=== fb_wr_arb ===
**src/rtl/fb_wr_arb.sv**
```systemverilog
// Frame buffer write-port controller: round-robin share of the BRAM write
// port between two requesters plus a full-memory fill sweep.
module fb_wr_arb #(
    parameter int dwidth     = 8,
    parameter int addr_width = 10
) (
    input  logic                  clk,
    input  logic                  reset,
    input  logic                  clear_start,
    input  logic [dwidth-1:0]     clear_val,
    output logic                  clear_busy,
    input  logic                  req0_valid,
    input  logic [addr_width-1:0] req0_addr,
    input  logic [dwidth-1:0]     req0_data,
    output logic                  req0_ready,
    input  logic                  req1_valid,
    input  logic [addr_width-1:0] req1_addr,
    input  logic [dwidth-1:0]     req1_data,
    output logic                  req1_ready,
    output logic                  mem_we,
    output logic [addr_width-1:0] mem_waddr,
    output logic [dwidth-1:0]     mem_wdata
);

    typedef enum logic {
        ARB   = 1'b0,
        CLEAR = 1'b1
    } state_t;

    state_t                state_q, state_d;
    logic [addr_width-1:0] cnt_q, cnt_d;
    logic [dwidth-1:0]     fill_q, fill_d;
    logic                  last_q, last_d;

    logic grant0;
    logic grant1;

    // Round-robin: on a tie, the requester not granted last time wins.
    always_comb begin
        grant0 = req0_valid & (~req1_valid | last_q);
        grant1 = req1_valid & (~req0_valid | ~last_q);
    end

    // Next-state and write-port muxing; reset forces every output low.
    always_comb begin
        state_d    = state_q;
        cnt_d      = cnt_q;
        fill_d     = fill_q;
        last_d     = last_q;
        clear_busy = 1'b0;
        req0_ready = 1'b0;
        req1_ready = 1'b0;
        mem_we     = 1'b0;
        mem_waddr  = '0;
        mem_wdata  = '0;
        if (!reset) begin
            unique case (state_q)
                ARB: begin
                    if (clear_start) begin
                        state_d = CLEAR;
                        cnt_d   = '0;
                        fill_d  = clear_val;
                    end else if (grant0) begin
                        req0_ready = 1'b1;
                        mem_we     = 1'b1;
                        mem_waddr  = req0_addr;
                        mem_wdata  = req0_data;
                        last_d     = 1'b0;
                    end else if (grant1) begin
                        req1_ready = 1'b1;
                        mem_we     = 1'b1;
                        mem_waddr  = req1_addr;
                        mem_wdata  = req1_data;
                        last_d     = 1'b1;
                    end
                end
                CLEAR: begin
                    clear_busy = 1'b1;
                    mem_we     = 1'b1;
                    mem_waddr  = cnt_q;
                    mem_wdata  = fill_q;
                    if (cnt_q == {addr_width{1'b1}}) begin
                        state_d = ARB;
                        cnt_d   = '0;
                    end else begin
                        cnt_d = cnt_q + 1'b1;
                    end
                end
                default: begin
                    state_d = ARB;
                end
            endcase
        end
    end

    // State registers with synchronous reset; last=1 lets req0 win first.
    always_ff @(posedge clk) begin
        if (reset) begin
            state_q <= ARB;
            cnt_q   <= '0;
            fill_q  <= '0;
            last_q  <= 1'b1;
        end else begin
            state_q <= state_d;
            cnt_q   <= cnt_d;
            fill_q  <= fill_d;
            last_q  <= last_d;
        end
    end

endmodule

```
**config.mk**
```make
export PLATFORM = sky130hd
export DESIGN_NAME = fb_wr_arb
export DESIGN_NICKNAME = d
export VERILOG_FILES = /design/src/rtl/fb_wr_arb.sv
export SDC_FILE = /design/constraint.sdc
export NUM_CORES = 1
export LEC_CHECK = 0
export CAP_MARGIN = 20
export CELL_PAD_IN_SITES_DETAIL_PLACEMENT = 1
export CELL_PAD_IN_SITES_GLOBAL_PLACEMENT = 2
export CORE_MARGIN = 8
export CORE_UTILIZATION = 17
export CTS_CLUSTER_DIAMETER = 200
export DETAILED_ROUTE_END_ITERATION = 8
export HOLD_SLACK_MARGIN = 0.1
export PLACE_DENSITY = 0.84
export SYNTH_ARGS = -nofsm -noshare
export SYNTH_HDL_FRONTEND = slang
export SYNTH_SLANG_ARGS = --single-unit
```
**constraint.sdc**
```tcl
create_clock -name clk -period 2.1 [get_ports clk]
set_input_delay 0.63 -clock clk [delete_from_list [all_inputs] [get_ports clk]]
set_output_delay 0.63 -clock clk [all_outputs]
set_load 0.05 [all_outputs]
```
=== fu_rdy_ctl ===
File: src/rtl/is_pkg.sv
// is_pkg: shared issue-stage constants (ready-vector bit positions, default
// multiplier latency) and the ALU1 branch / address-adder state encodings.
package is_pkg;

    localparam int FUN_MULT_BIT = 0;
    localparam int FUN_ADD1_BIT = 1;
    localparam int FUN_ADD2_BIT = 2;
    localparam int FUN_ADDR_BIT = 3;

    localparam int MULT_LAT_DEF = 4;
    localparam int CNT_W_DEF    = 3;

    typedef enum logic {
        BR_IDLE = 1'b0,
        BR_PEND = 1'b1
    } br_state_t;

    typedef enum logic {
        ADR_IDLE = 1'b0,
        ADR_WAIT = 1'b1
    } adr_state_t;

endpackage

File: src/rtl/fu_mul_busy_cnt.sv
// fu_mul_busy_cnt: multiplier occupancy counter. Loads LAT-1 on an accepted
// issue and counts down to zero; busy while nonzero.
module fu_mul_busy_cnt #(
    parameter int LAT = 4,
    parameter int W   = 3
) (
    input  logic         clk,
    input  logic         rst_n,
    input  logic         load,
    output logic [W-1:0] cnt,
    output logic         busy
);

    logic [W-1:0] cnt_q, cnt_d;

    // Next count: reload on issue, otherwise decrement until empty.
    always_comb begin
        cnt_d = load ? W'(LAT - 1) : ((cnt_q != '0) ? cnt_q - W'(1) : cnt_q);
    end

    // Counter register.
    always_ff @(posedge clk or negedge rst_n) begin
        if (!rst_n) cnt_q <= '0;
        else        cnt_q <= cnt_d;
    end

    assign cnt  = cnt_q;
    assign busy = (cnt_q != '0);

endmodule

File: src/rtl/fu_rdy_ctl.sv
// fu_rdy_ctl: issue-stage function-unit ready vector. The ready vector is built
// only from registered state plus pipe_stall/mem_busy so there is no path from
// the issue valids back into the priority decoder.
// Build option FU_MULT_PIPE_EN: treat the multiplier as fully pipelined
// (no occupancy counter, mul_cnt held at 0).
module fu_rdy_ctl
    import is_pkg::*;
#(
    parameter int MULT_LAT     = MULT_LAT_DEF,
    parameter int CNT_W        = CNT_W_DEF,
    parameter int FUN_MULT_BIT = is_pkg::FUN_MULT_BIT,
    parameter int FUN_ADD1_BIT = is_pkg::FUN_ADD1_BIT,
    parameter int FUN_ADD2_BIT = is_pkg::FUN_ADD2_BIT,
    parameter int FUN_ADDR_BIT = is_pkg::FUN_ADDR_BIT
) (
    input  logic             clk,
    input  logic             rst_n,
    input  logic             mul_iss_vld,
    input  logic             alu1_iss_vld,
    input  logic             alu1_iss_br,
    input  logic             alu2_iss_vld,
    input  logic             adr_iss_vld,
    input  logic             br_res_vld,
    input  logic             flush,
    input  logic             mem_busy,
    input  logic             mem_done,
    input  logic             pipe_stall,
    output logic [3:0]       fun_rdy_frm_exe,
    output logic [CNT_W-1:0] mul_cnt,
    output logic             br_pend,
    output logic             iss_err
);

    logic       init_done_q, init_done_d;
    br_state_t  br_q, br_d;
    adr_state_t adr_q, adr_d;
    logic       iss_err_q, iss_err_d;
    logic       base_rdy, mul_rdy, alu1_rdy, alu2_rdy, adr_rdy;
    logic       mul_busy;
    logic [3:0] rdy_vec;

`ifdef FU_MULT_PIPE_EN
    assign mul_busy = 1'b0;
    assign mul_cnt  = '0;
`else
    logic mul_go;

    // Only an accepted issue occupies the multiplier.
    assign mul_go = mul_iss_vld & mul_rdy;

    fu_mul_busy_cnt #(
        .LAT (MULT_LAT),
        .W   (CNT_W)
    ) u_mul_cnt (
        .clk   (clk),
        .rst_n (rst_n),
        .load  (mul_go),
        .cnt   (mul_cnt),
        .busy  (mul_busy)
    );
`endif

    // Per-unit ready from registered state; a global stall masks everything.
    always_comb begin
        base_rdy = init_done_q & ~pipe_stall;
        mul_rdy  = base_rdy & ~mul_busy;
        alu1_rdy = base_rdy & (br_q == BR_IDLE);
        alu2_rdy = base_rdy;
        adr_rdy  = base_rdy & (adr_q == ADR_IDLE) & ~mem_busy;
        rdy_vec  = '0;
        rdy_vec[FUN_MULT_BIT] = mul_rdy;
        rdy_vec[FUN_ADD1_BIT] = alu1_rdy;
        rdy_vec[FUN_ADD2_BIT] = alu2_rdy;
        rdy_vec[FUN_ADDR_BIT] = adr_rdy;
    end

    // Next state for init, branch FSM, address FSM and the sticky error;
    // issues against a not-ready unit are flagged but never change state.
    always_comb begin
        init_done_d = 1'b1;
        br_d        = br_q;
        adr_d       = adr_q;
        if (br_q == BR_PEND) begin
            if (br_res_vld | flush) br_d = BR_IDLE;
        end else if (alu1_iss_vld & alu1_iss_br & alu1_rdy) begin
            br_d = BR_PEND;
        end
        if (adr_q == ADR_WAIT) begin
            if (mem_done) adr_d = ADR_IDLE;
        end else if (adr_iss_vld & adr_rdy & ~mem_done) begin
            adr_d = ADR_WAIT;
        end
        iss_err_d = iss_err_q
                  | (mul_iss_vld  & ~mul_rdy)
                  | (alu1_iss_vld & ~alu1_rdy)
                  | (alu2_iss_vld & ~alu2_rdy)
                  | (adr_iss_vld  & ~adr_rdy)
                  | (br_res_vld & (br_q == BR_IDLE) & ~flush);
    end

    // Control state registers.
    always_ff @(posedge clk or negedge rst_n) begin
        if (!rst_n) begin
            init_done_q <= 1'b0;
            br_q        <= BR_IDLE;
            adr_q       <= ADR_IDLE;
            iss_err_q   <= 1'b0;
        end else begin
            init_done_q <= init_done_d;
            br_q        <= br_d;
            adr_q       <= adr_d;
            iss_err_q   <= iss_err_d;
        end
    end

    assign fun_rdy_frm_exe = rdy_vec;
    assign br_pend         = (br_q == BR_PEND);
    assign iss_err         = iss_err_q;

endmodule

File: config.mk
export PLATFORM = sky130hd
export DESIGN_NAME = fu_rdy_ctl
export DESIGN_NICKNAME = d
export VERILOG_FILES = /design/src/rtl/is_pkg.sv /design/src/rtl/fu_mul_busy_cnt.sv /design/src/rtl/fu_rdy_ctl.sv
export SDC_FILE = /design/constraint.sdc
export NUM_CORES = 1
export LEC_CHECK = 0
export ABC_AREA = 1
export CAP_MARGIN = 20
export CORE_AREA = 3 3 40 42
export CTS_CLUSTER_DIAMETER = 150
export DETAILED_ROUTE_END_ITERATION = 7
export DIE_AREA = 0 0 43 45
export GPL_ROUTABILITY_DRIVEN = 1
export GPL_TIMING_DRIVEN = 0
export PLACE_DENSITY = 0.75
export RECOVER_POWER = 50
export SLEW_MARGIN = 20
export SYNTH_ARGS = -nofsm -noshare
export SYNTH_HDL_FRONTEND = slang
export SYNTH_SLANG_ARGS = --single-unit
File: constraint.sdc
create_clock -name clk -period 3.8 [get_ports clk]
set_input_delay 1.14 -clock clk [delete_from_list [all_inputs] [get_ports clk]]
set_output_delay 1.14 -clock clk [all_outputs]
set_load 0.005 [all_outputs]
==> fu_rdy_ctl/pdn.png <==
Pins as bars on the die edge.
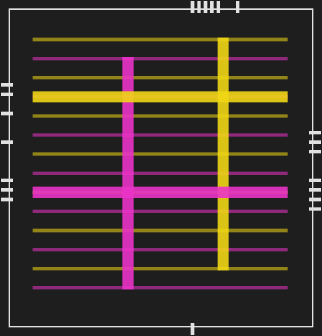
Key: VDD = yellow; VSS = magenta
2 straps on met4. 14 met1 rails follow the rows. 21 signal pins sit on the boundary. The core has 13 rows. 2 straps on met5.
Vert. Die Dim: 45 um
maximum vdd drop: 0.273 mV
area inside the core boundary: 1280 um2

==> metrics.cfg, fu_rdy_ctl <==
[outcome]
outcome = completed

[place]
post_dp_cell_area_um2 = 659

[global_route]
grt.met1_usage = 0.106

[timing]
fin_setup_tns_ns = 0
grt_setup_unrepaired = false
final_min_period_over_clock_period = 0.959

[synth]
synth_area_per_cell_um2 = 7.22
netlist_area_um2 = 440
synth-edff-count = 0

[power]
design_power_total_uw = 326

[critical_path]
cp.required_ns = 2.66
critPathMaxFanout = 4

[detailed_routing]
post_route_drc_violation_count = 0
first_pass_iters = 1

[layout]
logic_area_um2 = 174

[cts]
cts_made_buffers = 3

[floorplanning]
std_cell_rows = 13

[fu_rdy_ctl: logic make-up after synthesis]
| kind of cell | synth area share |
|---|---|
| AND/OR/NAND/NOR | 0.330 |
| flip-flops | 0.398 |
| buffers and inverters | 0.196 |
| adder cells (fa/ha/maj) | 0.0568 |
| other | 0.00851 |
| AND-OR/OR-AND | 0.0114 |
[fu_rdy_ctl: where the power goes]
group          internal (uW)  switching (uW)  total, uW
clock                   40.1            28.1       68.2
sequential              94.4            15.0        109
combinational           87.2            60.8        148
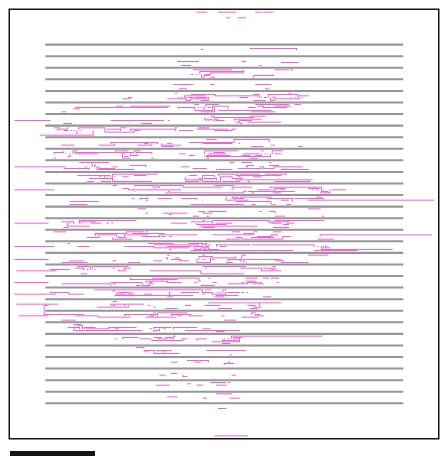
(fb_wr_arb/met1.png)
Scale bar: 20 um. Supply wires on this layer in grey.
The layer carries 2120 um of wire. The wires run mostly horizontal.
wirelength, routed: 5470 um
vias: 1541
global routing usage on met1: 0.111

==> metrics.cfg, fb_wr_arb <==
[outcome]
outcome = complete, but fails checks
failed_checks = setup timing

[critical_path]
crit_path_cell_trace = buf_8 -> nor3_4 -> and3_4 -> buf_12 -> a222oi_1 -> inv_2 -> buf_12
crit_start = clear_start
rr_startpoint = cnt_q[0]
critPathSlowestCell = sky130_fd_sc_hd__and3_4
critical-path-top-cell-by-count = sky130_fd_sc_hd__buf_12

[synth]
postSynthCellCount = 158
ys_sh_mux = 0
yosys_warnings = 0
yosys.area_share.adder = 0.0103
ys_dominant_reg_cell = sky130_fd_sc_hd__dfxtp_1
yosysTopAreaCellShare = 0.329
largest_area_cell = sky130_fd_sc_hd__dfxtp_1
ys_types = 30

[power]
power.switching_fraction = 0.293
power.sequential.fraction = 0.368

[layout]
final_net_count = 291
post_layout_nonfiller_instances = 339
layout_cell_share_with_drive_strength_beyond_1 = 0.317

[timing]
fin_setup_tns_ns = -4.99
fin_ws_ns = -0.285
setup_viol_count_final = 20

[place]
dp.cells = 330

[cts]
clock_pin_slew_of_the_registers_on_the_worst_case_setup_and_hold_paths_ns = 0.07

[run]
number_of_openroad_warnings = 29

[hold_path]
worstHoldPathType = register to register

[floorplanning]
ioPinCount = 71

[detailed_routing]
first_pass_iters = 4

[fb_wr_arb: final cells by class]
type,instances,area [um2],share of cell area
multi-input combinational,106,679,0.269
clock buffer,4,55.1,0.0218
timing repair buffer,90,1180,0.470
tap,99,124,0.0491
inverter,20,77.6,0.0308
sequential,20,402,0.159
[fb_wr_arb: layer usage]
metal,wire [um],vias up,share of wire,global-route usage
met2,2860,43,0.52,0.200
met4,58,0,0.011,0.0314
met1,2120,741,0.39,0.111
li1,-,751,-,-
met3,433,6,0.079,0.0442
met5,0,-,0,0

=== multi_nibble_add_seq_flat ===
$ cat config.mk
export PLATFORM = sky130hd
export DESIGN_NAME = multi_nibble_add_seq_flat
export DESIGN_NICKNAME = d
export VERILOG_FILES = /design/src/rtl/multi_nibble_add_seq_pkg.sv /design/src/rtl/multi_nibble_add_seq_if.sv /design/src/rtl/multi_nibble_add_seq_slice.sv /design/src/rtl/multi_nibble_add_seq.sv /design/src/flat_wrapper.sv
export SDC_FILE = /design/constraint.sdc
export NUM_CORES = 1
export LEC_CHECK = 0
export ABC_AREA = 1
export CAP_MARGIN = 10
export CORE_MARGIN = 4
export CORE_UTILIZATION = 54
export DETAILED_ROUTE_END_ITERATION = 8
export PLACE_DENSITY = 0.81
export SLEW_MARGIN = 20
export SYNTH_ARGS = -nofsm -noshare
export SYNTH_HDL_FRONTEND = slang
export SYNTH_SLANG_ARGS = --single-unit
$ cat constraint.sdc
create_clock -name clk -period 5.3 [get_ports clk]
set_input_delay 1.06 -clock clk [delete_from_list [all_inputs] [get_ports clk]]
set_output_delay 1.06 -clock clk [all_outputs]
set_load 0.02 [all_outputs]
$ cat src/rtl/multi_nibble_add_seq_pkg.sv
// rtl/multi_nibble_add_seq_pkg.sv - shared constants, FSM state type and index-width helper for the nibble-serial adder
package multi_nibble_add_pkg;

  localparam int CHUNK_W = 4;

  typedef enum logic [1:0] {
    IDLE = 2'd0,
    RUN  = 2'd1,
    DONE = 2'd2
  } state_t;

  // Nibble index width: enough to address every chunk, never narrower than one bit.
  function automatic int idx_width(input int chunks);
    return (chunks > 1) ? $clog2(chunks) : 1;
  endfunction

endpackage

$ cat src/rtl/multi_nibble_add_seq_if.sv
// rtl/multi_nibble_add_seq_if.sv - producer/consumer handshake bundle; sub exists only with MULTI_NIBBLE_SUB_EN
interface multi_nibble_add_seq_if #(
  parameter int WIDTH = 16
);

  logic             in_valid;
  logic             in_ready;
  logic [WIDTH-1:0] a;
  logic [WIDTH-1:0] b;
  logic             cin;
`ifdef MULTI_NIBBLE_SUB_EN
  logic             sub;
`endif
  logic             out_valid;
  logic             out_ready;
  logic [WIDTH-1:0] sum;
  logic             cout;
  logic             busy;

`ifdef MULTI_NIBBLE_SUB_EN
  modport master (
    output in_valid, a, b, cin, sub, out_ready,
    input  in_ready, out_valid, sum, cout, busy
  );

  modport slave (
    input  in_valid, a, b, cin, sub, out_ready,
    output in_ready, out_valid, sum, cout, busy
  );
`else
  modport master (
    output in_valid, a, b, cin, out_ready,
    input  in_ready, out_valid, sum, cout, busy
  );

  modport slave (
    input  in_valid, a, b, cin, out_ready,
    output in_ready, out_valid, sum, cout, busy
  );
`endif

endinterface

$ cat src/rtl/multi_nibble_add_seq_slice.sv
// rtl/multi_nibble_add_seq_slice.sv - combinational 4-bit ripple-carry adder slice
module nibble_adder_slice
  import multi_nibble_add_pkg::*;
(
  input  logic [CHUNK_W-1:0] i_a,
  input  logic [CHUNK_W-1:0] i_b,
  input  logic               i_ci,
  output logic [CHUNK_W-1:0] o_s,
  output logic               o_co
);

  // Ripple the carry through one full-adder equation per bit.
  always_comb begin
    logic w_c;
    o_s = '0;
    w_c = i_ci;
    for (int k = 0; k < CHUNK_W; k++) begin
      o_s[k] = i_a[k] ^ i_b[k] ^ w_c;
      w_c    = (i_a[k] & i_b[k]) | (w_c & (i_a[k] ^ i_b[k]));
    end
    o_co = w_c;
  end

endmodule

$ cat src/rtl/multi_nibble_add_seq.sv
// rtl/multi_nibble_add_seq.sv - WIDTH-bit adder time-sharing one nibble slice, LSB first; MULTI_NIBBLE_SUB_EN adds subtraction
module multi_nibble_add_seq
  import multi_nibble_add_pkg::*;
#(
  parameter int WIDTH = 16
) (
  input  logic                  clk,
  input  logic                  rst,
  multi_nibble_add_seq_if.slave bus
);

  localparam int CHUNKS = WIDTH / CHUNK_W;
  localparam int IDX_W  = idx_width(CHUNKS);

  generate
    if ((WIDTH < CHUNK_W) || ((WIDTH % CHUNK_W) != 0)) begin : g_bad_width
      $error("multi_nibble_add_seq: WIDTH must be a multiple of 4 and at least 4");
    end
  endgenerate

  state_t             r_state;
  state_t             w_state_nxt;
  logic [IDX_W-1:0]   r_idx;
  logic               r_carry;
  logic [WIDTH-1:0]   r_a;
  logic [WIDTH-1:0]   r_b;
  logic [WIDTH-1:0]   r_sum;
  logic               r_cout;
`ifdef MULTI_NIBBLE_SUB_EN
  logic               r_sub;
`endif

  logic               w_in_ready;
  logic               w_out_valid;
  logic               w_busy;
  logic               w_accept;
  logic               w_last;
  logic [CHUNK_W-1:0] w_a_nib;
  logic [CHUNK_W-1:0] w_b_nib;
  logic [CHUNK_W-1:0] w_b_slice;
  logic [CHUNK_W-1:0] w_s;
  logic               w_co;
  logic [WIDTH-1:0]   w_sum_nxt;
  logic               w_carry_init;

  assign w_accept = bus.in_valid && w_in_ready;
  assign w_last   = (r_idx == IDX_W'(CHUNKS - 1));

`ifdef MULTI_NIBBLE_SUB_EN
  // Subtraction is a + ~b + 1, so the carry seeds to 1 and cin is ignored.
  assign w_carry_init = bus.sub ? 1'b1 : bus.cin;
  assign w_b_slice    = r_sub ? ~w_b_nib : w_b_nib;
`else
  assign w_carry_init = bus.cin;
  assign w_b_slice    = w_b_nib;
`endif

  // Select the operand nibbles addressed by the current pass.
  always_comb begin
    w_a_nib = '0;
    w_b_nib = '0;
    for (int k = 0; k < CHUNKS; k++) begin
      if (r_idx == IDX_W'(k)) begin
        w_a_nib = r_a[k*CHUNK_W +: CHUNK_W];
        w_b_nib = r_b[k*CHUNK_W +: CHUNK_W];
      end
    end
  end

  nibble_adder_slice u_slice (
    .i_a  (w_a_nib),
    .i_b  (w_b_slice),
    .i_ci (r_carry),
    .o_s  (w_s),
    .o_co (w_co)
  );

  // Merge the fresh slice result into its nibble; other nibbles hold.
  always_comb begin
    w_sum_nxt = r_sum;
    for (int k = 0; k < CHUNKS; k++) begin
      if (r_idx == IDX_W'(k)) begin
        w_sum_nxt[k*CHUNK_W +: CHUNK_W] = w_s;
      end
    end
  end

  // FSM state register.
  always_ff @(posedge clk or posedge rst) begin
    if (rst) begin
      r_state <= IDLE;
    end else begin
      r_state <= w_state_nxt;
    end
  end

  // FSM next-state and handshake outputs; in_ready is forced low while rst is high.
  always_comb begin
    w_state_nxt = r_state;
    w_in_ready  = 1'b0;
    w_out_valid = 1'b0;
    w_busy      = 1'b0;
    case (r_state)
      IDLE: begin
        w_in_ready = !rst;
        if (bus.in_valid && !rst) begin
          w_state_nxt = RUN;
        end
      end
      RUN: begin
        w_busy = 1'b1;
        if (w_last) begin
          w_state_nxt = DONE;
        end
      end
      DONE: begin
        w_busy      = 1'b1;
        w_out_valid = 1'b1;
        if (bus.out_ready) begin
          w_state_nxt = IDLE;
        end
      end
      default: begin
        w_state_nxt = IDLE;
      end
    endcase
  end

  // Datapath: latch operands on accept, then one nibble per cycle during RUN.
  always_ff @(posedge clk or posedge rst) begin
    if (rst) begin
      r_idx   <= '0;
      r_carry <= 1'b0;
      r_a     <= '0;
      r_b     <= '0;
      r_sum   <= '0;
      r_cout  <= 1'b0;
`ifdef MULTI_NIBBLE_SUB_EN
      r_sub   <= 1'b0;
`endif
    end else begin
      case (r_state)
        IDLE: begin
          if (w_accept) begin
            r_a     <= bus.a;
            r_b     <= bus.b;
            r_carry <= w_carry_init;
            r_idx   <= '0;
`ifdef MULTI_NIBBLE_SUB_EN
            r_sub   <= bus.sub;
`endif
          end
        end
        RUN: begin
          r_sum   <= w_sum_nxt;
          r_carry <= w_co;
          if (w_last) begin
            r_cout <= w_co;
            r_idx  <= '0;
          end else begin
            r_idx  <= r_idx + IDX_W'(1);
          end
        end
        default: begin
        end
      endcase
    end
  end

  assign bus.in_ready  = w_in_ready;
  assign bus.out_valid = w_out_valid;
  assign bus.busy      = w_busy;
  assign bus.sum       = r_sum;
  assign bus.cout      = r_cout;

endmodule

$ cat src/flat_wrapper.sv
// flat-port wrapper written by rule: the top's interface ports become plain ports
module multi_nibble_add_seq_flat import multi_nibble_add_pkg::*;
#(
  parameter int WIDTH = 16
)
  (clk, rst, bus_in_valid, bus_a, bus_b, bus_cin, bus_out_ready, bus_in_ready, bus_out_valid, bus_sum, bus_cout, bus_busy);
  multi_nibble_add_seq_if #(.WIDTH(WIDTH)) bus_i ();
  input  logic clk;
  input  logic rst;
  input wire logic [$bits(bus_i.in_valid)-1:0] bus_in_valid;
  input wire logic [$bits(bus_i.a)-1:0] bus_a;
  input wire logic [$bits(bus_i.b)-1:0] bus_b;
  input wire logic [$bits(bus_i.cin)-1:0] bus_cin;
  input wire logic [$bits(bus_i.out_ready)-1:0] bus_out_ready;
  output wire logic [$bits(bus_i.in_ready)-1:0] bus_in_ready;
  output wire logic [$bits(bus_i.out_valid)-1:0] bus_out_valid;
  output wire logic [$bits(bus_i.sum)-1:0] bus_sum;
  output wire logic [$bits(bus_i.cout)-1:0] bus_cout;
  output wire logic [$bits(bus_i.busy)-1:0] bus_busy;
  assign bus_i.in_valid = bus_in_valid;
  assign bus_i.a = bus_a;
  assign bus_i.b = bus_b;
  assign bus_i.cin = bus_cin;
  assign bus_i.out_ready = bus_out_ready;
  assign bus_in_ready = bus_i.in_ready;
  assign bus_out_valid = bus_i.out_valid;
  assign bus_sum = bus_i.sum;
  assign bus_cout = bus_i.cout;
  assign bus_busy = bus_i.busy;
  multi_nibble_add_seq #(.WIDTH(WIDTH)) u_core (.clk(clk), .rst(rst), .bus(bus_i));
endmodule
=== pipeline_skid_stage ===
===== config.mk =====
export PLATFORM = sky130hd
export DESIGN_NAME = pipeline_skid_stage
export DESIGN_NICKNAME = d
export VERILOG_FILES = /design/src/rtl/pipeline_skid_stage.sv
export SDC_FILE = /design/constraint.sdc
export NUM_CORES = 1
export LEC_CHECK = 0
export CAP_MARGIN = 30
export CORE_ASPECT_RATIO = 1.75
export CORE_MARGIN = 2
export CORE_UTILIZATION = 55
export DETAILED_ROUTE_END_ITERATION = 10
export HOLD_SLACK_MARGIN = 0.1
export PLACE_DENSITY = 0.87
export SYNTH_ARGS = -nofsm -noshare
export SYNTH_HDL_FRONTEND = slang
export SYNTH_HIERARCHICAL = 1
export SYNTH_SLANG_ARGS = --single-unit

===== constraint.sdc =====
create_clock -name clock -period 6.1 [get_ports clock]
set_clock_uncertainty 0.05 [all_clocks]
set_input_delay 1.22 -clock clock [delete_from_list [all_inputs] [get_ports clock]]
set_output_delay 1.22 -clock clock [all_outputs]
set_load 0.03 [all_outputs]

===== src/rtl/pipeline_skid_stage.sv =====
// Elastic pipeline register: valid/ready handshake, two-entry skid buffer, registered in_ready, sync flush.
// Define PIPE_STAGE_STATS_EN to build the saturating stall counter on stall_count.

module skidField #(
  parameter int WIDTH = 32
) (
  input  logic             clock,
  input  logic             reset,
  input  logic             clear,
  input  logic             loadMainIn,
  input  logic             loadMainSkid,
  input  logic             loadSkid,
  input  logic [WIDTH-1:0] inWord,
  output logic [WIDTH-1:0] mainWord
);
  logic [WIDTH-1:0] skidWord;

  // Cleared words read as NOP downstream.
  always_ff @(posedge clock or posedge reset) begin
    if (reset) begin
      mainWord <= '0;
      skidWord <= '0;
    end else if (clear) begin
      mainWord <= '0;
      skidWord <= '0;
    end else begin
      if (loadMainIn)        mainWord <= inWord;
      else if (loadMainSkid) mainWord <= skidWord;
      if (loadSkid)          skidWord <= inWord;
    end
  end
endmodule

module pipeline_skid_stage #(
  parameter int WIDTH  = 32,
  parameter int FIELDS = 4,
  parameter int CNT_W  = 16
) (
  input  logic                    clock,
  input  logic                    reset,
  input  logic                    flush,
  input  logic                    in_valid,
  output logic                    in_ready,
  input  logic [WIDTH*FIELDS-1:0] in_data,
  output logic                    out_valid,
  input  logic                    out_ready,
  output logic [WIDTH*FIELDS-1:0] out_data,
  output logic [CNT_W-1:0]        stall_count
);
  typedef enum logic [1:0] {EMPTY, FULL, SKID} state_t;

  state_t stateQ, stateD;
  logic   inReadyQ;
  logic   accept, transfer;
  logic   loadMainIn, loadMainSkid, loadSkid;

  logic [FIELDS-1:0][WIDTH-1:0] inFields, mainFields;

  assign accept    = in_valid & inReadyQ;
  assign transfer  = out_valid & out_ready;
  assign out_valid = (stateQ != EMPTY);
  assign in_ready  = inReadyQ;
  assign inFields  = in_data;
  assign out_data  = mainFields;

  always_comb begin
    stateD       = stateQ;
    loadMainIn   = 1'b0;
    loadMainSkid = 1'b0;
    loadSkid     = 1'b0;
    case (stateQ)
      EMPTY: if (accept) begin
        loadMainIn = 1'b1;
        stateD     = FULL;
      end
      FULL: begin
        if (accept && transfer) loadMainIn = 1'b1;
        else if (transfer)      stateD = EMPTY;
        else if (accept) begin
          loadSkid = 1'b1;
          stateD   = SKID;
        end
      end
      SKID: if (transfer) begin
        loadMainSkid = 1'b1;
        stateD       = FULL;
      end
      default: stateD = EMPTY;
    endcase
    // Flush squashes everything, including a word offered this cycle.
    if (flush) begin
      stateD       = EMPTY;
      loadMainIn   = 1'b0;
      loadMainSkid = 1'b0;
      loadSkid     = 1'b0;
    end
  end

  // in_ready is precomputed from the next state so no ready path crosses stages.
  always_ff @(posedge clock or posedge reset) begin
    if (reset) begin
      stateQ   <= EMPTY;
      inReadyQ <= 1'b1;
    end else begin
      stateQ   <= stateD;
      inReadyQ <= (stateD != SKID);
    end
  end

  for (genvar k = 0; k < FIELDS; k++) begin : gField
    skidField #(.WIDTH(WIDTH)) uField (
      .clock       (clock),
      .reset       (reset),
      .clear       (flush),
      .loadMainIn  (loadMainIn),
      .loadMainSkid(loadMainSkid),
      .loadSkid    (loadSkid),
      .inWord      (inFields[k]),
      .mainWord    (mainFields[k])
    );
  end

`ifdef PIPE_STAGE_STATS_EN
  logic [CNT_W-1:0] stallQ;

  // Survives flush; only reset clears it.
  always_ff @(posedge clock or posedge reset) begin
    if (reset)                                    stallQ <= '0;
    else if (out_valid && !out_ready && stallQ != '1) stallQ <= stallQ + CNT_W'(1);
  end
  assign stall_count = stallQ;
`else
  assign stall_count = '0;
`endif
endmodule


## Gallery

Signal wires on met1.
Scale bar: 20 um. Supply wires on this layer in grey.
shot_01.png
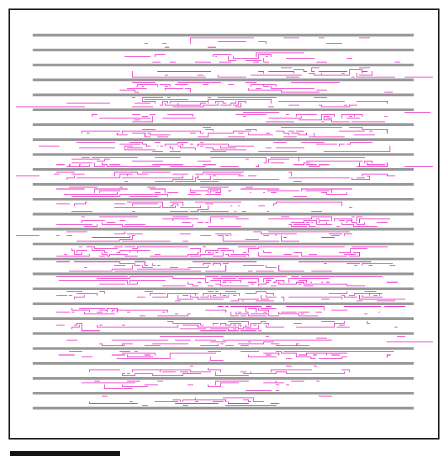
shot_02.png
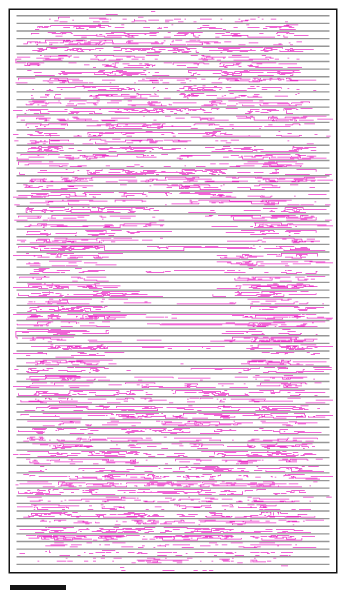
- multi_nibble_add_seq_flat = shot_01.png
- pipeline_skid_stage = shot_02.png
Of these, largest die: shot_02.png

==> multi_nibble_add_seq_flat/met3.png <==
Scale bar: 20 um.
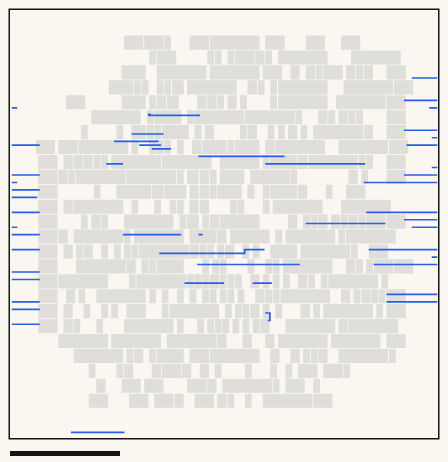
44 nets have wire on it. The layer holds 5.7% of the routed length.
wirelength, routed: 5540 um
fraction of met3 tracks used by global routing: 0.0378
vias: 2154

==> metrics.cfg, multi_nibble_add_seq_flat <==
[synth]
yosysTopAreaCellShare = 0.510
yosys_warnings = 0
netlist.top_cell.by_instances = sky130_fd_sc_hd__nand2_1
post_synth_most_frequent_cells = sky130_fd_sc_hd__nand2_1, sky130_fd_sc_hd__dfrtp_1, sky130_fd_sc_hd__nand3_1, sky130_fd_sc_hd__inv_1, sky130_fd_sc_hd__a21oi_1
yosys.area_share.simple = 0.267

[detailed_routing]
antenna_left = 0
via_cell_ratio = 4.95
avgRoutedWirePerCell_um = 12.7
post_route_drc_violation_count = 0

[global_route]
vias_in_the_first_global_route = 2057
grt.met1_usage = 0.268
grt_start_max_net_pins = 56

[layout]
layout_top_cells = sky130_fd_sc_hd__nand2_1, sky130_fd_sc_hd__clkdlybuf4s50_1, sky130_fd_sc_hd__dfrtp_1

[timing]
grt_setup_unrepaired = false
fin_setup_tns_ns = 0
final-max-slew-violation-count = 0
slew-limit-headroom = 0.427

[place]
dp.cells = 427
post_place_worst_slack_ns = 1.55
dp_hpwl_um = 4040

[power]
p_per_area_nw_per_um2 = 627
maximum_vdd_drop_mv = 0.259

[floorplanning]
design.die.area_um2 = 6090
std_cell_rows = 25

[cts]
cts.repair_timing.setup_buffer_count = 0

[critical_path]
critical_path_destination = bus_in_ready
wp_buf_inv = 2
crit-reg2reg-capture = u_core.bus.sum[15]

[outcome]
outcome = completed

## multi_nibble_add_seq_flat: layout make-up
class,count,share of cell area
clock buffer,8,0.0334
inverter,28,0.0319
multi-input combinational,221,0.328
sequential,54,0.410
tap,67,0.0254
timing repair buffer,57,0.172
## multi_nibble_add_seq_flat: per-layer routing
layer	routed length, um	up-vias	part of all wire
met1	2620	988	0.47
met3	317	5	0.057
met4	57	0	0.010
met5	0	-	0
met2	2540	64	0.46
li1	-	1097	-
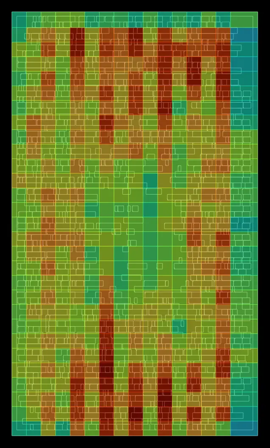
(pipeline_skid_stage/final_congestion.png)
GR Layer Usage met2: 0.419
global routing's busiest layer: met2
fraction of met3 tracks used by global routing: 0.0347
utilization after layout: 0.713

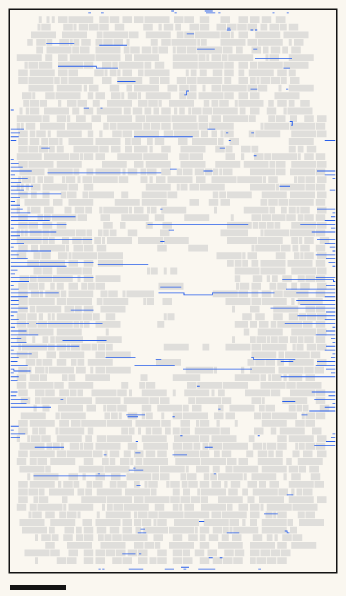
(pipeline_skid_stage/met3.png)
Scale bar: 20 um.
The layer holds 4.4% of the routed length. The longest straight run is 40.2 um. The wires run mostly horizontal. The layer carries 1310 um of wire.
wirelength, routed: 29700 um
vias: 8692

==> metrics.cfg, pipeline_skid_stage <==
[place]
gp_congestion = 0.812

[power]
clock_network_power_uw = 1530
p_per_area_nw_per_um2 = 257
power.sequential.fraction = 0.458
p_seq_uw = 1840

[synth]
largest_area_cell = sky130_fd_sc_hd__dfrtp_1
netlist.top_cell.by_instances = sky130_fd_sc_hd__dfrtp_1
netlist_area_um2 = 12100
ys_dominant_reg_cell = sky130_fd_sc_hd__dfrtp_1
post_synth_most_frequent_cells = sky130_fd_sc_hd__dfrtp_1, sky130_fd_sc_hd__mux2i_1, sky130_fd_sc_hd__a211oi_1, sky130_fd_sc_hd__nor2_1, sky130_fd_sc_hd__nor2b_1

[detailed_routing]
avgRoutedWirePerCell_um = 19.0
antenna_left = 0
detail_route.wirelength.met1_um = 11800

[outcome]
outcome = completed

[hold_path]
worstHoldPathType = register to register

[floorplanning]
fraction_of_the_core_area_occupied_by_cells_at_floorplan = 0.555
design.die.area_um2 = 23300

[critical_path]
rr_startpoint = in_ready
crit_path_cell_trace = or2_2 -> clkdlybuf4s50_1
critPathSlowestCell = sky130_fd_sc_hd__clkdlybuf4s50_1

[layout]
layout_cell_share_with_drive_strength_beyond_1 = 0.0570

[timing]
setup_viol_count_final = 0

[cts]
tritoncts = yes

[global_route]
grt.met1_usage = 0.328

[pipeline_skid_stage: state kept, by name, indices dropped and copies added (netlist names)]
register and cells:
gField.uField/skidWord 128, gField.uField/mainWord 128, stateQ 2, in_ready 1
[pipeline_skid_stage: layout make-up]
type                    instances  area share
clock buffers                  36      0.0479
flip-flops and latches        259       0.415
clock inverters                 7     0.00417
inverters                      10     0.00240
repair buffers                282       0.187
diodes                          2    0.000321
well taps                     296      0.0237
multi-input cells             669       0.319

=== sipo_deframer ===
### config.mk
export PLATFORM = sky130hd
export DESIGN_NAME = sipo_deframer
export DESIGN_NICKNAME = d
export VERILOG_FILES = /design/src/rtl/sipo_deframer.sv
export SDC_FILE = /design/constraint.sdc
export NUM_CORES = 1
export LEC_CHECK = 0
export ABC_AREA = 1
export CAP_MARGIN = 30
export CORE_UTILIZATION = 55
export DETAILED_ROUTE_END_ITERATION = 10
export PLACE_DENSITY = 0.81
export SLEW_MARGIN = 40
export SYNTH_ARGS = -nofsm -noshare
export SYNTH_HDL_FRONTEND = slang
export SYNTH_SLANG_ARGS = --single-unit
### constraint.sdc
create_clock -name clk -period 2.1 [get_ports clk]
set_clock_uncertainty 0.2 [all_clocks]
set_input_delay 0.63 -clock clk [delete_from_list [all_inputs] [get_ports clk]]
set_output_delay 0.63 -clock clk [all_outputs]
set_load 0.03 [all_outputs]
### src/rtl/sipo_deframer.sv
// Serial-to-parallel receive stage: start-bit detect, MSB-first shift, optional even parity,
// and a one-entry valid/ready output buffer that drops and flags frames when occupied.
module sipo_deframer #(
    parameter int WIDTH     = 3,
    parameter int PARITY_EN = 0
) (
    input  logic             clk,
    input  logic             rst,
    input  logic             serial_in,
    input  logic             in_valid,
    output logic [WIDTH-1:0] parallel_out,
    output logic             out_valid,
    input  logic             out_ready,
    output logic             parity_err,
    output logic             overrun,
    output logic             busy
);

    localparam int CW = $clog2(WIDTH + 1);
    localparam logic [CW-1:0] LAST = CW'(WIDTH - 1);

    localparam logic [1:0] IDLE   = 2'd0;
    localparam logic [1:0] SHIFT  = 2'd1;
    localparam logic [1:0] PARITY = 2'd2;

    logic [1:0]       state, state_next;
    logic [CW-1:0]    cnt, cnt_next;
    logic [WIDTH-1:0] shreg, shreg_next;
    logic [WIDTH-1:0] shifted;
    logic [WIDTH-1:0] comp_word;
    logic             comp_perr;
    logic             complete;
    logic             buf_free;

    assign shifted  = {shreg[WIDTH-2:0], serial_in};
    assign buf_free = !out_valid || out_ready;

    always_comb begin
        state_next = state;
        cnt_next   = cnt;
        shreg_next = shreg;
        complete   = 1'b0;
        comp_word  = shifted;
        comp_perr  = 1'b0;
        if (in_valid) begin
            case (state)
                IDLE: begin
                    if (serial_in) begin
                        state_next = SHIFT;
                        cnt_next   = '0;
                    end
                end
                SHIFT: begin
                    shreg_next = shifted;
                    if (cnt == LAST) begin
                        if (PARITY_EN != 0) begin
                            state_next = PARITY;
                            cnt_next   = cnt + CW'(1);
                        end else begin
                            state_next = IDLE;
                            cnt_next   = '0;
                            complete   = 1'b1;
                            comp_word  = shifted;
                        end
                    end else begin
                        cnt_next = cnt + CW'(1);
                    end
                end
                PARITY: begin
                    // Even parity: XOR of data and parity bit must be zero.
                    state_next = IDLE;
                    cnt_next   = '0;
                    complete   = 1'b1;
                    comp_word  = shreg;
                    comp_perr  = (^shreg) ^ serial_in;
                end
                default: begin
                    state_next = IDLE;
                    cnt_next   = '0;
                end
            endcase
        end
    end

    always_ff @(posedge clk or posedge rst) begin
        if (rst) begin
            state <= IDLE;
            cnt   <= '0;
            shreg <= '0;
            busy  <= 1'b0;
        end else begin
            state <= state_next;
            cnt   <= cnt_next;
            shreg <= shreg_next;
            busy  <= (state_next != IDLE);
        end
    end

    // A completion may refill the buffer on the same edge the consumer drains it.
    always_ff @(posedge clk or posedge rst) begin
        if (rst) begin
            parallel_out <= '0;
            out_valid    <= 1'b0;
            parity_err   <= 1'b0;
            overrun      <= 1'b0;
        end else begin
            overrun <= 1'b0;
            if (complete) begin
                if (buf_free) begin
                    parallel_out <= comp_word;
                    parity_err   <= comp_perr;
                    out_valid    <= 1'b1;
                end else begin
                    overrun <= 1'b1;
                end
            end else if (out_valid && out_ready) begin
                out_valid <= 1'b0;
            end
        end
    end

endmodule

=== mul_unit ===
===== src/rtl/mul_unit.sv =====
// Iterative signed WIDTH x WIDTH -> 2*WIDTH multiplier, one shift-add step per clock.
// Fixed latency WIDTH+1 edges from accepted start to done; start is ignored while busy, and requests are not queued.
module mul_unit #(
  parameter int WIDTH = 16
) (
  input  logic                 clk,
  input  logic                 reset,
  input  logic                 start,
  input  logic [WIDTH-1:0]     mul1,
  input  logic [WIDTH-1:0]     mul2,
  output logic [2*WIDTH-1:0]   mulresult,
  output logic                 busy,
  output logic                 done
);

  localparam int CW = $clog2(WIDTH) + 1;
  localparam logic [CW-1:0]      LAST = CW'(WIDTH - 1);
  localparam logic [CW-1:0]      CNT_ONE = CW'(1);
  localparam logic [WIDTH-1:0]   ONE1 = WIDTH'(1);
  localparam logic [2*WIDTH-1:0] ONE2 = (2*WIDTH)'(1);

  typedef enum logic [1:0] {
    S_IDLE = 2'd0,
    S_RUN  = 2'd1,
    S_FIX  = 2'd2
  } state_t;

  state_t r_state;
  state_t w_next;

  logic               w_load;
  logic               w_step;
  logic               w_fix;
  logic [WIDTH-1:0]   w_abs1;
  logic [WIDTH-1:0]   w_abs2;
  logic [2*WIDTH-1:0] w_addend;

  logic [WIDTH-1:0]   r_mcand;
  logic [WIDTH-1:0]   r_mplier;
  logic [2*WIDTH-1:0] r_acc;
  logic [CW-1:0]      r_cnt;
  logic               r_neg;
  logic [2*WIDTH-1:0] r_result;
  logic               r_busy;
  logic               r_done;

  always_ff @(posedge clk or posedge reset) begin
    if (reset) begin
      r_state <= S_IDLE;
    end else begin
      r_state <= w_next;
    end
  end

  always_comb begin
    w_next = r_state;
    case (r_state)
      S_IDLE:  if (start) w_next = S_RUN;
      S_RUN:   if (r_cnt == LAST) w_next = S_FIX;
      S_FIX:   w_next = S_IDLE;
      default: w_next = S_IDLE;
    endcase
  end

  always_comb begin
    w_load = 1'b0;
    w_step = 1'b0;
    w_fix  = 1'b0;
    case (r_state)
      S_IDLE:  w_load = start;
      S_RUN:   w_step = 1'b1;
      S_FIX:   w_fix  = 1'b1;
      default: ;
    endcase
  end

  // Magnitudes as unsigned: the most negative operand maps to 2^(WIDTH-1) without overflow.
  assign w_abs1   = mul1[WIDTH-1] ? (~mul1 + ONE1) : mul1;
  assign w_abs2   = mul2[WIDTH-1] ? (~mul2 + ONE1) : mul2;
  assign w_addend = {{WIDTH{1'b0}}, r_mcand} << r_cnt;

  always_ff @(posedge clk or posedge reset) begin
    if (reset) begin
      r_mcand  <= '0;
      r_mplier <= '0;
      r_acc    <= '0;
      r_cnt    <= '0;
      r_neg    <= 1'b0;
      r_result <= '0;
      r_busy   <= 1'b0;
      r_done   <= 1'b0;
    end else begin
      r_done <= w_fix;
      if (w_load) begin
        r_mcand  <= w_abs1;
        r_mplier <= w_abs2;
        r_neg    <= mul1[WIDTH-1] ^ mul2[WIDTH-1];
        r_acc    <= '0;
        r_cnt    <= '0;
        r_busy   <= 1'b1;
      end
      if (w_step) begin
        if (r_mplier[0]) begin
          r_acc <= r_acc + w_addend;
        end
        r_mplier <= r_mplier >> 1;
        r_cnt    <= r_cnt + CNT_ONE;
      end
      if (w_fix) begin
        r_result <= r_neg ? (~r_acc + ONE2) : r_acc;
        r_busy   <= 1'b0;
      end
    end
  end

  assign mulresult = r_result;
  assign busy      = r_busy;
  assign done      = r_done;

endmodule


===== config.mk =====
export PLATFORM = sky130hd
export DESIGN_NAME = mul_unit
export DESIGN_NICKNAME = d
export VERILOG_FILES = /design/src/rtl/mul_unit.sv
export SDC_FILE = /design/constraint.sdc
export NUM_CORES = 1
export LEC_CHECK = 0
export CAP_MARGIN = 10
export CORE_MARGIN = 4
export CORE_UTILIZATION = 45
export DETAILED_ROUTE_END_ITERATION = 12
export GPL_ROUTABILITY_DRIVEN = 1
export PLACE_DENSITY = 0.66
export SLEW_MARGIN = 20
export SYNTH_ARGS = -nofsm -noshare
export SYNTH_HDL_FRONTEND = slang
export SYNTH_SLANG_ARGS = --single-unit

===== constraint.sdc =====
create_clock -name clk -period 5.41 [get_ports clk]
set_clock_uncertainty 0.15 [all_clocks]
set_input_delay 1.623 -clock clk [delete_from_list [all_inputs] [get_ports clk]]
set_output_delay 1.623 -clock clk [all_outputs]
set_load 0.05 [all_outputs]

=== v_instr_queue ===
### config.mk
export PLATFORM = sky130hd
export DESIGN_NAME = v_instr_queue
export DESIGN_NICKNAME = d
export VERILOG_FILES = /design/src/rtl/v_instr_queue.sv
export SDC_FILE = /design/constraint.sdc
export NUM_CORES = 1
export LEC_CHECK = 0
export CORE_UTILIZATION = 35
export DETAILED_ROUTE_END_ITERATION = 8
export PLACE_DENSITY = 0.59
export SYNTH_ARGS = -nofsm -noshare
export SYNTH_HDL_FRONTEND = slang
export SYNTH_SLANG_ARGS = --single-unit
### constraint.sdc
create_clock -name clk -period 22.4 [get_ports clk]
set_input_delay 4.48 -clock clk [delete_from_list [all_inputs] [get_ports clk]]
set_output_delay 4.48 -clock clk [all_outputs]
set_load 0.05 [all_outputs]
### src/rtl/v_instr_queue.sv
// Instruction queue in front of the vector decoder: a first-word-fall-through
// circular FIFO with a fence that stalls issue until a vset* commit is acknowledged.
module v_instr_queue #(
  parameter int DEPTH          = 4,
  parameter int INSTR_WIDTH    = 32,
  parameter int DATA_WIDTH     = 32,
  parameter int TRACK_ID_WIDTH = 4
) (
  input  logic                          clk,
  input  logic                          rst,
  input  logic                          flush,
  input  logic                          in_valid,
  output logic                          in_ready,
  input  logic [INSTR_WIDTH-1:0]        in_instr,
  input  logic [DATA_WIDTH-1:0]         in_rs1,
  input  logic [DATA_WIDTH-1:0]         in_rs2,
  input  logic [TRACK_ID_WIDTH-1:0]     in_track_id,
  input  logic [2:0]                    in_vxrm,
  output logic                          out_valid,
  input  logic                          out_ready,
  output logic [INSTR_WIDTH-1:0]        out_instr,
  output logic [DATA_WIDTH-1:0]         out_rs1,
  output logic [DATA_WIDTH-1:0]         out_rs2,
  output logic [TRACK_ID_WIDTH-1:0]     out_track_id,
  output logic [2:0]                    out_vxrm,
  input  logic                          vcfg_ack,
  output logic [$clog2(DEPTH):0]        count
);

  localparam int PW = $clog2(DEPTH);
  localparam int CW = PW + 1;

  typedef enum logic {
    ST_IDLE     = 1'b0,
    ST_WAIT_CFG = 1'b1
  } state_t;

  // vset* encoding: OP-V major opcode with the OPCFG funct3
  function automatic logic is_cfg(input logic [INSTR_WIDTH-1:0] instr);
    return (instr[6:0] == 7'b1010111) && (instr[14:12] == 3'b111);
  endfunction

  logic [INSTR_WIDTH-1:0]    r_instr    [DEPTH];
  logic [DATA_WIDTH-1:0]     r_rs1      [DEPTH];
  logic [DATA_WIDTH-1:0]     r_rs2      [DEPTH];
  logic [TRACK_ID_WIDTH-1:0] r_track_id [DEPTH];
  logic [2:0]                r_vxrm     [DEPTH];

  logic [PW-1:0] r_wr_ptr;
  logic [PW-1:0] r_rd_ptr;
  logic [CW-1:0] r_count;
  state_t        r_state;
  state_t        w_state_nxt;

  logic w_full;
  logic w_empty;
  logic w_push;
  logic w_pop;
  logic w_cfg_pending;

  assign w_full        = (r_count == CW'(DEPTH));
  assign w_empty       = (r_count == {CW{1'b0}});
  assign w_cfg_pending = (r_state == ST_WAIT_CFG);

  // Outputs are forced to their reset values while rst is low, before the first edge lands
  assign in_ready  = rst ? (~w_full & ~flush) : ~flush;
  assign out_valid = rst & ~w_empty & ~w_cfg_pending & ~flush;
  assign count     = rst ? r_count : {CW{1'b0}};

  assign w_push = in_valid & in_ready;
  assign w_pop  = out_valid & out_ready;

  assign out_instr    = r_instr[r_rd_ptr];
  assign out_rs1      = r_rs1[r_rd_ptr];
  assign out_rs2      = r_rs2[r_rd_ptr];
  assign out_track_id = r_track_id[r_rd_ptr];
  assign out_vxrm     = r_vxrm[r_rd_ptr];

  always_ff @(posedge clk) begin
    if (!rst) begin
      for (int i = 0; i < DEPTH; i++) begin
        r_instr[i]    <= {INSTR_WIDTH{1'b0}};
        r_rs1[i]      <= {DATA_WIDTH{1'b0}};
        r_rs2[i]      <= {DATA_WIDTH{1'b0}};
        r_track_id[i] <= {TRACK_ID_WIDTH{1'b0}};
        r_vxrm[i]     <= 3'b000;
      end
    end else if (w_push) begin
      r_instr[r_wr_ptr]    <= in_instr;
      r_rs1[r_wr_ptr]      <= in_rs1;
      r_rs2[r_wr_ptr]      <= in_rs2;
      r_track_id[r_wr_ptr] <= in_track_id;
      r_vxrm[r_wr_ptr]     <= in_vxrm;
    end
  end

  // Flush beats push/pop; in_ready/out_valid are already low then, this just zeroes state
  always_ff @(posedge clk) begin
    if (!rst || flush) begin
      r_wr_ptr <= {PW{1'b0}};
      r_rd_ptr <= {PW{1'b0}};
      r_count  <= {CW{1'b0}};
    end else begin
      if (w_push) begin
        r_wr_ptr <= r_wr_ptr + PW'(1);
      end
      if (w_pop) begin
        r_rd_ptr <= r_rd_ptr + PW'(1);
      end
      if (w_push && !w_pop) begin
        r_count <= r_count + CW'(1);
      end else if (w_pop && !w_push) begin
        r_count <= r_count - CW'(1);
      end
    end
  end

  always_ff @(posedge clk) begin
    if (!rst) begin
      r_state <= ST_IDLE;
    end else begin
      r_state <= w_state_nxt;
    end
  end

  // A popped config entry wins over a same-cycle ack so the new fence is not lost
  always_comb begin
    w_state_nxt = r_state;
    if (flush) begin
      w_state_nxt = ST_IDLE;
    end else begin
      case (r_state)
        ST_IDLE: begin
          if (w_pop && is_cfg(out_instr)) begin
            w_state_nxt = ST_WAIT_CFG;
          end else begin
            w_state_nxt = ST_IDLE;
          end
        end
        ST_WAIT_CFG: begin
          if (w_pop && is_cfg(out_instr)) begin
            w_state_nxt = ST_WAIT_CFG;
          end else if (vcfg_ack) begin
            w_state_nxt = ST_IDLE;
          end else begin
            w_state_nxt = ST_WAIT_CFG;
          end
        end
        default: w_state_nxt = ST_IDLE;
      endcase
    end
  end

endmodule

=== mips_muldiv_unit_flat ===
File: src/rtl/mips_muldiv_pkg.sv
// mips_muldiv_pkg: opcode/funct constants, FSM states, flag bits
// shared by the multiply/divide unit files.
package mips_muldiv_pkg;

   localparam logic [5:0] OP_SPECIAL  = 6'b000000;
   localparam logic [5:0] OP_SPECIAL2 = 6'b011100;

   localparam logic [5:0] F_MULT  = 6'b011000;
   localparam logic [5:0] F_MULTU = 6'b011001;
   localparam logic [5:0] F_DIV   = 6'b011010;
   localparam logic [5:0] F_DIVU  = 6'b011011;
   localparam logic [5:0] F_MFHI  = 6'b010000;
   localparam logic [5:0] F_MTHI  = 6'b010001;
   localparam logic [5:0] F_MFLO  = 6'b010010;
   localparam logic [5:0] F_MTLO  = 6'b010011;

   localparam logic [5:0] F_MADD  = 6'b000000;
   localparam logic [5:0] F_MADDU = 6'b000001;
   localparam logic [5:0] F_MSUB  = 6'b000100;
   localparam logic [5:0] F_MSUBU = 6'b000101;

   typedef enum logic [1:0] {
      IDLE = 2'd0,
      MUL  = 2'd1,
      DIV  = 2'd2,
      FIN  = 2'd3
   } state_e;

   localparam int FLAG_DZ   = 0;
   localparam int FLAG_NEG  = 1;
   localparam int FLAG_ZERO = 2;

endpackage

File: src/rtl/mips_muldiv_if.sv
// mips_muldiv_if: EX-stage request/response bundle of the
// multiply/divide unit (master = pipeline, slave = unit).
interface mips_muldiv_if #(
   parameter int WIDTH = 32
);
   logic             start_i;
   logic             flush_i;
   logic [31:0]      instruction_i;
   logic [WIDTH-1:0] rega_i;
   logic [WIDTH-1:0] regb_i;
   logic             busy_o;
   logic             done_o;
   logic             stall_o;
   logic [WIDTH-1:0] hi_o;
   logic [WIDTH-1:0] lo_o;
   logic [WIDTH-1:0] result_o;
   logic [2:0]       flags_o;

   modport master (
      output start_i, flush_i, instruction_i,
      output rega_i, regb_i,
      input  busy_o, done_o, stall_o,
      input  hi_o, lo_o, result_o, flags_o
   );

   modport slave (
      input  start_i, flush_i, instruction_i,
      input  rega_i, regb_i,
      output busy_o, done_o, stall_o,
      output hi_o, lo_o, result_o, flags_o
   );
endinterface

File: src/rtl/mips_muldiv_datapath.sv
// mips_muldiv_datapath: {acc, q} iteration registers; one
// shift-add (multiply) or restoring subtract (divide) per step.
module mips_muldiv_datapath #(
   parameter int WIDTH = 32
) (
   input  logic             clk,
   input  logic             rst_n,
   input  logic             load_i,
   input  logic             step_i,
   input  logic             div_i,
   input  logic [WIDTH-1:0] a_i,
   input  logic [WIDTH-1:0] b_i,
   output logic [WIDTH-1:0] acc_o,
   output logic [WIDTH-1:0] q_o
);

   logic [WIDTH-1:0] acc_q, q_q, b_q;
   logic [WIDTH:0]   sum, shl;
   logic [WIDTH-1:0] diff;
   logic             geq;

   // candidate results for both step kinds
   always_comb begin
      sum  = {1'b0, acc_q} + (q_q[0] ? {1'b0, b_q} : '0);
      shl  = {acc_q, q_q[WIDTH-1]};
      geq  = shl >= {1'b0, b_q};
      diff = shl[WIDTH-1:0] - b_q;
   end

   // operand load and per-cycle iteration
   always_ff @(posedge clk or negedge rst_n) begin
      if (!rst_n) begin
         acc_q <= '0;
         q_q   <= '0;
         b_q   <= '0;
      end else if (load_i) begin
         acc_q <= '0;
         q_q   <= a_i;
         b_q   <= b_i;
      end else if (step_i) begin
         if (div_i) begin
            acc_q <= geq ? diff : shl[WIDTH-1:0];
            q_q   <= {q_q[WIDTH-2:0], geq};
         end else begin
            acc_q <= sum[WIDTH:1];
            q_q   <= {sum[0], q_q[WIDTH-1:1]};
         end
      end
   end

   assign acc_o = acc_q;
   assign q_o   = q_q;

endmodule

File: src/rtl/mips_muldiv_unit.sv
// mips_muldiv_unit: iterative MIPS mult/div with HI/LO.
// MIPS_MULDIV_MADD_EN adds SPECIAL2 madd/maddu/msub/msubu.
module mips_muldiv_unit
   import mips_muldiv_pkg::*;
#(
   parameter  int WIDTH = 32,
   localparam int CNT_W = $clog2(WIDTH) + 1
) (
   input logic        clk,
   input logic        rst_n,
   mips_muldiv_if.slave bus
);

   state_e           state_q;
   logic [CNT_W-1:0] cnt_q;
   logic [WIDTH-1:0] hi_q, lo_q;
   logic             done_q, dz_q, dz_pend_q;
   logic             div_q, macc_q, sub_q;
   logic             neg_p_q, neg_r_q;

   logic [5:0] opc, fn;
   logic d_mul, d_div, d_sgn, d_macc, d_sub;
   logic d_mfhi, d_mflo, d_mthi, d_mtlo, d_any;
   logic busy, accept, div0, rd;
   logic a_neg, b_neg;
   logic [WIDTH-1:0] a_mag, b_mag, dp_acc, dp_q;
   logic [WIDTH-1:0] quot_s, rem_s, result;
   logic [2*WIDTH-1:0] prod_s, hilo_n;
   logic unused_instr;

   assign opc = bus.instruction_i[31:26];
   assign fn  = bus.instruction_i[5:0];
   assign unused_instr = ^bus.instruction_i[25:6];

   // instruction decode
   always_comb begin
      d_mul  = 1'b0;
      d_div  = 1'b0;
      d_sgn  = 1'b0;
      d_macc = 1'b0;
      d_sub  = 1'b0;
      d_mfhi = 1'b0;
      d_mflo = 1'b0;
      d_mthi = 1'b0;
      d_mtlo = 1'b0;
      if (opc == OP_SPECIAL) begin
         case (fn)
            F_MULT:  begin d_mul = 1'b1; d_sgn = 1'b1; end
            F_MULTU: d_mul = 1'b1;
            F_DIV:   begin d_div = 1'b1; d_sgn = 1'b1; end
            F_DIVU:  d_div = 1'b1;
            F_MFHI:  d_mfhi = 1'b1;
            F_MFLO:  d_mflo = 1'b1;
            F_MTHI:  d_mthi = 1'b1;
            F_MTLO:  d_mtlo = 1'b1;
            default: ;
         endcase
      end
`ifdef MIPS_MULDIV_MADD_EN
      if (opc == OP_SPECIAL2) begin
         case (fn)
            F_MADD:  begin d_mul = 1'b1; d_macc = 1'b1; d_sgn = 1'b1; end
            F_MADDU: begin d_mul = 1'b1; d_macc = 1'b1; end
            F_MSUB:  begin d_mul = 1'b1; d_macc = 1'b1; d_sub = 1'b1; d_sgn = 1'b1; end
            F_MSUBU: begin d_mul = 1'b1; d_macc = 1'b1; d_sub = 1'b1; end
            default: ;
         endcase
      end
`endif
      d_any = d_mul | d_div | d_mfhi | d_mflo | d_mthi | d_mtlo;
   end

   assign busy   = state_q != IDLE;
   assign accept = bus.start_i & ~busy & ~bus.flush_i;
   assign div0   = d_div & (bus.regb_i == '0);
   assign a_neg  = d_sgn & bus.rega_i[WIDTH-1];
   assign b_neg  = d_sgn & bus.regb_i[WIDTH-1];
   assign a_mag  = a_neg ? -bus.rega_i : bus.rega_i;
   assign b_mag  = b_neg ? -bus.regb_i : bus.regb_i;

   mips_muldiv_datapath #(.WIDTH(WIDTH)) u_dp (
      .clk    (clk),
      .rst_n  (rst_n),
      .load_i (accept & (d_mul | d_div) & ~div0),
      .step_i ((state_q == MUL) | (state_q == DIV)),
      .div_i  (state_q == DIV),
      .a_i    (a_mag),
      .b_i    (b_mag),
      .acc_o  (dp_acc),
      .q_o    (dp_q)
   );

   // sign fix-up and accumulate applied in FIN
   always_comb begin
      prod_s = neg_p_q ? -{dp_acc, dp_q} : {dp_acc, dp_q};
      quot_s = neg_p_q ? -dp_q : dp_q;
      rem_s  = neg_r_q ? -dp_acc : dp_acc;
      hilo_n = prod_s;
      if (macc_q)
         hilo_n = sub_q ? {hi_q, lo_q} - prod_s
                        : {hi_q, lo_q} + prod_s;
   end

   // control FSM, counter, HI/LO and status registers
   always_ff @(posedge clk or negedge rst_n) begin
      if (!rst_n) begin
         state_q   <= IDLE;
         cnt_q     <= '0;
         hi_q      <= '0;
         lo_q      <= '0;
         done_q    <= 1'b0;
         dz_q      <= 1'b0;
         dz_pend_q <= 1'b0;
         div_q     <= 1'b0;
         macc_q    <= 1'b0;
         sub_q     <= 1'b0;
         neg_p_q   <= 1'b0;
         neg_r_q   <= 1'b0;
      end else begin
         done_q <= 1'b0;
         if (bus.flush_i) begin
            state_q <= IDLE;
         end else begin
            case (state_q)
               IDLE: if (accept) begin
                  if (d_mthi) hi_q <= bus.rega_i;
                  if (d_mtlo) lo_q <= bus.rega_i;
                  if (d_mul | d_div) begin
                     cnt_q     <= CNT_W'(WIDTH);
                     div_q     <= d_div;
                     macc_q    <= d_macc;
                     sub_q     <= d_sub;
                     neg_p_q   <= a_neg ^ b_neg;
                     neg_r_q   <= a_neg;
                     dz_pend_q <= div0;
                     state_q   <= div0 ? FIN : (d_div ? DIV : MUL);
                  end
               end
               MUL, DIV: begin
                  cnt_q <= cnt_q - CNT_W'(1);
                  if (cnt_q == CNT_W'(1)) state_q <= FIN;
               end
               FIN: begin
                  state_q <= IDLE;
                  done_q  <= 1'b1;
                  dz_q    <= dz_pend_q;
                  if (!dz_pend_q) begin
                     if (div_q) begin
                        hi_q <= rem_s;
                        lo_q <= quot_s;
                     end else begin
                        {hi_q, lo_q} <= hilo_n;
                     end
                  end
               end
               default: state_q <= IDLE;
            endcase
         end
      end
   end

   assign rd     = bus.start_i & ~busy & (d_mfhi | d_mflo);
   assign result = !rd ? '0 : (d_mfhi ? hi_q : lo_q);

   assign bus.busy_o   = busy;
   assign bus.done_o   = done_q;
   assign bus.stall_o  = bus.start_i & busy & d_any;
   assign bus.hi_o     = hi_q;
   assign bus.lo_o     = lo_q;
   assign bus.result_o = result;
   assign bus.flags_o[FLAG_ZERO] = rd & (result == '0);
   assign bus.flags_o[FLAG_NEG]  = result[WIDTH-1];
   assign bus.flags_o[FLAG_DZ]   = dz_q;

endmodule

File: src/flat_wrapper.sv
// flat-port wrapper written by rule: the top's interface ports become plain ports
module mips_muldiv_unit_flat import mips_muldiv_pkg::*;
#(
   parameter  int WIDTH = 32,
   localparam int CNT_W = $clog2(WIDTH) + 1
)
  (clk, rst_n, bus_start_i, bus_flush_i, bus_instruction_i, bus_rega_i, bus_regb_i, bus_busy_o, bus_done_o, bus_stall_o, bus_hi_o, bus_lo_o, bus_result_o, bus_flags_o);
  mips_muldiv_if #(.WIDTH(WIDTH)) bus_i ();
  input logic clk;
  input logic rst_n;
  input wire logic [$bits(bus_i.start_i)-1:0] bus_start_i;
  input wire logic [$bits(bus_i.flush_i)-1:0] bus_flush_i;
  input wire logic [$bits(bus_i.instruction_i)-1:0] bus_instruction_i;
  input wire logic [$bits(bus_i.rega_i)-1:0] bus_rega_i;
  input wire logic [$bits(bus_i.regb_i)-1:0] bus_regb_i;
  output wire logic [$bits(bus_i.busy_o)-1:0] bus_busy_o;
  output wire logic [$bits(bus_i.done_o)-1:0] bus_done_o;
  output wire logic [$bits(bus_i.stall_o)-1:0] bus_stall_o;
  output wire logic [$bits(bus_i.hi_o)-1:0] bus_hi_o;
  output wire logic [$bits(bus_i.lo_o)-1:0] bus_lo_o;
  output wire logic [$bits(bus_i.result_o)-1:0] bus_result_o;
  output wire logic [$bits(bus_i.flags_o)-1:0] bus_flags_o;
  assign bus_i.start_i = bus_start_i;
  assign bus_i.flush_i = bus_flush_i;
  assign bus_i.instruction_i = bus_instruction_i;
  assign bus_i.rega_i = bus_rega_i;
  assign bus_i.regb_i = bus_regb_i;
  assign bus_busy_o = bus_i.busy_o;
  assign bus_done_o = bus_i.done_o;
  assign bus_stall_o = bus_i.stall_o;
  assign bus_hi_o = bus_i.hi_o;
  assign bus_lo_o = bus_i.lo_o;
  assign bus_result_o = bus_i.result_o;
  assign bus_flags_o = bus_i.flags_o;
  mips_muldiv_unit #(.WIDTH(WIDTH)) u_core (.clk(clk), .rst_n(rst_n), .bus(bus_i));
endmodule
File: config.mk
export PLATFORM = sky130hd
export DESIGN_NAME = mips_muldiv_unit_flat
export DESIGN_NICKNAME = d
export VERILOG_FILES = /design/src/rtl/mips_muldiv_pkg.sv /design/src/rtl/mips_muldiv_if.sv /design/src/rtl/mips_muldiv_datapath.sv /design/src/rtl/mips_muldiv_unit.sv /design/src/flat_wrapper.sv
export SDC_FILE = /design/constraint.sdc
export NUM_CORES = 1
export LEC_CHECK = 0
export CAP_MARGIN = 20
export CORE_MARGIN = 2
export CORE_UTILIZATION = 45
export CTS_CLUSTER_DIAMETER = 50
export CTS_CLUSTER_SIZE = 20
export DETAILED_ROUTE_END_ITERATION = 10
export GPL_TIMING_DRIVEN = 0
export PLACE_DENSITY_LB_ADDON = 0.12
export RECOVER_POWER = 25
export SLEW_MARGIN = 20
export SYNTH_ARGS = -nofsm -noshare
export SYNTH_HDL_FRONTEND = slang
export SYNTH_SLANG_ARGS = --single-unit
File: constraint.sdc
create_clock -name clk -period 6.75 [get_ports clk]
set_input_delay 1.35 -clock clk [delete_from_list [all_inputs] [get_ports clk]]
set_output_delay 1.35 -clock clk [all_outputs]
set_load 0.005 [all_outputs]
==> mul_unit/met3.png <==
Scale bar: 50 um.
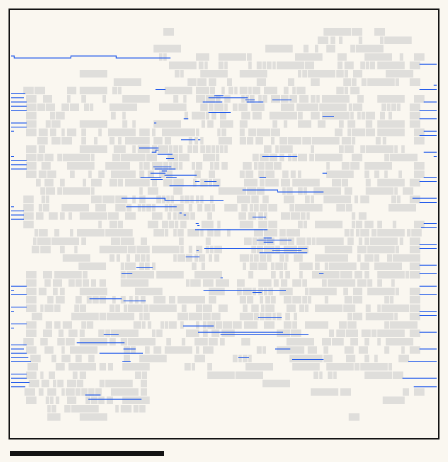
The wires run mostly horizontal. The layer carries 867 um of wire. The layer holds 4.8% of the routed length. The longest straight run is 33.1 um.
wirelength, routed: 18100 um
fraction of met3 tracks used by global routing: 0.0283
vias: 6674

==> metrics.cfg, mul_unit <==
[synth]
cells_in_synth_stat_txt = 923
yosys-stat-area_um2 = 7720
yosysTopAreaCellShare = 0.343

[detailed_routing]
avgRoutedWirePerCell_um = 15.3
dr_wl_met2_um = 7930
antenna_left = 0

[timing]
final_period_minus_worst_setup_slack_ns = 4.67
final_min_period_over_clock_period = 0.864

[critical_path]
cp_top_family = AND-OR/OR-AND gates

[layout]
final_antenna_diode_count = 0

[outcome]
outcome = completed

[global_route]
grt.met1_usage = 0.267
grt_first_pass_wirelength_um = 30200

[power]
design_power_total_uw = 6530
power.share.combinational = 0.633

[floorplanning]
fraction_of_the_core_area_occupied_by_cells_at_floorplan = 0.463

mul_unit: cell type report:
cell class	count	area (um2)
fill	1608	7790
timing repair buffer	76	753
inverter	26	100
sequential	106	2650
tap	220	275
multi-input combinational	738	4780
clock buffer	11	243
clock inverter	4	98.8
mul_unit: flip-flops by register name (all words and copies together) (netlist names):
name       cells
busy           1
done           1
mulresult     32
r_acc         32
r_cnt          5
r_mcand       16
r_mplier      16
r_neg          1
r_state        2
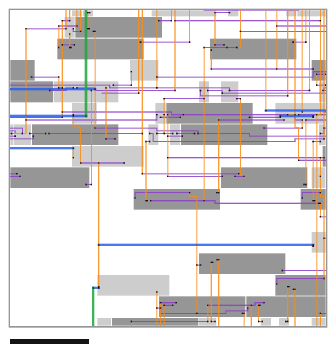
(v_instr_queue/zoom.png)
Scale bar: 10 um. Window x 150 to 190, y 37 to 77 um. Cells in grey, sequential cells in the stronger grey; small squares are vias.
Key: met2 = orange; met1 = purple; met3 = blue; met4 = green
Sequential cells in the window: 13. Most frequent: edfxtp_1 (13), nor2_1 (4). Netlist names of flops here include r_rs1 (13). 29 logic cells have their middle in the window.

==> metrics.cfg, v_instr_queue <==
[power]
maximum_vdd_drop_mv = 0.0506
internal-power_uw = 1390

[critical_path]
critical_path_class = primary input to output port
critical_path.startpoint_type = primary input
critical-path-top-cell-by-count = sky130_fd_sc_hd__clkdlybuf4s50_1
worstSetupPathDepth = 4
rr_startpoint = r_count[0]
crit_start = rst
critical_path.endpoint_type = output port

[global_route]
grt_first_pass_wirelength_um = 64000

[cts]
cts.root.buffer_cell = sky130_fd_sc_hd__clkbuf_16

[detailed_routing]
antenna_left = 0

[synth]
synth_area_per_cell_um2 = 15.3
yosys.area_share.adder = 0.00183
yosys.area_share.simple = 0.112
synth-compound-area-share = 0.00289

[timing]
setup_viol_count_final = 0

[floorplanning]
ioPinCount = 217

[outcome]
outcome = completed

[layout]
post-route-util = 0.441

v_instr_queue: per-layer routing:
layer | global-route usage | share of wire | vias to the layer above | routed length (um)
li1 | - | - | 4563 | -
met1 | 0.215 | 0.43 | 5123 | 18400
met2 | 0.289 | 0.50 | 232 | 21300
met3 | 0.0441 | 0.060 | 50 | 2570
met4 | 0.0349 | 0.015 | 4 | 627
met5 | 0 | 0.00056 | - | 24
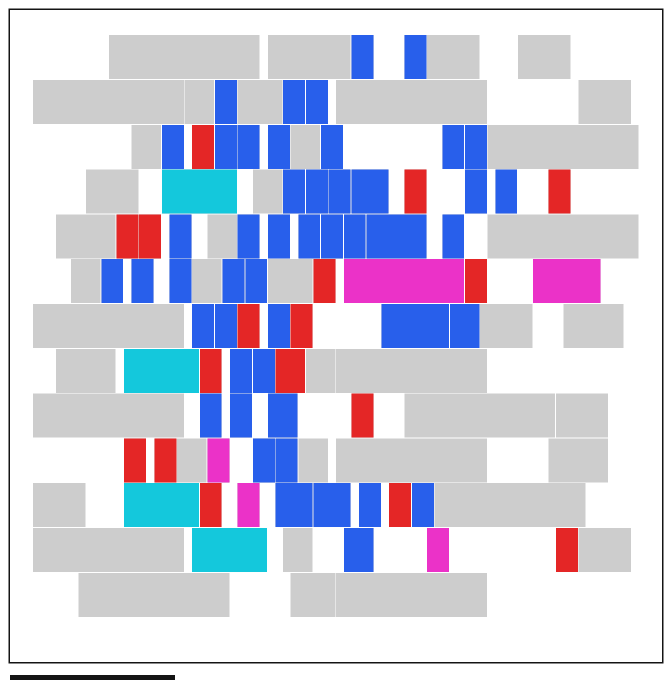
(sipo_deframer/gate_families.png)
Scale bar: 10 um.
Key: inverters = red [cells 17]; adder and majority cells = cyan [cells 4]; NAND gates = blue [cells 48]; NOR gates = magenta [cells 5]
final cell count without fillers: 130
most frequent standard cell in the layout excluding fill and tap cells: sky130_fd_sc_hd__nand2_1
share of the final layout cell area in multi-input gates: 0.387

==> metrics.cfg, sipo_deframer <==
[outcome]
outcome = completed

[synth]
yosys.area_share.adder = 0.0644
synth.logic.top_family = simple AND/OR/NAND/NOR gates
netlist_area_um2 = 777
yosys-stat-area_um2 = 777

[timing]
setup_viol_count_final = 0
final-max-slew-violation-count = 0
tightest_slew_ns = 0.526

[critical_path]
wp_buf_inv = 1
rr_startpoint = state[1]

[detailed_routing]
first_pass_iters = 4
vias = 666
avgRoutedWirePerCell_um = 11.2

[layout]
n_sequential_cell = 14
num-fill-cells = 108
comb_multi_in = 69

[cts]
clock_pin_slew_of_the_registers_on_the_worst_case_setup_and_hold_paths_ns = 0.08
cts_made_buffers = 3

[place]
post_dp_cell_area_um2 = 906
io_buffers = 11

[power]
power.sequential.fraction = 0.387

[hold_path]
whs_endpoint = parallel_out[2]
hold_path_depth = 2

## sipo_deframer: worst register-to-register path: cells and delay by family (launching register included)
kind | cells | cell delay, ns
adder cells (fa/ha/maj) | 1 | 0.24
flip-flops | 1 | 0.38
buffers and inverters | 1 | 0.14
AND/OR/NAND/NOR | 5 | 0.52
## sipo_deframer: layer usage
metal	global-route usage	vias to the layer above	share of wire	wire length [um]
met4	0.129	0	0.027	39
met3	0.0341	5	0.061	89
met1	0.290	296	0.43	632
met5	0	-	0	0
met2	0.414	26	0.48	700
li1	-	339	-	-
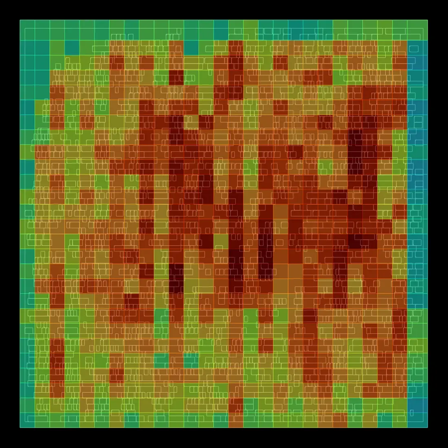
(mips_muldiv_unit_flat/final_congestion.png)
GR Layer Usage met2: 0.572
routed wirelength normalized by instance count: 24.0 um
all-layer global routing usage: 0.351

==> metrics.cfg, mips_muldiv_unit_flat <==
[outcome]
outcome = complete, but fails checks
failed_checks = capacitance limit, slew limit

[detailed_routing]
antenna_left = 0
vias = 16100

[layout]
seq_share = 0.237
clock_tree_area_fraction = 0.0313
layout_top_cells = sky130_fd_sc_hd__nand2_1, sky130_fd_sc_hd__o21ai_0, sky130_fd_sc_hd__clkdlybuf4s50_1

[synth]
largest_area_cell = sky130_fd_sc_hd__dfrtp_1
synth_area_per_cell_um2 = 7.95

[critical_path]
critical_path.startpoint_type = primary input
critical_path.endpoint_type = output port

[place]
dp.cells = 2564

[cts]
cts.repair_timing.setup_buffer_count = 0
cts.root.buffer_cell = sky130_fd_sc_hd__clkbuf_16
tritoncts = yes

[global_route]
grt.met1_usage = 0.442

[timing]
final-max-slew-violation-count = 91

[run]
drv.max_cap_violation_count = 1

-- mips_muldiv_unit_flat: final timing paths --
kind	startpoint	endpoint	slack (ns)
max in group asynchronous	rst_n	u_core.u_dp.acc_o[31]	1.10
setup reg to reg	u_core.u_dp.q_o[0]	u_core.u_dp.acc_o[27]	1.94
min in group asynchronous	rst_n	u_core.bus.done_o	0.70
setup / recovery	bus_instruction_i[31]	bus_flags_o[2]	0.30
hold / removal	u_core.u_dp.b_q[19]	u_core.u_dp.b_q[19]	0.49
hold reg to reg	u_core.u_dp.b_q[19]	u_core.u_dp.b_q[19]	0.49

=== mul_div_unit ===
### config.mk
export PLATFORM = sky130hd
export DESIGN_NAME = mul_div_unit
export DESIGN_NICKNAME = d
export VERILOG_FILES = /design/src/rtl/mul_div_unit.sv
export SDC_FILE = /design/constraint.sdc
export NUM_CORES = 1
export LEC_CHECK = 0
export CORE_MARGIN = 4
export CORE_UTILIZATION = 65
export CTS_BUF_LIST = sky130_fd_sc_hd__clkbuf_4 sky130_fd_sc_hd__clkbuf_8
export CTS_CLUSTER_DIAMETER = 30
export DETAILED_ROUTE_END_ITERATION = 7
export PLACE_DENSITY_LB_ADDON = 0.1
export SYNTH_ARGS = -nofsm -noshare
export SYNTH_HDL_FRONTEND = slang
export SYNTH_SLANG_ARGS = --single-unit
### constraint.sdc
create_clock -name clk -period 18.04 [get_ports clk]
set_input_delay 3.608 -clock clk [delete_from_list [all_inputs] [get_ports clk]]
set_output_delay 3.608 -clock clk [all_outputs]
set_load 0.01 [all_outputs]
### src/rtl/mul_div_unit.sv
// ----------------------------------------------------------------------------
// mul_div_unit
// RV32M integer multiply/divide unit. Takes one operation at a time from the
// reservation station, runs a DATA_WIDTH-iteration shift-add multiply or
// restoring divide, and broadcasts the result on one CDB lane for one cycle.
// Revision: 1.0 - initial release
// ----------------------------------------------------------------------------
`default_nettype none

module mul_div_unit #(
  parameter int DATA_WIDTH   = 32,
  parameter int ADDR_WIDTH   = 32,
  parameter int TAG_WIDTH    = 6,
  parameter int OPCODE_WIDTH = 7
) (
  input  logic                    clk,
  input  logic                    n_rst,
  input  logic                    i_flush,
  input  logic                    i_fu_valid,
  input  logic [OPCODE_WIDTH-1:0] i_fu_opcode,
  input  logic [ADDR_WIDTH-1:0]   i_fu_iaddr,
  input  logic [DATA_WIDTH-1:0]   i_fu_insn,
  input  logic [DATA_WIDTH-1:0]   i_fu_src_a,
  input  logic [DATA_WIDTH-1:0]   i_fu_src_b,
  input  logic [TAG_WIDTH-1:0]    i_fu_tag,
  output logic                    o_fu_stall,
  output logic                    o_cdb_en,
  output logic                    o_cdb_redirect,
  output logic [DATA_WIDTH-1:0]   o_cdb_data,
  output logic [ADDR_WIDTH-1:0]   o_cdb_addr,
  output logic [TAG_WIDTH-1:0]    o_cdb_tag
);

  localparam int                CNT_W  = $clog2(DATA_WIDTH);
  localparam logic [CNT_W-1:0]  C_LAST = CNT_W'(DATA_WIDTH - 1);

  typedef enum logic [1:0] {
    ST_IDLE = 2'd0,
    ST_EXEC = 2'd1,
    ST_DONE = 2'd2
  } state_t;

  state_t r_state;
  state_t w_state_n;

  // Latched operation context
  logic [2:0]              r_f3;
  logic                    r_neg_q;     // product / quotient negation
  logic                    r_neg_r;     // remainder follows dividend sign
  logic                    r_b_zero;    // divide by zero: quotient stays all ones
  logic [CNT_W-1:0]        r_cnt;
  logic [ADDR_WIDTH-1:0]   r_iaddr;
  logic [TAG_WIDTH-1:0]    r_tag;

  // Iteration registers.
  // r_x: multiplicand (mul) or dividend-in / quotient-out shift register (div)
  // r_y: multiplier shifted right (mul) or fixed divisor (div)
  logic [DATA_WIDTH-1:0]   r_x;
  logic [DATA_WIDTH-1:0]   r_y;
  logic [2*DATA_WIDTH-1:0] r_acc;
  logic [DATA_WIDTH-1:0]   r_rem;

  logic [DATA_WIDTH-1:0]   r_cdb_data;
  logic [ADDR_WIDTH-1:0]   r_cdb_addr;
  logic [TAG_WIDTH-1:0]    r_cdb_tag;

  // Issue-side decode
  logic [2:0]            w_f3;
  logic                  w_a_signed;
  logic                  w_b_signed;
  logic                  w_a_neg;
  logic                  w_b_neg;
  logic [DATA_WIDTH-1:0] w_a_abs;
  logic [DATA_WIDTH-1:0] w_b_abs;
  logic                  w_accept;
  logic                  w_is_div;
  logic                  w_last;

  assign w_f3       = i_fu_insn[14:12];
  // MUL treats both operands as signed: the low word is the same either way.
  assign w_a_signed = w_f3[2] ? ~w_f3[0] : (w_f3 != 3'b011);
  assign w_b_signed = w_f3[2] ? ~w_f3[0] : (w_f3[1] == 1'b0);
  assign w_a_neg    = w_a_signed & i_fu_src_a[DATA_WIDTH-1];
  assign w_b_neg    = w_b_signed & i_fu_src_b[DATA_WIDTH-1];
  assign w_a_abs    = w_a_neg ? -i_fu_src_a : i_fu_src_a;
  assign w_b_abs    = w_b_neg ? -i_fu_src_b : i_fu_src_b;
  assign w_accept   = (r_state == ST_IDLE) & i_fu_valid & ~i_flush;
  assign w_is_div   = r_f3[2];
  assign w_last     = (r_cnt == C_LAST);

  // Multiply step
  logic [2*DATA_WIDTH-1:0] w_addend;
  logic [2*DATA_WIDTH-1:0] w_prod;
  logic [2*DATA_WIDTH-1:0] w_prod_s;

  assign w_addend = {{DATA_WIDTH{1'b0}}, r_x} << r_cnt;
  assign w_prod   = r_acc + (r_y[0] ? w_addend : '0);
  assign w_prod_s = r_neg_q ? -w_prod : w_prod;

  // Restoring divide step; the trial remainder is one bit wider than the data
  logic [DATA_WIDTH:0]   w_shift;
  logic [DATA_WIDTH:0]   w_trial;
  logic                  w_ge;
  logic [DATA_WIDTH-1:0] w_rem_n;
  logic [DATA_WIDTH-1:0] w_quo_n;
  logic [DATA_WIDTH-1:0] w_quo_s;
  logic [DATA_WIDTH-1:0] w_rem_s;

  assign w_shift = {r_rem, r_x[DATA_WIDTH-1]};
  assign w_trial = w_shift - {1'b0, r_y};
  assign w_ge    = ~w_trial[DATA_WIDTH];
  assign w_rem_n = w_ge ? w_trial[DATA_WIDTH-1:0] : w_shift[DATA_WIDTH-1:0];
  assign w_quo_n = {r_x[DATA_WIDTH-2:0], w_ge};
  assign w_quo_s = (r_neg_q & ~r_b_zero) ? -w_quo_n : w_quo_n;
  assign w_rem_s = r_neg_r ? -w_rem_n : w_rem_n;

  logic [DATA_WIDTH-1:0] w_result;

  // Select the architectural result from the final iteration
  always_comb begin
    w_result = '0;
    case (r_f3)
      3'b000:          w_result = w_prod_s[DATA_WIDTH-1:0];
      3'b001, 3'b010,
      3'b011:          w_result = w_prod_s[2*DATA_WIDTH-1:DATA_WIDTH];
      3'b100, 3'b101:  w_result = w_quo_s;
      default:         w_result = w_rem_s;
    endcase
  end

  // State register
  always_ff @(posedge clk or negedge n_rst) begin
    if (!n_rst) r_state <= ST_IDLE;
    else        r_state <= w_state_n;
  end

  // Next-state, stall and CDB-valid decode; flush always wins
  always_comb begin
    w_state_n  = r_state;
    o_fu_stall = (r_state != ST_IDLE);
    o_cdb_en   = (r_state == ST_DONE) & ~i_flush;
    if (i_flush) begin
      w_state_n = ST_IDLE;
    end else begin
      case (r_state)
        ST_IDLE: if (i_fu_valid) w_state_n = ST_EXEC;
        ST_EXEC: if (w_last)     w_state_n = ST_DONE;
        default:                 w_state_n = ST_IDLE;
      endcase
    end
  end

  // Operand capture on accept, one datapath iteration per EXEC cycle
  always_ff @(posedge clk or negedge n_rst) begin
    if (!n_rst) begin
      r_f3     <= '0;
      r_neg_q  <= 1'b0;
      r_neg_r  <= 1'b0;
      r_b_zero <= 1'b0;
      r_cnt    <= '0;
      r_iaddr  <= '0;
      r_tag    <= '0;
      r_x      <= '0;
      r_y      <= '0;
      r_acc    <= '0;
      r_rem    <= '0;
    end else if (w_accept) begin
      r_f3     <= w_f3;
      r_neg_q  <= w_a_neg ^ w_b_neg;
      r_neg_r  <= w_a_neg;
      r_b_zero <= (i_fu_src_b == '0);
      r_cnt    <= '0;
      r_iaddr  <= i_fu_iaddr;
      r_tag    <= i_fu_tag;
      r_x      <= w_a_abs;
      r_y      <= w_b_abs;
      r_acc    <= '0;
      r_rem    <= '0;
    end else if (r_state == ST_EXEC) begin
      r_cnt <= r_cnt + CNT_W'(1);
      if (w_is_div) begin
        r_rem <= w_rem_n;
        r_x   <= w_quo_n;
      end else begin
        r_acc <= w_prod;
        r_y   <= r_y >> 1;
      end
    end
  end

  // CDB payload registers, loaded as the final iteration completes
  always_ff @(posedge clk or negedge n_rst) begin
    if (!n_rst) begin
      r_cdb_data <= '0;
      r_cdb_addr <= '0;
      r_cdb_tag  <= '0;
    end else if ((r_state == ST_EXEC) && w_last && !i_flush) begin
      r_cdb_data <= w_result;
      r_cdb_addr <= r_iaddr;
      r_cdb_tag  <= r_tag;
    end
  end

  assign o_cdb_redirect = 1'b0;
  assign o_cdb_data     = r_cdb_data;
  assign o_cdb_addr     = r_cdb_addr;
  assign o_cdb_tag      = r_cdb_tag;

  // Opcode and the non-funct3 instruction bits are carried but not decoded
  logic w_unused;
  assign w_unused = ^{i_fu_opcode, i_fu_insn[DATA_WIDTH-1:15], i_fu_insn[11:0]};

endmodule

`default_nettype wire
=== matmul_sequencer ===
## config.mk

```make
export PLATFORM = sky130hd
export DESIGN_NAME = matmul_sequencer
export DESIGN_NICKNAME = d
export VERILOG_FILES = /design/src/rtl/matmul_pkg.sv /design/src/rtl/matmul_sequencer_mac.sv /design/src/rtl/matmul_sequencer.sv
export SDC_FILE = /design/constraint.sdc
export NUM_CORES = 1
export LEC_CHECK = 0
export ABC_AREA = 1
export CAP_MARGIN = 10
export CORE_MARGIN = 1
export CORE_UTILIZATION = 59
export DETAILED_ROUTE_END_ITERATION = 6
export PLACE_DENSITY_LB_ADDON = 0.15
export SETUP_SLACK_MARGIN = 0.3
export SYNTH_ARGS = -nofsm -noshare
export SYNTH_HDL_FRONTEND = slang
export SYNTH_SLANG_ARGS = --single-unit
```

## constraint.sdc

```tcl
create_clock -name clk -period 7.2 [get_ports clk]
set_input_delay 2.16 -clock clk [delete_from_list [all_inputs] [get_ports clk]]
set_output_delay 2.16 -clock clk [all_outputs]
set_load 0.005 [all_outputs]
```

## src/rtl/matmul_pkg.sv

```systemverilog
// Shared types and helpers for the matrix-multiply sequencer.
package matmul_pkg;

    localparam int ADDR_W = 6;

    typedef enum logic [2:0] {
        ST_IDLE  = 3'd0,
        ST_FETCH = 3'd1,
        ST_MAC   = 3'd2,
        ST_WRITE = 3'd3,
        ST_DONE  = 3'd4
    } state_t;

    function automatic logic [ADDR_W-1:0] rm_index(input int r, input int c, input int cols);
        return ADDR_W'(r * cols + c);
    endfunction

    // Accumulator wide enough for a full-length dot product of max-valued operands.
    function automatic int out_size(input int size, input int cols);
        return 2 * size + $clog2(cols);
    endfunction

endpackage

```

## src/rtl/matmul_sequencer_mac.sv

```systemverilog
// Multiply-accumulate register: clear has priority over accumulate.
module mac_unit #(
    parameter int SIZE     = 8,
    parameter int OUT_SIZE = 17
) (
    input  logic                clk,
    input  logic                rst,
    input  logic                clr_i,
    input  logic                en_i,
    input  logic [SIZE-1:0]     a_i,
    input  logic [SIZE-1:0]     b_i,
    output logic [OUT_SIZE-1:0] acc_o
);

    logic [2*SIZE-1:0]   prod;
    logic [OUT_SIZE-1:0] acc_q, acc_d;

    assign prod = a_i * b_i;

    always_comb begin
        acc_d = acc_q;
        if (clr_i)
            acc_d = '0;
        else if (en_i)
            acc_d = acc_q + OUT_SIZE'(prod);
    end

    always_ff @(posedge clk) begin
        if (rst)
            acc_q <= '0;
        else
            acc_q <= acc_d;
    end

    assign acc_o = acc_q;

endmodule

```

## src/rtl/matmul_sequencer.sv

```systemverilog
// Sequences A/B element fetches, MACs each dot product and writes C row-major.
// Build option MATMUL_SAT_EN clamps written results to the SIZE-bit maximum.
//
// state | meaning
// IDLE  | waiting for start
// FETCH | one-cycle read strobe for A(i,k), B(k,j)
// MAC   | accumulate a_data*b_data, advance k
// WRITE | write acc to C(i,j), advance j/i
// DONE  | one-cycle done pulse
module matmul_sequencer
    import matmul_pkg::*;
#(
    parameter int ROW      = 2,
    parameter int COLUMN   = 2,
    parameter int SIZE     = 8,
    parameter int OUT_SIZE = out_size(SIZE, COLUMN)
) (
    input  logic                clk,
    input  logic                rst,
    input  logic                start,
    output logic                busy,
    output logic                done,
    output logic                a_read,
    output logic [ADDR_W-1:0]   a_read_address,
    input  logic [SIZE-1:0]     a_data,
    output logic                b_read,
    output logic [ADDR_W-1:0]   b_read_address,
    input  logic [SIZE-1:0]     b_data,
    output logic                c_write,
    output logic [ADDR_W-1:0]   c_write_address,
    output logic [OUT_SIZE-1:0] c_write_value
);

    state_t              state_q, state_d;
    logic [ADDR_W-1:0]   i_q, i_d, j_q, j_d, k_q, k_d;
    logic [OUT_SIZE-1:0] acc, wr_value;
    logic                last_k, last_elem, mac_clr, mac_en;

    assign last_k    = (k_q == ADDR_W'(COLUMN - 1));
    assign last_elem = (i_q == ADDR_W'(ROW - 1)) && (j_q == ADDR_W'(COLUMN - 1));
    assign mac_clr   = ((state_q == ST_IDLE) && start) || (state_q == ST_WRITE);
    assign mac_en    = (state_q == ST_MAC);

    mac_unit #(.SIZE(SIZE), .OUT_SIZE(OUT_SIZE)) u_mac (
        .clk   (clk),
        .rst   (rst),
        .clr_i (mac_clr),
        .en_i  (mac_en),
        .a_i   (a_data),
        .b_i   (b_data),
        .acc_o (acc)
    );

`ifdef MATMUL_SAT_EN
    localparam logic [OUT_SIZE-1:0] SAT_MAX = {{(OUT_SIZE-SIZE){1'b0}}, {SIZE{1'b1}}};
    assign wr_value = (acc > SAT_MAX) ? SAT_MAX : acc;
`else
    assign wr_value = acc;
`endif

    always_ff @(posedge clk) begin
        if (rst) begin
            state_q <= ST_IDLE;
            i_q     <= '0;
            j_q     <= '0;
            k_q     <= '0;
        end else begin
            state_q <= state_d;
            i_q     <= i_d;
            j_q     <= j_d;
            k_q     <= k_d;
        end
    end

    always_comb begin
        state_d = state_q;
        i_d     = i_q;
        j_d     = j_q;
        k_d     = k_q;
        case (state_q)
            ST_IDLE: if (start) begin
                state_d = ST_FETCH;
                i_d     = '0;
                j_d     = '0;
                k_d     = '0;
            end
            ST_FETCH: state_d = ST_MAC;
            ST_MAC: begin
                if (last_k) begin
                    state_d = ST_WRITE;
                end else begin
                    state_d = ST_FETCH;
                    k_d     = k_q + ADDR_W'(1);
                end
            end
            ST_WRITE: begin
                state_d = last_elem ? ST_DONE : ST_FETCH;
                k_d     = '0;
                if (j_q == ADDR_W'(COLUMN - 1)) begin
                    j_d = '0;
                    i_d = i_q + ADDR_W'(1);
                end else begin
                    j_d = j_q + ADDR_W'(1);
                end
            end
            ST_DONE: state_d = ST_IDLE;
            default: state_d = ST_IDLE;
        endcase
    end

    // Addresses and value are forced to zero outside their strobe cycle.
    always_comb begin
        busy            = (state_q != ST_IDLE);
        done            = 1'b0;
        a_read          = 1'b0;
        b_read          = 1'b0;
        a_read_address  = '0;
        b_read_address  = '0;
        c_write         = 1'b0;
        c_write_address = '0;
        c_write_value   = '0;
        case (state_q)
            ST_FETCH: begin
                a_read         = 1'b1;
                b_read         = 1'b1;
                a_read_address = rm_index(int'(i_q), int'(k_q), COLUMN);
                b_read_address = rm_index(int'(k_q), int'(j_q), COLUMN);
            end
            ST_WRITE: begin
                c_write         = 1'b1;
                c_write_address = rm_index(int'(i_q), int'(j_q), COLUMN);
                c_write_value   = wr_value;
            end
            ST_DONE: done = 1'b1;
            default: ;
        endcase
    end

endmodule

```

=== seq_divider ===
[src/rtl/seq_divider.sv]
// Sequential restoring divider: one quotient bit per clock, fixed latency.
//
// state | meaning
// ------+-------------------------------------------------------------
// IDLE  | waiting for Run; outputs hold the last result
// LOAD  | capture operands, clear partial remainder and bit counter
// DIV   | one restoring shift/subtract step per cycle, WIDTH cycles
// DONE  | result valid; stays here until Run is released
module seq_divider #(
  parameter int WIDTH = 8
) (
  input  logic             Clk,
  input  logic             Reset,
  input  logic             Run,
  input  logic [WIDTH-1:0] Dividend,
  input  logic [WIDTH-1:0] Divisor,
  output logic [WIDTH-1:0] Quotient,
  output logic [WIDTH-1:0] Remainder,
  output logic             Busy,
  output logic             Done,
  output logic             DivZero
);

  localparam int CW = (WIDTH > 1) ? $clog2(WIDTH) : 1;
  localparam logic [CW-1:0] CNT_LAST = CW'(WIDTH - 1);

  typedef enum logic [1:0] {
    IDLE = 2'd0,
    LOAD = 2'd1,
    DIV  = 2'd2,
    DONE = 2'd3
  } state_t;

  state_t           state_q, state_d;
  logic [WIDTH-1:0] p_q, p_d;          // partial remainder
  logic [WIDTH-1:0] qsr_q, qsr_d;      // dividend in, quotient out (shift register)
  logic [WIDTH-1:0] d_q, d_d;          // captured divisor
  logic [CW-1:0]    cnt_q, cnt_d;
  logic [WIDTH-1:0] quotient_q, quotient_d;
  logic [WIDTH-1:0] remainder_q, remainder_d;
  logic             div_zero_q, div_zero_d;

  // Shift/subtract datapath for one DIV step. The trial subtraction only
  // succeeds when the shifted remainder is >= D, in which case the true
  // difference is < D and fits in WIDTH bits, so a WIDTH-bit subtract is exact.
  logic [WIDTH:0]   shifted;
  logic             sub_ok;
  logic [WIDTH-1:0] p_step;
  logic [WIDTH-1:0] qsr_step;

  // Trial subtraction of the divisor from {P, next dividend bit}.
  always_comb begin
    shifted  = {p_q, qsr_q[WIDTH-1]};
    sub_ok   = (shifted >= {1'b0, d_q});
    p_step   = sub_ok ? (shifted[WIDTH-1:0] - d_q) : shifted[WIDTH-1:0];
    qsr_step = {qsr_q[WIDTH-2:0], sub_ok};
  end

  // Next-state and datapath update; result registers move only on entry to DONE.
  always_comb begin
    state_d     = state_q;
    p_d         = p_q;
    qsr_d       = qsr_q;
    d_d         = d_q;
    cnt_d       = cnt_q;
    quotient_d  = quotient_q;
    remainder_d = remainder_q;
    div_zero_d  = div_zero_q;

    case (state_q)
      IDLE: begin
        if (Run) begin
          state_d = LOAD;
        end
      end

      LOAD: begin
        qsr_d = Dividend;
        d_d   = Divisor;
        p_d   = '0;
        cnt_d = '0;
        if (Divisor != '0) begin
          state_d = DIV;
        end else begin
          // Divide by zero short-circuits straight to a flagged result.
          state_d     = DONE;
          quotient_d  = '1;
          remainder_d = Dividend;
          div_zero_d  = 1'b1;
        end
      end

      DIV: begin
        p_d   = p_step;
        qsr_d = qsr_step;
        cnt_d = cnt_q + CW'(1);
        if (cnt_q == CNT_LAST) begin
          state_d     = DONE;
          quotient_d  = qsr_step;
          remainder_d = p_step;
          div_zero_d  = 1'b0;
        end
      end

      DONE: begin
        // Leaving only on Run low means a held Run cannot retrigger.
        if (!Run) begin
          state_d = IDLE;
        end
      end

      default: begin
        state_d = IDLE;
      end
    endcase
  end

  // State and datapath registers with asynchronous clear.
  always_ff @(posedge Clk or negedge Reset) begin
    if (!Reset) begin
      state_q     <= IDLE;
      p_q         <= '0;
      qsr_q       <= '0;
      d_q         <= '0;
      cnt_q       <= '0;
      quotient_q  <= '0;
      remainder_q <= '0;
      div_zero_q  <= 1'b0;
    end else begin
      state_q     <= state_d;
      p_q         <= p_d;
      qsr_q       <= qsr_d;
      d_q         <= d_d;
      cnt_q       <= cnt_d;
      quotient_q  <= quotient_d;
      remainder_q <= remainder_d;
      div_zero_q  <= div_zero_d;
    end
  end

  // Status decoded straight from the state register so reset clears it at once.
  always_comb begin
    Busy      = (state_q == LOAD) || (state_q == DIV);
    Done      = (state_q == DONE);
    Quotient  = quotient_q;
    Remainder = remainder_q;
    DivZero   = div_zero_q;
  end

endmodule

[config.mk]
export PLATFORM = sky130hd
export DESIGN_NAME = seq_divider
export DESIGN_NICKNAME = d
export VERILOG_FILES = /design/src/rtl/seq_divider.sv
export SDC_FILE = /design/constraint.sdc
export NUM_CORES = 1
export LEC_CHECK = 0
export CORE_ASPECT_RATIO = 0.5
export CORE_MARGIN = 4
export CORE_UTILIZATION = 49
export DETAILED_ROUTE_END_ITERATION = 6
export HOLD_SLACK_MARGIN = 0.03
export PLACE_DENSITY = 0.82
export SLEW_MARGIN = 15
export SYNTH_ARGS = -nofsm -noshare
export SYNTH_HDL_FRONTEND = slang
export SYNTH_SLANG_ARGS = --single-unit
[constraint.sdc]
create_clock -name Clk -period 2.4 [get_ports Clk]
set_clock_uncertainty 0.05 [all_clocks]
set_input_delay 0.24 -clock Clk [delete_from_list [all_inputs] [get_ports Clk]]
set_output_delay 0.24 -clock Clk [all_outputs]
set_load 0.005 [all_outputs]
=== step_dir_decoder_flat ===
[src/rtl/step_dir_decoder_pkg.sv]
// Shared types and parameter defaults for the step/direction decoder.
package step_dir_pkg;

  localparam int SYNC_STAGES_DEF = 2;
  localparam int DIR_SETUP_DEF   = 4;
  localparam int MIN_HIGH_DEF    = 2;

  typedef enum logic {
    S_LOW  = 1'b0,
    S_HIGH = 1'b1
  } pulse_state_e;

  // Free-running cycle counter step that sticks at all-ones instead of wrapping.
  function automatic logic [31:0] sat_inc32(input logic [31:0] value);
    return (value == 32'hFFFF_FFFF) ? value : value + 32'd1;
  endfunction

endpackage

[src/rtl/step_dir_decoder_if.sv]
// Step/direction pins, control strobes and decoded results as a single bundle.
interface step_dir_decoder_if;

  logic               step;
  logic               direction;
  logic               enable_n;
  logic               preset_load;
  logic signed [31:0] preset_value;
  logic               clear_errors;

  logic signed [31:0] position;
  logic [31:0]        step_count;
  logic [31:0]        last_period;
  logic               period_valid;
  logic               step_strobe;
  logic               dir_setup_error;
  logic               pulse_width_error;
  logic               disabled_step_error;

  modport master (
    output step, direction, enable_n, preset_load, preset_value, clear_errors,
    input  position, step_count, last_period, period_valid, step_strobe,
    input  dir_setup_error, pulse_width_error, disabled_step_error
  );

  modport slave (
    input  step, direction, enable_n, preset_load, preset_value, clear_errors,
    output position, step_count, last_period, period_valid, step_strobe,
    output dir_setup_error, pulse_width_error, disabled_step_error
  );

endinterface

[src/rtl/step_dir_decoder_step_sync.sv]
// N-flop synchronizer with rise/fall detect. Rises are suppressed until the input has
// been seen low after reset, so a pin already high at reset release never counts as an edge.
module step_sync
  import step_dir_pkg::*;
#(
  parameter int STAGES = SYNC_STAGES_DEF
) (
  input  logic clk,
  input  logic reset,
  input  logic din,
  output logic level,
  output logic rise,
  output logic fall
);

  logic [STAGES-1:0] chain;
  logic [STAGES-1:0] fill;
  logic              prev;
  logic              armed;

  always_ff @(posedge clk or negedge reset) begin
    if (!reset) begin
      chain <= '0;
      fill  <= '0;
      prev  <= 1'b0;
      armed <= 1'b0;
    end else begin
      chain <= {chain[STAGES-2:0], din};
      fill  <= {fill[STAGES-2:0], 1'b1};
      prev  <= level;
      // Only trust a low once the chain holds real samples rather than reset zeros.
      if (fill[STAGES-1] && !level) begin
        armed <= 1'b1;
      end
    end
  end

  assign level = chain[STAGES-1];
  assign rise  = armed & level & ~prev;
  assign fall  = prev & ~level;

endmodule

[src/rtl/step_dir_decoder.sv]
// Decodes a step/direction pulse train into position, step count and step period,
// with sticky flags for direction setup, short pulses and steps while disabled.
module step_dir_decoder
  import step_dir_pkg::*;
#(
  parameter int SYNC_STAGES = SYNC_STAGES_DEF,
  parameter int DIR_SETUP   = DIR_SETUP_DEF,
  parameter int MIN_HIGH    = MIN_HIGH_DEF
) (
  input logic               clk,
  input logic               reset,
  step_dir_decoder_if.slave bus
);

  localparam int               AGE_W    = $clog2(DIR_SETUP + 1);
  localparam int               HIGH_W   = $clog2(MIN_HIGH + 1);
  localparam logic [AGE_W-1:0]  AGE_MAX  = AGE_W'(DIR_SETUP);
  localparam logic [HIGH_W-1:0] HIGH_MAX = HIGH_W'(MIN_HIGH);

  logic step_lvl, step_rise, step_fall;
  logic dir_lvl, dir_rise, dir_fall;
  logic en_lvl, en_rise, en_fall;
  logic unused_sync;

  pulse_state_e state, state_nxt;

  logic [AGE_W-1:0]  dir_age;
  logic [HIGH_W-1:0] high_cnt;

  logic step_accept;
  logic step_blocked;
  logic width_short;
  logic dir_short;

  logic signed [31:0] position_q;
  logic [31:0]        step_count_q;
  logic [31:0]        last_period_q;
  logic [31:0]        period_cnt;
  logic               seen_step;
  logic               period_valid_q;
  logic               step_strobe_q;
  logic               dir_err_q;
  logic               width_err_q;
  logic               dis_err_q;

  step_sync #(.STAGES(SYNC_STAGES)) u_step_sync (
    .clk   (clk),
    .reset (reset),
    .din   (bus.step),
    .level (step_lvl),
    .rise  (step_rise),
    .fall  (step_fall)
  );

  step_sync #(.STAGES(SYNC_STAGES)) u_dir_sync (
    .clk   (clk),
    .reset (reset),
    .din   (bus.direction),
    .level (dir_lvl),
    .rise  (dir_rise),
    .fall  (dir_fall)
  );

  step_sync #(.STAGES(SYNC_STAGES)) u_en_sync (
    .clk   (clk),
    .reset (reset),
    .din   (bus.enable_n),
    .level (en_lvl),
    .rise  (en_rise),
    .fall  (en_fall)
  );

  assign unused_sync = step_lvl | en_rise | en_fall;

  always_ff @(posedge clk or negedge reset) begin
    if (!reset) begin
      state <= S_LOW;
    end else begin
      state <= state_nxt;
    end
  end

  always_comb begin
    state_nxt    = state;
    step_accept  = 1'b0;
    step_blocked = 1'b0;
    width_short  = 1'b0;
    dir_short    = 1'b0;
    case (state)
      S_LOW: begin
        if (step_rise) begin
          state_nxt    = S_HIGH;
          step_accept  = ~en_lvl;
          step_blocked = en_lvl;
          // A direction edge in the same cycle as the step edge counts as zero setup.
          dir_short    = ~en_lvl & (dir_rise | dir_fall | (dir_age < AGE_MAX));
        end
      end
      S_HIGH: begin
        if (step_fall) begin
          state_nxt   = S_LOW;
          width_short = (high_cnt < HIGH_MAX);
        end
      end
      default: state_nxt = S_LOW;
    endcase
  end

  // Cycles since the synchronized direction last changed, saturating at DIR_SETUP.
  always_ff @(posedge clk or negedge reset) begin
    if (!reset) begin
      dir_age <= AGE_MAX;
    end else if (dir_rise || dir_fall) begin
      dir_age <= AGE_W'(1);
    end else if (dir_age != AGE_MAX) begin
      dir_age <= dir_age + 1'b1;
    end
  end

  // Dwell in S_HIGH, saturating at MIN_HIGH; equals the high width at the falling edge.
  always_ff @(posedge clk or negedge reset) begin
    if (!reset) begin
      high_cnt <= '0;
    end else if (state == S_LOW) begin
      high_cnt <= step_rise ? HIGH_W'(1) : '0;
    end else if (high_cnt != HIGH_MAX) begin
      high_cnt <= high_cnt + 1'b1;
    end
  end

  always_ff @(posedge clk or negedge reset) begin
    if (!reset) begin
      position_q     <= '0;
      step_count_q   <= '0;
      last_period_q  <= '0;
      period_cnt     <= '0;
      seen_step      <= 1'b0;
      period_valid_q <= 1'b0;
      step_strobe_q  <= 1'b0;
    end else begin
      step_strobe_q <= step_accept;
      period_cnt    <= step_accept ? 32'd1 : sat_inc32(period_cnt);

      if (step_accept) begin
        step_count_q  <= step_count_q + 32'd1;
        last_period_q <= period_cnt;
      end

      if (bus.preset_load) begin
        position_q <= bus.preset_value;
      end else if (step_accept) begin
        position_q <= dir_lvl ? position_q - 32'sd1 : position_q + 32'sd1;
      end

      // A preset restarts the "two steps seen" qualification for the period.
      if (bus.preset_load) begin
        seen_step      <= 1'b0;
        period_valid_q <= 1'b0;
      end else if (step_accept) begin
        seen_step <= 1'b1;
        if (seen_step) begin
          period_valid_q <= 1'b1;
        end
      end
    end
  end

  // Sticky flags: a new event in the clearing cycle leaves the flag set.
  always_ff @(posedge clk or negedge reset) begin
    if (!reset) begin
      dir_err_q   <= 1'b0;
      width_err_q <= 1'b0;
      dis_err_q   <= 1'b0;
    end else begin
      dir_err_q   <= (dir_err_q & ~bus.clear_errors) | dir_short;
      width_err_q <= (width_err_q & ~bus.clear_errors) | width_short;
      dis_err_q   <= (dis_err_q & ~bus.clear_errors) | step_blocked;
    end
  end

  assign bus.position            = position_q;
  assign bus.step_count          = step_count_q;
  assign bus.last_period         = last_period_q;
  assign bus.period_valid        = period_valid_q;
  assign bus.step_strobe         = step_strobe_q;
  assign bus.dir_setup_error     = dir_err_q;
  assign bus.pulse_width_error   = width_err_q;
  assign bus.disabled_step_error = dis_err_q;

endmodule

[src/flat_wrapper.sv]
// flat-port wrapper written by rule: the top's interface ports become plain ports
module step_dir_decoder_flat import step_dir_pkg::*;
#(
  parameter int SYNC_STAGES = SYNC_STAGES_DEF,
  parameter int DIR_SETUP   = DIR_SETUP_DEF,
  parameter int MIN_HIGH    = MIN_HIGH_DEF
)
  (clk, reset, bus_step, bus_direction, bus_enable_n, bus_preset_load, bus_preset_value, bus_clear_errors, bus_position, bus_step_count, bus_last_period, bus_period_valid, bus_step_strobe, bus_dir_setup_error, bus_pulse_width_error, bus_disabled_step_error);
  step_dir_decoder_if bus_i ();
  input logic clk;
  input logic reset;
  input wire logic [$bits(bus_i.step)-1:0] bus_step;
  input wire logic [$bits(bus_i.direction)-1:0] bus_direction;
  input wire logic [$bits(bus_i.enable_n)-1:0] bus_enable_n;
  input wire logic [$bits(bus_i.preset_load)-1:0] bus_preset_load;
  input wire logic [$bits(bus_i.preset_value)-1:0] bus_preset_value;
  input wire logic [$bits(bus_i.clear_errors)-1:0] bus_clear_errors;
  output wire logic [$bits(bus_i.position)-1:0] bus_position;
  output wire logic [$bits(bus_i.step_count)-1:0] bus_step_count;
  output wire logic [$bits(bus_i.last_period)-1:0] bus_last_period;
  output wire logic [$bits(bus_i.period_valid)-1:0] bus_period_valid;
  output wire logic [$bits(bus_i.step_strobe)-1:0] bus_step_strobe;
  output wire logic [$bits(bus_i.dir_setup_error)-1:0] bus_dir_setup_error;
  output wire logic [$bits(bus_i.pulse_width_error)-1:0] bus_pulse_width_error;
  output wire logic [$bits(bus_i.disabled_step_error)-1:0] bus_disabled_step_error;
  assign bus_i.step = bus_step;
  assign bus_i.direction = bus_direction;
  assign bus_i.enable_n = bus_enable_n;
  assign bus_i.preset_load = bus_preset_load;
  assign bus_i.preset_value = bus_preset_value;
  assign bus_i.clear_errors = bus_clear_errors;
  assign bus_position = bus_i.position;
  assign bus_step_count = bus_i.step_count;
  assign bus_last_period = bus_i.last_period;
  assign bus_period_valid = bus_i.period_valid;
  assign bus_step_strobe = bus_i.step_strobe;
  assign bus_dir_setup_error = bus_i.dir_setup_error;
  assign bus_pulse_width_error = bus_i.pulse_width_error;
  assign bus_disabled_step_error = bus_i.disabled_step_error;
  step_dir_decoder #(.SYNC_STAGES(SYNC_STAGES), .DIR_SETUP(DIR_SETUP), .MIN_HIGH(MIN_HIGH)) u_core (.clk(clk), .reset(reset), .bus(bus_i));
endmodule
[config.mk]
export PLATFORM = sky130hd
export DESIGN_NAME = step_dir_decoder_flat
export DESIGN_NICKNAME = d
export VERILOG_FILES = /design/src/rtl/step_dir_decoder_pkg.sv /design/src/rtl/step_dir_decoder_if.sv /design/src/rtl/step_dir_decoder_step_sync.sv /design/src/rtl/step_dir_decoder.sv /design/src/flat_wrapper.sv
export SDC_FILE = /design/constraint.sdc
export NUM_CORES = 1
export LEC_CHECK = 0
export CORE_UTILIZATION = 50
export CTS_BUF_LIST = sky130_fd_sc_hd__clkbuf_4 sky130_fd_sc_hd__clkbuf_8
export DETAILED_ROUTE_END_ITERATION = 7
export PLACE_DENSITY = 0.76
export SLEW_MARGIN = 20
export SYNTH_ARGS = -nofsm -noshare
export SYNTH_HDL_FRONTEND = slang
export SYNTH_HIERARCHICAL = 1
export SYNTH_SLANG_ARGS = --single-unit
export TNS_END_PERCENT = 1
[constraint.sdc]
create_clock -name clk -period 6 [get_ports clk]
set_input_delay 0.6 -clock clk [delete_from_list [all_inputs] [get_ports clk]]
set_output_delay 0.6 -clock clk [all_outputs]
set_load 0.005 [all_outputs]

==> screenshots <==
Signal wires on met1.
(a)
Scale bar: 50 um. Supply wires on this layer in grey.
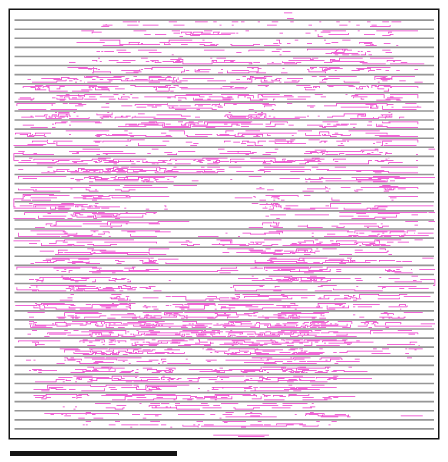
(b)
Scale bar: 20 um. Supply wires on this layer in grey.
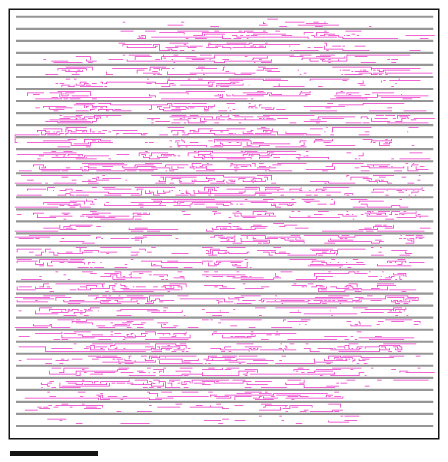
(c)
Scale bar: 20 um. Supply wires on this layer in grey.
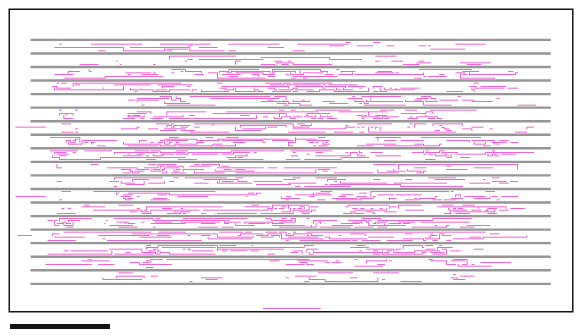
(d)
Scale bar: 50 um. Supply wires on this layer in grey.
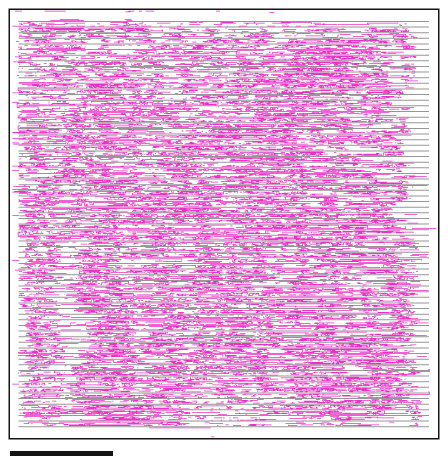
For seq_divider, see (c).
For mul_div_unit, see (d).
For step_dir_decoder_flat, see (a).
For matmul_sequencer, see (b).
- smallest die: (c)
- largest die: (d)

Key to (c):
The wires run mostly horizontal. The layer holds 46% of the routed length. The longest straight run is 35.9 um. 353 nets have wire on it. The layer carries 3280 um of wire.

==> step_dir_decoder_flat/met3.png <==
Scale bar: 50 um.
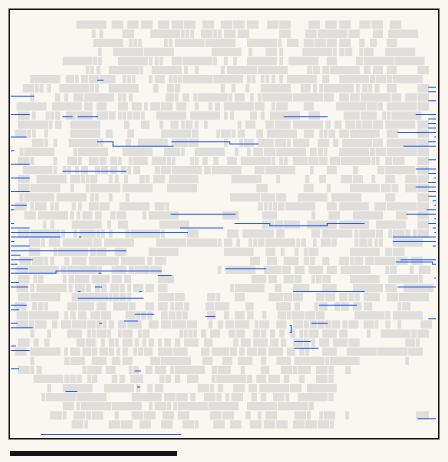
82 nets have wire on it. The layer carries 700 um of wire. The layer holds 4.0% of the routed length. The longest straight run is 52.7 um.
wirelength, routed: 17400 um
fraction of met3 tracks used by global routing: 0.0543
vias: 6420

==> metrics.cfg, step_dir_decoder_flat <==
[synth]
fp_nets = 922

[layout]
post_layout_nonfiller_instances = 1205
clock_buffer_count = 21
area.sequential_um2 = 3850
final_net_count = 1057
mostFrequentLayoutCell = sky130_fd_sc_hd__nand2_1
layout.cell_area.non_filler_um2 = 9910
seq_share = 0.389

[critical_path]
critical_path_destination = u_core/bus.position[20]
critical_path.startpoint_type = register
critical_path.max_stage_delay_ns = 0.48

[detailed_routing]
post_route_drc_violation_count = 0
first_pass_iters = 5

[floorplanning]
std_cell_rows = 45

[place]
io_buffers = 139
dp.cells = 1174

[power]
internal-power_uw = 1820
maximum_vdd_drop_mv = 0.204
p_comb_uw = 663
power.switching_uw = 809

[cts]
tritoncts = yes
cts.repair_timing.setup_buffer_count = 0
cts-htree-levels = 4
clock_sink_count = 154

[run]
number_of_openroad_warnings = 29
drv.max_cap_violation_count = 0

[timing]
final-max-slew-violation-count = 0

[outcome]
outcome = completed

[global_route]
grt_overflow = 0

step_dir_decoder_flat: layer usage:
metal	up-vias	wire length [um]	GRT usage
met5	-	0	0
met4	0	193	0.0678
met3	16	699	0.0543
met2	119	8130	0.362
met1	3118	8410	0.302
li1	3167	-	-
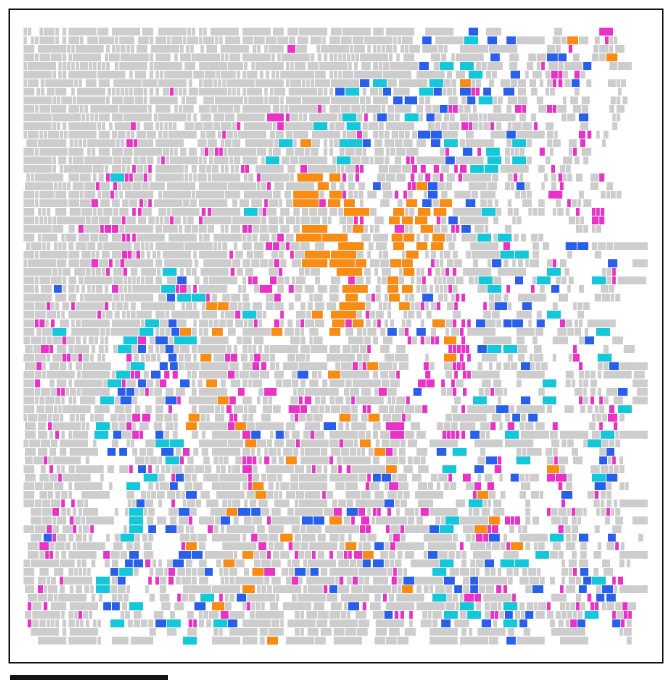
(mul_div_unit/gate_families.png)
Scale bar: 50 um.
Key: AND-OR and OR-AND gates = blue [cells 169, where widely spread]; multiplexers = orange [cells 100]; adder and majority cells = cyan [cells 104, where widely spread]; NOR gates = magenta [cells 442, where widely spread]
most frequent standard cell in the layout excluding fill and tap cells: sky130_fd_sc_hd__nand2_1
final cell count without fillers: 4063
share of the final layout cell area in multi-input gates: 0.600

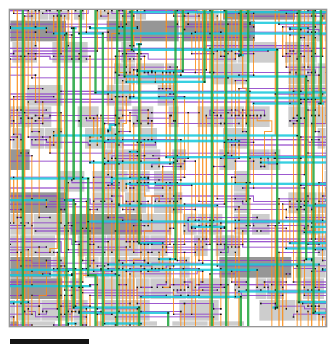
(mul_div_unit/zoom.png)
Scale bar: 10 um. Window x 135 to 175, y 32 to 72 um. Cells in grey, sequential cells in the stronger grey; small squares are vias.
Key: met4 = green; met1 = purple; met2 = orange; met3 = cyan
114 logic cells have their middle in the window. Netlist names of flops here include r_acc (8). Most frequent: nand2_1 (11), o21ai_0 (11), nor2_1 (10). Sequential cells in the window: 8.

==> metrics.cfg, mul_div_unit <==
[outcome]
outcome = complete, but fails checks
failed_checks = DRC

[cts]
cts.root.buffer_cell = sky130_fd_sc_hd__clkbuf_8
number_of_buffers_on_the_longest_clock_path = 3
clock_sink_count = 281
tritoncts = yes

[detailed_routing]
met3_wirelength_um = 12100
vias = 29300
post_route_drc_violation_count = 6

[timing]
setup_viol_count_final = 0
timing.clock.skew_ns = 0.0441
final_period_minus_worst_setup_slack_ns = 8.50
fin_setup_tns_ns = 0

[synth]
xor_share = 0.0689
synth-seq-cells = 281

[floorplanning]
num_tapcells = 518
fraction_of_the_core_area_occupied_by_cells_at_floorplan = 0.662

[layout]
layout_top_cells = sky130_fd_sc_hd__nand2_1, sky130_fd_sc_hd__nor2_1, sky130_fd_sc_hd__dfrtp_1
flip_flop_count_of_the_largest_register_all_copies_and_words_added = 64
comb_multi_in = 2848
layout.cell_area.non_filler_um2 = 29200

[global_route]
grt.met1_usage = 0.546
grt_first_pass_wirelength_um = 152000

[place]
post_dp_cell_area_um2 = 27600

[hold_path]
worstHoldPathType = register to register

==> mul_div_unit: path summary, 6_finish.rpt <==
kind                                from             end  depth (start not counted)
max                              i_flush        o_cdb_en                          3
min                        o_cdb_addr[4]   o_cdb_addr[4]                          2
max reg2reg                     r_cnt[0]  o_cdb_data[26]                         23
min reg2reg                o_cdb_addr[4]   o_cdb_addr[4]                          2
max in group asynchronous          n_rst       r_acc[28]                          2
min in group asynchronous          n_rst       r_rem[30]                          1
==> mul_div_unit: where the power goes <==
part	internal (uW)	leakage [uW]	switching, uW
Combinational	1090	0.00804	2110
Sequential	763	0.00366	196
Clock	566	0.000843	354
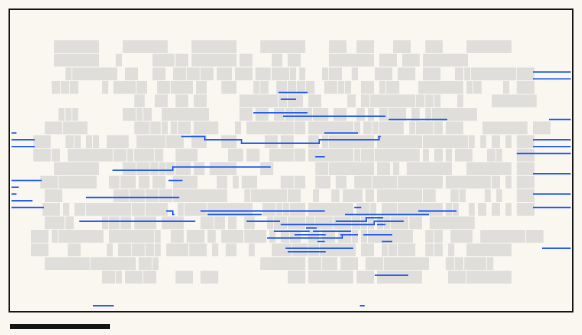
(seq_divider/met3.png)
Scale bar: 20 um.
The layer holds 6.5% of the routed length. The longest straight run is 24.6 um. The layer carries 462 um of wire. The wires run mostly horizontal.
fraction of met3 tracks used by global routing: 0.0369
vias: 2418
wirelength, routed: 7080 um

==> metrics.cfg, seq_divider <==
[power]
clock_power_share = 0.116
p_per_area_nw_per_um2 = 1420
p_comb_uw = 3210
power.switching_uw = 2250

[timing]
final_period_minus_worst_setup_slack_ns = 2.33

[layout]
post-route-util = 0.694

[synth]
yosys-stat-area_um2 = 2690

[detailed_routing]
via_cell_ratio = 5.66
initialDrtViolationCount = 147

[cts]
cts-htree-levels = 2

[outcome]
outcome = completed

[critical_path]
critical_path.startpoint_type = register

[floorplanning]
design.die.area_um2 = 6810
ioPinCount = 38
chipWidth_um = 113

-- seq_divider: repair_timing --
item / 4_1_cts / 5_1_grt
hold buffers: 0 / 1
endpoints found under the setup margin: 1 / 11
gates cloned: 0 / 0
buffers inserted: 0 / 4
pin swaps: 1 / 4
hold endpoints to repair: 0 / 46
resized: 0 / 13
-- seq_divider: worst reg2reg max path: cells and delay by family, from the launching register on --
| family | cells | cell delay, ns |
|---|---|---|
| and+or+nand+nor | 3 | 1.08 |
| adders and majority gates | 1 | 0.14 |
| AOI/OAI and AO/OA | 2 | 0.34 |
| DFF | 1 | 0.40 |
| buffers and inverters | 2 | 0.21 |
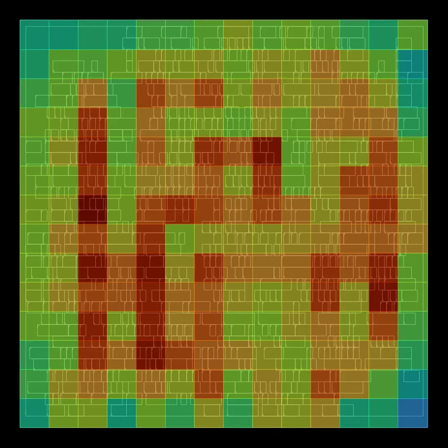
(matmul_sequencer/final_congestion.png)
routed wirelength normalized by instance count: 13.0 um
global routing's busiest layer: met2

==> metrics.cfg, matmul_sequencer <==
[timing]
setup_viol_count_final = 0

[global_route]
fraction_of_met3_tracks_used_by_global_routing = 0.0282
grt_start_max_net_pins = 30
vias_in_the_first_global_route = 4924
grt.total_usage = 0.281
grt.met1_usage = 0.336

[layout]
clock_buffer_count = 6
num-fill-cells = 782
final.signal_buffer_count = 59
logic_area_um2 = 3580

[synth]
yosysTopAreaCellShare = 0.200
yosys_warnings = 0
synth-compound-area-share = 0.0603
synth-edff-count = 0

[cts]
number_of_buffers_on_the_longest_clock_path = 2

[power]
clock_power_share = 0.146

[outcome]
outcome = completed

[detailed_routing]
initialDrtViolationCount = 214

[place]
post_place_worst_slack_ns = 0.737

==> matmul_sequencer: final timing paths <==
path	end	startpoint	slack, ns	depth (start not counted)
max	u_mac.acc_o[13]	b_data[7]	1.07	16
min	u_mac.acc_o[3]	u_mac.acc_o[3]	0.48	2
max reg2reg	u_mac.acc_o[9]	u_mac.acc_o[6]	3.42	17
min reg2reg	u_mac.acc_o[3]	u_mac.acc_o[3]	0.48	2
==> matmul_sequencer: power by group through the flow <==
stage	logic (uW)	registers [uW]	clock network [uW]
floorplan	524	230	0
global placement	648	233	0
detailed placement	665	233	0
CTS	671	228	157
global route	785	230	167
finish	668	228	154

=== adc045_acq_ctrl ===
==> src/rtl/adc045_acq_ctrl.sv <==
// Acquisition controller for the adc045 core: configures the core, paces sync
// pulses, averages 2^N samples per channel and streams results out.
module adc045_acq_ctrl #(
    parameter int unsigned SYNC_PERIOD = 50000,
    parameter int unsigned TIMEOUT     = 100000,
    parameter int unsigned ACC_W       = 28
) (
    input  logic        clk,
    input  logic        rst_l,
    input  logic        enable,
    input  logic [1:0]  cfg_channel,
    input  logic [2:0]  cfg_gain,
    input  logic [1:0]  cfg_dr,
    input  logic [2:0]  cfg_avg_log2,
    input  logic        adc_busy,
    input  logic        adc_rd_en,
    input  logic [23:0] adc_data,
    input  logic        adc_channel,
    output logic        adc_sync,
    output logic [13:0] adc_wreg_command,
    output logic [1:0]  adc_channel_choice,
    output logic        res_valid,
    input  logic        res_ready,
    output logic [23:0] res_data,
    output logic        res_channel,
    output logic        timeout_err,
    output logic        overrun
);

    localparam int unsigned DATA_W = 24;
    localparam int unsigned PER_W  = $clog2(SYNC_PERIOD + 1);
    localparam int unsigned TO_W   = $clog2(TIMEOUT + 1);
    localparam int unsigned CNT_W  = 5;
    localparam int unsigned EXT_W  = ACC_W - DATA_W;

    typedef enum logic [2:0] {
        IDLE,
        CONFIG,
        SYNC,
        WAIT,
        HOLD
    } state_t;

    state_t                   state;
    logic [1:0]               chan_sel;
    logic [2:0]               avg_n;
    logic [PER_W-1:0]         per_cnt;
    logic [TO_W-1:0]          to_cnt;
    logic [1:0]               exp_cnt;
    logic                     busy_low;
    logic signed [ACC_W-1:0]  acc [2];
    logic [CNT_W-1:0]         cnt [2];

    logic [1:0]               cfg_chan_m;
    logic [2:0]               cfg_avg_m;
    logic                     sample_ok;
    logic signed [ACC_W-1:0]  acc_sum;
    logic [CNT_W-1:0]         cnt_next;
    logic                     blk_done;
    logic [DATA_W-1:0]        blk_res;
    logic                     can_load;

    // Configuration mapping and the sample/accumulate datapath for the incoming rd_en
    always_comb begin
        cfg_chan_m = (cfg_channel == 2'b00) ? 2'b01 : cfg_channel;
        cfg_avg_m  = (cfg_avg_log2 > 3'd4) ? 3'd4 : cfg_avg_log2;
        sample_ok  = (state == WAIT) && adc_rd_en && chan_sel[adc_channel];
        acc_sum    = acc[adc_channel] + {{EXT_W{adc_data[DATA_W-1]}}, adc_data};
        cnt_next   = cnt[adc_channel] + CNT_W'(1);
        blk_done   = sample_ok && (cnt_next == (CNT_W'(1) << avg_n));
        blk_res    = DATA_W'(acc_sum >>> avg_n);
        can_load   = !res_valid || res_ready;
    end

    always_ff @(posedge clk) begin
        if (!rst_l) begin
            state              <= IDLE;
            chan_sel           <= 2'b01;
            avg_n              <= 3'd0;
            per_cnt            <= '0;
            to_cnt             <= '0;
            exp_cnt            <= 2'd0;
            busy_low           <= 1'b0;
            for (int i = 0; i < 2; i++) begin
                acc[i] <= '0;
                cnt[i] <= '0;
            end
            adc_sync           <= 1'b0;
            adc_wreg_command   <= {1'b0, 3'b000, 1'b0, 1'b0, 2'b00, 2'b00, 1'b0, 1'b0, 2'b00};
            adc_channel_choice <= 2'b01;
            res_valid          <= 1'b0;
            res_data           <= '0;
            res_channel        <= 1'b0;
            timeout_err        <= 1'b0;
            overrun            <= 1'b0;
        end else begin
            adc_sync <= 1'b0;
            if (res_valid && res_ready) begin
                res_valid <= 1'b0;
            end

            if (!enable && (state != IDLE)) begin
                // Run request withdrawn: abandon everything but the sticky flags
                state     <= IDLE;
                res_valid <= 1'b0;
                for (int i = 0; i < 2; i++) begin
                    acc[i] <= '0;
                    cnt[i] <= '0;
                end
            end else begin
                case (state)
                    IDLE: begin
                        if (enable) begin
                            chan_sel           <= cfg_chan_m;
                            avg_n              <= cfg_avg_m;
                            adc_channel_choice <= cfg_chan_m;
                            adc_wreg_command   <= {1'b0, cfg_gain, 1'b0, (cfg_chan_m == 2'b11),
                                                   cfg_dr, 2'b00, 1'b0, 1'b0, 2'b00};
                            timeout_err        <= 1'b0;
                            overrun            <= 1'b0;
                            busy_low           <= 1'b0;
                            for (int i = 0; i < 2; i++) begin
                                acc[i] <= '0;
                                cnt[i] <= '0;
                            end
                            state <= CONFIG;
                        end
                    end

                    CONFIG: begin
                        if (adc_busy) begin
                            busy_low <= 1'b0;
                        end else if (busy_low) begin
                            busy_low <= 1'b0;
                            adc_sync <= 1'b1;
                            state    <= SYNC;
                        end else begin
                            busy_low <= 1'b1;
                        end
                    end

                    SYNC: begin
                        to_cnt  <= TO_W'(TIMEOUT - 1);
                        per_cnt <= PER_W'(SYNC_PERIOD - 1);
                        exp_cnt <= (chan_sel == 2'b11) ? 2'd2 : 2'd1;
                        state   <= WAIT;
                    end

                    WAIT: begin
                        if (per_cnt != '0) begin
                            per_cnt <= per_cnt - PER_W'(1);
                        end
                        if (to_cnt != '0) begin
                            to_cnt <= to_cnt - TO_W'(1);
                        end
                        if (sample_ok) begin
                            exp_cnt <= exp_cnt - 2'd1;
                            if (blk_done) begin
                                acc[adc_channel] <= '0;
                                cnt[adc_channel] <= '0;
                                if (can_load) begin
                                    res_data    <= blk_res;
                                    res_channel <= adc_channel;
                                    res_valid   <= 1'b1;
                                end else begin
                                    overrun <= 1'b1;
                                end
                            end else begin
                                acc[adc_channel] <= acc_sum;
                                cnt[adc_channel] <= cnt_next;
                            end
                        end
                        if (sample_ok && (exp_cnt == 2'd1)) begin
                            state <= HOLD;
                        end else if (to_cnt == '0) begin
                            // Core went quiet: drop partial blocks and reconfigure
                            timeout_err <= 1'b1;
                            busy_low    <= 1'b0;
                            for (int i = 0; i < 2; i++) begin
                                acc[i] <= '0;
                                cnt[i] <= '0;
                            end
                            state <= CONFIG;
                        end
                    end

                    HOLD: begin
                        // Leaving at count 1 keeps sync pulses exactly SYNC_PERIOD apart
                        if (per_cnt <= PER_W'(1)) begin
                            adc_sync <= 1'b1;
                            state    <= SYNC;
                        end else begin
                            per_cnt <= per_cnt - PER_W'(1);
                        end
                    end

                    default: begin
                        state <= IDLE;
                    end
                endcase
            end
        end
    end

endmodule

==> config.mk <==
export PLATFORM = sky130hd
export DESIGN_NAME = adc045_acq_ctrl
export DESIGN_NICKNAME = d
export VERILOG_FILES = /design/src/rtl/adc045_acq_ctrl.sv
export SDC_FILE = /design/constraint.sdc
export NUM_CORES = 1
export LEC_CHECK = 0
export CORE_ASPECT_RATIO = 1.1
export CORE_MARGIN = 10
export CORE_UTILIZATION = 50
export CTS_CLUSTER_DIAMETER = 100
export DETAILED_ROUTE_END_ITERATION = 10
export PLACE_DENSITY = 0.82
export SLEW_MARGIN = 20
export SYNTH_ARGS = -nofsm -noshare
export SYNTH_HDL_FRONTEND = slang
export SYNTH_SLANG_ARGS = --single-unit
==> constraint.sdc <==
create_clock -name clk -period 6.2 [get_ports clk]
set_clock_uncertainty 0.05 [all_clocks]
set_input_delay 1.24 -clock clk [delete_from_list [all_inputs] [get_ports clk]]
set_output_delay 1.24 -clock clk [all_outputs]
set_load 0.02 [all_outputs]
=== sprite_mover ===
File: config.mk
export PLATFORM = sky130hd
export DESIGN_NAME = sprite_mover
export DESIGN_NICKNAME = d
export VERILOG_FILES = /design/src/rtl/sprite_pkg.sv /design/src/rtl/sprite_scan.sv /design/src/rtl/sprite_mover.sv
export SDC_FILE = /design/constraint.sdc
export NUM_CORES = 1
export LEC_CHECK = 0
export CORE_ASPECT_RATIO = 0.75
export CORE_MARGIN = 4
export CORE_UTILIZATION = 56
export DETAILED_ROUTE_END_ITERATION = 8
export PLACE_DENSITY = 0.87
export SETUP_SLACK_MARGIN = 0.15
export SLEW_MARGIN = 25
export SYNTH_ARGS = -nofsm -noshare
export SYNTH_HDL_FRONTEND = slang
export SYNTH_SLANG_ARGS = --single-unit
File: constraint.sdc
create_clock -name clock -period 4.45 [get_ports clock]
set_input_delay 0.6675 -clock clock [delete_from_list [all_inputs] [get_ports clock]]
set_output_delay 0.6675 -clock clock [all_outputs]
set_load 0.05 [all_outputs]
File: src/rtl/sprite_pkg.sv
// Shared state, direction and colour definitions for the sprite engine.
package sprite_pkg;
  typedef enum logic [2:0] {
    ST_IDLE     = 3'd0,
    ST_DRAW     = 3'd1,
    ST_WAIT     = 3'd2,
    ST_ERASE    = 3'd3,
    ST_MOVE     = 3'd4,
    ST_HIT_DRAW = 3'd5
  } state_t;

  typedef enum logic [2:0] {
    DIR_NONE  = 3'd0,
    DIR_UP    = 3'd1,
    DIR_DOWN  = 3'd2,
    DIR_RIGHT = 3'd3,
    DIR_LEFT  = 3'd4
  } dir_t;

  localparam logic [2:0] DEF_FG_COLOUR  = 3'b111;
  localparam logic [2:0] DEF_BG_COLOUR  = 3'b000;
  localparam logic [2:0] DEF_HIT_COLOUR = 3'b100;

  // Held directions resolve with priority up > down > right > left.
  function automatic dir_t pick_dir(input logic up, input logic down,
                                    input logic right, input logic left);
    if (up) begin
      return DIR_UP;
    end else if (down) begin
      return DIR_DOWN;
    end else if (right) begin
      return DIR_RIGHT;
    end else if (left) begin
      return DIR_LEFT;
    end else begin
      return DIR_NONE;
    end
  endfunction
endpackage

File: src/rtl/sprite_scan.sv
// Raster-order column/row walker over the sprite footprint, column fastest.
module sprite_scan #(
  parameter int SPRITE_W = 4,
  parameter int SPRITE_H = 4
) (
  input  logic clock,
  input  logic reset,
  input  logic clear,
  input  logic advance,
  output logic col_last,
  output logic last
);
  localparam int CW = (SPRITE_W > 1) ? $clog2(SPRITE_W) : 1;
  localparam int RW = (SPRITE_H > 1) ? $clog2(SPRITE_H) : 1;

  logic [CW-1:0] col_r;
  logic [RW-1:0] row_r;

  assign col_last = (col_r == CW'(SPRITE_W - 1));
  assign last     = col_last && (row_r == RW'(SPRITE_H - 1));

  // Step the raster position per accepted pixel, wrapping to 0 after the last one
  always_ff @(posedge clock or negedge reset) begin
    if (!reset) begin
      col_r <= {CW{1'b0}};
      row_r <= {RW{1'b0}};
    end else if (clear) begin
      col_r <= {CW{1'b0}};
      row_r <= {RW{1'b0}};
    end else if (advance) begin
      if (col_last) begin
        col_r <= {CW{1'b0}};
        row_r <= last ? {RW{1'b0}} : row_r + RW'(1);
      end else begin
        col_r <= col_r + CW'(1);
      end
    end
  end
endmodule

File: src/rtl/sprite_mover.sv
// Sprite engine: paints, erases and steps one rectangular sprite on the
// framebuffer, painting a hit pattern when a step would cross the border.
module sprite_mover
  import sprite_pkg::*;
#(
  parameter int SCREEN_W = 160,
  parameter int SCREEN_H = 120,
  parameter int X_W      = 8,
  parameter int Y_W      = 7,
  parameter int SPRITE_W = 4,
  parameter int SPRITE_H = 4,
  parameter int STEP     = 1,
  parameter int BORDER   = 4,
  parameter int START_X  = 78,
  parameter int START_Y  = 58,
  parameter int COLOUR_W = 3,
  parameter logic [COLOUR_W-1:0] FG_COLOUR  = DEF_FG_COLOUR,
  parameter logic [COLOUR_W-1:0] BG_COLOUR  = DEF_BG_COLOUR,
  parameter logic [COLOUR_W-1:0] HIT_COLOUR = DEF_HIT_COLOUR
) (
  input  logic                clock,
  input  logic                reset,
  input  logic                start,
  input  logic                tick,
  input  logic                up,
  input  logic                down,
  input  logic                left,
  input  logic                right,
  input  logic                plot_ready,
  output logic                plot,
  output logic [X_W-1:0]      x,
  output logic [Y_W-1:0]      y,
  output logic [COLOUR_W-1:0] colour,
  output logic [X_W-1:0]      pos_x,
  output logic [Y_W-1:0]      pos_y,
  output logic                busy,
  output logic                hit
);
  // One spare bit on each axis so a step past 0 shows up as a huge value, not a wrap.
  localparam logic [X_W:0] X_MIN  = (X_W+1)'(BORDER);
  localparam logic [X_W:0] X_MAX  = (X_W+1)'(SCREEN_W - BORDER - SPRITE_W);
  localparam logic [Y_W:0] Y_MIN  = (Y_W+1)'(BORDER);
  localparam logic [Y_W:0] Y_MAX  = (Y_W+1)'(SCREEN_H - BORDER - SPRITE_H);
  localparam logic [X_W:0] X_STEP = (X_W+1)'(STEP);
  localparam logic [Y_W:0] Y_STEP = (Y_W+1)'(STEP);

  state_t                state_r;
  dir_t                  dir_r;
  dir_t                  dir_s;
  logic [X_W-1:0]        pos_x_r;
  logic [Y_W-1:0]        pos_y_r;
  logic                  plot_r;
  logic [X_W-1:0]        x_r;
  logic [Y_W-1:0]        y_r;
  logic [COLOUR_W-1:0]   colour_r;
  logic                  busy_r;
  logic                  hit_r;
  logic [X_W:0]          mx_s;
  logic [Y_W:0]          my_s;
  logic                  legal_s;
  logic                  accept_s;
  logic                  col_last_s;
  logic                  last_s;

  assign dir_s    = pick_dir(up, down, right, left);
  assign accept_s = plot_r & plot_ready;
  assign legal_s  = (mx_s >= X_MIN) && (mx_s <= X_MAX) && (my_s >= Y_MIN) && (my_s <= Y_MAX);

  sprite_scan #(
    .SPRITE_W (SPRITE_W),
    .SPRITE_H (SPRITE_H)
  ) u_scan (
    .clock    (clock),
    .reset    (reset),
    .clear    (state_r == ST_IDLE),
    .advance  (accept_s),
    .col_last (col_last_s),
    .last     (last_s)
  );

  // Candidate origin for the latched direction
  always_comb begin
    mx_s = {1'b0, pos_x_r};
    my_s = {1'b0, pos_y_r};
    case (dir_r)
      DIR_UP:    my_s = {1'b0, pos_y_r} - Y_STEP;
      DIR_DOWN:  my_s = {1'b0, pos_y_r} + Y_STEP;
      DIR_RIGHT: mx_s = {1'b0, pos_x_r} + X_STEP;
      DIR_LEFT:  mx_s = {1'b0, pos_x_r} - X_STEP;
      default: begin
        mx_s = {1'b0, pos_x_r};
        my_s = {1'b0, pos_y_r};
      end
    endcase
  end

  // Control FSM with registered pixel port; outputs load on the edge entering a paint state
  always_ff @(posedge clock or negedge reset) begin
    if (!reset) begin
      state_r  <= ST_IDLE;
      dir_r    <= DIR_NONE;
      pos_x_r  <= X_W'(START_X);
      pos_y_r  <= Y_W'(START_Y);
      plot_r   <= 1'b0;
      x_r      <= {X_W{1'b0}};
      y_r      <= {Y_W{1'b0}};
      colour_r <= {COLOUR_W{1'b0}};
      busy_r   <= 1'b0;
      hit_r    <= 1'b0;
    end else begin
      if (accept_s && !last_s) begin
        x_r <= col_last_s ? pos_x_r : x_r + X_W'(1);
        y_r <= col_last_s ? y_r + Y_W'(1) : y_r;
      end
      case (state_r)
        ST_IDLE: begin
          if (start) begin
            pos_x_r  <= X_W'(START_X);
            pos_y_r  <= Y_W'(START_Y);
            hit_r    <= 1'b0;
            plot_r   <= 1'b1;
            x_r      <= X_W'(START_X);
            y_r      <= Y_W'(START_Y);
            colour_r <= FG_COLOUR;
            busy_r   <= 1'b1;
            state_r  <= ST_DRAW;
          end
        end
        ST_DRAW, ST_ERASE, ST_HIT_DRAW: begin
          if (accept_s && last_s) begin
            plot_r <= 1'b0;
            busy_r <= (state_r == ST_ERASE);
            state_r <= (state_r == ST_DRAW)  ? ST_WAIT :
                       (state_r == ST_ERASE) ? ST_MOVE : ST_IDLE;
          end
        end
        ST_WAIT: begin
          if (tick && (dir_s != DIR_NONE)) begin
            dir_r    <= dir_s;
            plot_r   <= 1'b1;
            x_r      <= pos_x_r;
            y_r      <= pos_y_r;
            colour_r <= BG_COLOUR;
            busy_r   <= 1'b1;
            state_r  <= ST_ERASE;
          end
        end
        ST_MOVE: begin
          plot_r <= 1'b1;
          busy_r <= 1'b1;
          if (legal_s) begin
            pos_x_r  <= mx_s[X_W-1:0];
            pos_y_r  <= my_s[Y_W-1:0];
            x_r      <= mx_s[X_W-1:0];
            y_r      <= my_s[Y_W-1:0];
            colour_r <= FG_COLOUR;
            state_r  <= ST_DRAW;
          end else begin
            hit_r    <= 1'b1;
            x_r      <= pos_x_r;
            y_r      <= pos_y_r;
            colour_r <= HIT_COLOUR;
            state_r  <= ST_HIT_DRAW;
          end
        end
        default: begin
          plot_r  <= 1'b0;
          busy_r  <= 1'b0;
          state_r <= ST_IDLE;
        end
      endcase
    end
  end

  assign plot   = plot_r;
  assign x      = x_r;
  assign y      = y_r;
  assign colour = colour_r;
  assign pos_x  = pos_x_r;
  assign pos_y  = pos_y_r;
  assign busy   = busy_r;
  assign hit    = hit_r;
endmodule

==> sprite_mover/final_congestion.png <==
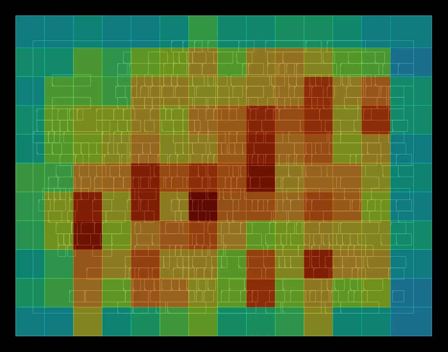
utilization after layout: 0.688
fraction of met3 tracks used by global routing: 0.0426
global routing usage on met1: 0.382

==> metrics.cfg, sprite_mover <==
[global_route]
grt_start_max_net_pins = 46
vias_in_the_first_global_route = 3184

[layout]
mostFrequentLayoutCell = sky130_fd_sc_hd__clkdlybuf4s50_1
layout_top_cells = sky130_fd_sc_hd__clkdlybuf4s50_1, sky130_fd_sc_hd__nand2_1, sky130_fd_sc_hd__nor2_1, sky130_fd_sc_hd__dfrtp_1, sky130_fd_sc_hd__o21ai_0
num-fill-cells = 471
layout_cell_share_with_drive_strength_beyond_1 = 0.0768
seq_share = 0.278

[synth]
fp_nets = 445
ys_dominant_reg_cell = sky130_fd_sc_hd__dfrtp_1
synth-async-reset-ratio = 1.00
yosysTopAreaCellShare = 0.263
yosys.area_share.simple = 0.240
ys_sh_mux = 0.0444
yosys-stat-area_um2 = 3520

[cts]
number_of_buffers_on_the_longest_clock_path = 2
tritoncts = yes
cts-htree-levels = 2

[detailed_routing]
initialDrtViolationCount = 409
avgRoutedWirePerCell_um = 18.5

[critical_path]
crit-reg2reg-capture = y[4]
critical_path_arrival_ns = 4.30
critPathMaxFanout = 14

[floorplanning]
ioPinCount = 45

[place]
dp_hpwl_um = 7440

[power]
clock_power_share = 0.162

[run]
drv.max_cap_violation_count = 0

[outcome]
outcome = completed

-- sprite_mover: power by group through the flow --
| stage | Clock [uW] | Sequential, uW | Combinational [uW] |
|---|---|---|---|
| floorplan | 0 | 792 | 406 |
| global placement | 0 | 589 | 837 |
| detailed placement | 0 | 596 | 856 |
| CTS | 279 | 588 | 861 |
| global route | 300 | 603 | 934 |
| finish | 281 | 590 | 868 |
-- sprite_mover: routing by layer --
layer	global-route usage	vias to the layer above
met5	0	-
met4	0.0682	0
met3	0.0426	23
met2	0.375	211
met1	0.382	1631
li1	-	1654
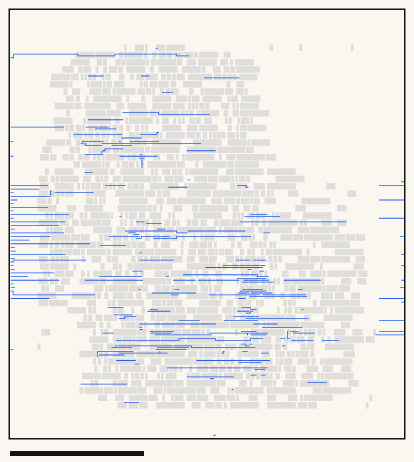
(adc045_acq_ctrl/met3.png)
Scale bar: 50 um.
143 nets have wire on it. The wires run mostly horizontal. The layer holds 8.1% of the routed length.
wirelength, routed: 22800 um
vias: 7559
fraction of met3 tracks used by global routing: 0.0557

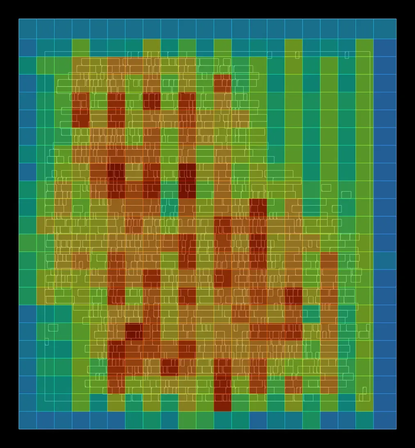
(adc045_acq_ctrl/final_congestion.png)
routed wirelength normalized by instance count: 17.9 um
global routing's busiest layer: met2
utilization after layout: 0.605
all-layer global routing usage: 0.191

==> metrics.cfg, adc045_acq_ctrl <==
[cts]
number_of_buffers_on_the_longest_clock_path = 2
clock_pin_slew_of_the_registers_on_the_worst_case_setup_and_hold_paths_ns = 0.06
cts.repair_timing.setup_buffer_count = 0

[floorplanning]
design.die.area_um2 = 23400
die_height_um = 160
chipWidth_um = 147
coreArea_um2 = 17200

[timing]
whs_ns = 0.405

[detailed_routing]
routed.top_layer = met4

[synth]
synth_area_per_cell_um2 = 9.12

[layout]
area_growth_syn_to_layout_pct = 17.6
clock_buffer_count = 25

[critical_path]
crit-reg2reg-capture = res_data[22]
rr_startpoint = acc[0][0]
critical_path.max_stage_delay_ns = 0.50

[global_route]
globalRouteMet2Util = 0.298

[power]
clock_power_share = 0.408

[outcome]
outcome = completed

[place]
dp_hpwl_um = 16100

[adc045_acq_ctrl: tightest hold or removal path, delay by kind of cell, from the launching register on]
family | cells | cell delay [ns]
compound gates | 1 | 0.05
flops | 1 | 0.31
simple gates | 1 | 0.05
[adc045_acq_ctrl: power groups by stage]
stage / logic, uW / registers [uW] / clock network, uW
3_5_place_dp: 502 / 1060 / 0
2_1_floorplan: 361 / 1060 / 0
4_1_cts: 507 / 1040 / 1090
5_1_grt: 563 / 1040 / 1130
3_3_place_gp: 493 / 1060 / 0
6_report: 519 / 1040 / 1080

=== mem_access_ctrl_flat ===
==> mem_access_ctrl_flat/met3.png <==
Scale bar: 50 um.
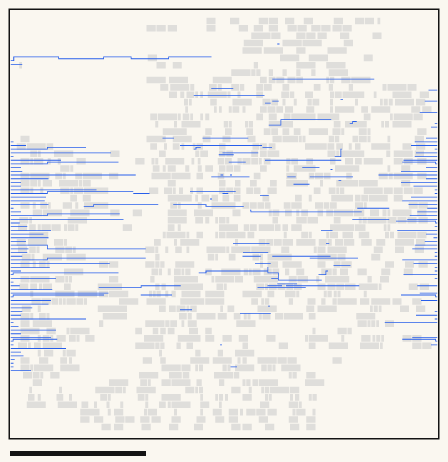

**src/rtl/mem_access_ctrl_if.sv**
```systemverilog
// Pipeline request/response and word-addressed data-memory signals of mem_access_ctrl.
interface mem_access_ctrl_if;
   logic        req_valid;
   logic        req_ready;
   logic        req_write;
   logic [1:0]  req_size;
   logic        req_unsigned;
   logic [31:0] req_addr;
   logic [31:0] req_wdata;
   logic        resp_valid;
   logic [31:0] resp_rdata;
   logic        resp_err;
   logic [31:0] mem_address;
   logic        mem_read_wire;
   logic        mem_write_wire;
   logic [31:0] mem_write_data;
   logic [31:0] mem_read_data;

   modport slave (
      input  req_valid, req_write, req_size, req_unsigned, req_addr, req_wdata, mem_read_data,
      output req_ready, resp_valid, resp_rdata, resp_err,
             mem_address, mem_read_wire, mem_write_wire, mem_write_data
   );

   modport master (
      output req_valid, req_write, req_size, req_unsigned, req_addr, req_wdata, mem_read_data,
      input  req_ready, resp_valid, resp_rdata, resp_err,
             mem_address, mem_read_wire, mem_write_wire, mem_write_data
   );
endinterface

```
**src/rtl/mem_access_ctrl.sv**
```systemverilog
// MIPS32 MEM-stage load/store controller: big-endian lanes, read-modify-write for sub-word stores.
// Response cycle 1/2/3/4 (error/word store/load/sub-word store); `MEM_BOUNDS_CHK_EN adds a word-index bounds error.
module mem_access_ctrl #(
   parameter int unsigned MEM_WORDS = 32'd1048576
) (
   input  logic              clk,
   input  logic              rst_n,
   mem_access_ctrl_if.slave  bus
);

   typedef enum logic [2:0] {IDLE, RD_ISSUE, RD_WAIT, WR_ISSUE, RESP} state_e;

   localparam logic [1:0] SZ_BYTE = 2'b00;
   localparam logic [1:0] SZ_HALF = 2'b01;
   localparam logic [1:0] SZ_WORD = 2'b10;

   if (MEM_WORDS == 0) begin : g_bad_cfg
      $error("mem_access_ctrl: MEM_WORDS must be nonzero");
   end

   state_e      state_q, state_d;
   logic        write_q;
   logic [1:0]  size_q;
   logic        uns_q;
   logic [1:0]  off_q;
   logic [15:0] wdata_q;

   logic        resp_valid_q, resp_valid_d;
   logic        resp_err_q, resp_err_d;
   logic [31:0] resp_rdata_q, resp_rdata_d;
   logic [31:0] mem_address_q, mem_address_d;
   logic        mem_read_q, mem_read_d;
   logic        mem_write_q, mem_write_d;
   logic [31:0] mem_write_data_q, mem_write_data_d;

   logic        accept;
   logic        misaligned;
   logic        out_of_range;
   logic        req_err;
   logic [7:0]  rd_byte;
   logic [15:0] rd_half;
   logic [31:0] load_val;
   logic [31:0] merged;

   assign accept = bus.req_valid && (state_q == IDLE);

   assign misaligned = ((bus.req_size == SZ_HALF) && bus.req_addr[0])
                    || ((bus.req_size == SZ_WORD) && (bus.req_addr[1:0] != 2'b00))
                    || (bus.req_size == 2'b11);

`ifdef MEM_BOUNDS_CHK_EN
   assign out_of_range = ({2'b00, bus.req_addr[31:2]} >= MEM_WORDS);
`else
   assign out_of_range = 1'b0;
`endif

   assign req_err = misaligned || out_of_range;

   always_ff @(posedge clk) begin
      if (!rst_n) begin
         state_q          <= IDLE;
         write_q          <= 1'b0;
         size_q           <= 2'b00;
         uns_q            <= 1'b0;
         off_q            <= 2'b00;
         wdata_q          <= 16'h0;
         resp_valid_q     <= 1'b0;
         resp_err_q       <= 1'b0;
         resp_rdata_q     <= 32'h0;
         mem_address_q    <= 32'h0;
         mem_read_q       <= 1'b0;
         mem_write_q      <= 1'b0;
         mem_write_data_q <= 32'h0;
      end else begin
         state_q          <= state_d;
         resp_valid_q     <= resp_valid_d;
         resp_err_q       <= resp_err_d;
         resp_rdata_q     <= resp_rdata_d;
         mem_address_q    <= mem_address_d;
         mem_read_q       <= mem_read_d;
         mem_write_q      <= mem_write_d;
         mem_write_data_q <= mem_write_data_d;
         if (accept) begin
            write_q <= bus.req_write;
            size_q  <= bus.req_size;
            uns_q   <= bus.req_unsigned;
            off_q   <= bus.req_addr[1:0];
            wdata_q <= bus.req_wdata[15:0];
         end
      end
   end

   always_comb begin
      state_d = state_q;
      case (state_q)
         IDLE: begin
            if (accept) begin
               if (req_err)
                  state_d = RESP;
               else if (bus.req_write && (bus.req_size == SZ_WORD))
                  state_d = WR_ISSUE;
               else
                  state_d = RD_ISSUE;
            end
         end
         RD_ISSUE: state_d = RD_WAIT;
         RD_WAIT:  state_d = write_q ? WR_ISSUE : RESP;
         WR_ISSUE: state_d = RESP;
         RESP:     state_d = IDLE;
         default:  state_d = IDLE;
      endcase
   end

   // Outputs are registered from the next state, so each strobe is high exactly in its state's cycle.
   always_comb begin
      rd_byte = bus.mem_read_data[31:24];
      case (off_q)
         2'd0:    rd_byte = bus.mem_read_data[31:24];
         2'd1:    rd_byte = bus.mem_read_data[23:16];
         2'd2:    rd_byte = bus.mem_read_data[15:8];
         default: rd_byte = bus.mem_read_data[7:0];
      endcase
      rd_half = off_q[1] ? bus.mem_read_data[15:0] : bus.mem_read_data[31:16];

      load_val = bus.mem_read_data;
      merged   = bus.mem_read_data;
      case (size_q)
         SZ_BYTE: begin
            load_val = uns_q ? {24'h0, rd_byte} : {{24{rd_byte[7]}}, rd_byte};
            case (off_q)
               2'd0:    merged[31:24] = wdata_q[7:0];
               2'd1:    merged[23:16] = wdata_q[7:0];
               2'd2:    merged[15:8]  = wdata_q[7:0];
               default: merged[7:0]   = wdata_q[7:0];
            endcase
         end
         SZ_HALF: begin
            load_val = uns_q ? {16'h0, rd_half} : {{16{rd_half[15]}}, rd_half};
            if (off_q[1])
               merged[15:0] = wdata_q;
            else
               merged[31:16] = wdata_q;
         end
         default: begin
            load_val = bus.mem_read_data;
            merged   = bus.mem_read_data;
         end
      endcase

      mem_read_d       = (state_d == RD_ISSUE);
      mem_write_d      = (state_d == WR_ISSUE);
      resp_valid_d     = (state_d == RESP);
      resp_err_d       = accept && req_err;
      resp_rdata_d     = 32'h0;
      mem_address_d    = mem_address_q;
      mem_write_data_d = mem_write_data_q;

      if (accept) begin
         mem_address_d    = {2'b00, bus.req_addr[31:2]};
         mem_write_data_d = bus.req_wdata;
      end
      if (state_q == RD_WAIT) begin
         if (write_q)
            mem_write_data_d = merged;
         else
            resp_rdata_d = load_val;
      end
   end

   assign bus.req_ready      = (state_q == IDLE);
   assign bus.resp_valid     = resp_valid_q;
   assign bus.resp_err       = resp_err_q;
   assign bus.resp_rdata     = resp_rdata_q;
   assign bus.mem_address    = mem_address_q;
   assign bus.mem_read_wire  = mem_read_q;
   assign bus.mem_write_wire = mem_write_q;
   assign bus.mem_write_data = mem_write_data_q;

endmodule
```
**src/flat_wrapper.sv**
```systemverilog
// flat-port wrapper written by rule: the top's interface ports become plain ports
module mem_access_ctrl_flat 
#(
   parameter int unsigned MEM_WORDS = 32'd1048576
)
  (clk, rst_n, bus_req_valid, bus_req_write, bus_req_size, bus_req_unsigned, bus_req_addr, bus_req_wdata, bus_mem_read_data, bus_req_ready, bus_resp_valid, bus_resp_rdata, bus_resp_err, bus_mem_address, bus_mem_read_wire, bus_mem_write_wire, bus_mem_write_data);
  mem_access_ctrl_if bus_i ();
  input  logic clk;
  input  logic rst_n;
  input wire logic [$bits(bus_i.req_valid)-1:0] bus_req_valid;
  input wire logic [$bits(bus_i.req_write)-1:0] bus_req_write;
  input wire logic [$bits(bus_i.req_size)-1:0] bus_req_size;
  input wire logic [$bits(bus_i.req_unsigned)-1:0] bus_req_unsigned;
  input wire logic [$bits(bus_i.req_addr)-1:0] bus_req_addr;
  input wire logic [$bits(bus_i.req_wdata)-1:0] bus_req_wdata;
  input wire logic [$bits(bus_i.mem_read_data)-1:0] bus_mem_read_data;
  output wire logic [$bits(bus_i.req_ready)-1:0] bus_req_ready;
  output wire logic [$bits(bus_i.resp_valid)-1:0] bus_resp_valid;
  output wire logic [$bits(bus_i.resp_rdata)-1:0] bus_resp_rdata;
  output wire logic [$bits(bus_i.resp_err)-1:0] bus_resp_err;
  output wire logic [$bits(bus_i.mem_address)-1:0] bus_mem_address;
  output wire logic [$bits(bus_i.mem_read_wire)-1:0] bus_mem_read_wire;
  output wire logic [$bits(bus_i.mem_write_wire)-1:0] bus_mem_write_wire;
  output wire logic [$bits(bus_i.mem_write_data)-1:0] bus_mem_write_data;
  assign bus_i.req_valid = bus_req_valid;
  assign bus_i.req_write = bus_req_write;
  assign bus_i.req_size = bus_req_size;
  assign bus_i.req_unsigned = bus_req_unsigned;
  assign bus_i.req_addr = bus_req_addr;
  assign bus_i.req_wdata = bus_req_wdata;
  assign bus_i.mem_read_data = bus_mem_read_data;
  assign bus_req_ready = bus_i.req_ready;
  assign bus_resp_valid = bus_i.resp_valid;
  assign bus_resp_rdata = bus_i.resp_rdata;
  assign bus_resp_err = bus_i.resp_err;
  assign bus_mem_address = bus_i.mem_address;
  assign bus_mem_read_wire = bus_i.mem_read_wire;
  assign bus_mem_write_wire = bus_i.mem_write_wire;
  assign bus_mem_write_data = bus_i.mem_write_data;
  mem_access_ctrl #(.MEM_WORDS(MEM_WORDS)) u_core (.clk(clk), .rst_n(rst_n), .bus(bus_i));
endmodule
```
**config.mk**
```make
export PLATFORM = sky130hd
export DESIGN_NAME = mem_access_ctrl_flat
export DESIGN_NICKNAME = d
export VERILOG_FILES = /design/src/rtl/mem_access_ctrl_if.sv /design/src/rtl/mem_access_ctrl.sv /design/src/flat_wrapper.sv
export SDC_FILE = /design/constraint.sdc
export NUM_CORES = 1
export LEC_CHECK = 0
export ABC_CLOCK_PERIOD_IN_PS = 2000
export CAP_MARGIN = 20
export CORE_MARGIN = 2
export CORE_UTILIZATION = 25
export CTS_CLUSTER_SIZE = 8
export DETAILED_ROUTE_END_ITERATION = 7
export GPL_ROUTABILITY_DRIVEN = 0
export HOLD_SLACK_MARGIN = 0.1
export PLACE_DENSITY_LB_ADDON = 0.25
export SYNTH_ARGS = -nofsm -noshare
export SYNTH_HDL_FRONTEND = slang
export SYNTH_SLANG_ARGS = --single-unit
```
**constraint.sdc**
```tcl
create_clock -name clk -period 2 [get_ports clk]
set_input_delay 0.5 -clock clk [delete_from_list [all_inputs] [get_ports clk]]
set_output_delay 0.5 -clock clk [all_outputs]
set_load 0.02 [all_outputs]
```
=== stream_mux_rr ===
==> src/rtl/stream_mux_pkg.sv <==
// Shared definitions for the stream_mux_rr merge point: selection mode
// encodings and a width helper for channel-index fields.
package stream_mux_pkg;

  localparam logic [1:0] MODE_MANUAL = 2'b00;
  localparam logic [1:0] MODE_FIXED  = 2'b01;
  localparam logic [1:0] MODE_RR     = 2'b10;

  // Index fields are at least one bit wide even when n collapses to 1.
  function automatic int clog2_safe(input int n);
    return (n < 2) ? 1 : $clog2(n);
  endfunction

endpackage

==> src/rtl/stream_mux_rr_arbiter.sv <==
// Combinational arbiter: lowest-index-first priority, or round-robin
// starting at ptr when mode selects it. Reserved mode falls back to priority.
module rr_arbiter
  import stream_mux_pkg::*;
#(
  parameter int N    = 4,
  parameter int SELW = clog2_safe(N)
) (
  input  logic [N-1:0]    req,
  input  logic [SELW-1:0] ptr,
  input  logic [1:0]      mode,
  output logic            gnt_valid,
  output logic [SELW-1:0] gnt_idx
);

  int idx;

  // Loops run from the far end down so the last hit, i.e. the closest
  // candidate, is the one that sticks.
  always_comb begin
    gnt_valid = 1'b0;
    gnt_idx   = '0;
    idx       = 0;
    if (mode == MODE_RR) begin
      for (int off = N - 1; off >= 0; off--) begin
        idx = (int'(ptr) + off) % N;
        if (req[idx]) begin
          gnt_valid = 1'b1;
          gnt_idx   = SELW'(idx);
        end
      end
    end else begin
      for (int i = N - 1; i >= 0; i--) begin
        if (req[i]) begin
          gnt_valid = 1'b1;
          gnt_idx   = SELW'(i);
        end
      end
    end
  end

endmodule

==> src/rtl/stream_mux_rr.sv <==
// N-channel valid/ready merge with a single registered output stage and
// manual, fixed-priority or round-robin channel selection.
module stream_mux_rr
  import stream_mux_pkg::*;
#(
  parameter int  N     = 4,
  parameter int  WIDTH = 4,
  localparam int SELW  = clog2_safe(N)
) (
  input  logic               clk,
  input  logic               rst_n,
  input  logic [1:0]         mode,
  input  logic [SELW-1:0]    sel,
  input  logic [N-1:0]       in_valid,
  output logic [N-1:0]       in_ready,
  input  logic [N*WIDTH-1:0] in_data,
  output logic               out_valid,
  input  logic               out_ready,
  output logic [WIDTH-1:0]   out_data,
  output logic [SELW-1:0]    out_chan
);

  logic [N-1:0]     req;
  logic             gnt_valid;
  logic [SELW-1:0]  gnt_idx;
  logic [SELW-1:0]  ptr_reg;
  logic [SELW-1:0]  ptr_next;
  logic             load_en;
  logic             transfer;
  logic [WIDTH-1:0] lane [N];

  genvar gi;
  generate
    for (gi = 0; gi < N; gi++) begin : g_lane
      assign lane[gi]     = in_data[gi*WIDTH +: WIDTH];
      assign in_ready[gi] = transfer && (gnt_idx == SELW'(gi));
    end
  endgenerate

  // Manual mode reuses the priority arbiter with only the selected request
  // left standing; an out-of-range sel leaves nothing to grant.
  always_comb begin
    req = '0;
    if (mode == MODE_MANUAL) begin
      if (int'(sel) < N) req[sel] = in_valid[sel];
    end else begin
      req = in_valid;
    end
  end

  rr_arbiter #(
    .N    (N),
    .SELW (SELW)
  ) u_arb (
    .req       (req),
    .ptr       (ptr_reg),
    .mode      (mode),
    .gnt_valid (gnt_valid),
    .gnt_idx   (gnt_idx)
  );

  assign load_en  = !out_valid || out_ready;
  assign transfer = gnt_valid && load_en;
  assign ptr_next = (gnt_idx == SELW'(N - 1)) ? '0 : gnt_idx + SELW'(1);

  always_ff @(posedge clk or negedge rst_n) begin
    if (!rst_n) begin
      out_valid <= 1'b0;
      out_data  <= '0;
      out_chan  <= '0;
      ptr_reg   <= '0;
    end else begin
      if (transfer) begin
        out_valid <= 1'b1;
        out_data  <= lane[gnt_idx];
        out_chan  <= gnt_idx;
        if (mode == MODE_RR) ptr_reg <= ptr_next;
      end else if (out_ready) begin
        out_valid <= 1'b0;
      end
    end
  end

endmodule

==> config.mk <==
export PLATFORM = sky130hd
export DESIGN_NAME = stream_mux_rr
export DESIGN_NICKNAME = d
export VERILOG_FILES = /design/src/rtl/stream_mux_pkg.sv /design/src/rtl/stream_mux_rr_arbiter.sv /design/src/rtl/stream_mux_rr.sv
export SDC_FILE = /design/constraint.sdc
export NUM_CORES = 1
export LEC_CHECK = 0
export CAP_MARGIN = 25
export CORE_ASPECT_RATIO = 0.9
export CORE_MARGIN = 3
export CORE_UTILIZATION = 45
export CTS_CLUSTER_DIAMETER = 120
export DETAILED_ROUTE_END_ITERATION = 12
export MAX_ROUTING_LAYER = met4
export PLACE_DENSITY_LB_ADDON = 0.25
export SLEW_MARGIN = 20
export SYNTH_ARGS = -nofsm -noshare
export SYNTH_HDL_FRONTEND = slang
export SYNTH_SLANG_ARGS = --single-unit
==> constraint.sdc <==
create_clock -name clk -period 5.1 [get_ports clk]
set_input_delay 0.765 -clock clk [delete_from_list [all_inputs] [get_ports clk]]
set_output_delay 0.765 -clock clk [all_outputs]
set_load 0.03 [all_outputs]
=== mem_port_arbiter ===
--- config.mk ---
export PLATFORM = sky130hd
export DESIGN_NAME = mem_port_arbiter
export DESIGN_NICKNAME = d
export VERILOG_FILES = /design/src/rtl/mem_port_arbiter.sv
export SDC_FILE = /design/constraint.sdc
export NUM_CORES = 1
export LEC_CHECK = 0
export CORE_MARGIN = 3
export CORE_UTILIZATION = 33
export DETAILED_ROUTE_END_ITERATION = 10
export HOLD_SLACK_MARGIN = 0.15
export PLACE_DENSITY = 0.87
export SLEW_MARGIN = 10
export SYNTH_ARGS = -nofsm -noshare
export SYNTH_HDL_FRONTEND = slang
export SYNTH_SLANG_ARGS = --single-unit
--- constraint.sdc ---
create_clock -name clk -period 3.8 [get_ports clk]
set_input_delay 0.76 -clock clk [delete_from_list [all_inputs] [get_ports clk]]
set_output_delay 0.76 -clock clk [all_outputs]
set_load 0.02 [all_outputs]
--- src/rtl/mem_port_arbiter.sv ---
// Two-port memory arbiter: instruction fetch and data load/store share one
// memory port, with a starvation bound on the instruction side and checks on
// data access legality.
module mem_port_arbiter #(
  parameter int STARVE_MAX = 3,
  parameter int DATA_LIMIT = 1024,
  localparam int CW = (STARVE_MAX < 4) ? 2 : $clog2(STARVE_MAX + 1)
) (
  input  logic          clk,
  input  logic          rst,
  input  logic          if_req,
  input  logic [11:0]   if_addr,
  output logic          if_ack,
  output logic [31:0]   if_rdata,
  input  logic          d_req,
  input  logic          d_we,
  input  logic [11:0]   d_addr,
  input  logic [31:0]   d_wdata,
  input  logic [2:0]    d_f3,
  output logic          d_ack,
  output logic [31:0]   d_rdata,
  output logic          d_err,
  output logic          mem_sel,
  output logic [11:0]   mem_addr,
  output logic [31:0]   mem_wdata,
  output logic [2:0]    mem_f3,
  output logic          mem_read,
  output logic          mem_write,
  input  logic [31:0]   mem_rdata,
  output logic          stall_if,
  output logic [1:0]    dbg_state,
  output logic [CW-1:0] dbg_starve
);

  // Handshake: a requester holds req (and its address/data) until it sees
  // ack=1; the transfer completes at that rising edge and the requester may
  // change or drop the request from the next cycle on.

  typedef enum logic [1:0] {
    IDLE   = 2'd0,
    IFETCH = 2'd1,
    DACC   = 2'd2
  } state_t;

  localparam logic [2:0]    F3_B  = 3'b000;
  localparam logic [2:0]    F3_H  = 3'b001;
  localparam logic [2:0]    F3_W  = 3'b010;
  localparam logic [2:0]    F3_BU = 3'b100;
  localparam logic [2:0]    F3_HU = 3'b101;
  localparam logic [CW-1:0] SMAX  = CW'(STARVE_MAX);

  state_t        state, state_n;
  logic [CW-1:0] starve_cnt, starve_cnt_n;
  logic [2:0]    size;
  logic          legal_f3;
  logic [12:0]   end_addr;
  logic          err;

  always_comb begin
    legal_f3 = 1'b1;
    size     = 3'd1;
    case (d_f3)
      F3_B, F3_BU: size = 3'd1;
      F3_H, F3_HU: size = 3'd2;
      F3_W:        size = 3'd4;
      default: begin
        legal_f3 = 1'b0;
        size     = 3'd1;
      end
    endcase
  end

  // 13-bit sum so an access running off the top of the 12-bit space is caught.
  assign end_addr = {1'b0, d_addr} + {10'd0, size};
  assign err = !legal_f3
             || (size == 3'd2 && d_addr[0])
             || (size == 3'd4 && d_addr[1:0] != 2'b00)
             || ({19'd0, end_addr} > 32'(DATA_LIMIT));

  always_ff @(posedge clk) begin
    if (rst) begin
      state      <= IDLE;
      starve_cnt <= '0;
    end else begin
      state      <= state_n;
      starve_cnt <= starve_cnt_n;
    end
  end

  always_comb begin
    state_n      = state;
    starve_cnt_n = starve_cnt;
    case (state)
      IDLE: begin
        if (d_req && (!if_req || starve_cnt < SMAX)) begin
          state_n = DACC;
          if (if_req)
            starve_cnt_n = (starve_cnt == SMAX) ? starve_cnt : starve_cnt + 1'b1;
          else
            starve_cnt_n = '0;
        end else if (if_req) begin
          state_n      = IFETCH;
          starve_cnt_n = '0;
        end else begin
          starve_cnt_n = '0;
        end
      end
      IFETCH:  state_n = IDLE;
      DACC:    state_n = IDLE;
      default: state_n = IDLE;
    endcase
  end

  // Memory-side outputs; reset forces the idle values so an in-flight
  // store is dropped rather than written.
  always_comb begin
    mem_sel   = 1'b0;
    mem_addr  = 12'd0;
    mem_wdata = 32'd0;
    mem_f3    = 3'd0;
    mem_read  = 1'b0;
    mem_write = 1'b0;
    if_ack    = 1'b0;
    d_ack     = 1'b0;
    if (!rst) begin
      case (state)
        IFETCH: begin
          mem_sel  = 1'b1;
          mem_addr = if_addr;
          if_ack   = 1'b1;
        end
        DACC: begin
          mem_addr  = d_addr;
          mem_wdata = d_wdata;
          mem_f3    = d_f3;
          mem_read  = !d_we && !err;
          mem_write = d_we && !err;
          d_ack     = 1'b1;
        end
        default: ;
      endcase
    end
  end

  always_ff @(posedge clk) begin
    if (rst) begin
      if_rdata <= 32'd0;
      d_rdata  <= 32'd0;
      d_err    <= 1'b0;
    end else begin
      if (state == IFETCH)
        if_rdata <= mem_rdata;
      if (state == DACC) begin
        d_err <= err;
        if (!d_we && !err)
          d_rdata <= mem_rdata;
      end
    end
  end

  assign stall_if   = if_req && !if_ack;
  assign dbg_state  = state;
  assign dbg_starve = starve_cnt;

endmodule

=== reg_context_unit_flat ===
==> src/rtl/reg_context_unit_pkg.sv <==
// Shared constants, FSM state encoding and mask helper for the register save/restore sequencer.
package reg_context_unit_pkg;

    localparam int REG_COUNT      = 8;
    localparam int REG_SEL_W      = 3;
    localparam int DATA_WIDTH_DEF = 16;
    localparam int ADDR_WIDTH     = 16;

    typedef enum logic [2:0] {
        ST_IDLE,
        ST_SCAN,
        ST_RF_RD,
        ST_RF_CAP,
        ST_MEM_WR,
        ST_MEM_RD,
        ST_RF_WR,
        ST_FIN
    } ctx_state_e;

    function automatic logic [REG_COUNT-1:0] clear_bit(input logic [REG_COUNT-1:0] mask,
                                                       input logic [REG_SEL_W-1:0] idx);
        clear_bit = mask & ~(REG_COUNT'(1) << idx);
    endfunction

endpackage

==> src/rtl/reg_context_unit_if.sv <==
// Register-file rD port and data-memory bus as seen by the context sequencer.
interface reg_context_unit_if #(
    parameter int DATA_WIDTH = 16
) ();
    logic                  rf_en;
    logic                  rf_wr_en;
    logic [2:0]            rf_sel;
    logic [DATA_WIDTH-1:0] rf_wdata;
    logic [DATA_WIDTH-1:0] rf_rdata;
    logic                  mem_req;
    logic                  mem_we;
    logic [15:0]           mem_addr;
    logic [DATA_WIDTH-1:0] mem_wdata;
    logic [DATA_WIDTH-1:0] mem_rdata;
    logic                  mem_ack;

    modport master (
        output rf_en, rf_wr_en, rf_sel, rf_wdata,
        output mem_req, mem_we, mem_addr, mem_wdata,
        input  rf_rdata, mem_rdata, mem_ack
    );

    modport slave (
        input  rf_en, rf_wr_en, rf_sel, rf_wdata,
        input  mem_req, mem_we, mem_addr, mem_wdata,
        output rf_rdata, mem_rdata, mem_ack
    );
endinterface

==> src/rtl/reg_context_unit_prio_enc.sv <==
// ctx_prio_enc: 8-bit priority encoder, high_first_i selects highest-set-bit-first order.
module ctx_prio_enc
    import reg_context_unit_pkg::*;
(
    input  logic [REG_COUNT-1:0] req_i,
    input  logic                 high_first_i,
    output logic [REG_SEL_W-1:0] idx_o,
    output logic                 any_o
);

    logic [REG_COUNT-1:0] lo_win;
    logic [REG_COUNT-1:0] hi_win;
    logic [REG_COUNT-1:0] win;

    // One-hot winner per direction: a bit wins if no bit ahead of it in scan order is set.
    generate
        for (genvar gi = 0; gi < REG_COUNT; gi++) begin : g_win
            if (gi == 0) begin : g_lo_first
                assign lo_win[gi] = req_i[gi];
            end else begin : g_lo_rest
                assign lo_win[gi] = req_i[gi] && !(|req_i[gi-1:0]);
            end
            if (gi == REG_COUNT - 1) begin : g_hi_first
                assign hi_win[gi] = req_i[gi];
            end else begin : g_hi_rest
                assign hi_win[gi] = req_i[gi] && !(|req_i[REG_COUNT-1:gi+1]);
            end
        end
    endgenerate

    assign win   = high_first_i ? hi_win : lo_win;
    assign any_o = |req_i;

    always_comb begin
        idx_o = '0;
        for (int i = 0; i < REG_COUNT; i++) begin
            if (win[i]) begin
                idx_o = idx_o | REG_SEL_W'(i);
            end
        end
    end

endmodule

==> src/rtl/reg_context_unit.sv <==
// Register save/restore sequencer: pushes/pops masked registers between the rD port and memory.
// Optional CTX_FRAME_WORD_EN adds a {8'h00, mask} header word to each saved frame.
module reg_context_unit
    import reg_context_unit_pkg::*;
#(
    parameter int DATA_WIDTH = DATA_WIDTH_DEF,
    parameter int SP_STEP    = 2
) (
    input  logic                  clk,
    input  logic                  rst,
    input  logic                  start_save,
    input  logic                  start_restore,
    input  logic [REG_COUNT-1:0]  reg_mask,
    input  logic [ADDR_WIDTH-1:0] sp_in,
    output logic                  busy,
    output logic                  done,
    output logic [ADDR_WIDTH-1:0] sp_out,
    reg_context_unit_if.master    bus
);

`ifdef CTX_FRAME_WORD_EN
    localparam bit FRAME_EN = 1'b1;
`else
    localparam bit FRAME_EN = 1'b0;
`endif

    ctx_state_e            state_q;
    logic                  save_op_q;
    logic [REG_COUNT-1:0]  mask_q;
    logic [REG_COUNT-1:0]  orig_mask_q;
    logic                  hdr_pend_q;
    logic                  hdr_rd_q;
    logic [ADDR_WIDTH-1:0] sp_q;
    logic [REG_SEL_W-1:0]  idx_q;
    logic                  busy_q;
    logic                  done_q;
    logic [ADDR_WIDTH-1:0] sp_out_q;
    logic                  rf_en_q;
    logic                  rf_wr_en_q;
    logic [REG_SEL_W-1:0]  rf_sel_q;
    logic [DATA_WIDTH-1:0] rf_wdata_q;
    logic                  mem_req_q;
    logic                  mem_we_q;
    logic [ADDR_WIDTH-1:0] mem_addr_q;
    logic [DATA_WIDTH-1:0] mem_wdata_q;

    logic [REG_SEL_W-1:0]  enc_idx;
    logic                  enc_any;
    logic [ADDR_WIDTH-1:0] sp_dec_d;
    logic [ADDR_WIDTH-1:0] sp_inc_d;

    assign sp_dec_d = sp_q - ADDR_WIDTH'(SP_STEP);
    assign sp_inc_d = sp_q + ADDR_WIDTH'(SP_STEP);

    // Save walks r7..r0, restore walks r0..r7, so the stack stays LIFO.
    ctx_prio_enc u_prio_enc (
        .req_i        (mask_q),
        .high_first_i (save_op_q),
        .idx_o        (enc_idx),
        .any_o        (enc_any)
    );

    always_ff @(posedge clk) begin
        if (rst) begin
            state_q     <= ST_IDLE;
            save_op_q   <= 1'b0;
            mask_q      <= '0;
            orig_mask_q <= '0;
            hdr_pend_q  <= 1'b0;
            hdr_rd_q    <= 1'b0;
            sp_q        <= '0;
            idx_q       <= '0;
            busy_q      <= 1'b0;
            done_q      <= 1'b0;
            sp_out_q    <= '0;
            rf_en_q     <= 1'b0;
            rf_wr_en_q  <= 1'b0;
            rf_sel_q    <= '0;
            rf_wdata_q  <= '0;
            mem_req_q   <= 1'b0;
            mem_we_q    <= 1'b0;
            mem_addr_q  <= '0;
            mem_wdata_q <= '0;
        end else begin
            case (state_q)
                ST_IDLE: begin
                    if (start_save || start_restore) begin
                        save_op_q   <= start_save;
                        mask_q      <= reg_mask;
                        orig_mask_q <= reg_mask;
                        hdr_pend_q  <= FRAME_EN;
                        sp_q        <= sp_in;
                        busy_q      <= 1'b1;
                        state_q     <= ST_SCAN;
                    end
                end
                ST_SCAN: begin
                    if (FRAME_EN && hdr_pend_q && !save_op_q) begin
                        // Restore pops the header first; its low byte becomes the mask.
                        hdr_pend_q <= 1'b0;
                        hdr_rd_q   <= 1'b1;
                        mem_req_q  <= 1'b1;
                        mem_we_q   <= 1'b0;
                        mem_addr_q <= sp_q;
                        state_q    <= ST_MEM_RD;
                    end else if (enc_any) begin
                        mask_q <= clear_bit(mask_q, enc_idx);
                        idx_q  <= enc_idx;
                        if (save_op_q) begin
                            rf_en_q  <= 1'b1;
                            rf_sel_q <= enc_idx;
                            state_q  <= ST_RF_RD;
                        end else begin
                            mem_req_q  <= 1'b1;
                            mem_we_q   <= 1'b0;
                            mem_addr_q <= sp_q;
                            state_q    <= ST_MEM_RD;
                        end
                    end else if (FRAME_EN && hdr_pend_q) begin
                        hdr_pend_q  <= 1'b0;
                        sp_q        <= sp_dec_d;
                        mem_req_q   <= 1'b1;
                        mem_we_q    <= 1'b1;
                        mem_addr_q  <= sp_dec_d;
                        mem_wdata_q <= DATA_WIDTH'(orig_mask_q);
                        state_q     <= ST_MEM_WR;
                    end else begin
                        done_q   <= 1'b1;
                        sp_out_q <= sp_q;
                        state_q  <= ST_FIN;
                    end
                end
                ST_RF_RD: begin
                    rf_en_q <= 1'b0;
                    state_q <= ST_RF_CAP;
                end
                ST_RF_CAP: begin
                    sp_q        <= sp_dec_d;
                    mem_req_q   <= 1'b1;
                    mem_we_q    <= 1'b1;
                    mem_addr_q  <= sp_dec_d;
                    mem_wdata_q <= bus.rf_rdata;
                    state_q     <= ST_MEM_WR;
                end
                ST_MEM_WR: begin
                    if (bus.mem_ack) begin
                        mem_req_q <= 1'b0;
                        mem_we_q  <= 1'b0;
                        state_q   <= ST_SCAN;
                    end
                end
                ST_MEM_RD: begin
                    if (bus.mem_ack) begin
                        mem_req_q <= 1'b0;
                        sp_q      <= sp_inc_d;
                        if (hdr_rd_q) begin
                            hdr_rd_q <= 1'b0;
                            mask_q   <= bus.mem_rdata[REG_COUNT-1:0];
                            state_q  <= ST_SCAN;
                        end else begin
                            rf_en_q    <= 1'b1;
                            rf_wr_en_q <= 1'b1;
                            rf_sel_q   <= idx_q;
                            rf_wdata_q <= bus.mem_rdata;
                            state_q    <= ST_RF_WR;
                        end
                    end
                end
                ST_RF_WR: begin
                    rf_en_q    <= 1'b0;
                    rf_wr_en_q <= 1'b0;
                    state_q    <= ST_SCAN;
                end
                ST_FIN: begin
                    done_q  <= 1'b0;
                    busy_q  <= 1'b0;
                    state_q <= ST_IDLE;
                end
                default: state_q <= ST_IDLE;
            endcase
        end
    end

    assign busy          = busy_q;
    assign done          = done_q;
    assign sp_out        = sp_out_q;
    assign bus.rf_en     = rf_en_q;
    assign bus.rf_wr_en  = rf_wr_en_q;
    assign bus.rf_sel    = rf_sel_q;
    assign bus.rf_wdata  = rf_wdata_q;
    assign bus.mem_req   = mem_req_q;
    assign bus.mem_we    = mem_we_q;
    assign bus.mem_addr  = mem_addr_q;
    assign bus.mem_wdata = mem_wdata_q;

endmodule

==> src/flat_wrapper.sv <==
// flat-port wrapper written by rule: the top's interface ports become plain ports
module reg_context_unit_flat import reg_context_unit_pkg::*;
#(
    parameter int DATA_WIDTH = DATA_WIDTH_DEF,
    parameter int SP_STEP    = 2
)
  (clk, rst, start_save, start_restore, reg_mask, sp_in, busy, done, sp_out, bus_rf_en, bus_rf_wr_en, bus_rf_sel, bus_rf_wdata, bus_mem_req, bus_mem_we, bus_mem_addr, bus_mem_wdata, bus_rf_rdata, bus_mem_rdata, bus_mem_ack);
  reg_context_unit_if #(.DATA_WIDTH(DATA_WIDTH)) bus_i ();
  input  logic clk;
  input  logic rst;
  input  logic start_save;
  input  logic start_restore;
  input  logic [REG_COUNT-1:0] reg_mask;
  input  logic [ADDR_WIDTH-1:0] sp_in;
  output logic busy;
  output logic done;
  output logic [ADDR_WIDTH-1:0] sp_out;
  output wire logic [$bits(bus_i.rf_en)-1:0] bus_rf_en;
  output wire logic [$bits(bus_i.rf_wr_en)-1:0] bus_rf_wr_en;
  output wire logic [$bits(bus_i.rf_sel)-1:0] bus_rf_sel;
  output wire logic [$bits(bus_i.rf_wdata)-1:0] bus_rf_wdata;
  output wire logic [$bits(bus_i.mem_req)-1:0] bus_mem_req;
  output wire logic [$bits(bus_i.mem_we)-1:0] bus_mem_we;
  output wire logic [$bits(bus_i.mem_addr)-1:0] bus_mem_addr;
  output wire logic [$bits(bus_i.mem_wdata)-1:0] bus_mem_wdata;
  input wire logic [$bits(bus_i.rf_rdata)-1:0] bus_rf_rdata;
  input wire logic [$bits(bus_i.mem_rdata)-1:0] bus_mem_rdata;
  input wire logic [$bits(bus_i.mem_ack)-1:0] bus_mem_ack;
  assign bus_rf_en = bus_i.rf_en;
  assign bus_rf_wr_en = bus_i.rf_wr_en;
  assign bus_rf_sel = bus_i.rf_sel;
  assign bus_rf_wdata = bus_i.rf_wdata;
  assign bus_mem_req = bus_i.mem_req;
  assign bus_mem_we = bus_i.mem_we;
  assign bus_mem_addr = bus_i.mem_addr;
  assign bus_mem_wdata = bus_i.mem_wdata;
  assign bus_i.rf_rdata = bus_rf_rdata;
  assign bus_i.mem_rdata = bus_mem_rdata;
  assign bus_i.mem_ack = bus_mem_ack;
  reg_context_unit #(.DATA_WIDTH(DATA_WIDTH), .SP_STEP(SP_STEP)) u_core (.clk(clk), .rst(rst), .start_save(start_save), .start_restore(start_restore), .reg_mask(reg_mask), .sp_in(sp_in), .busy(busy), .done(done), .sp_out(sp_out), .bus(bus_i));
endmodule
==> config.mk <==
export PLATFORM = sky130hd
export DESIGN_NAME = reg_context_unit_flat
export DESIGN_NICKNAME = d
export VERILOG_FILES = /design/src/rtl/reg_context_unit_pkg.sv /design/src/rtl/reg_context_unit_if.sv /design/src/rtl/reg_context_unit_prio_enc.sv /design/src/rtl/reg_context_unit.sv /design/src/flat_wrapper.sv
export SDC_FILE = /design/constraint.sdc
export NUM_CORES = 1
export LEC_CHECK = 0
export CAP_MARGIN = 20
export CORE_UTILIZATION = 50
export DETAILED_ROUTE_END_ITERATION = 10
export PLACE_DENSITY = 0.81
export SLEW_MARGIN = 30
export SYNTH_ARGS = -nofsm -noshare
export SYNTH_HDL_FRONTEND = slang
export SYNTH_SLANG_ARGS = --single-unit
==> constraint.sdc <==
create_clock -name clk -period 2.4 [get_ports clk]
set_input_delay 0.48 -clock clk [delete_from_list [all_inputs] [get_ports clk]]
set_output_delay 0.48 -clock clk [all_outputs]
set_load 0.02 [all_outputs]
==> mem_port_arbiter/zoom.png <==
Scale bar: 10 um. Window x 61 to 101, y 7 to 47 um. Cells in grey, sequential cells in the stronger grey; small squares are vias.
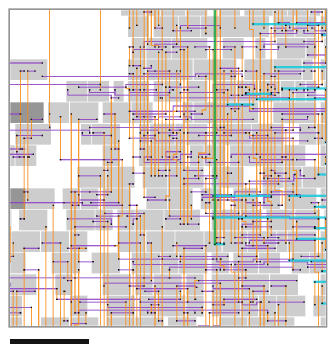
Key: met3 = cyan; met4 = green; met1 = purple; met2 = orange
Most frequent: clkdlybuf4s50_1 (39), and3_1 (20), buf_4 (16). 127 logic cells have their middle in the window. Netlist names of flops here include dbg_state (1). Sequential cells in the window: 1.

==> metrics.cfg, mem_port_arbiter <==
[critical_path]
critPathSlowestCell = sky130_fd_sc_hd__or4_4
timing.reg2reg.setup_slack_ns = 1.77

[timing]
final-max-slew-violation-count = 0
max_clock_freq_ghz = 0.248
setup_viol_count_final = 2
fin_ws_ns = -0.240
whs_ns = 0.455

[floorplanning]
ioPinCount = 218
fraction_of_the_core_area_occupied_by_cells_at_floorplan = 0.343
std_cell_rows = 36
design.die.area_um2 = 11600

[synth]
yosysSeqAreaShare = 0.406
synth-compound-area-share = 0.0607
yosys.area_share.simple = 0.246
synth-edff-count = 0
cells_in_synth_stat_txt = 389

[outcome]
outcome = complete, but fails checks
failed_checks = setup timing

[layout]
comb_area_frac = 0.315
n_sequential_cell = 69
comb_multi_in = 285

[global_route]
grt.total_usage = 0.198

[detailed_routing]
post_route_drc_violation_count = 0
routed.top_layer = met4

[run]
drv.max_cap_violation_count = 0

[place]
dp_hpwl_um = 9110
dp.cells = 739

[cts]
clock_pin_slew_of_the_registers_on_the_worst_case_setup_and_hold_paths_ns = 0.07

[mem_port_arbiter: sequential cells by signal (all words and copies together) (netlist names)]
| signal | count |
|---|---|
| dbg_starve | 2 |
| dbg_state | 2 |
| if_rdata | 32 |
| d_rdata | 32 |
| d_err | 1 |
[mem_port_arbiter: where the power goes]
group | internal, uW | switching, uW | total [uW]
Sequential | 739 | 9.25 | 749
Combinational | 224 | 193 | 417
Clock | 433 | 275 | 709
Total | 1400 | 478 | 1870
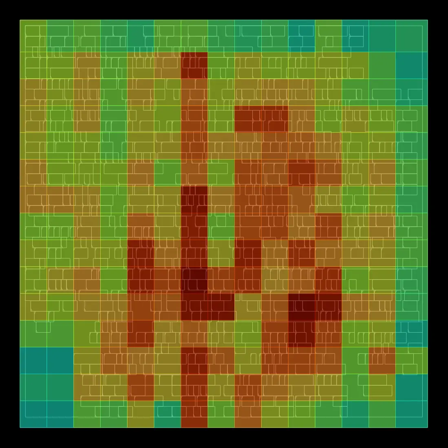
(reg_context_unit_flat/final_congestion.png)
fraction of met3 tracks used by global routing: 0.0730
all-layer global routing usage: 0.283

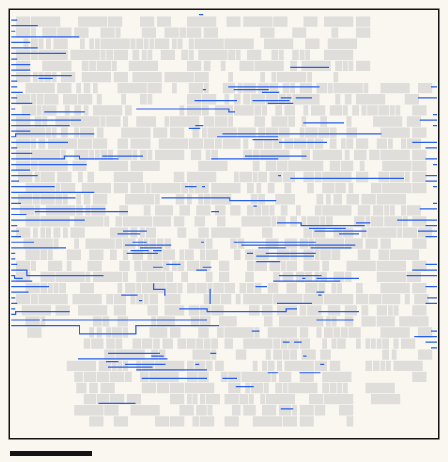
(reg_context_unit_flat/met3.png)
Scale bar: 20 um.
The wires run mostly horizontal. The longest straight run is 40.0 um. 142 nets have wire on it.
wirelength, routed: 15200 um
vias: 5515

==> metrics.cfg, reg_context_unit_flat <==
[synth]
yosys_warnings = 0
netlist_area_um2 = 5290
ys_dominant_reg_cell = sky130_fd_sc_hd__dfxtp_1
post_synth_most_frequent_cells = sky130_fd_sc_hd__nand2_1, sky130_fd_sc_hd__dfxtp_1, sky130_fd_sc_hd__a21oi_1, sky130_fd_sc_hd__nor2_1, sky130_fd_sc_hd__clkbuf_1
fp_nets = 750
yosys-stat-area_um2 = 5290
synth_area_per_cell_um2 = 7.75
ys_types = 63

[layout]
post-route-util = 0.683
layout_cell_share_with_drive_strength_beyond_1 = 0.0795
mostFrequentLayoutCell = sky130_fd_sc_hd__clkdlybuf4s50_1

[detailed_routing]
met3_wirelength_um = 1340
detail_route.wirelength.met1_um = 6450
antenna_left = 0

[timing]
finalHoldViolations = 0
final_min_period_over_clock_period = 0.902

[power]
static-leakage-power_uw = 0.00245

[run]
drv.max_cap_violation_count = 0

[global_route]
grt_first_pass_wirelength_um = 25200
grt_start_max_net_pins = 48
global_routing_s_busiest_layer = met2

[critical_path]
critical_path.max_stage_delay_ns = 0.51
rr_worst_depth = 7

[floorplanning]
fraction_of_the_core_area_occupied_by_cells_at_floorplan = 0.514

[cts]
tritoncts = yes
cts.root.buffer_cell = sky130_fd_sc_hd__clkbuf_8

[place]
dp.cells = 925

[outcome]
outcome = completed

## reg_context_unit_flat: area by class of cell
type                    instances  area share
clock buffers                   9      0.0177
clock inverters                 7      0.0128
inverters                      17     0.00909
multi-input cells             501       0.414
flip-flops and latches        104       0.297
well taps                     136      0.0242
repair buffers                167       0.225
## reg_context_unit_flat: where the power goes
part	internal, uW	switching [uW]	leakage, uW
Clock	508	671	0.000106
Combinational	1970	2630	0.00150
Sequential	2110	536	0.000846
Total	4590	3840	0.00245
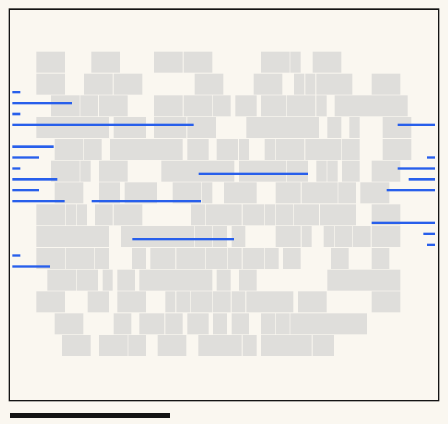
(stream_mux_rr/met3.png)
Scale bar: 20 um.
The layer carries 126 um of wire. The layer holds 5.1% of the routed length. 22 nets have wire on it. The wires run mostly horizontal. The longest straight run is 22.3 um.
vias: 905
wirelength, routed: 2480 um

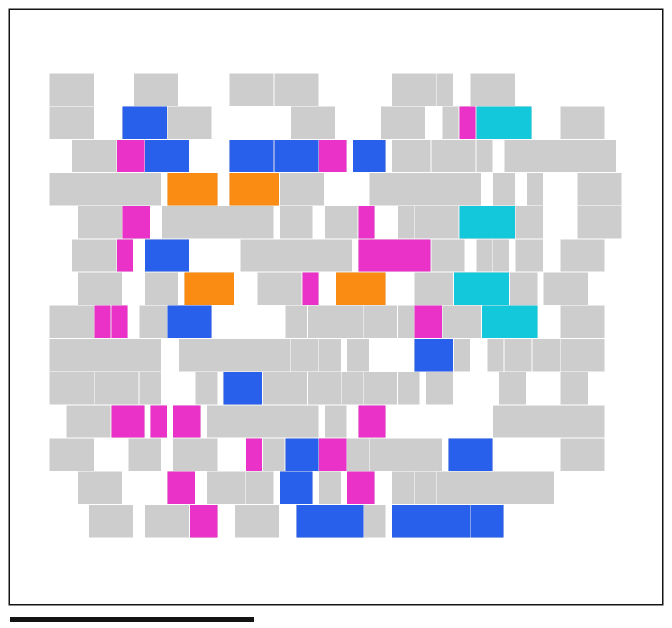
(stream_mux_rr/gate_families.png)
Scale bar: 20 um.
Key: multiplexers = orange [cells 4]; AND-OR and OR-AND gates = blue [cells 15]; NOR gates = magenta [cells 20]; adder and majority cells = cyan [cells 4, where middle right]
final cell count without fillers: 164
most frequent standard cell in the layout excluding fill and tap cells: sky130_fd_sc_hd__clkdlybuf4s50_1

==> metrics.cfg, stream_mux_rr <==
[power]
power.switching_uw = 157
maxPowerGroup = combinational cells
design_power_total_uw = 375

[floorplanning]
fraction_of_the_core_area_occupied_by_cells_at_floorplan = 0.510

[critical_path]
critical-path-top-cell-by-count = sky130_fd_sc_hd__clkdlybuf4s50_1
rr_worst_depth = 8
timing.reg2reg.setup_slack_ns = 2.54

[layout]
final_net_count = 172
n_all_inverters = 6

[detailed_routing]
met3_wirelength_um = 125
avgRoutedWirePerCell_um = 15.1
routed.top_layer = met3

[place]
gp_congestion = 0.787
dp.cells = 160

[cts]
cts-resized-gates = 0

[outcome]
outcome = completed

[timing]
setup_viol_count_final = 0

-- stream_mux_rr: how the worst min path moves through the flow --
| stage | startpoint | to | slack (ns) |
|---|---|---|---|
| 3_3_place_gp | out_chan[0] | out_chan[0] | 0.48 |
| 3_5_place_dp | out_chan[0] | out_chan[0] | 0.48 |
| 6_report | out_chan[0] | out_chan[0] | 0.49 |
| 4_1_cts | out_chan[0] | out_chan[0] | 0.50 |
| 2_1_floorplan | rst_n | out_chan[0] | 0.47 |
| 5_1_grt | out_chan[0] | out_chan[0] | 0.57 |
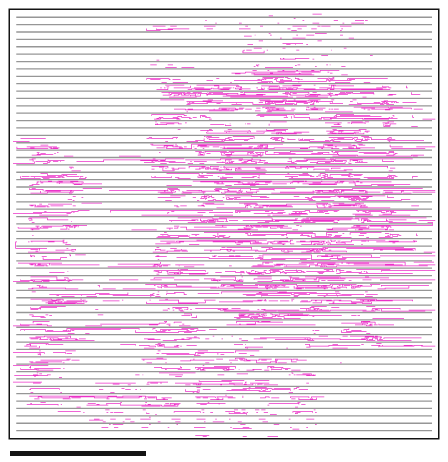
(mem_access_ctrl_flat/met1.png)
Scale bar: 50 um. Supply wires on this layer in grey.
864 nets have wire on it. The wires run mostly horizontal. The longest straight run is 38.2 um. The layer carries 9400 um of wire.
wirelength, routed: 22100 um
global routing usage on met1: 0.216
vias: 5944

About mem_access_ctrl_flat/met3.png:
The layer holds 9.4% of the routed length. The layer carries 2070 um of wire. 159 nets have wire on it.
fraction of met3 tracks used by global routing: 0.0679

==> metrics.cfg, mem_access_ctrl_flat <==
[critical_path]
critPathSlowestCell = sky130_fd_sc_hd__clkdlybuf4s50_1
rr_worst_depth = 5
cp.required_ns = 1.50
crit-reg2reg-capture = u_core.bus.mem_write_data[14]
critical_path.endpoint_type = output port

[hold_path]
whs_endpoint = u_core.bus.mem_address[7]
hold_path_startpoint = u_core.bus.mem_address[7]

[run]
drv.max_cap_violation_count = 0

[layout]
final_antenna_diode_count = 0
area_growth_syn_to_layout_pct = 53.4

[timing]
fin_ws_ns = 0.0639
tightest_slew_ns = 0.716
fin_setup_tns_ns = 0

[outcome]
outcome = completed

[synth]
post_synth_most_frequent_cells = sky130_fd_sc_hd__nand2_1, sky130_fd_sc_hd__dfxtp_1, sky130_fd_sc_hd__a21boi_0, sky130_fd_sc_hd__a21oi_1, sky130_fd_sc_hd__clkbuf_1
yosys-stat-area_um2 = 5910

## mem_access_ctrl_flat: how the worst max path moves through the flow
stage,to,slack (ns),from,cells past startpoint
final,bus_mem_write_data[7],0.06,u_core.bus.mem_write_data[7],1
after global routing,bus_mem_write_data[15],0.004,u_core.bus.mem_write_data[15],1
after CTS,bus_mem_write_data[15],0.05,u_core.bus.mem_write_data[15],1
after detailed placement,u_core.bus.mem_write_data[14],-0.27,bus_req_valid,5
after global placement,u_core.bus.mem_address[29],-0.22,bus_req_valid,5
after floorplan,u_core.bus.mem_write_data[16],0.31,u_core.off_q[1],6


==> notes/layouts.md <==
Pictures saved along the way, in no particular order.

The metal 3 layer.
picture 1
Scale bar: 50 um.
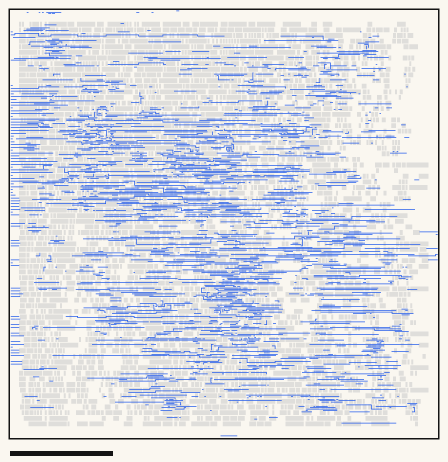
picture 2
Scale bar: 10 um.
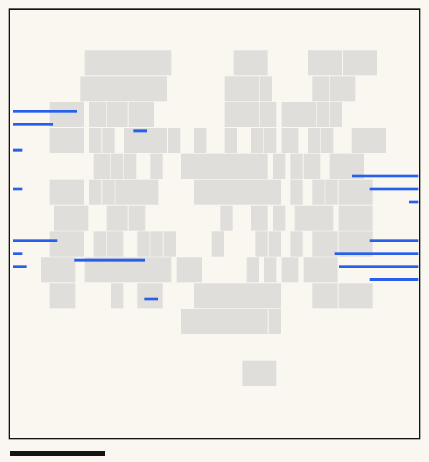
picture 3
Scale bar: 20 um.
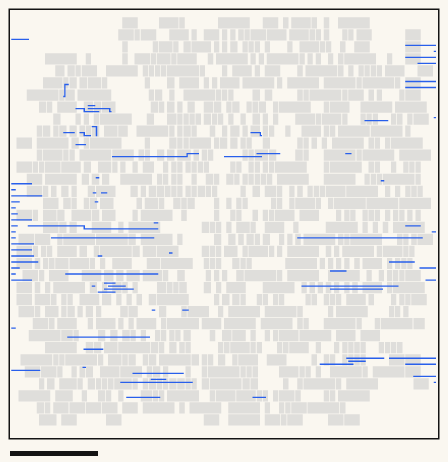
picture 4
Scale bar: 10 um.
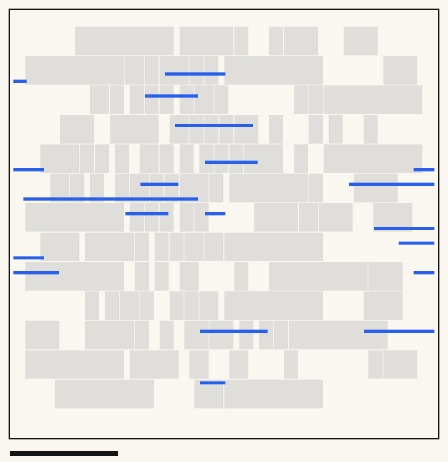
picture 5
Scale bar: 20 um.
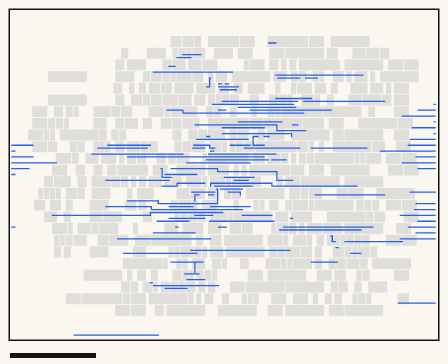
picture 6
Scale bar: 20 um.
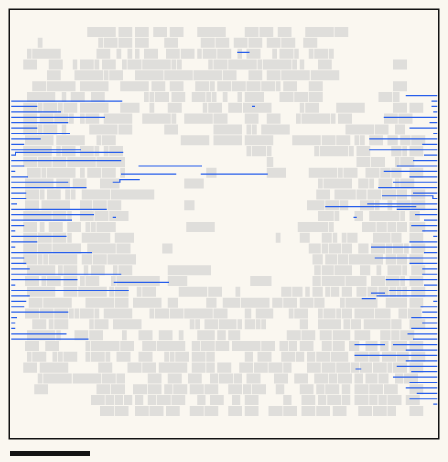
picture 4: sipo_deframer
picture 1: mul_div_unit
picture 2: fu_rdy_ctl
picture 3: matmul_sequencer
picture 5: sprite_mover
picture 6: mem_port_arbiter

Key to picture 1:
The wires run mostly horizontal. 890 nets have wire on it. The layer holds 12% of the routed length. The layer carries 12100 um of wire.


## Gallery

Track usage over the die.
Plate I
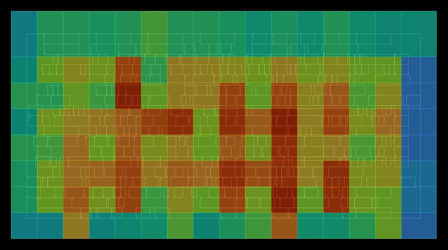
Plate II
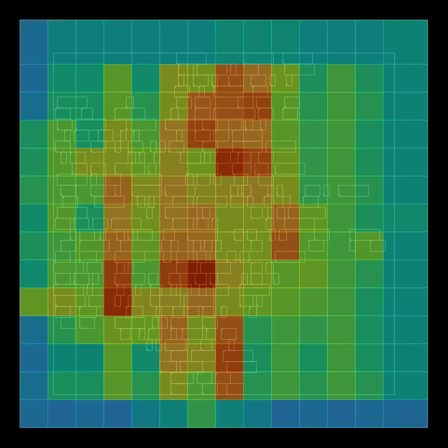
Plate III
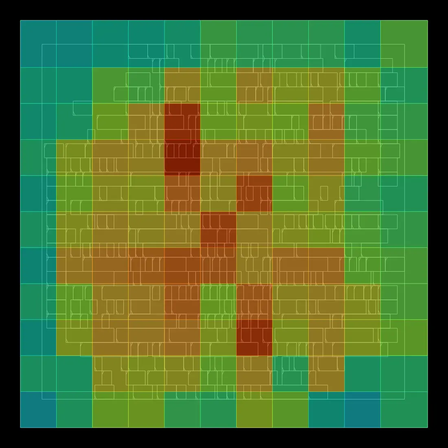
Plate IV
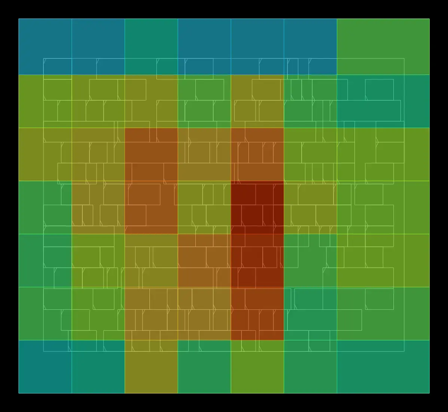
Plate V
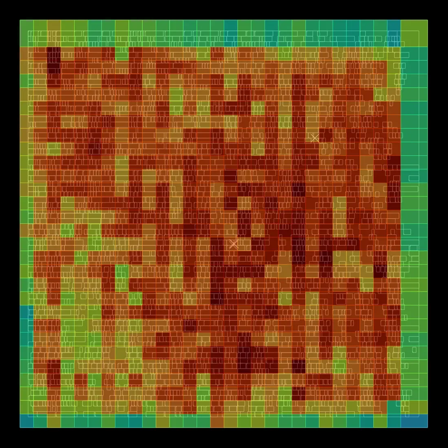
Plate VI
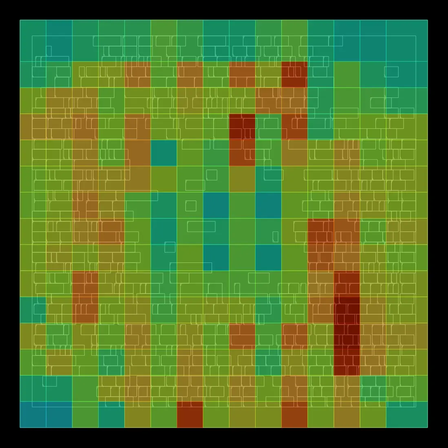
- Plate I = seq_divider
- Plate V = mul_div_unit
- Plate IV = stream_mux_rr
- Plate II = fb_wr_arb
- Plate VI = mem_port_arbiter
- Plate III = multi_nibble_add_seq_flat

No activity file was given, so power comes from the tool's default toggle rates.
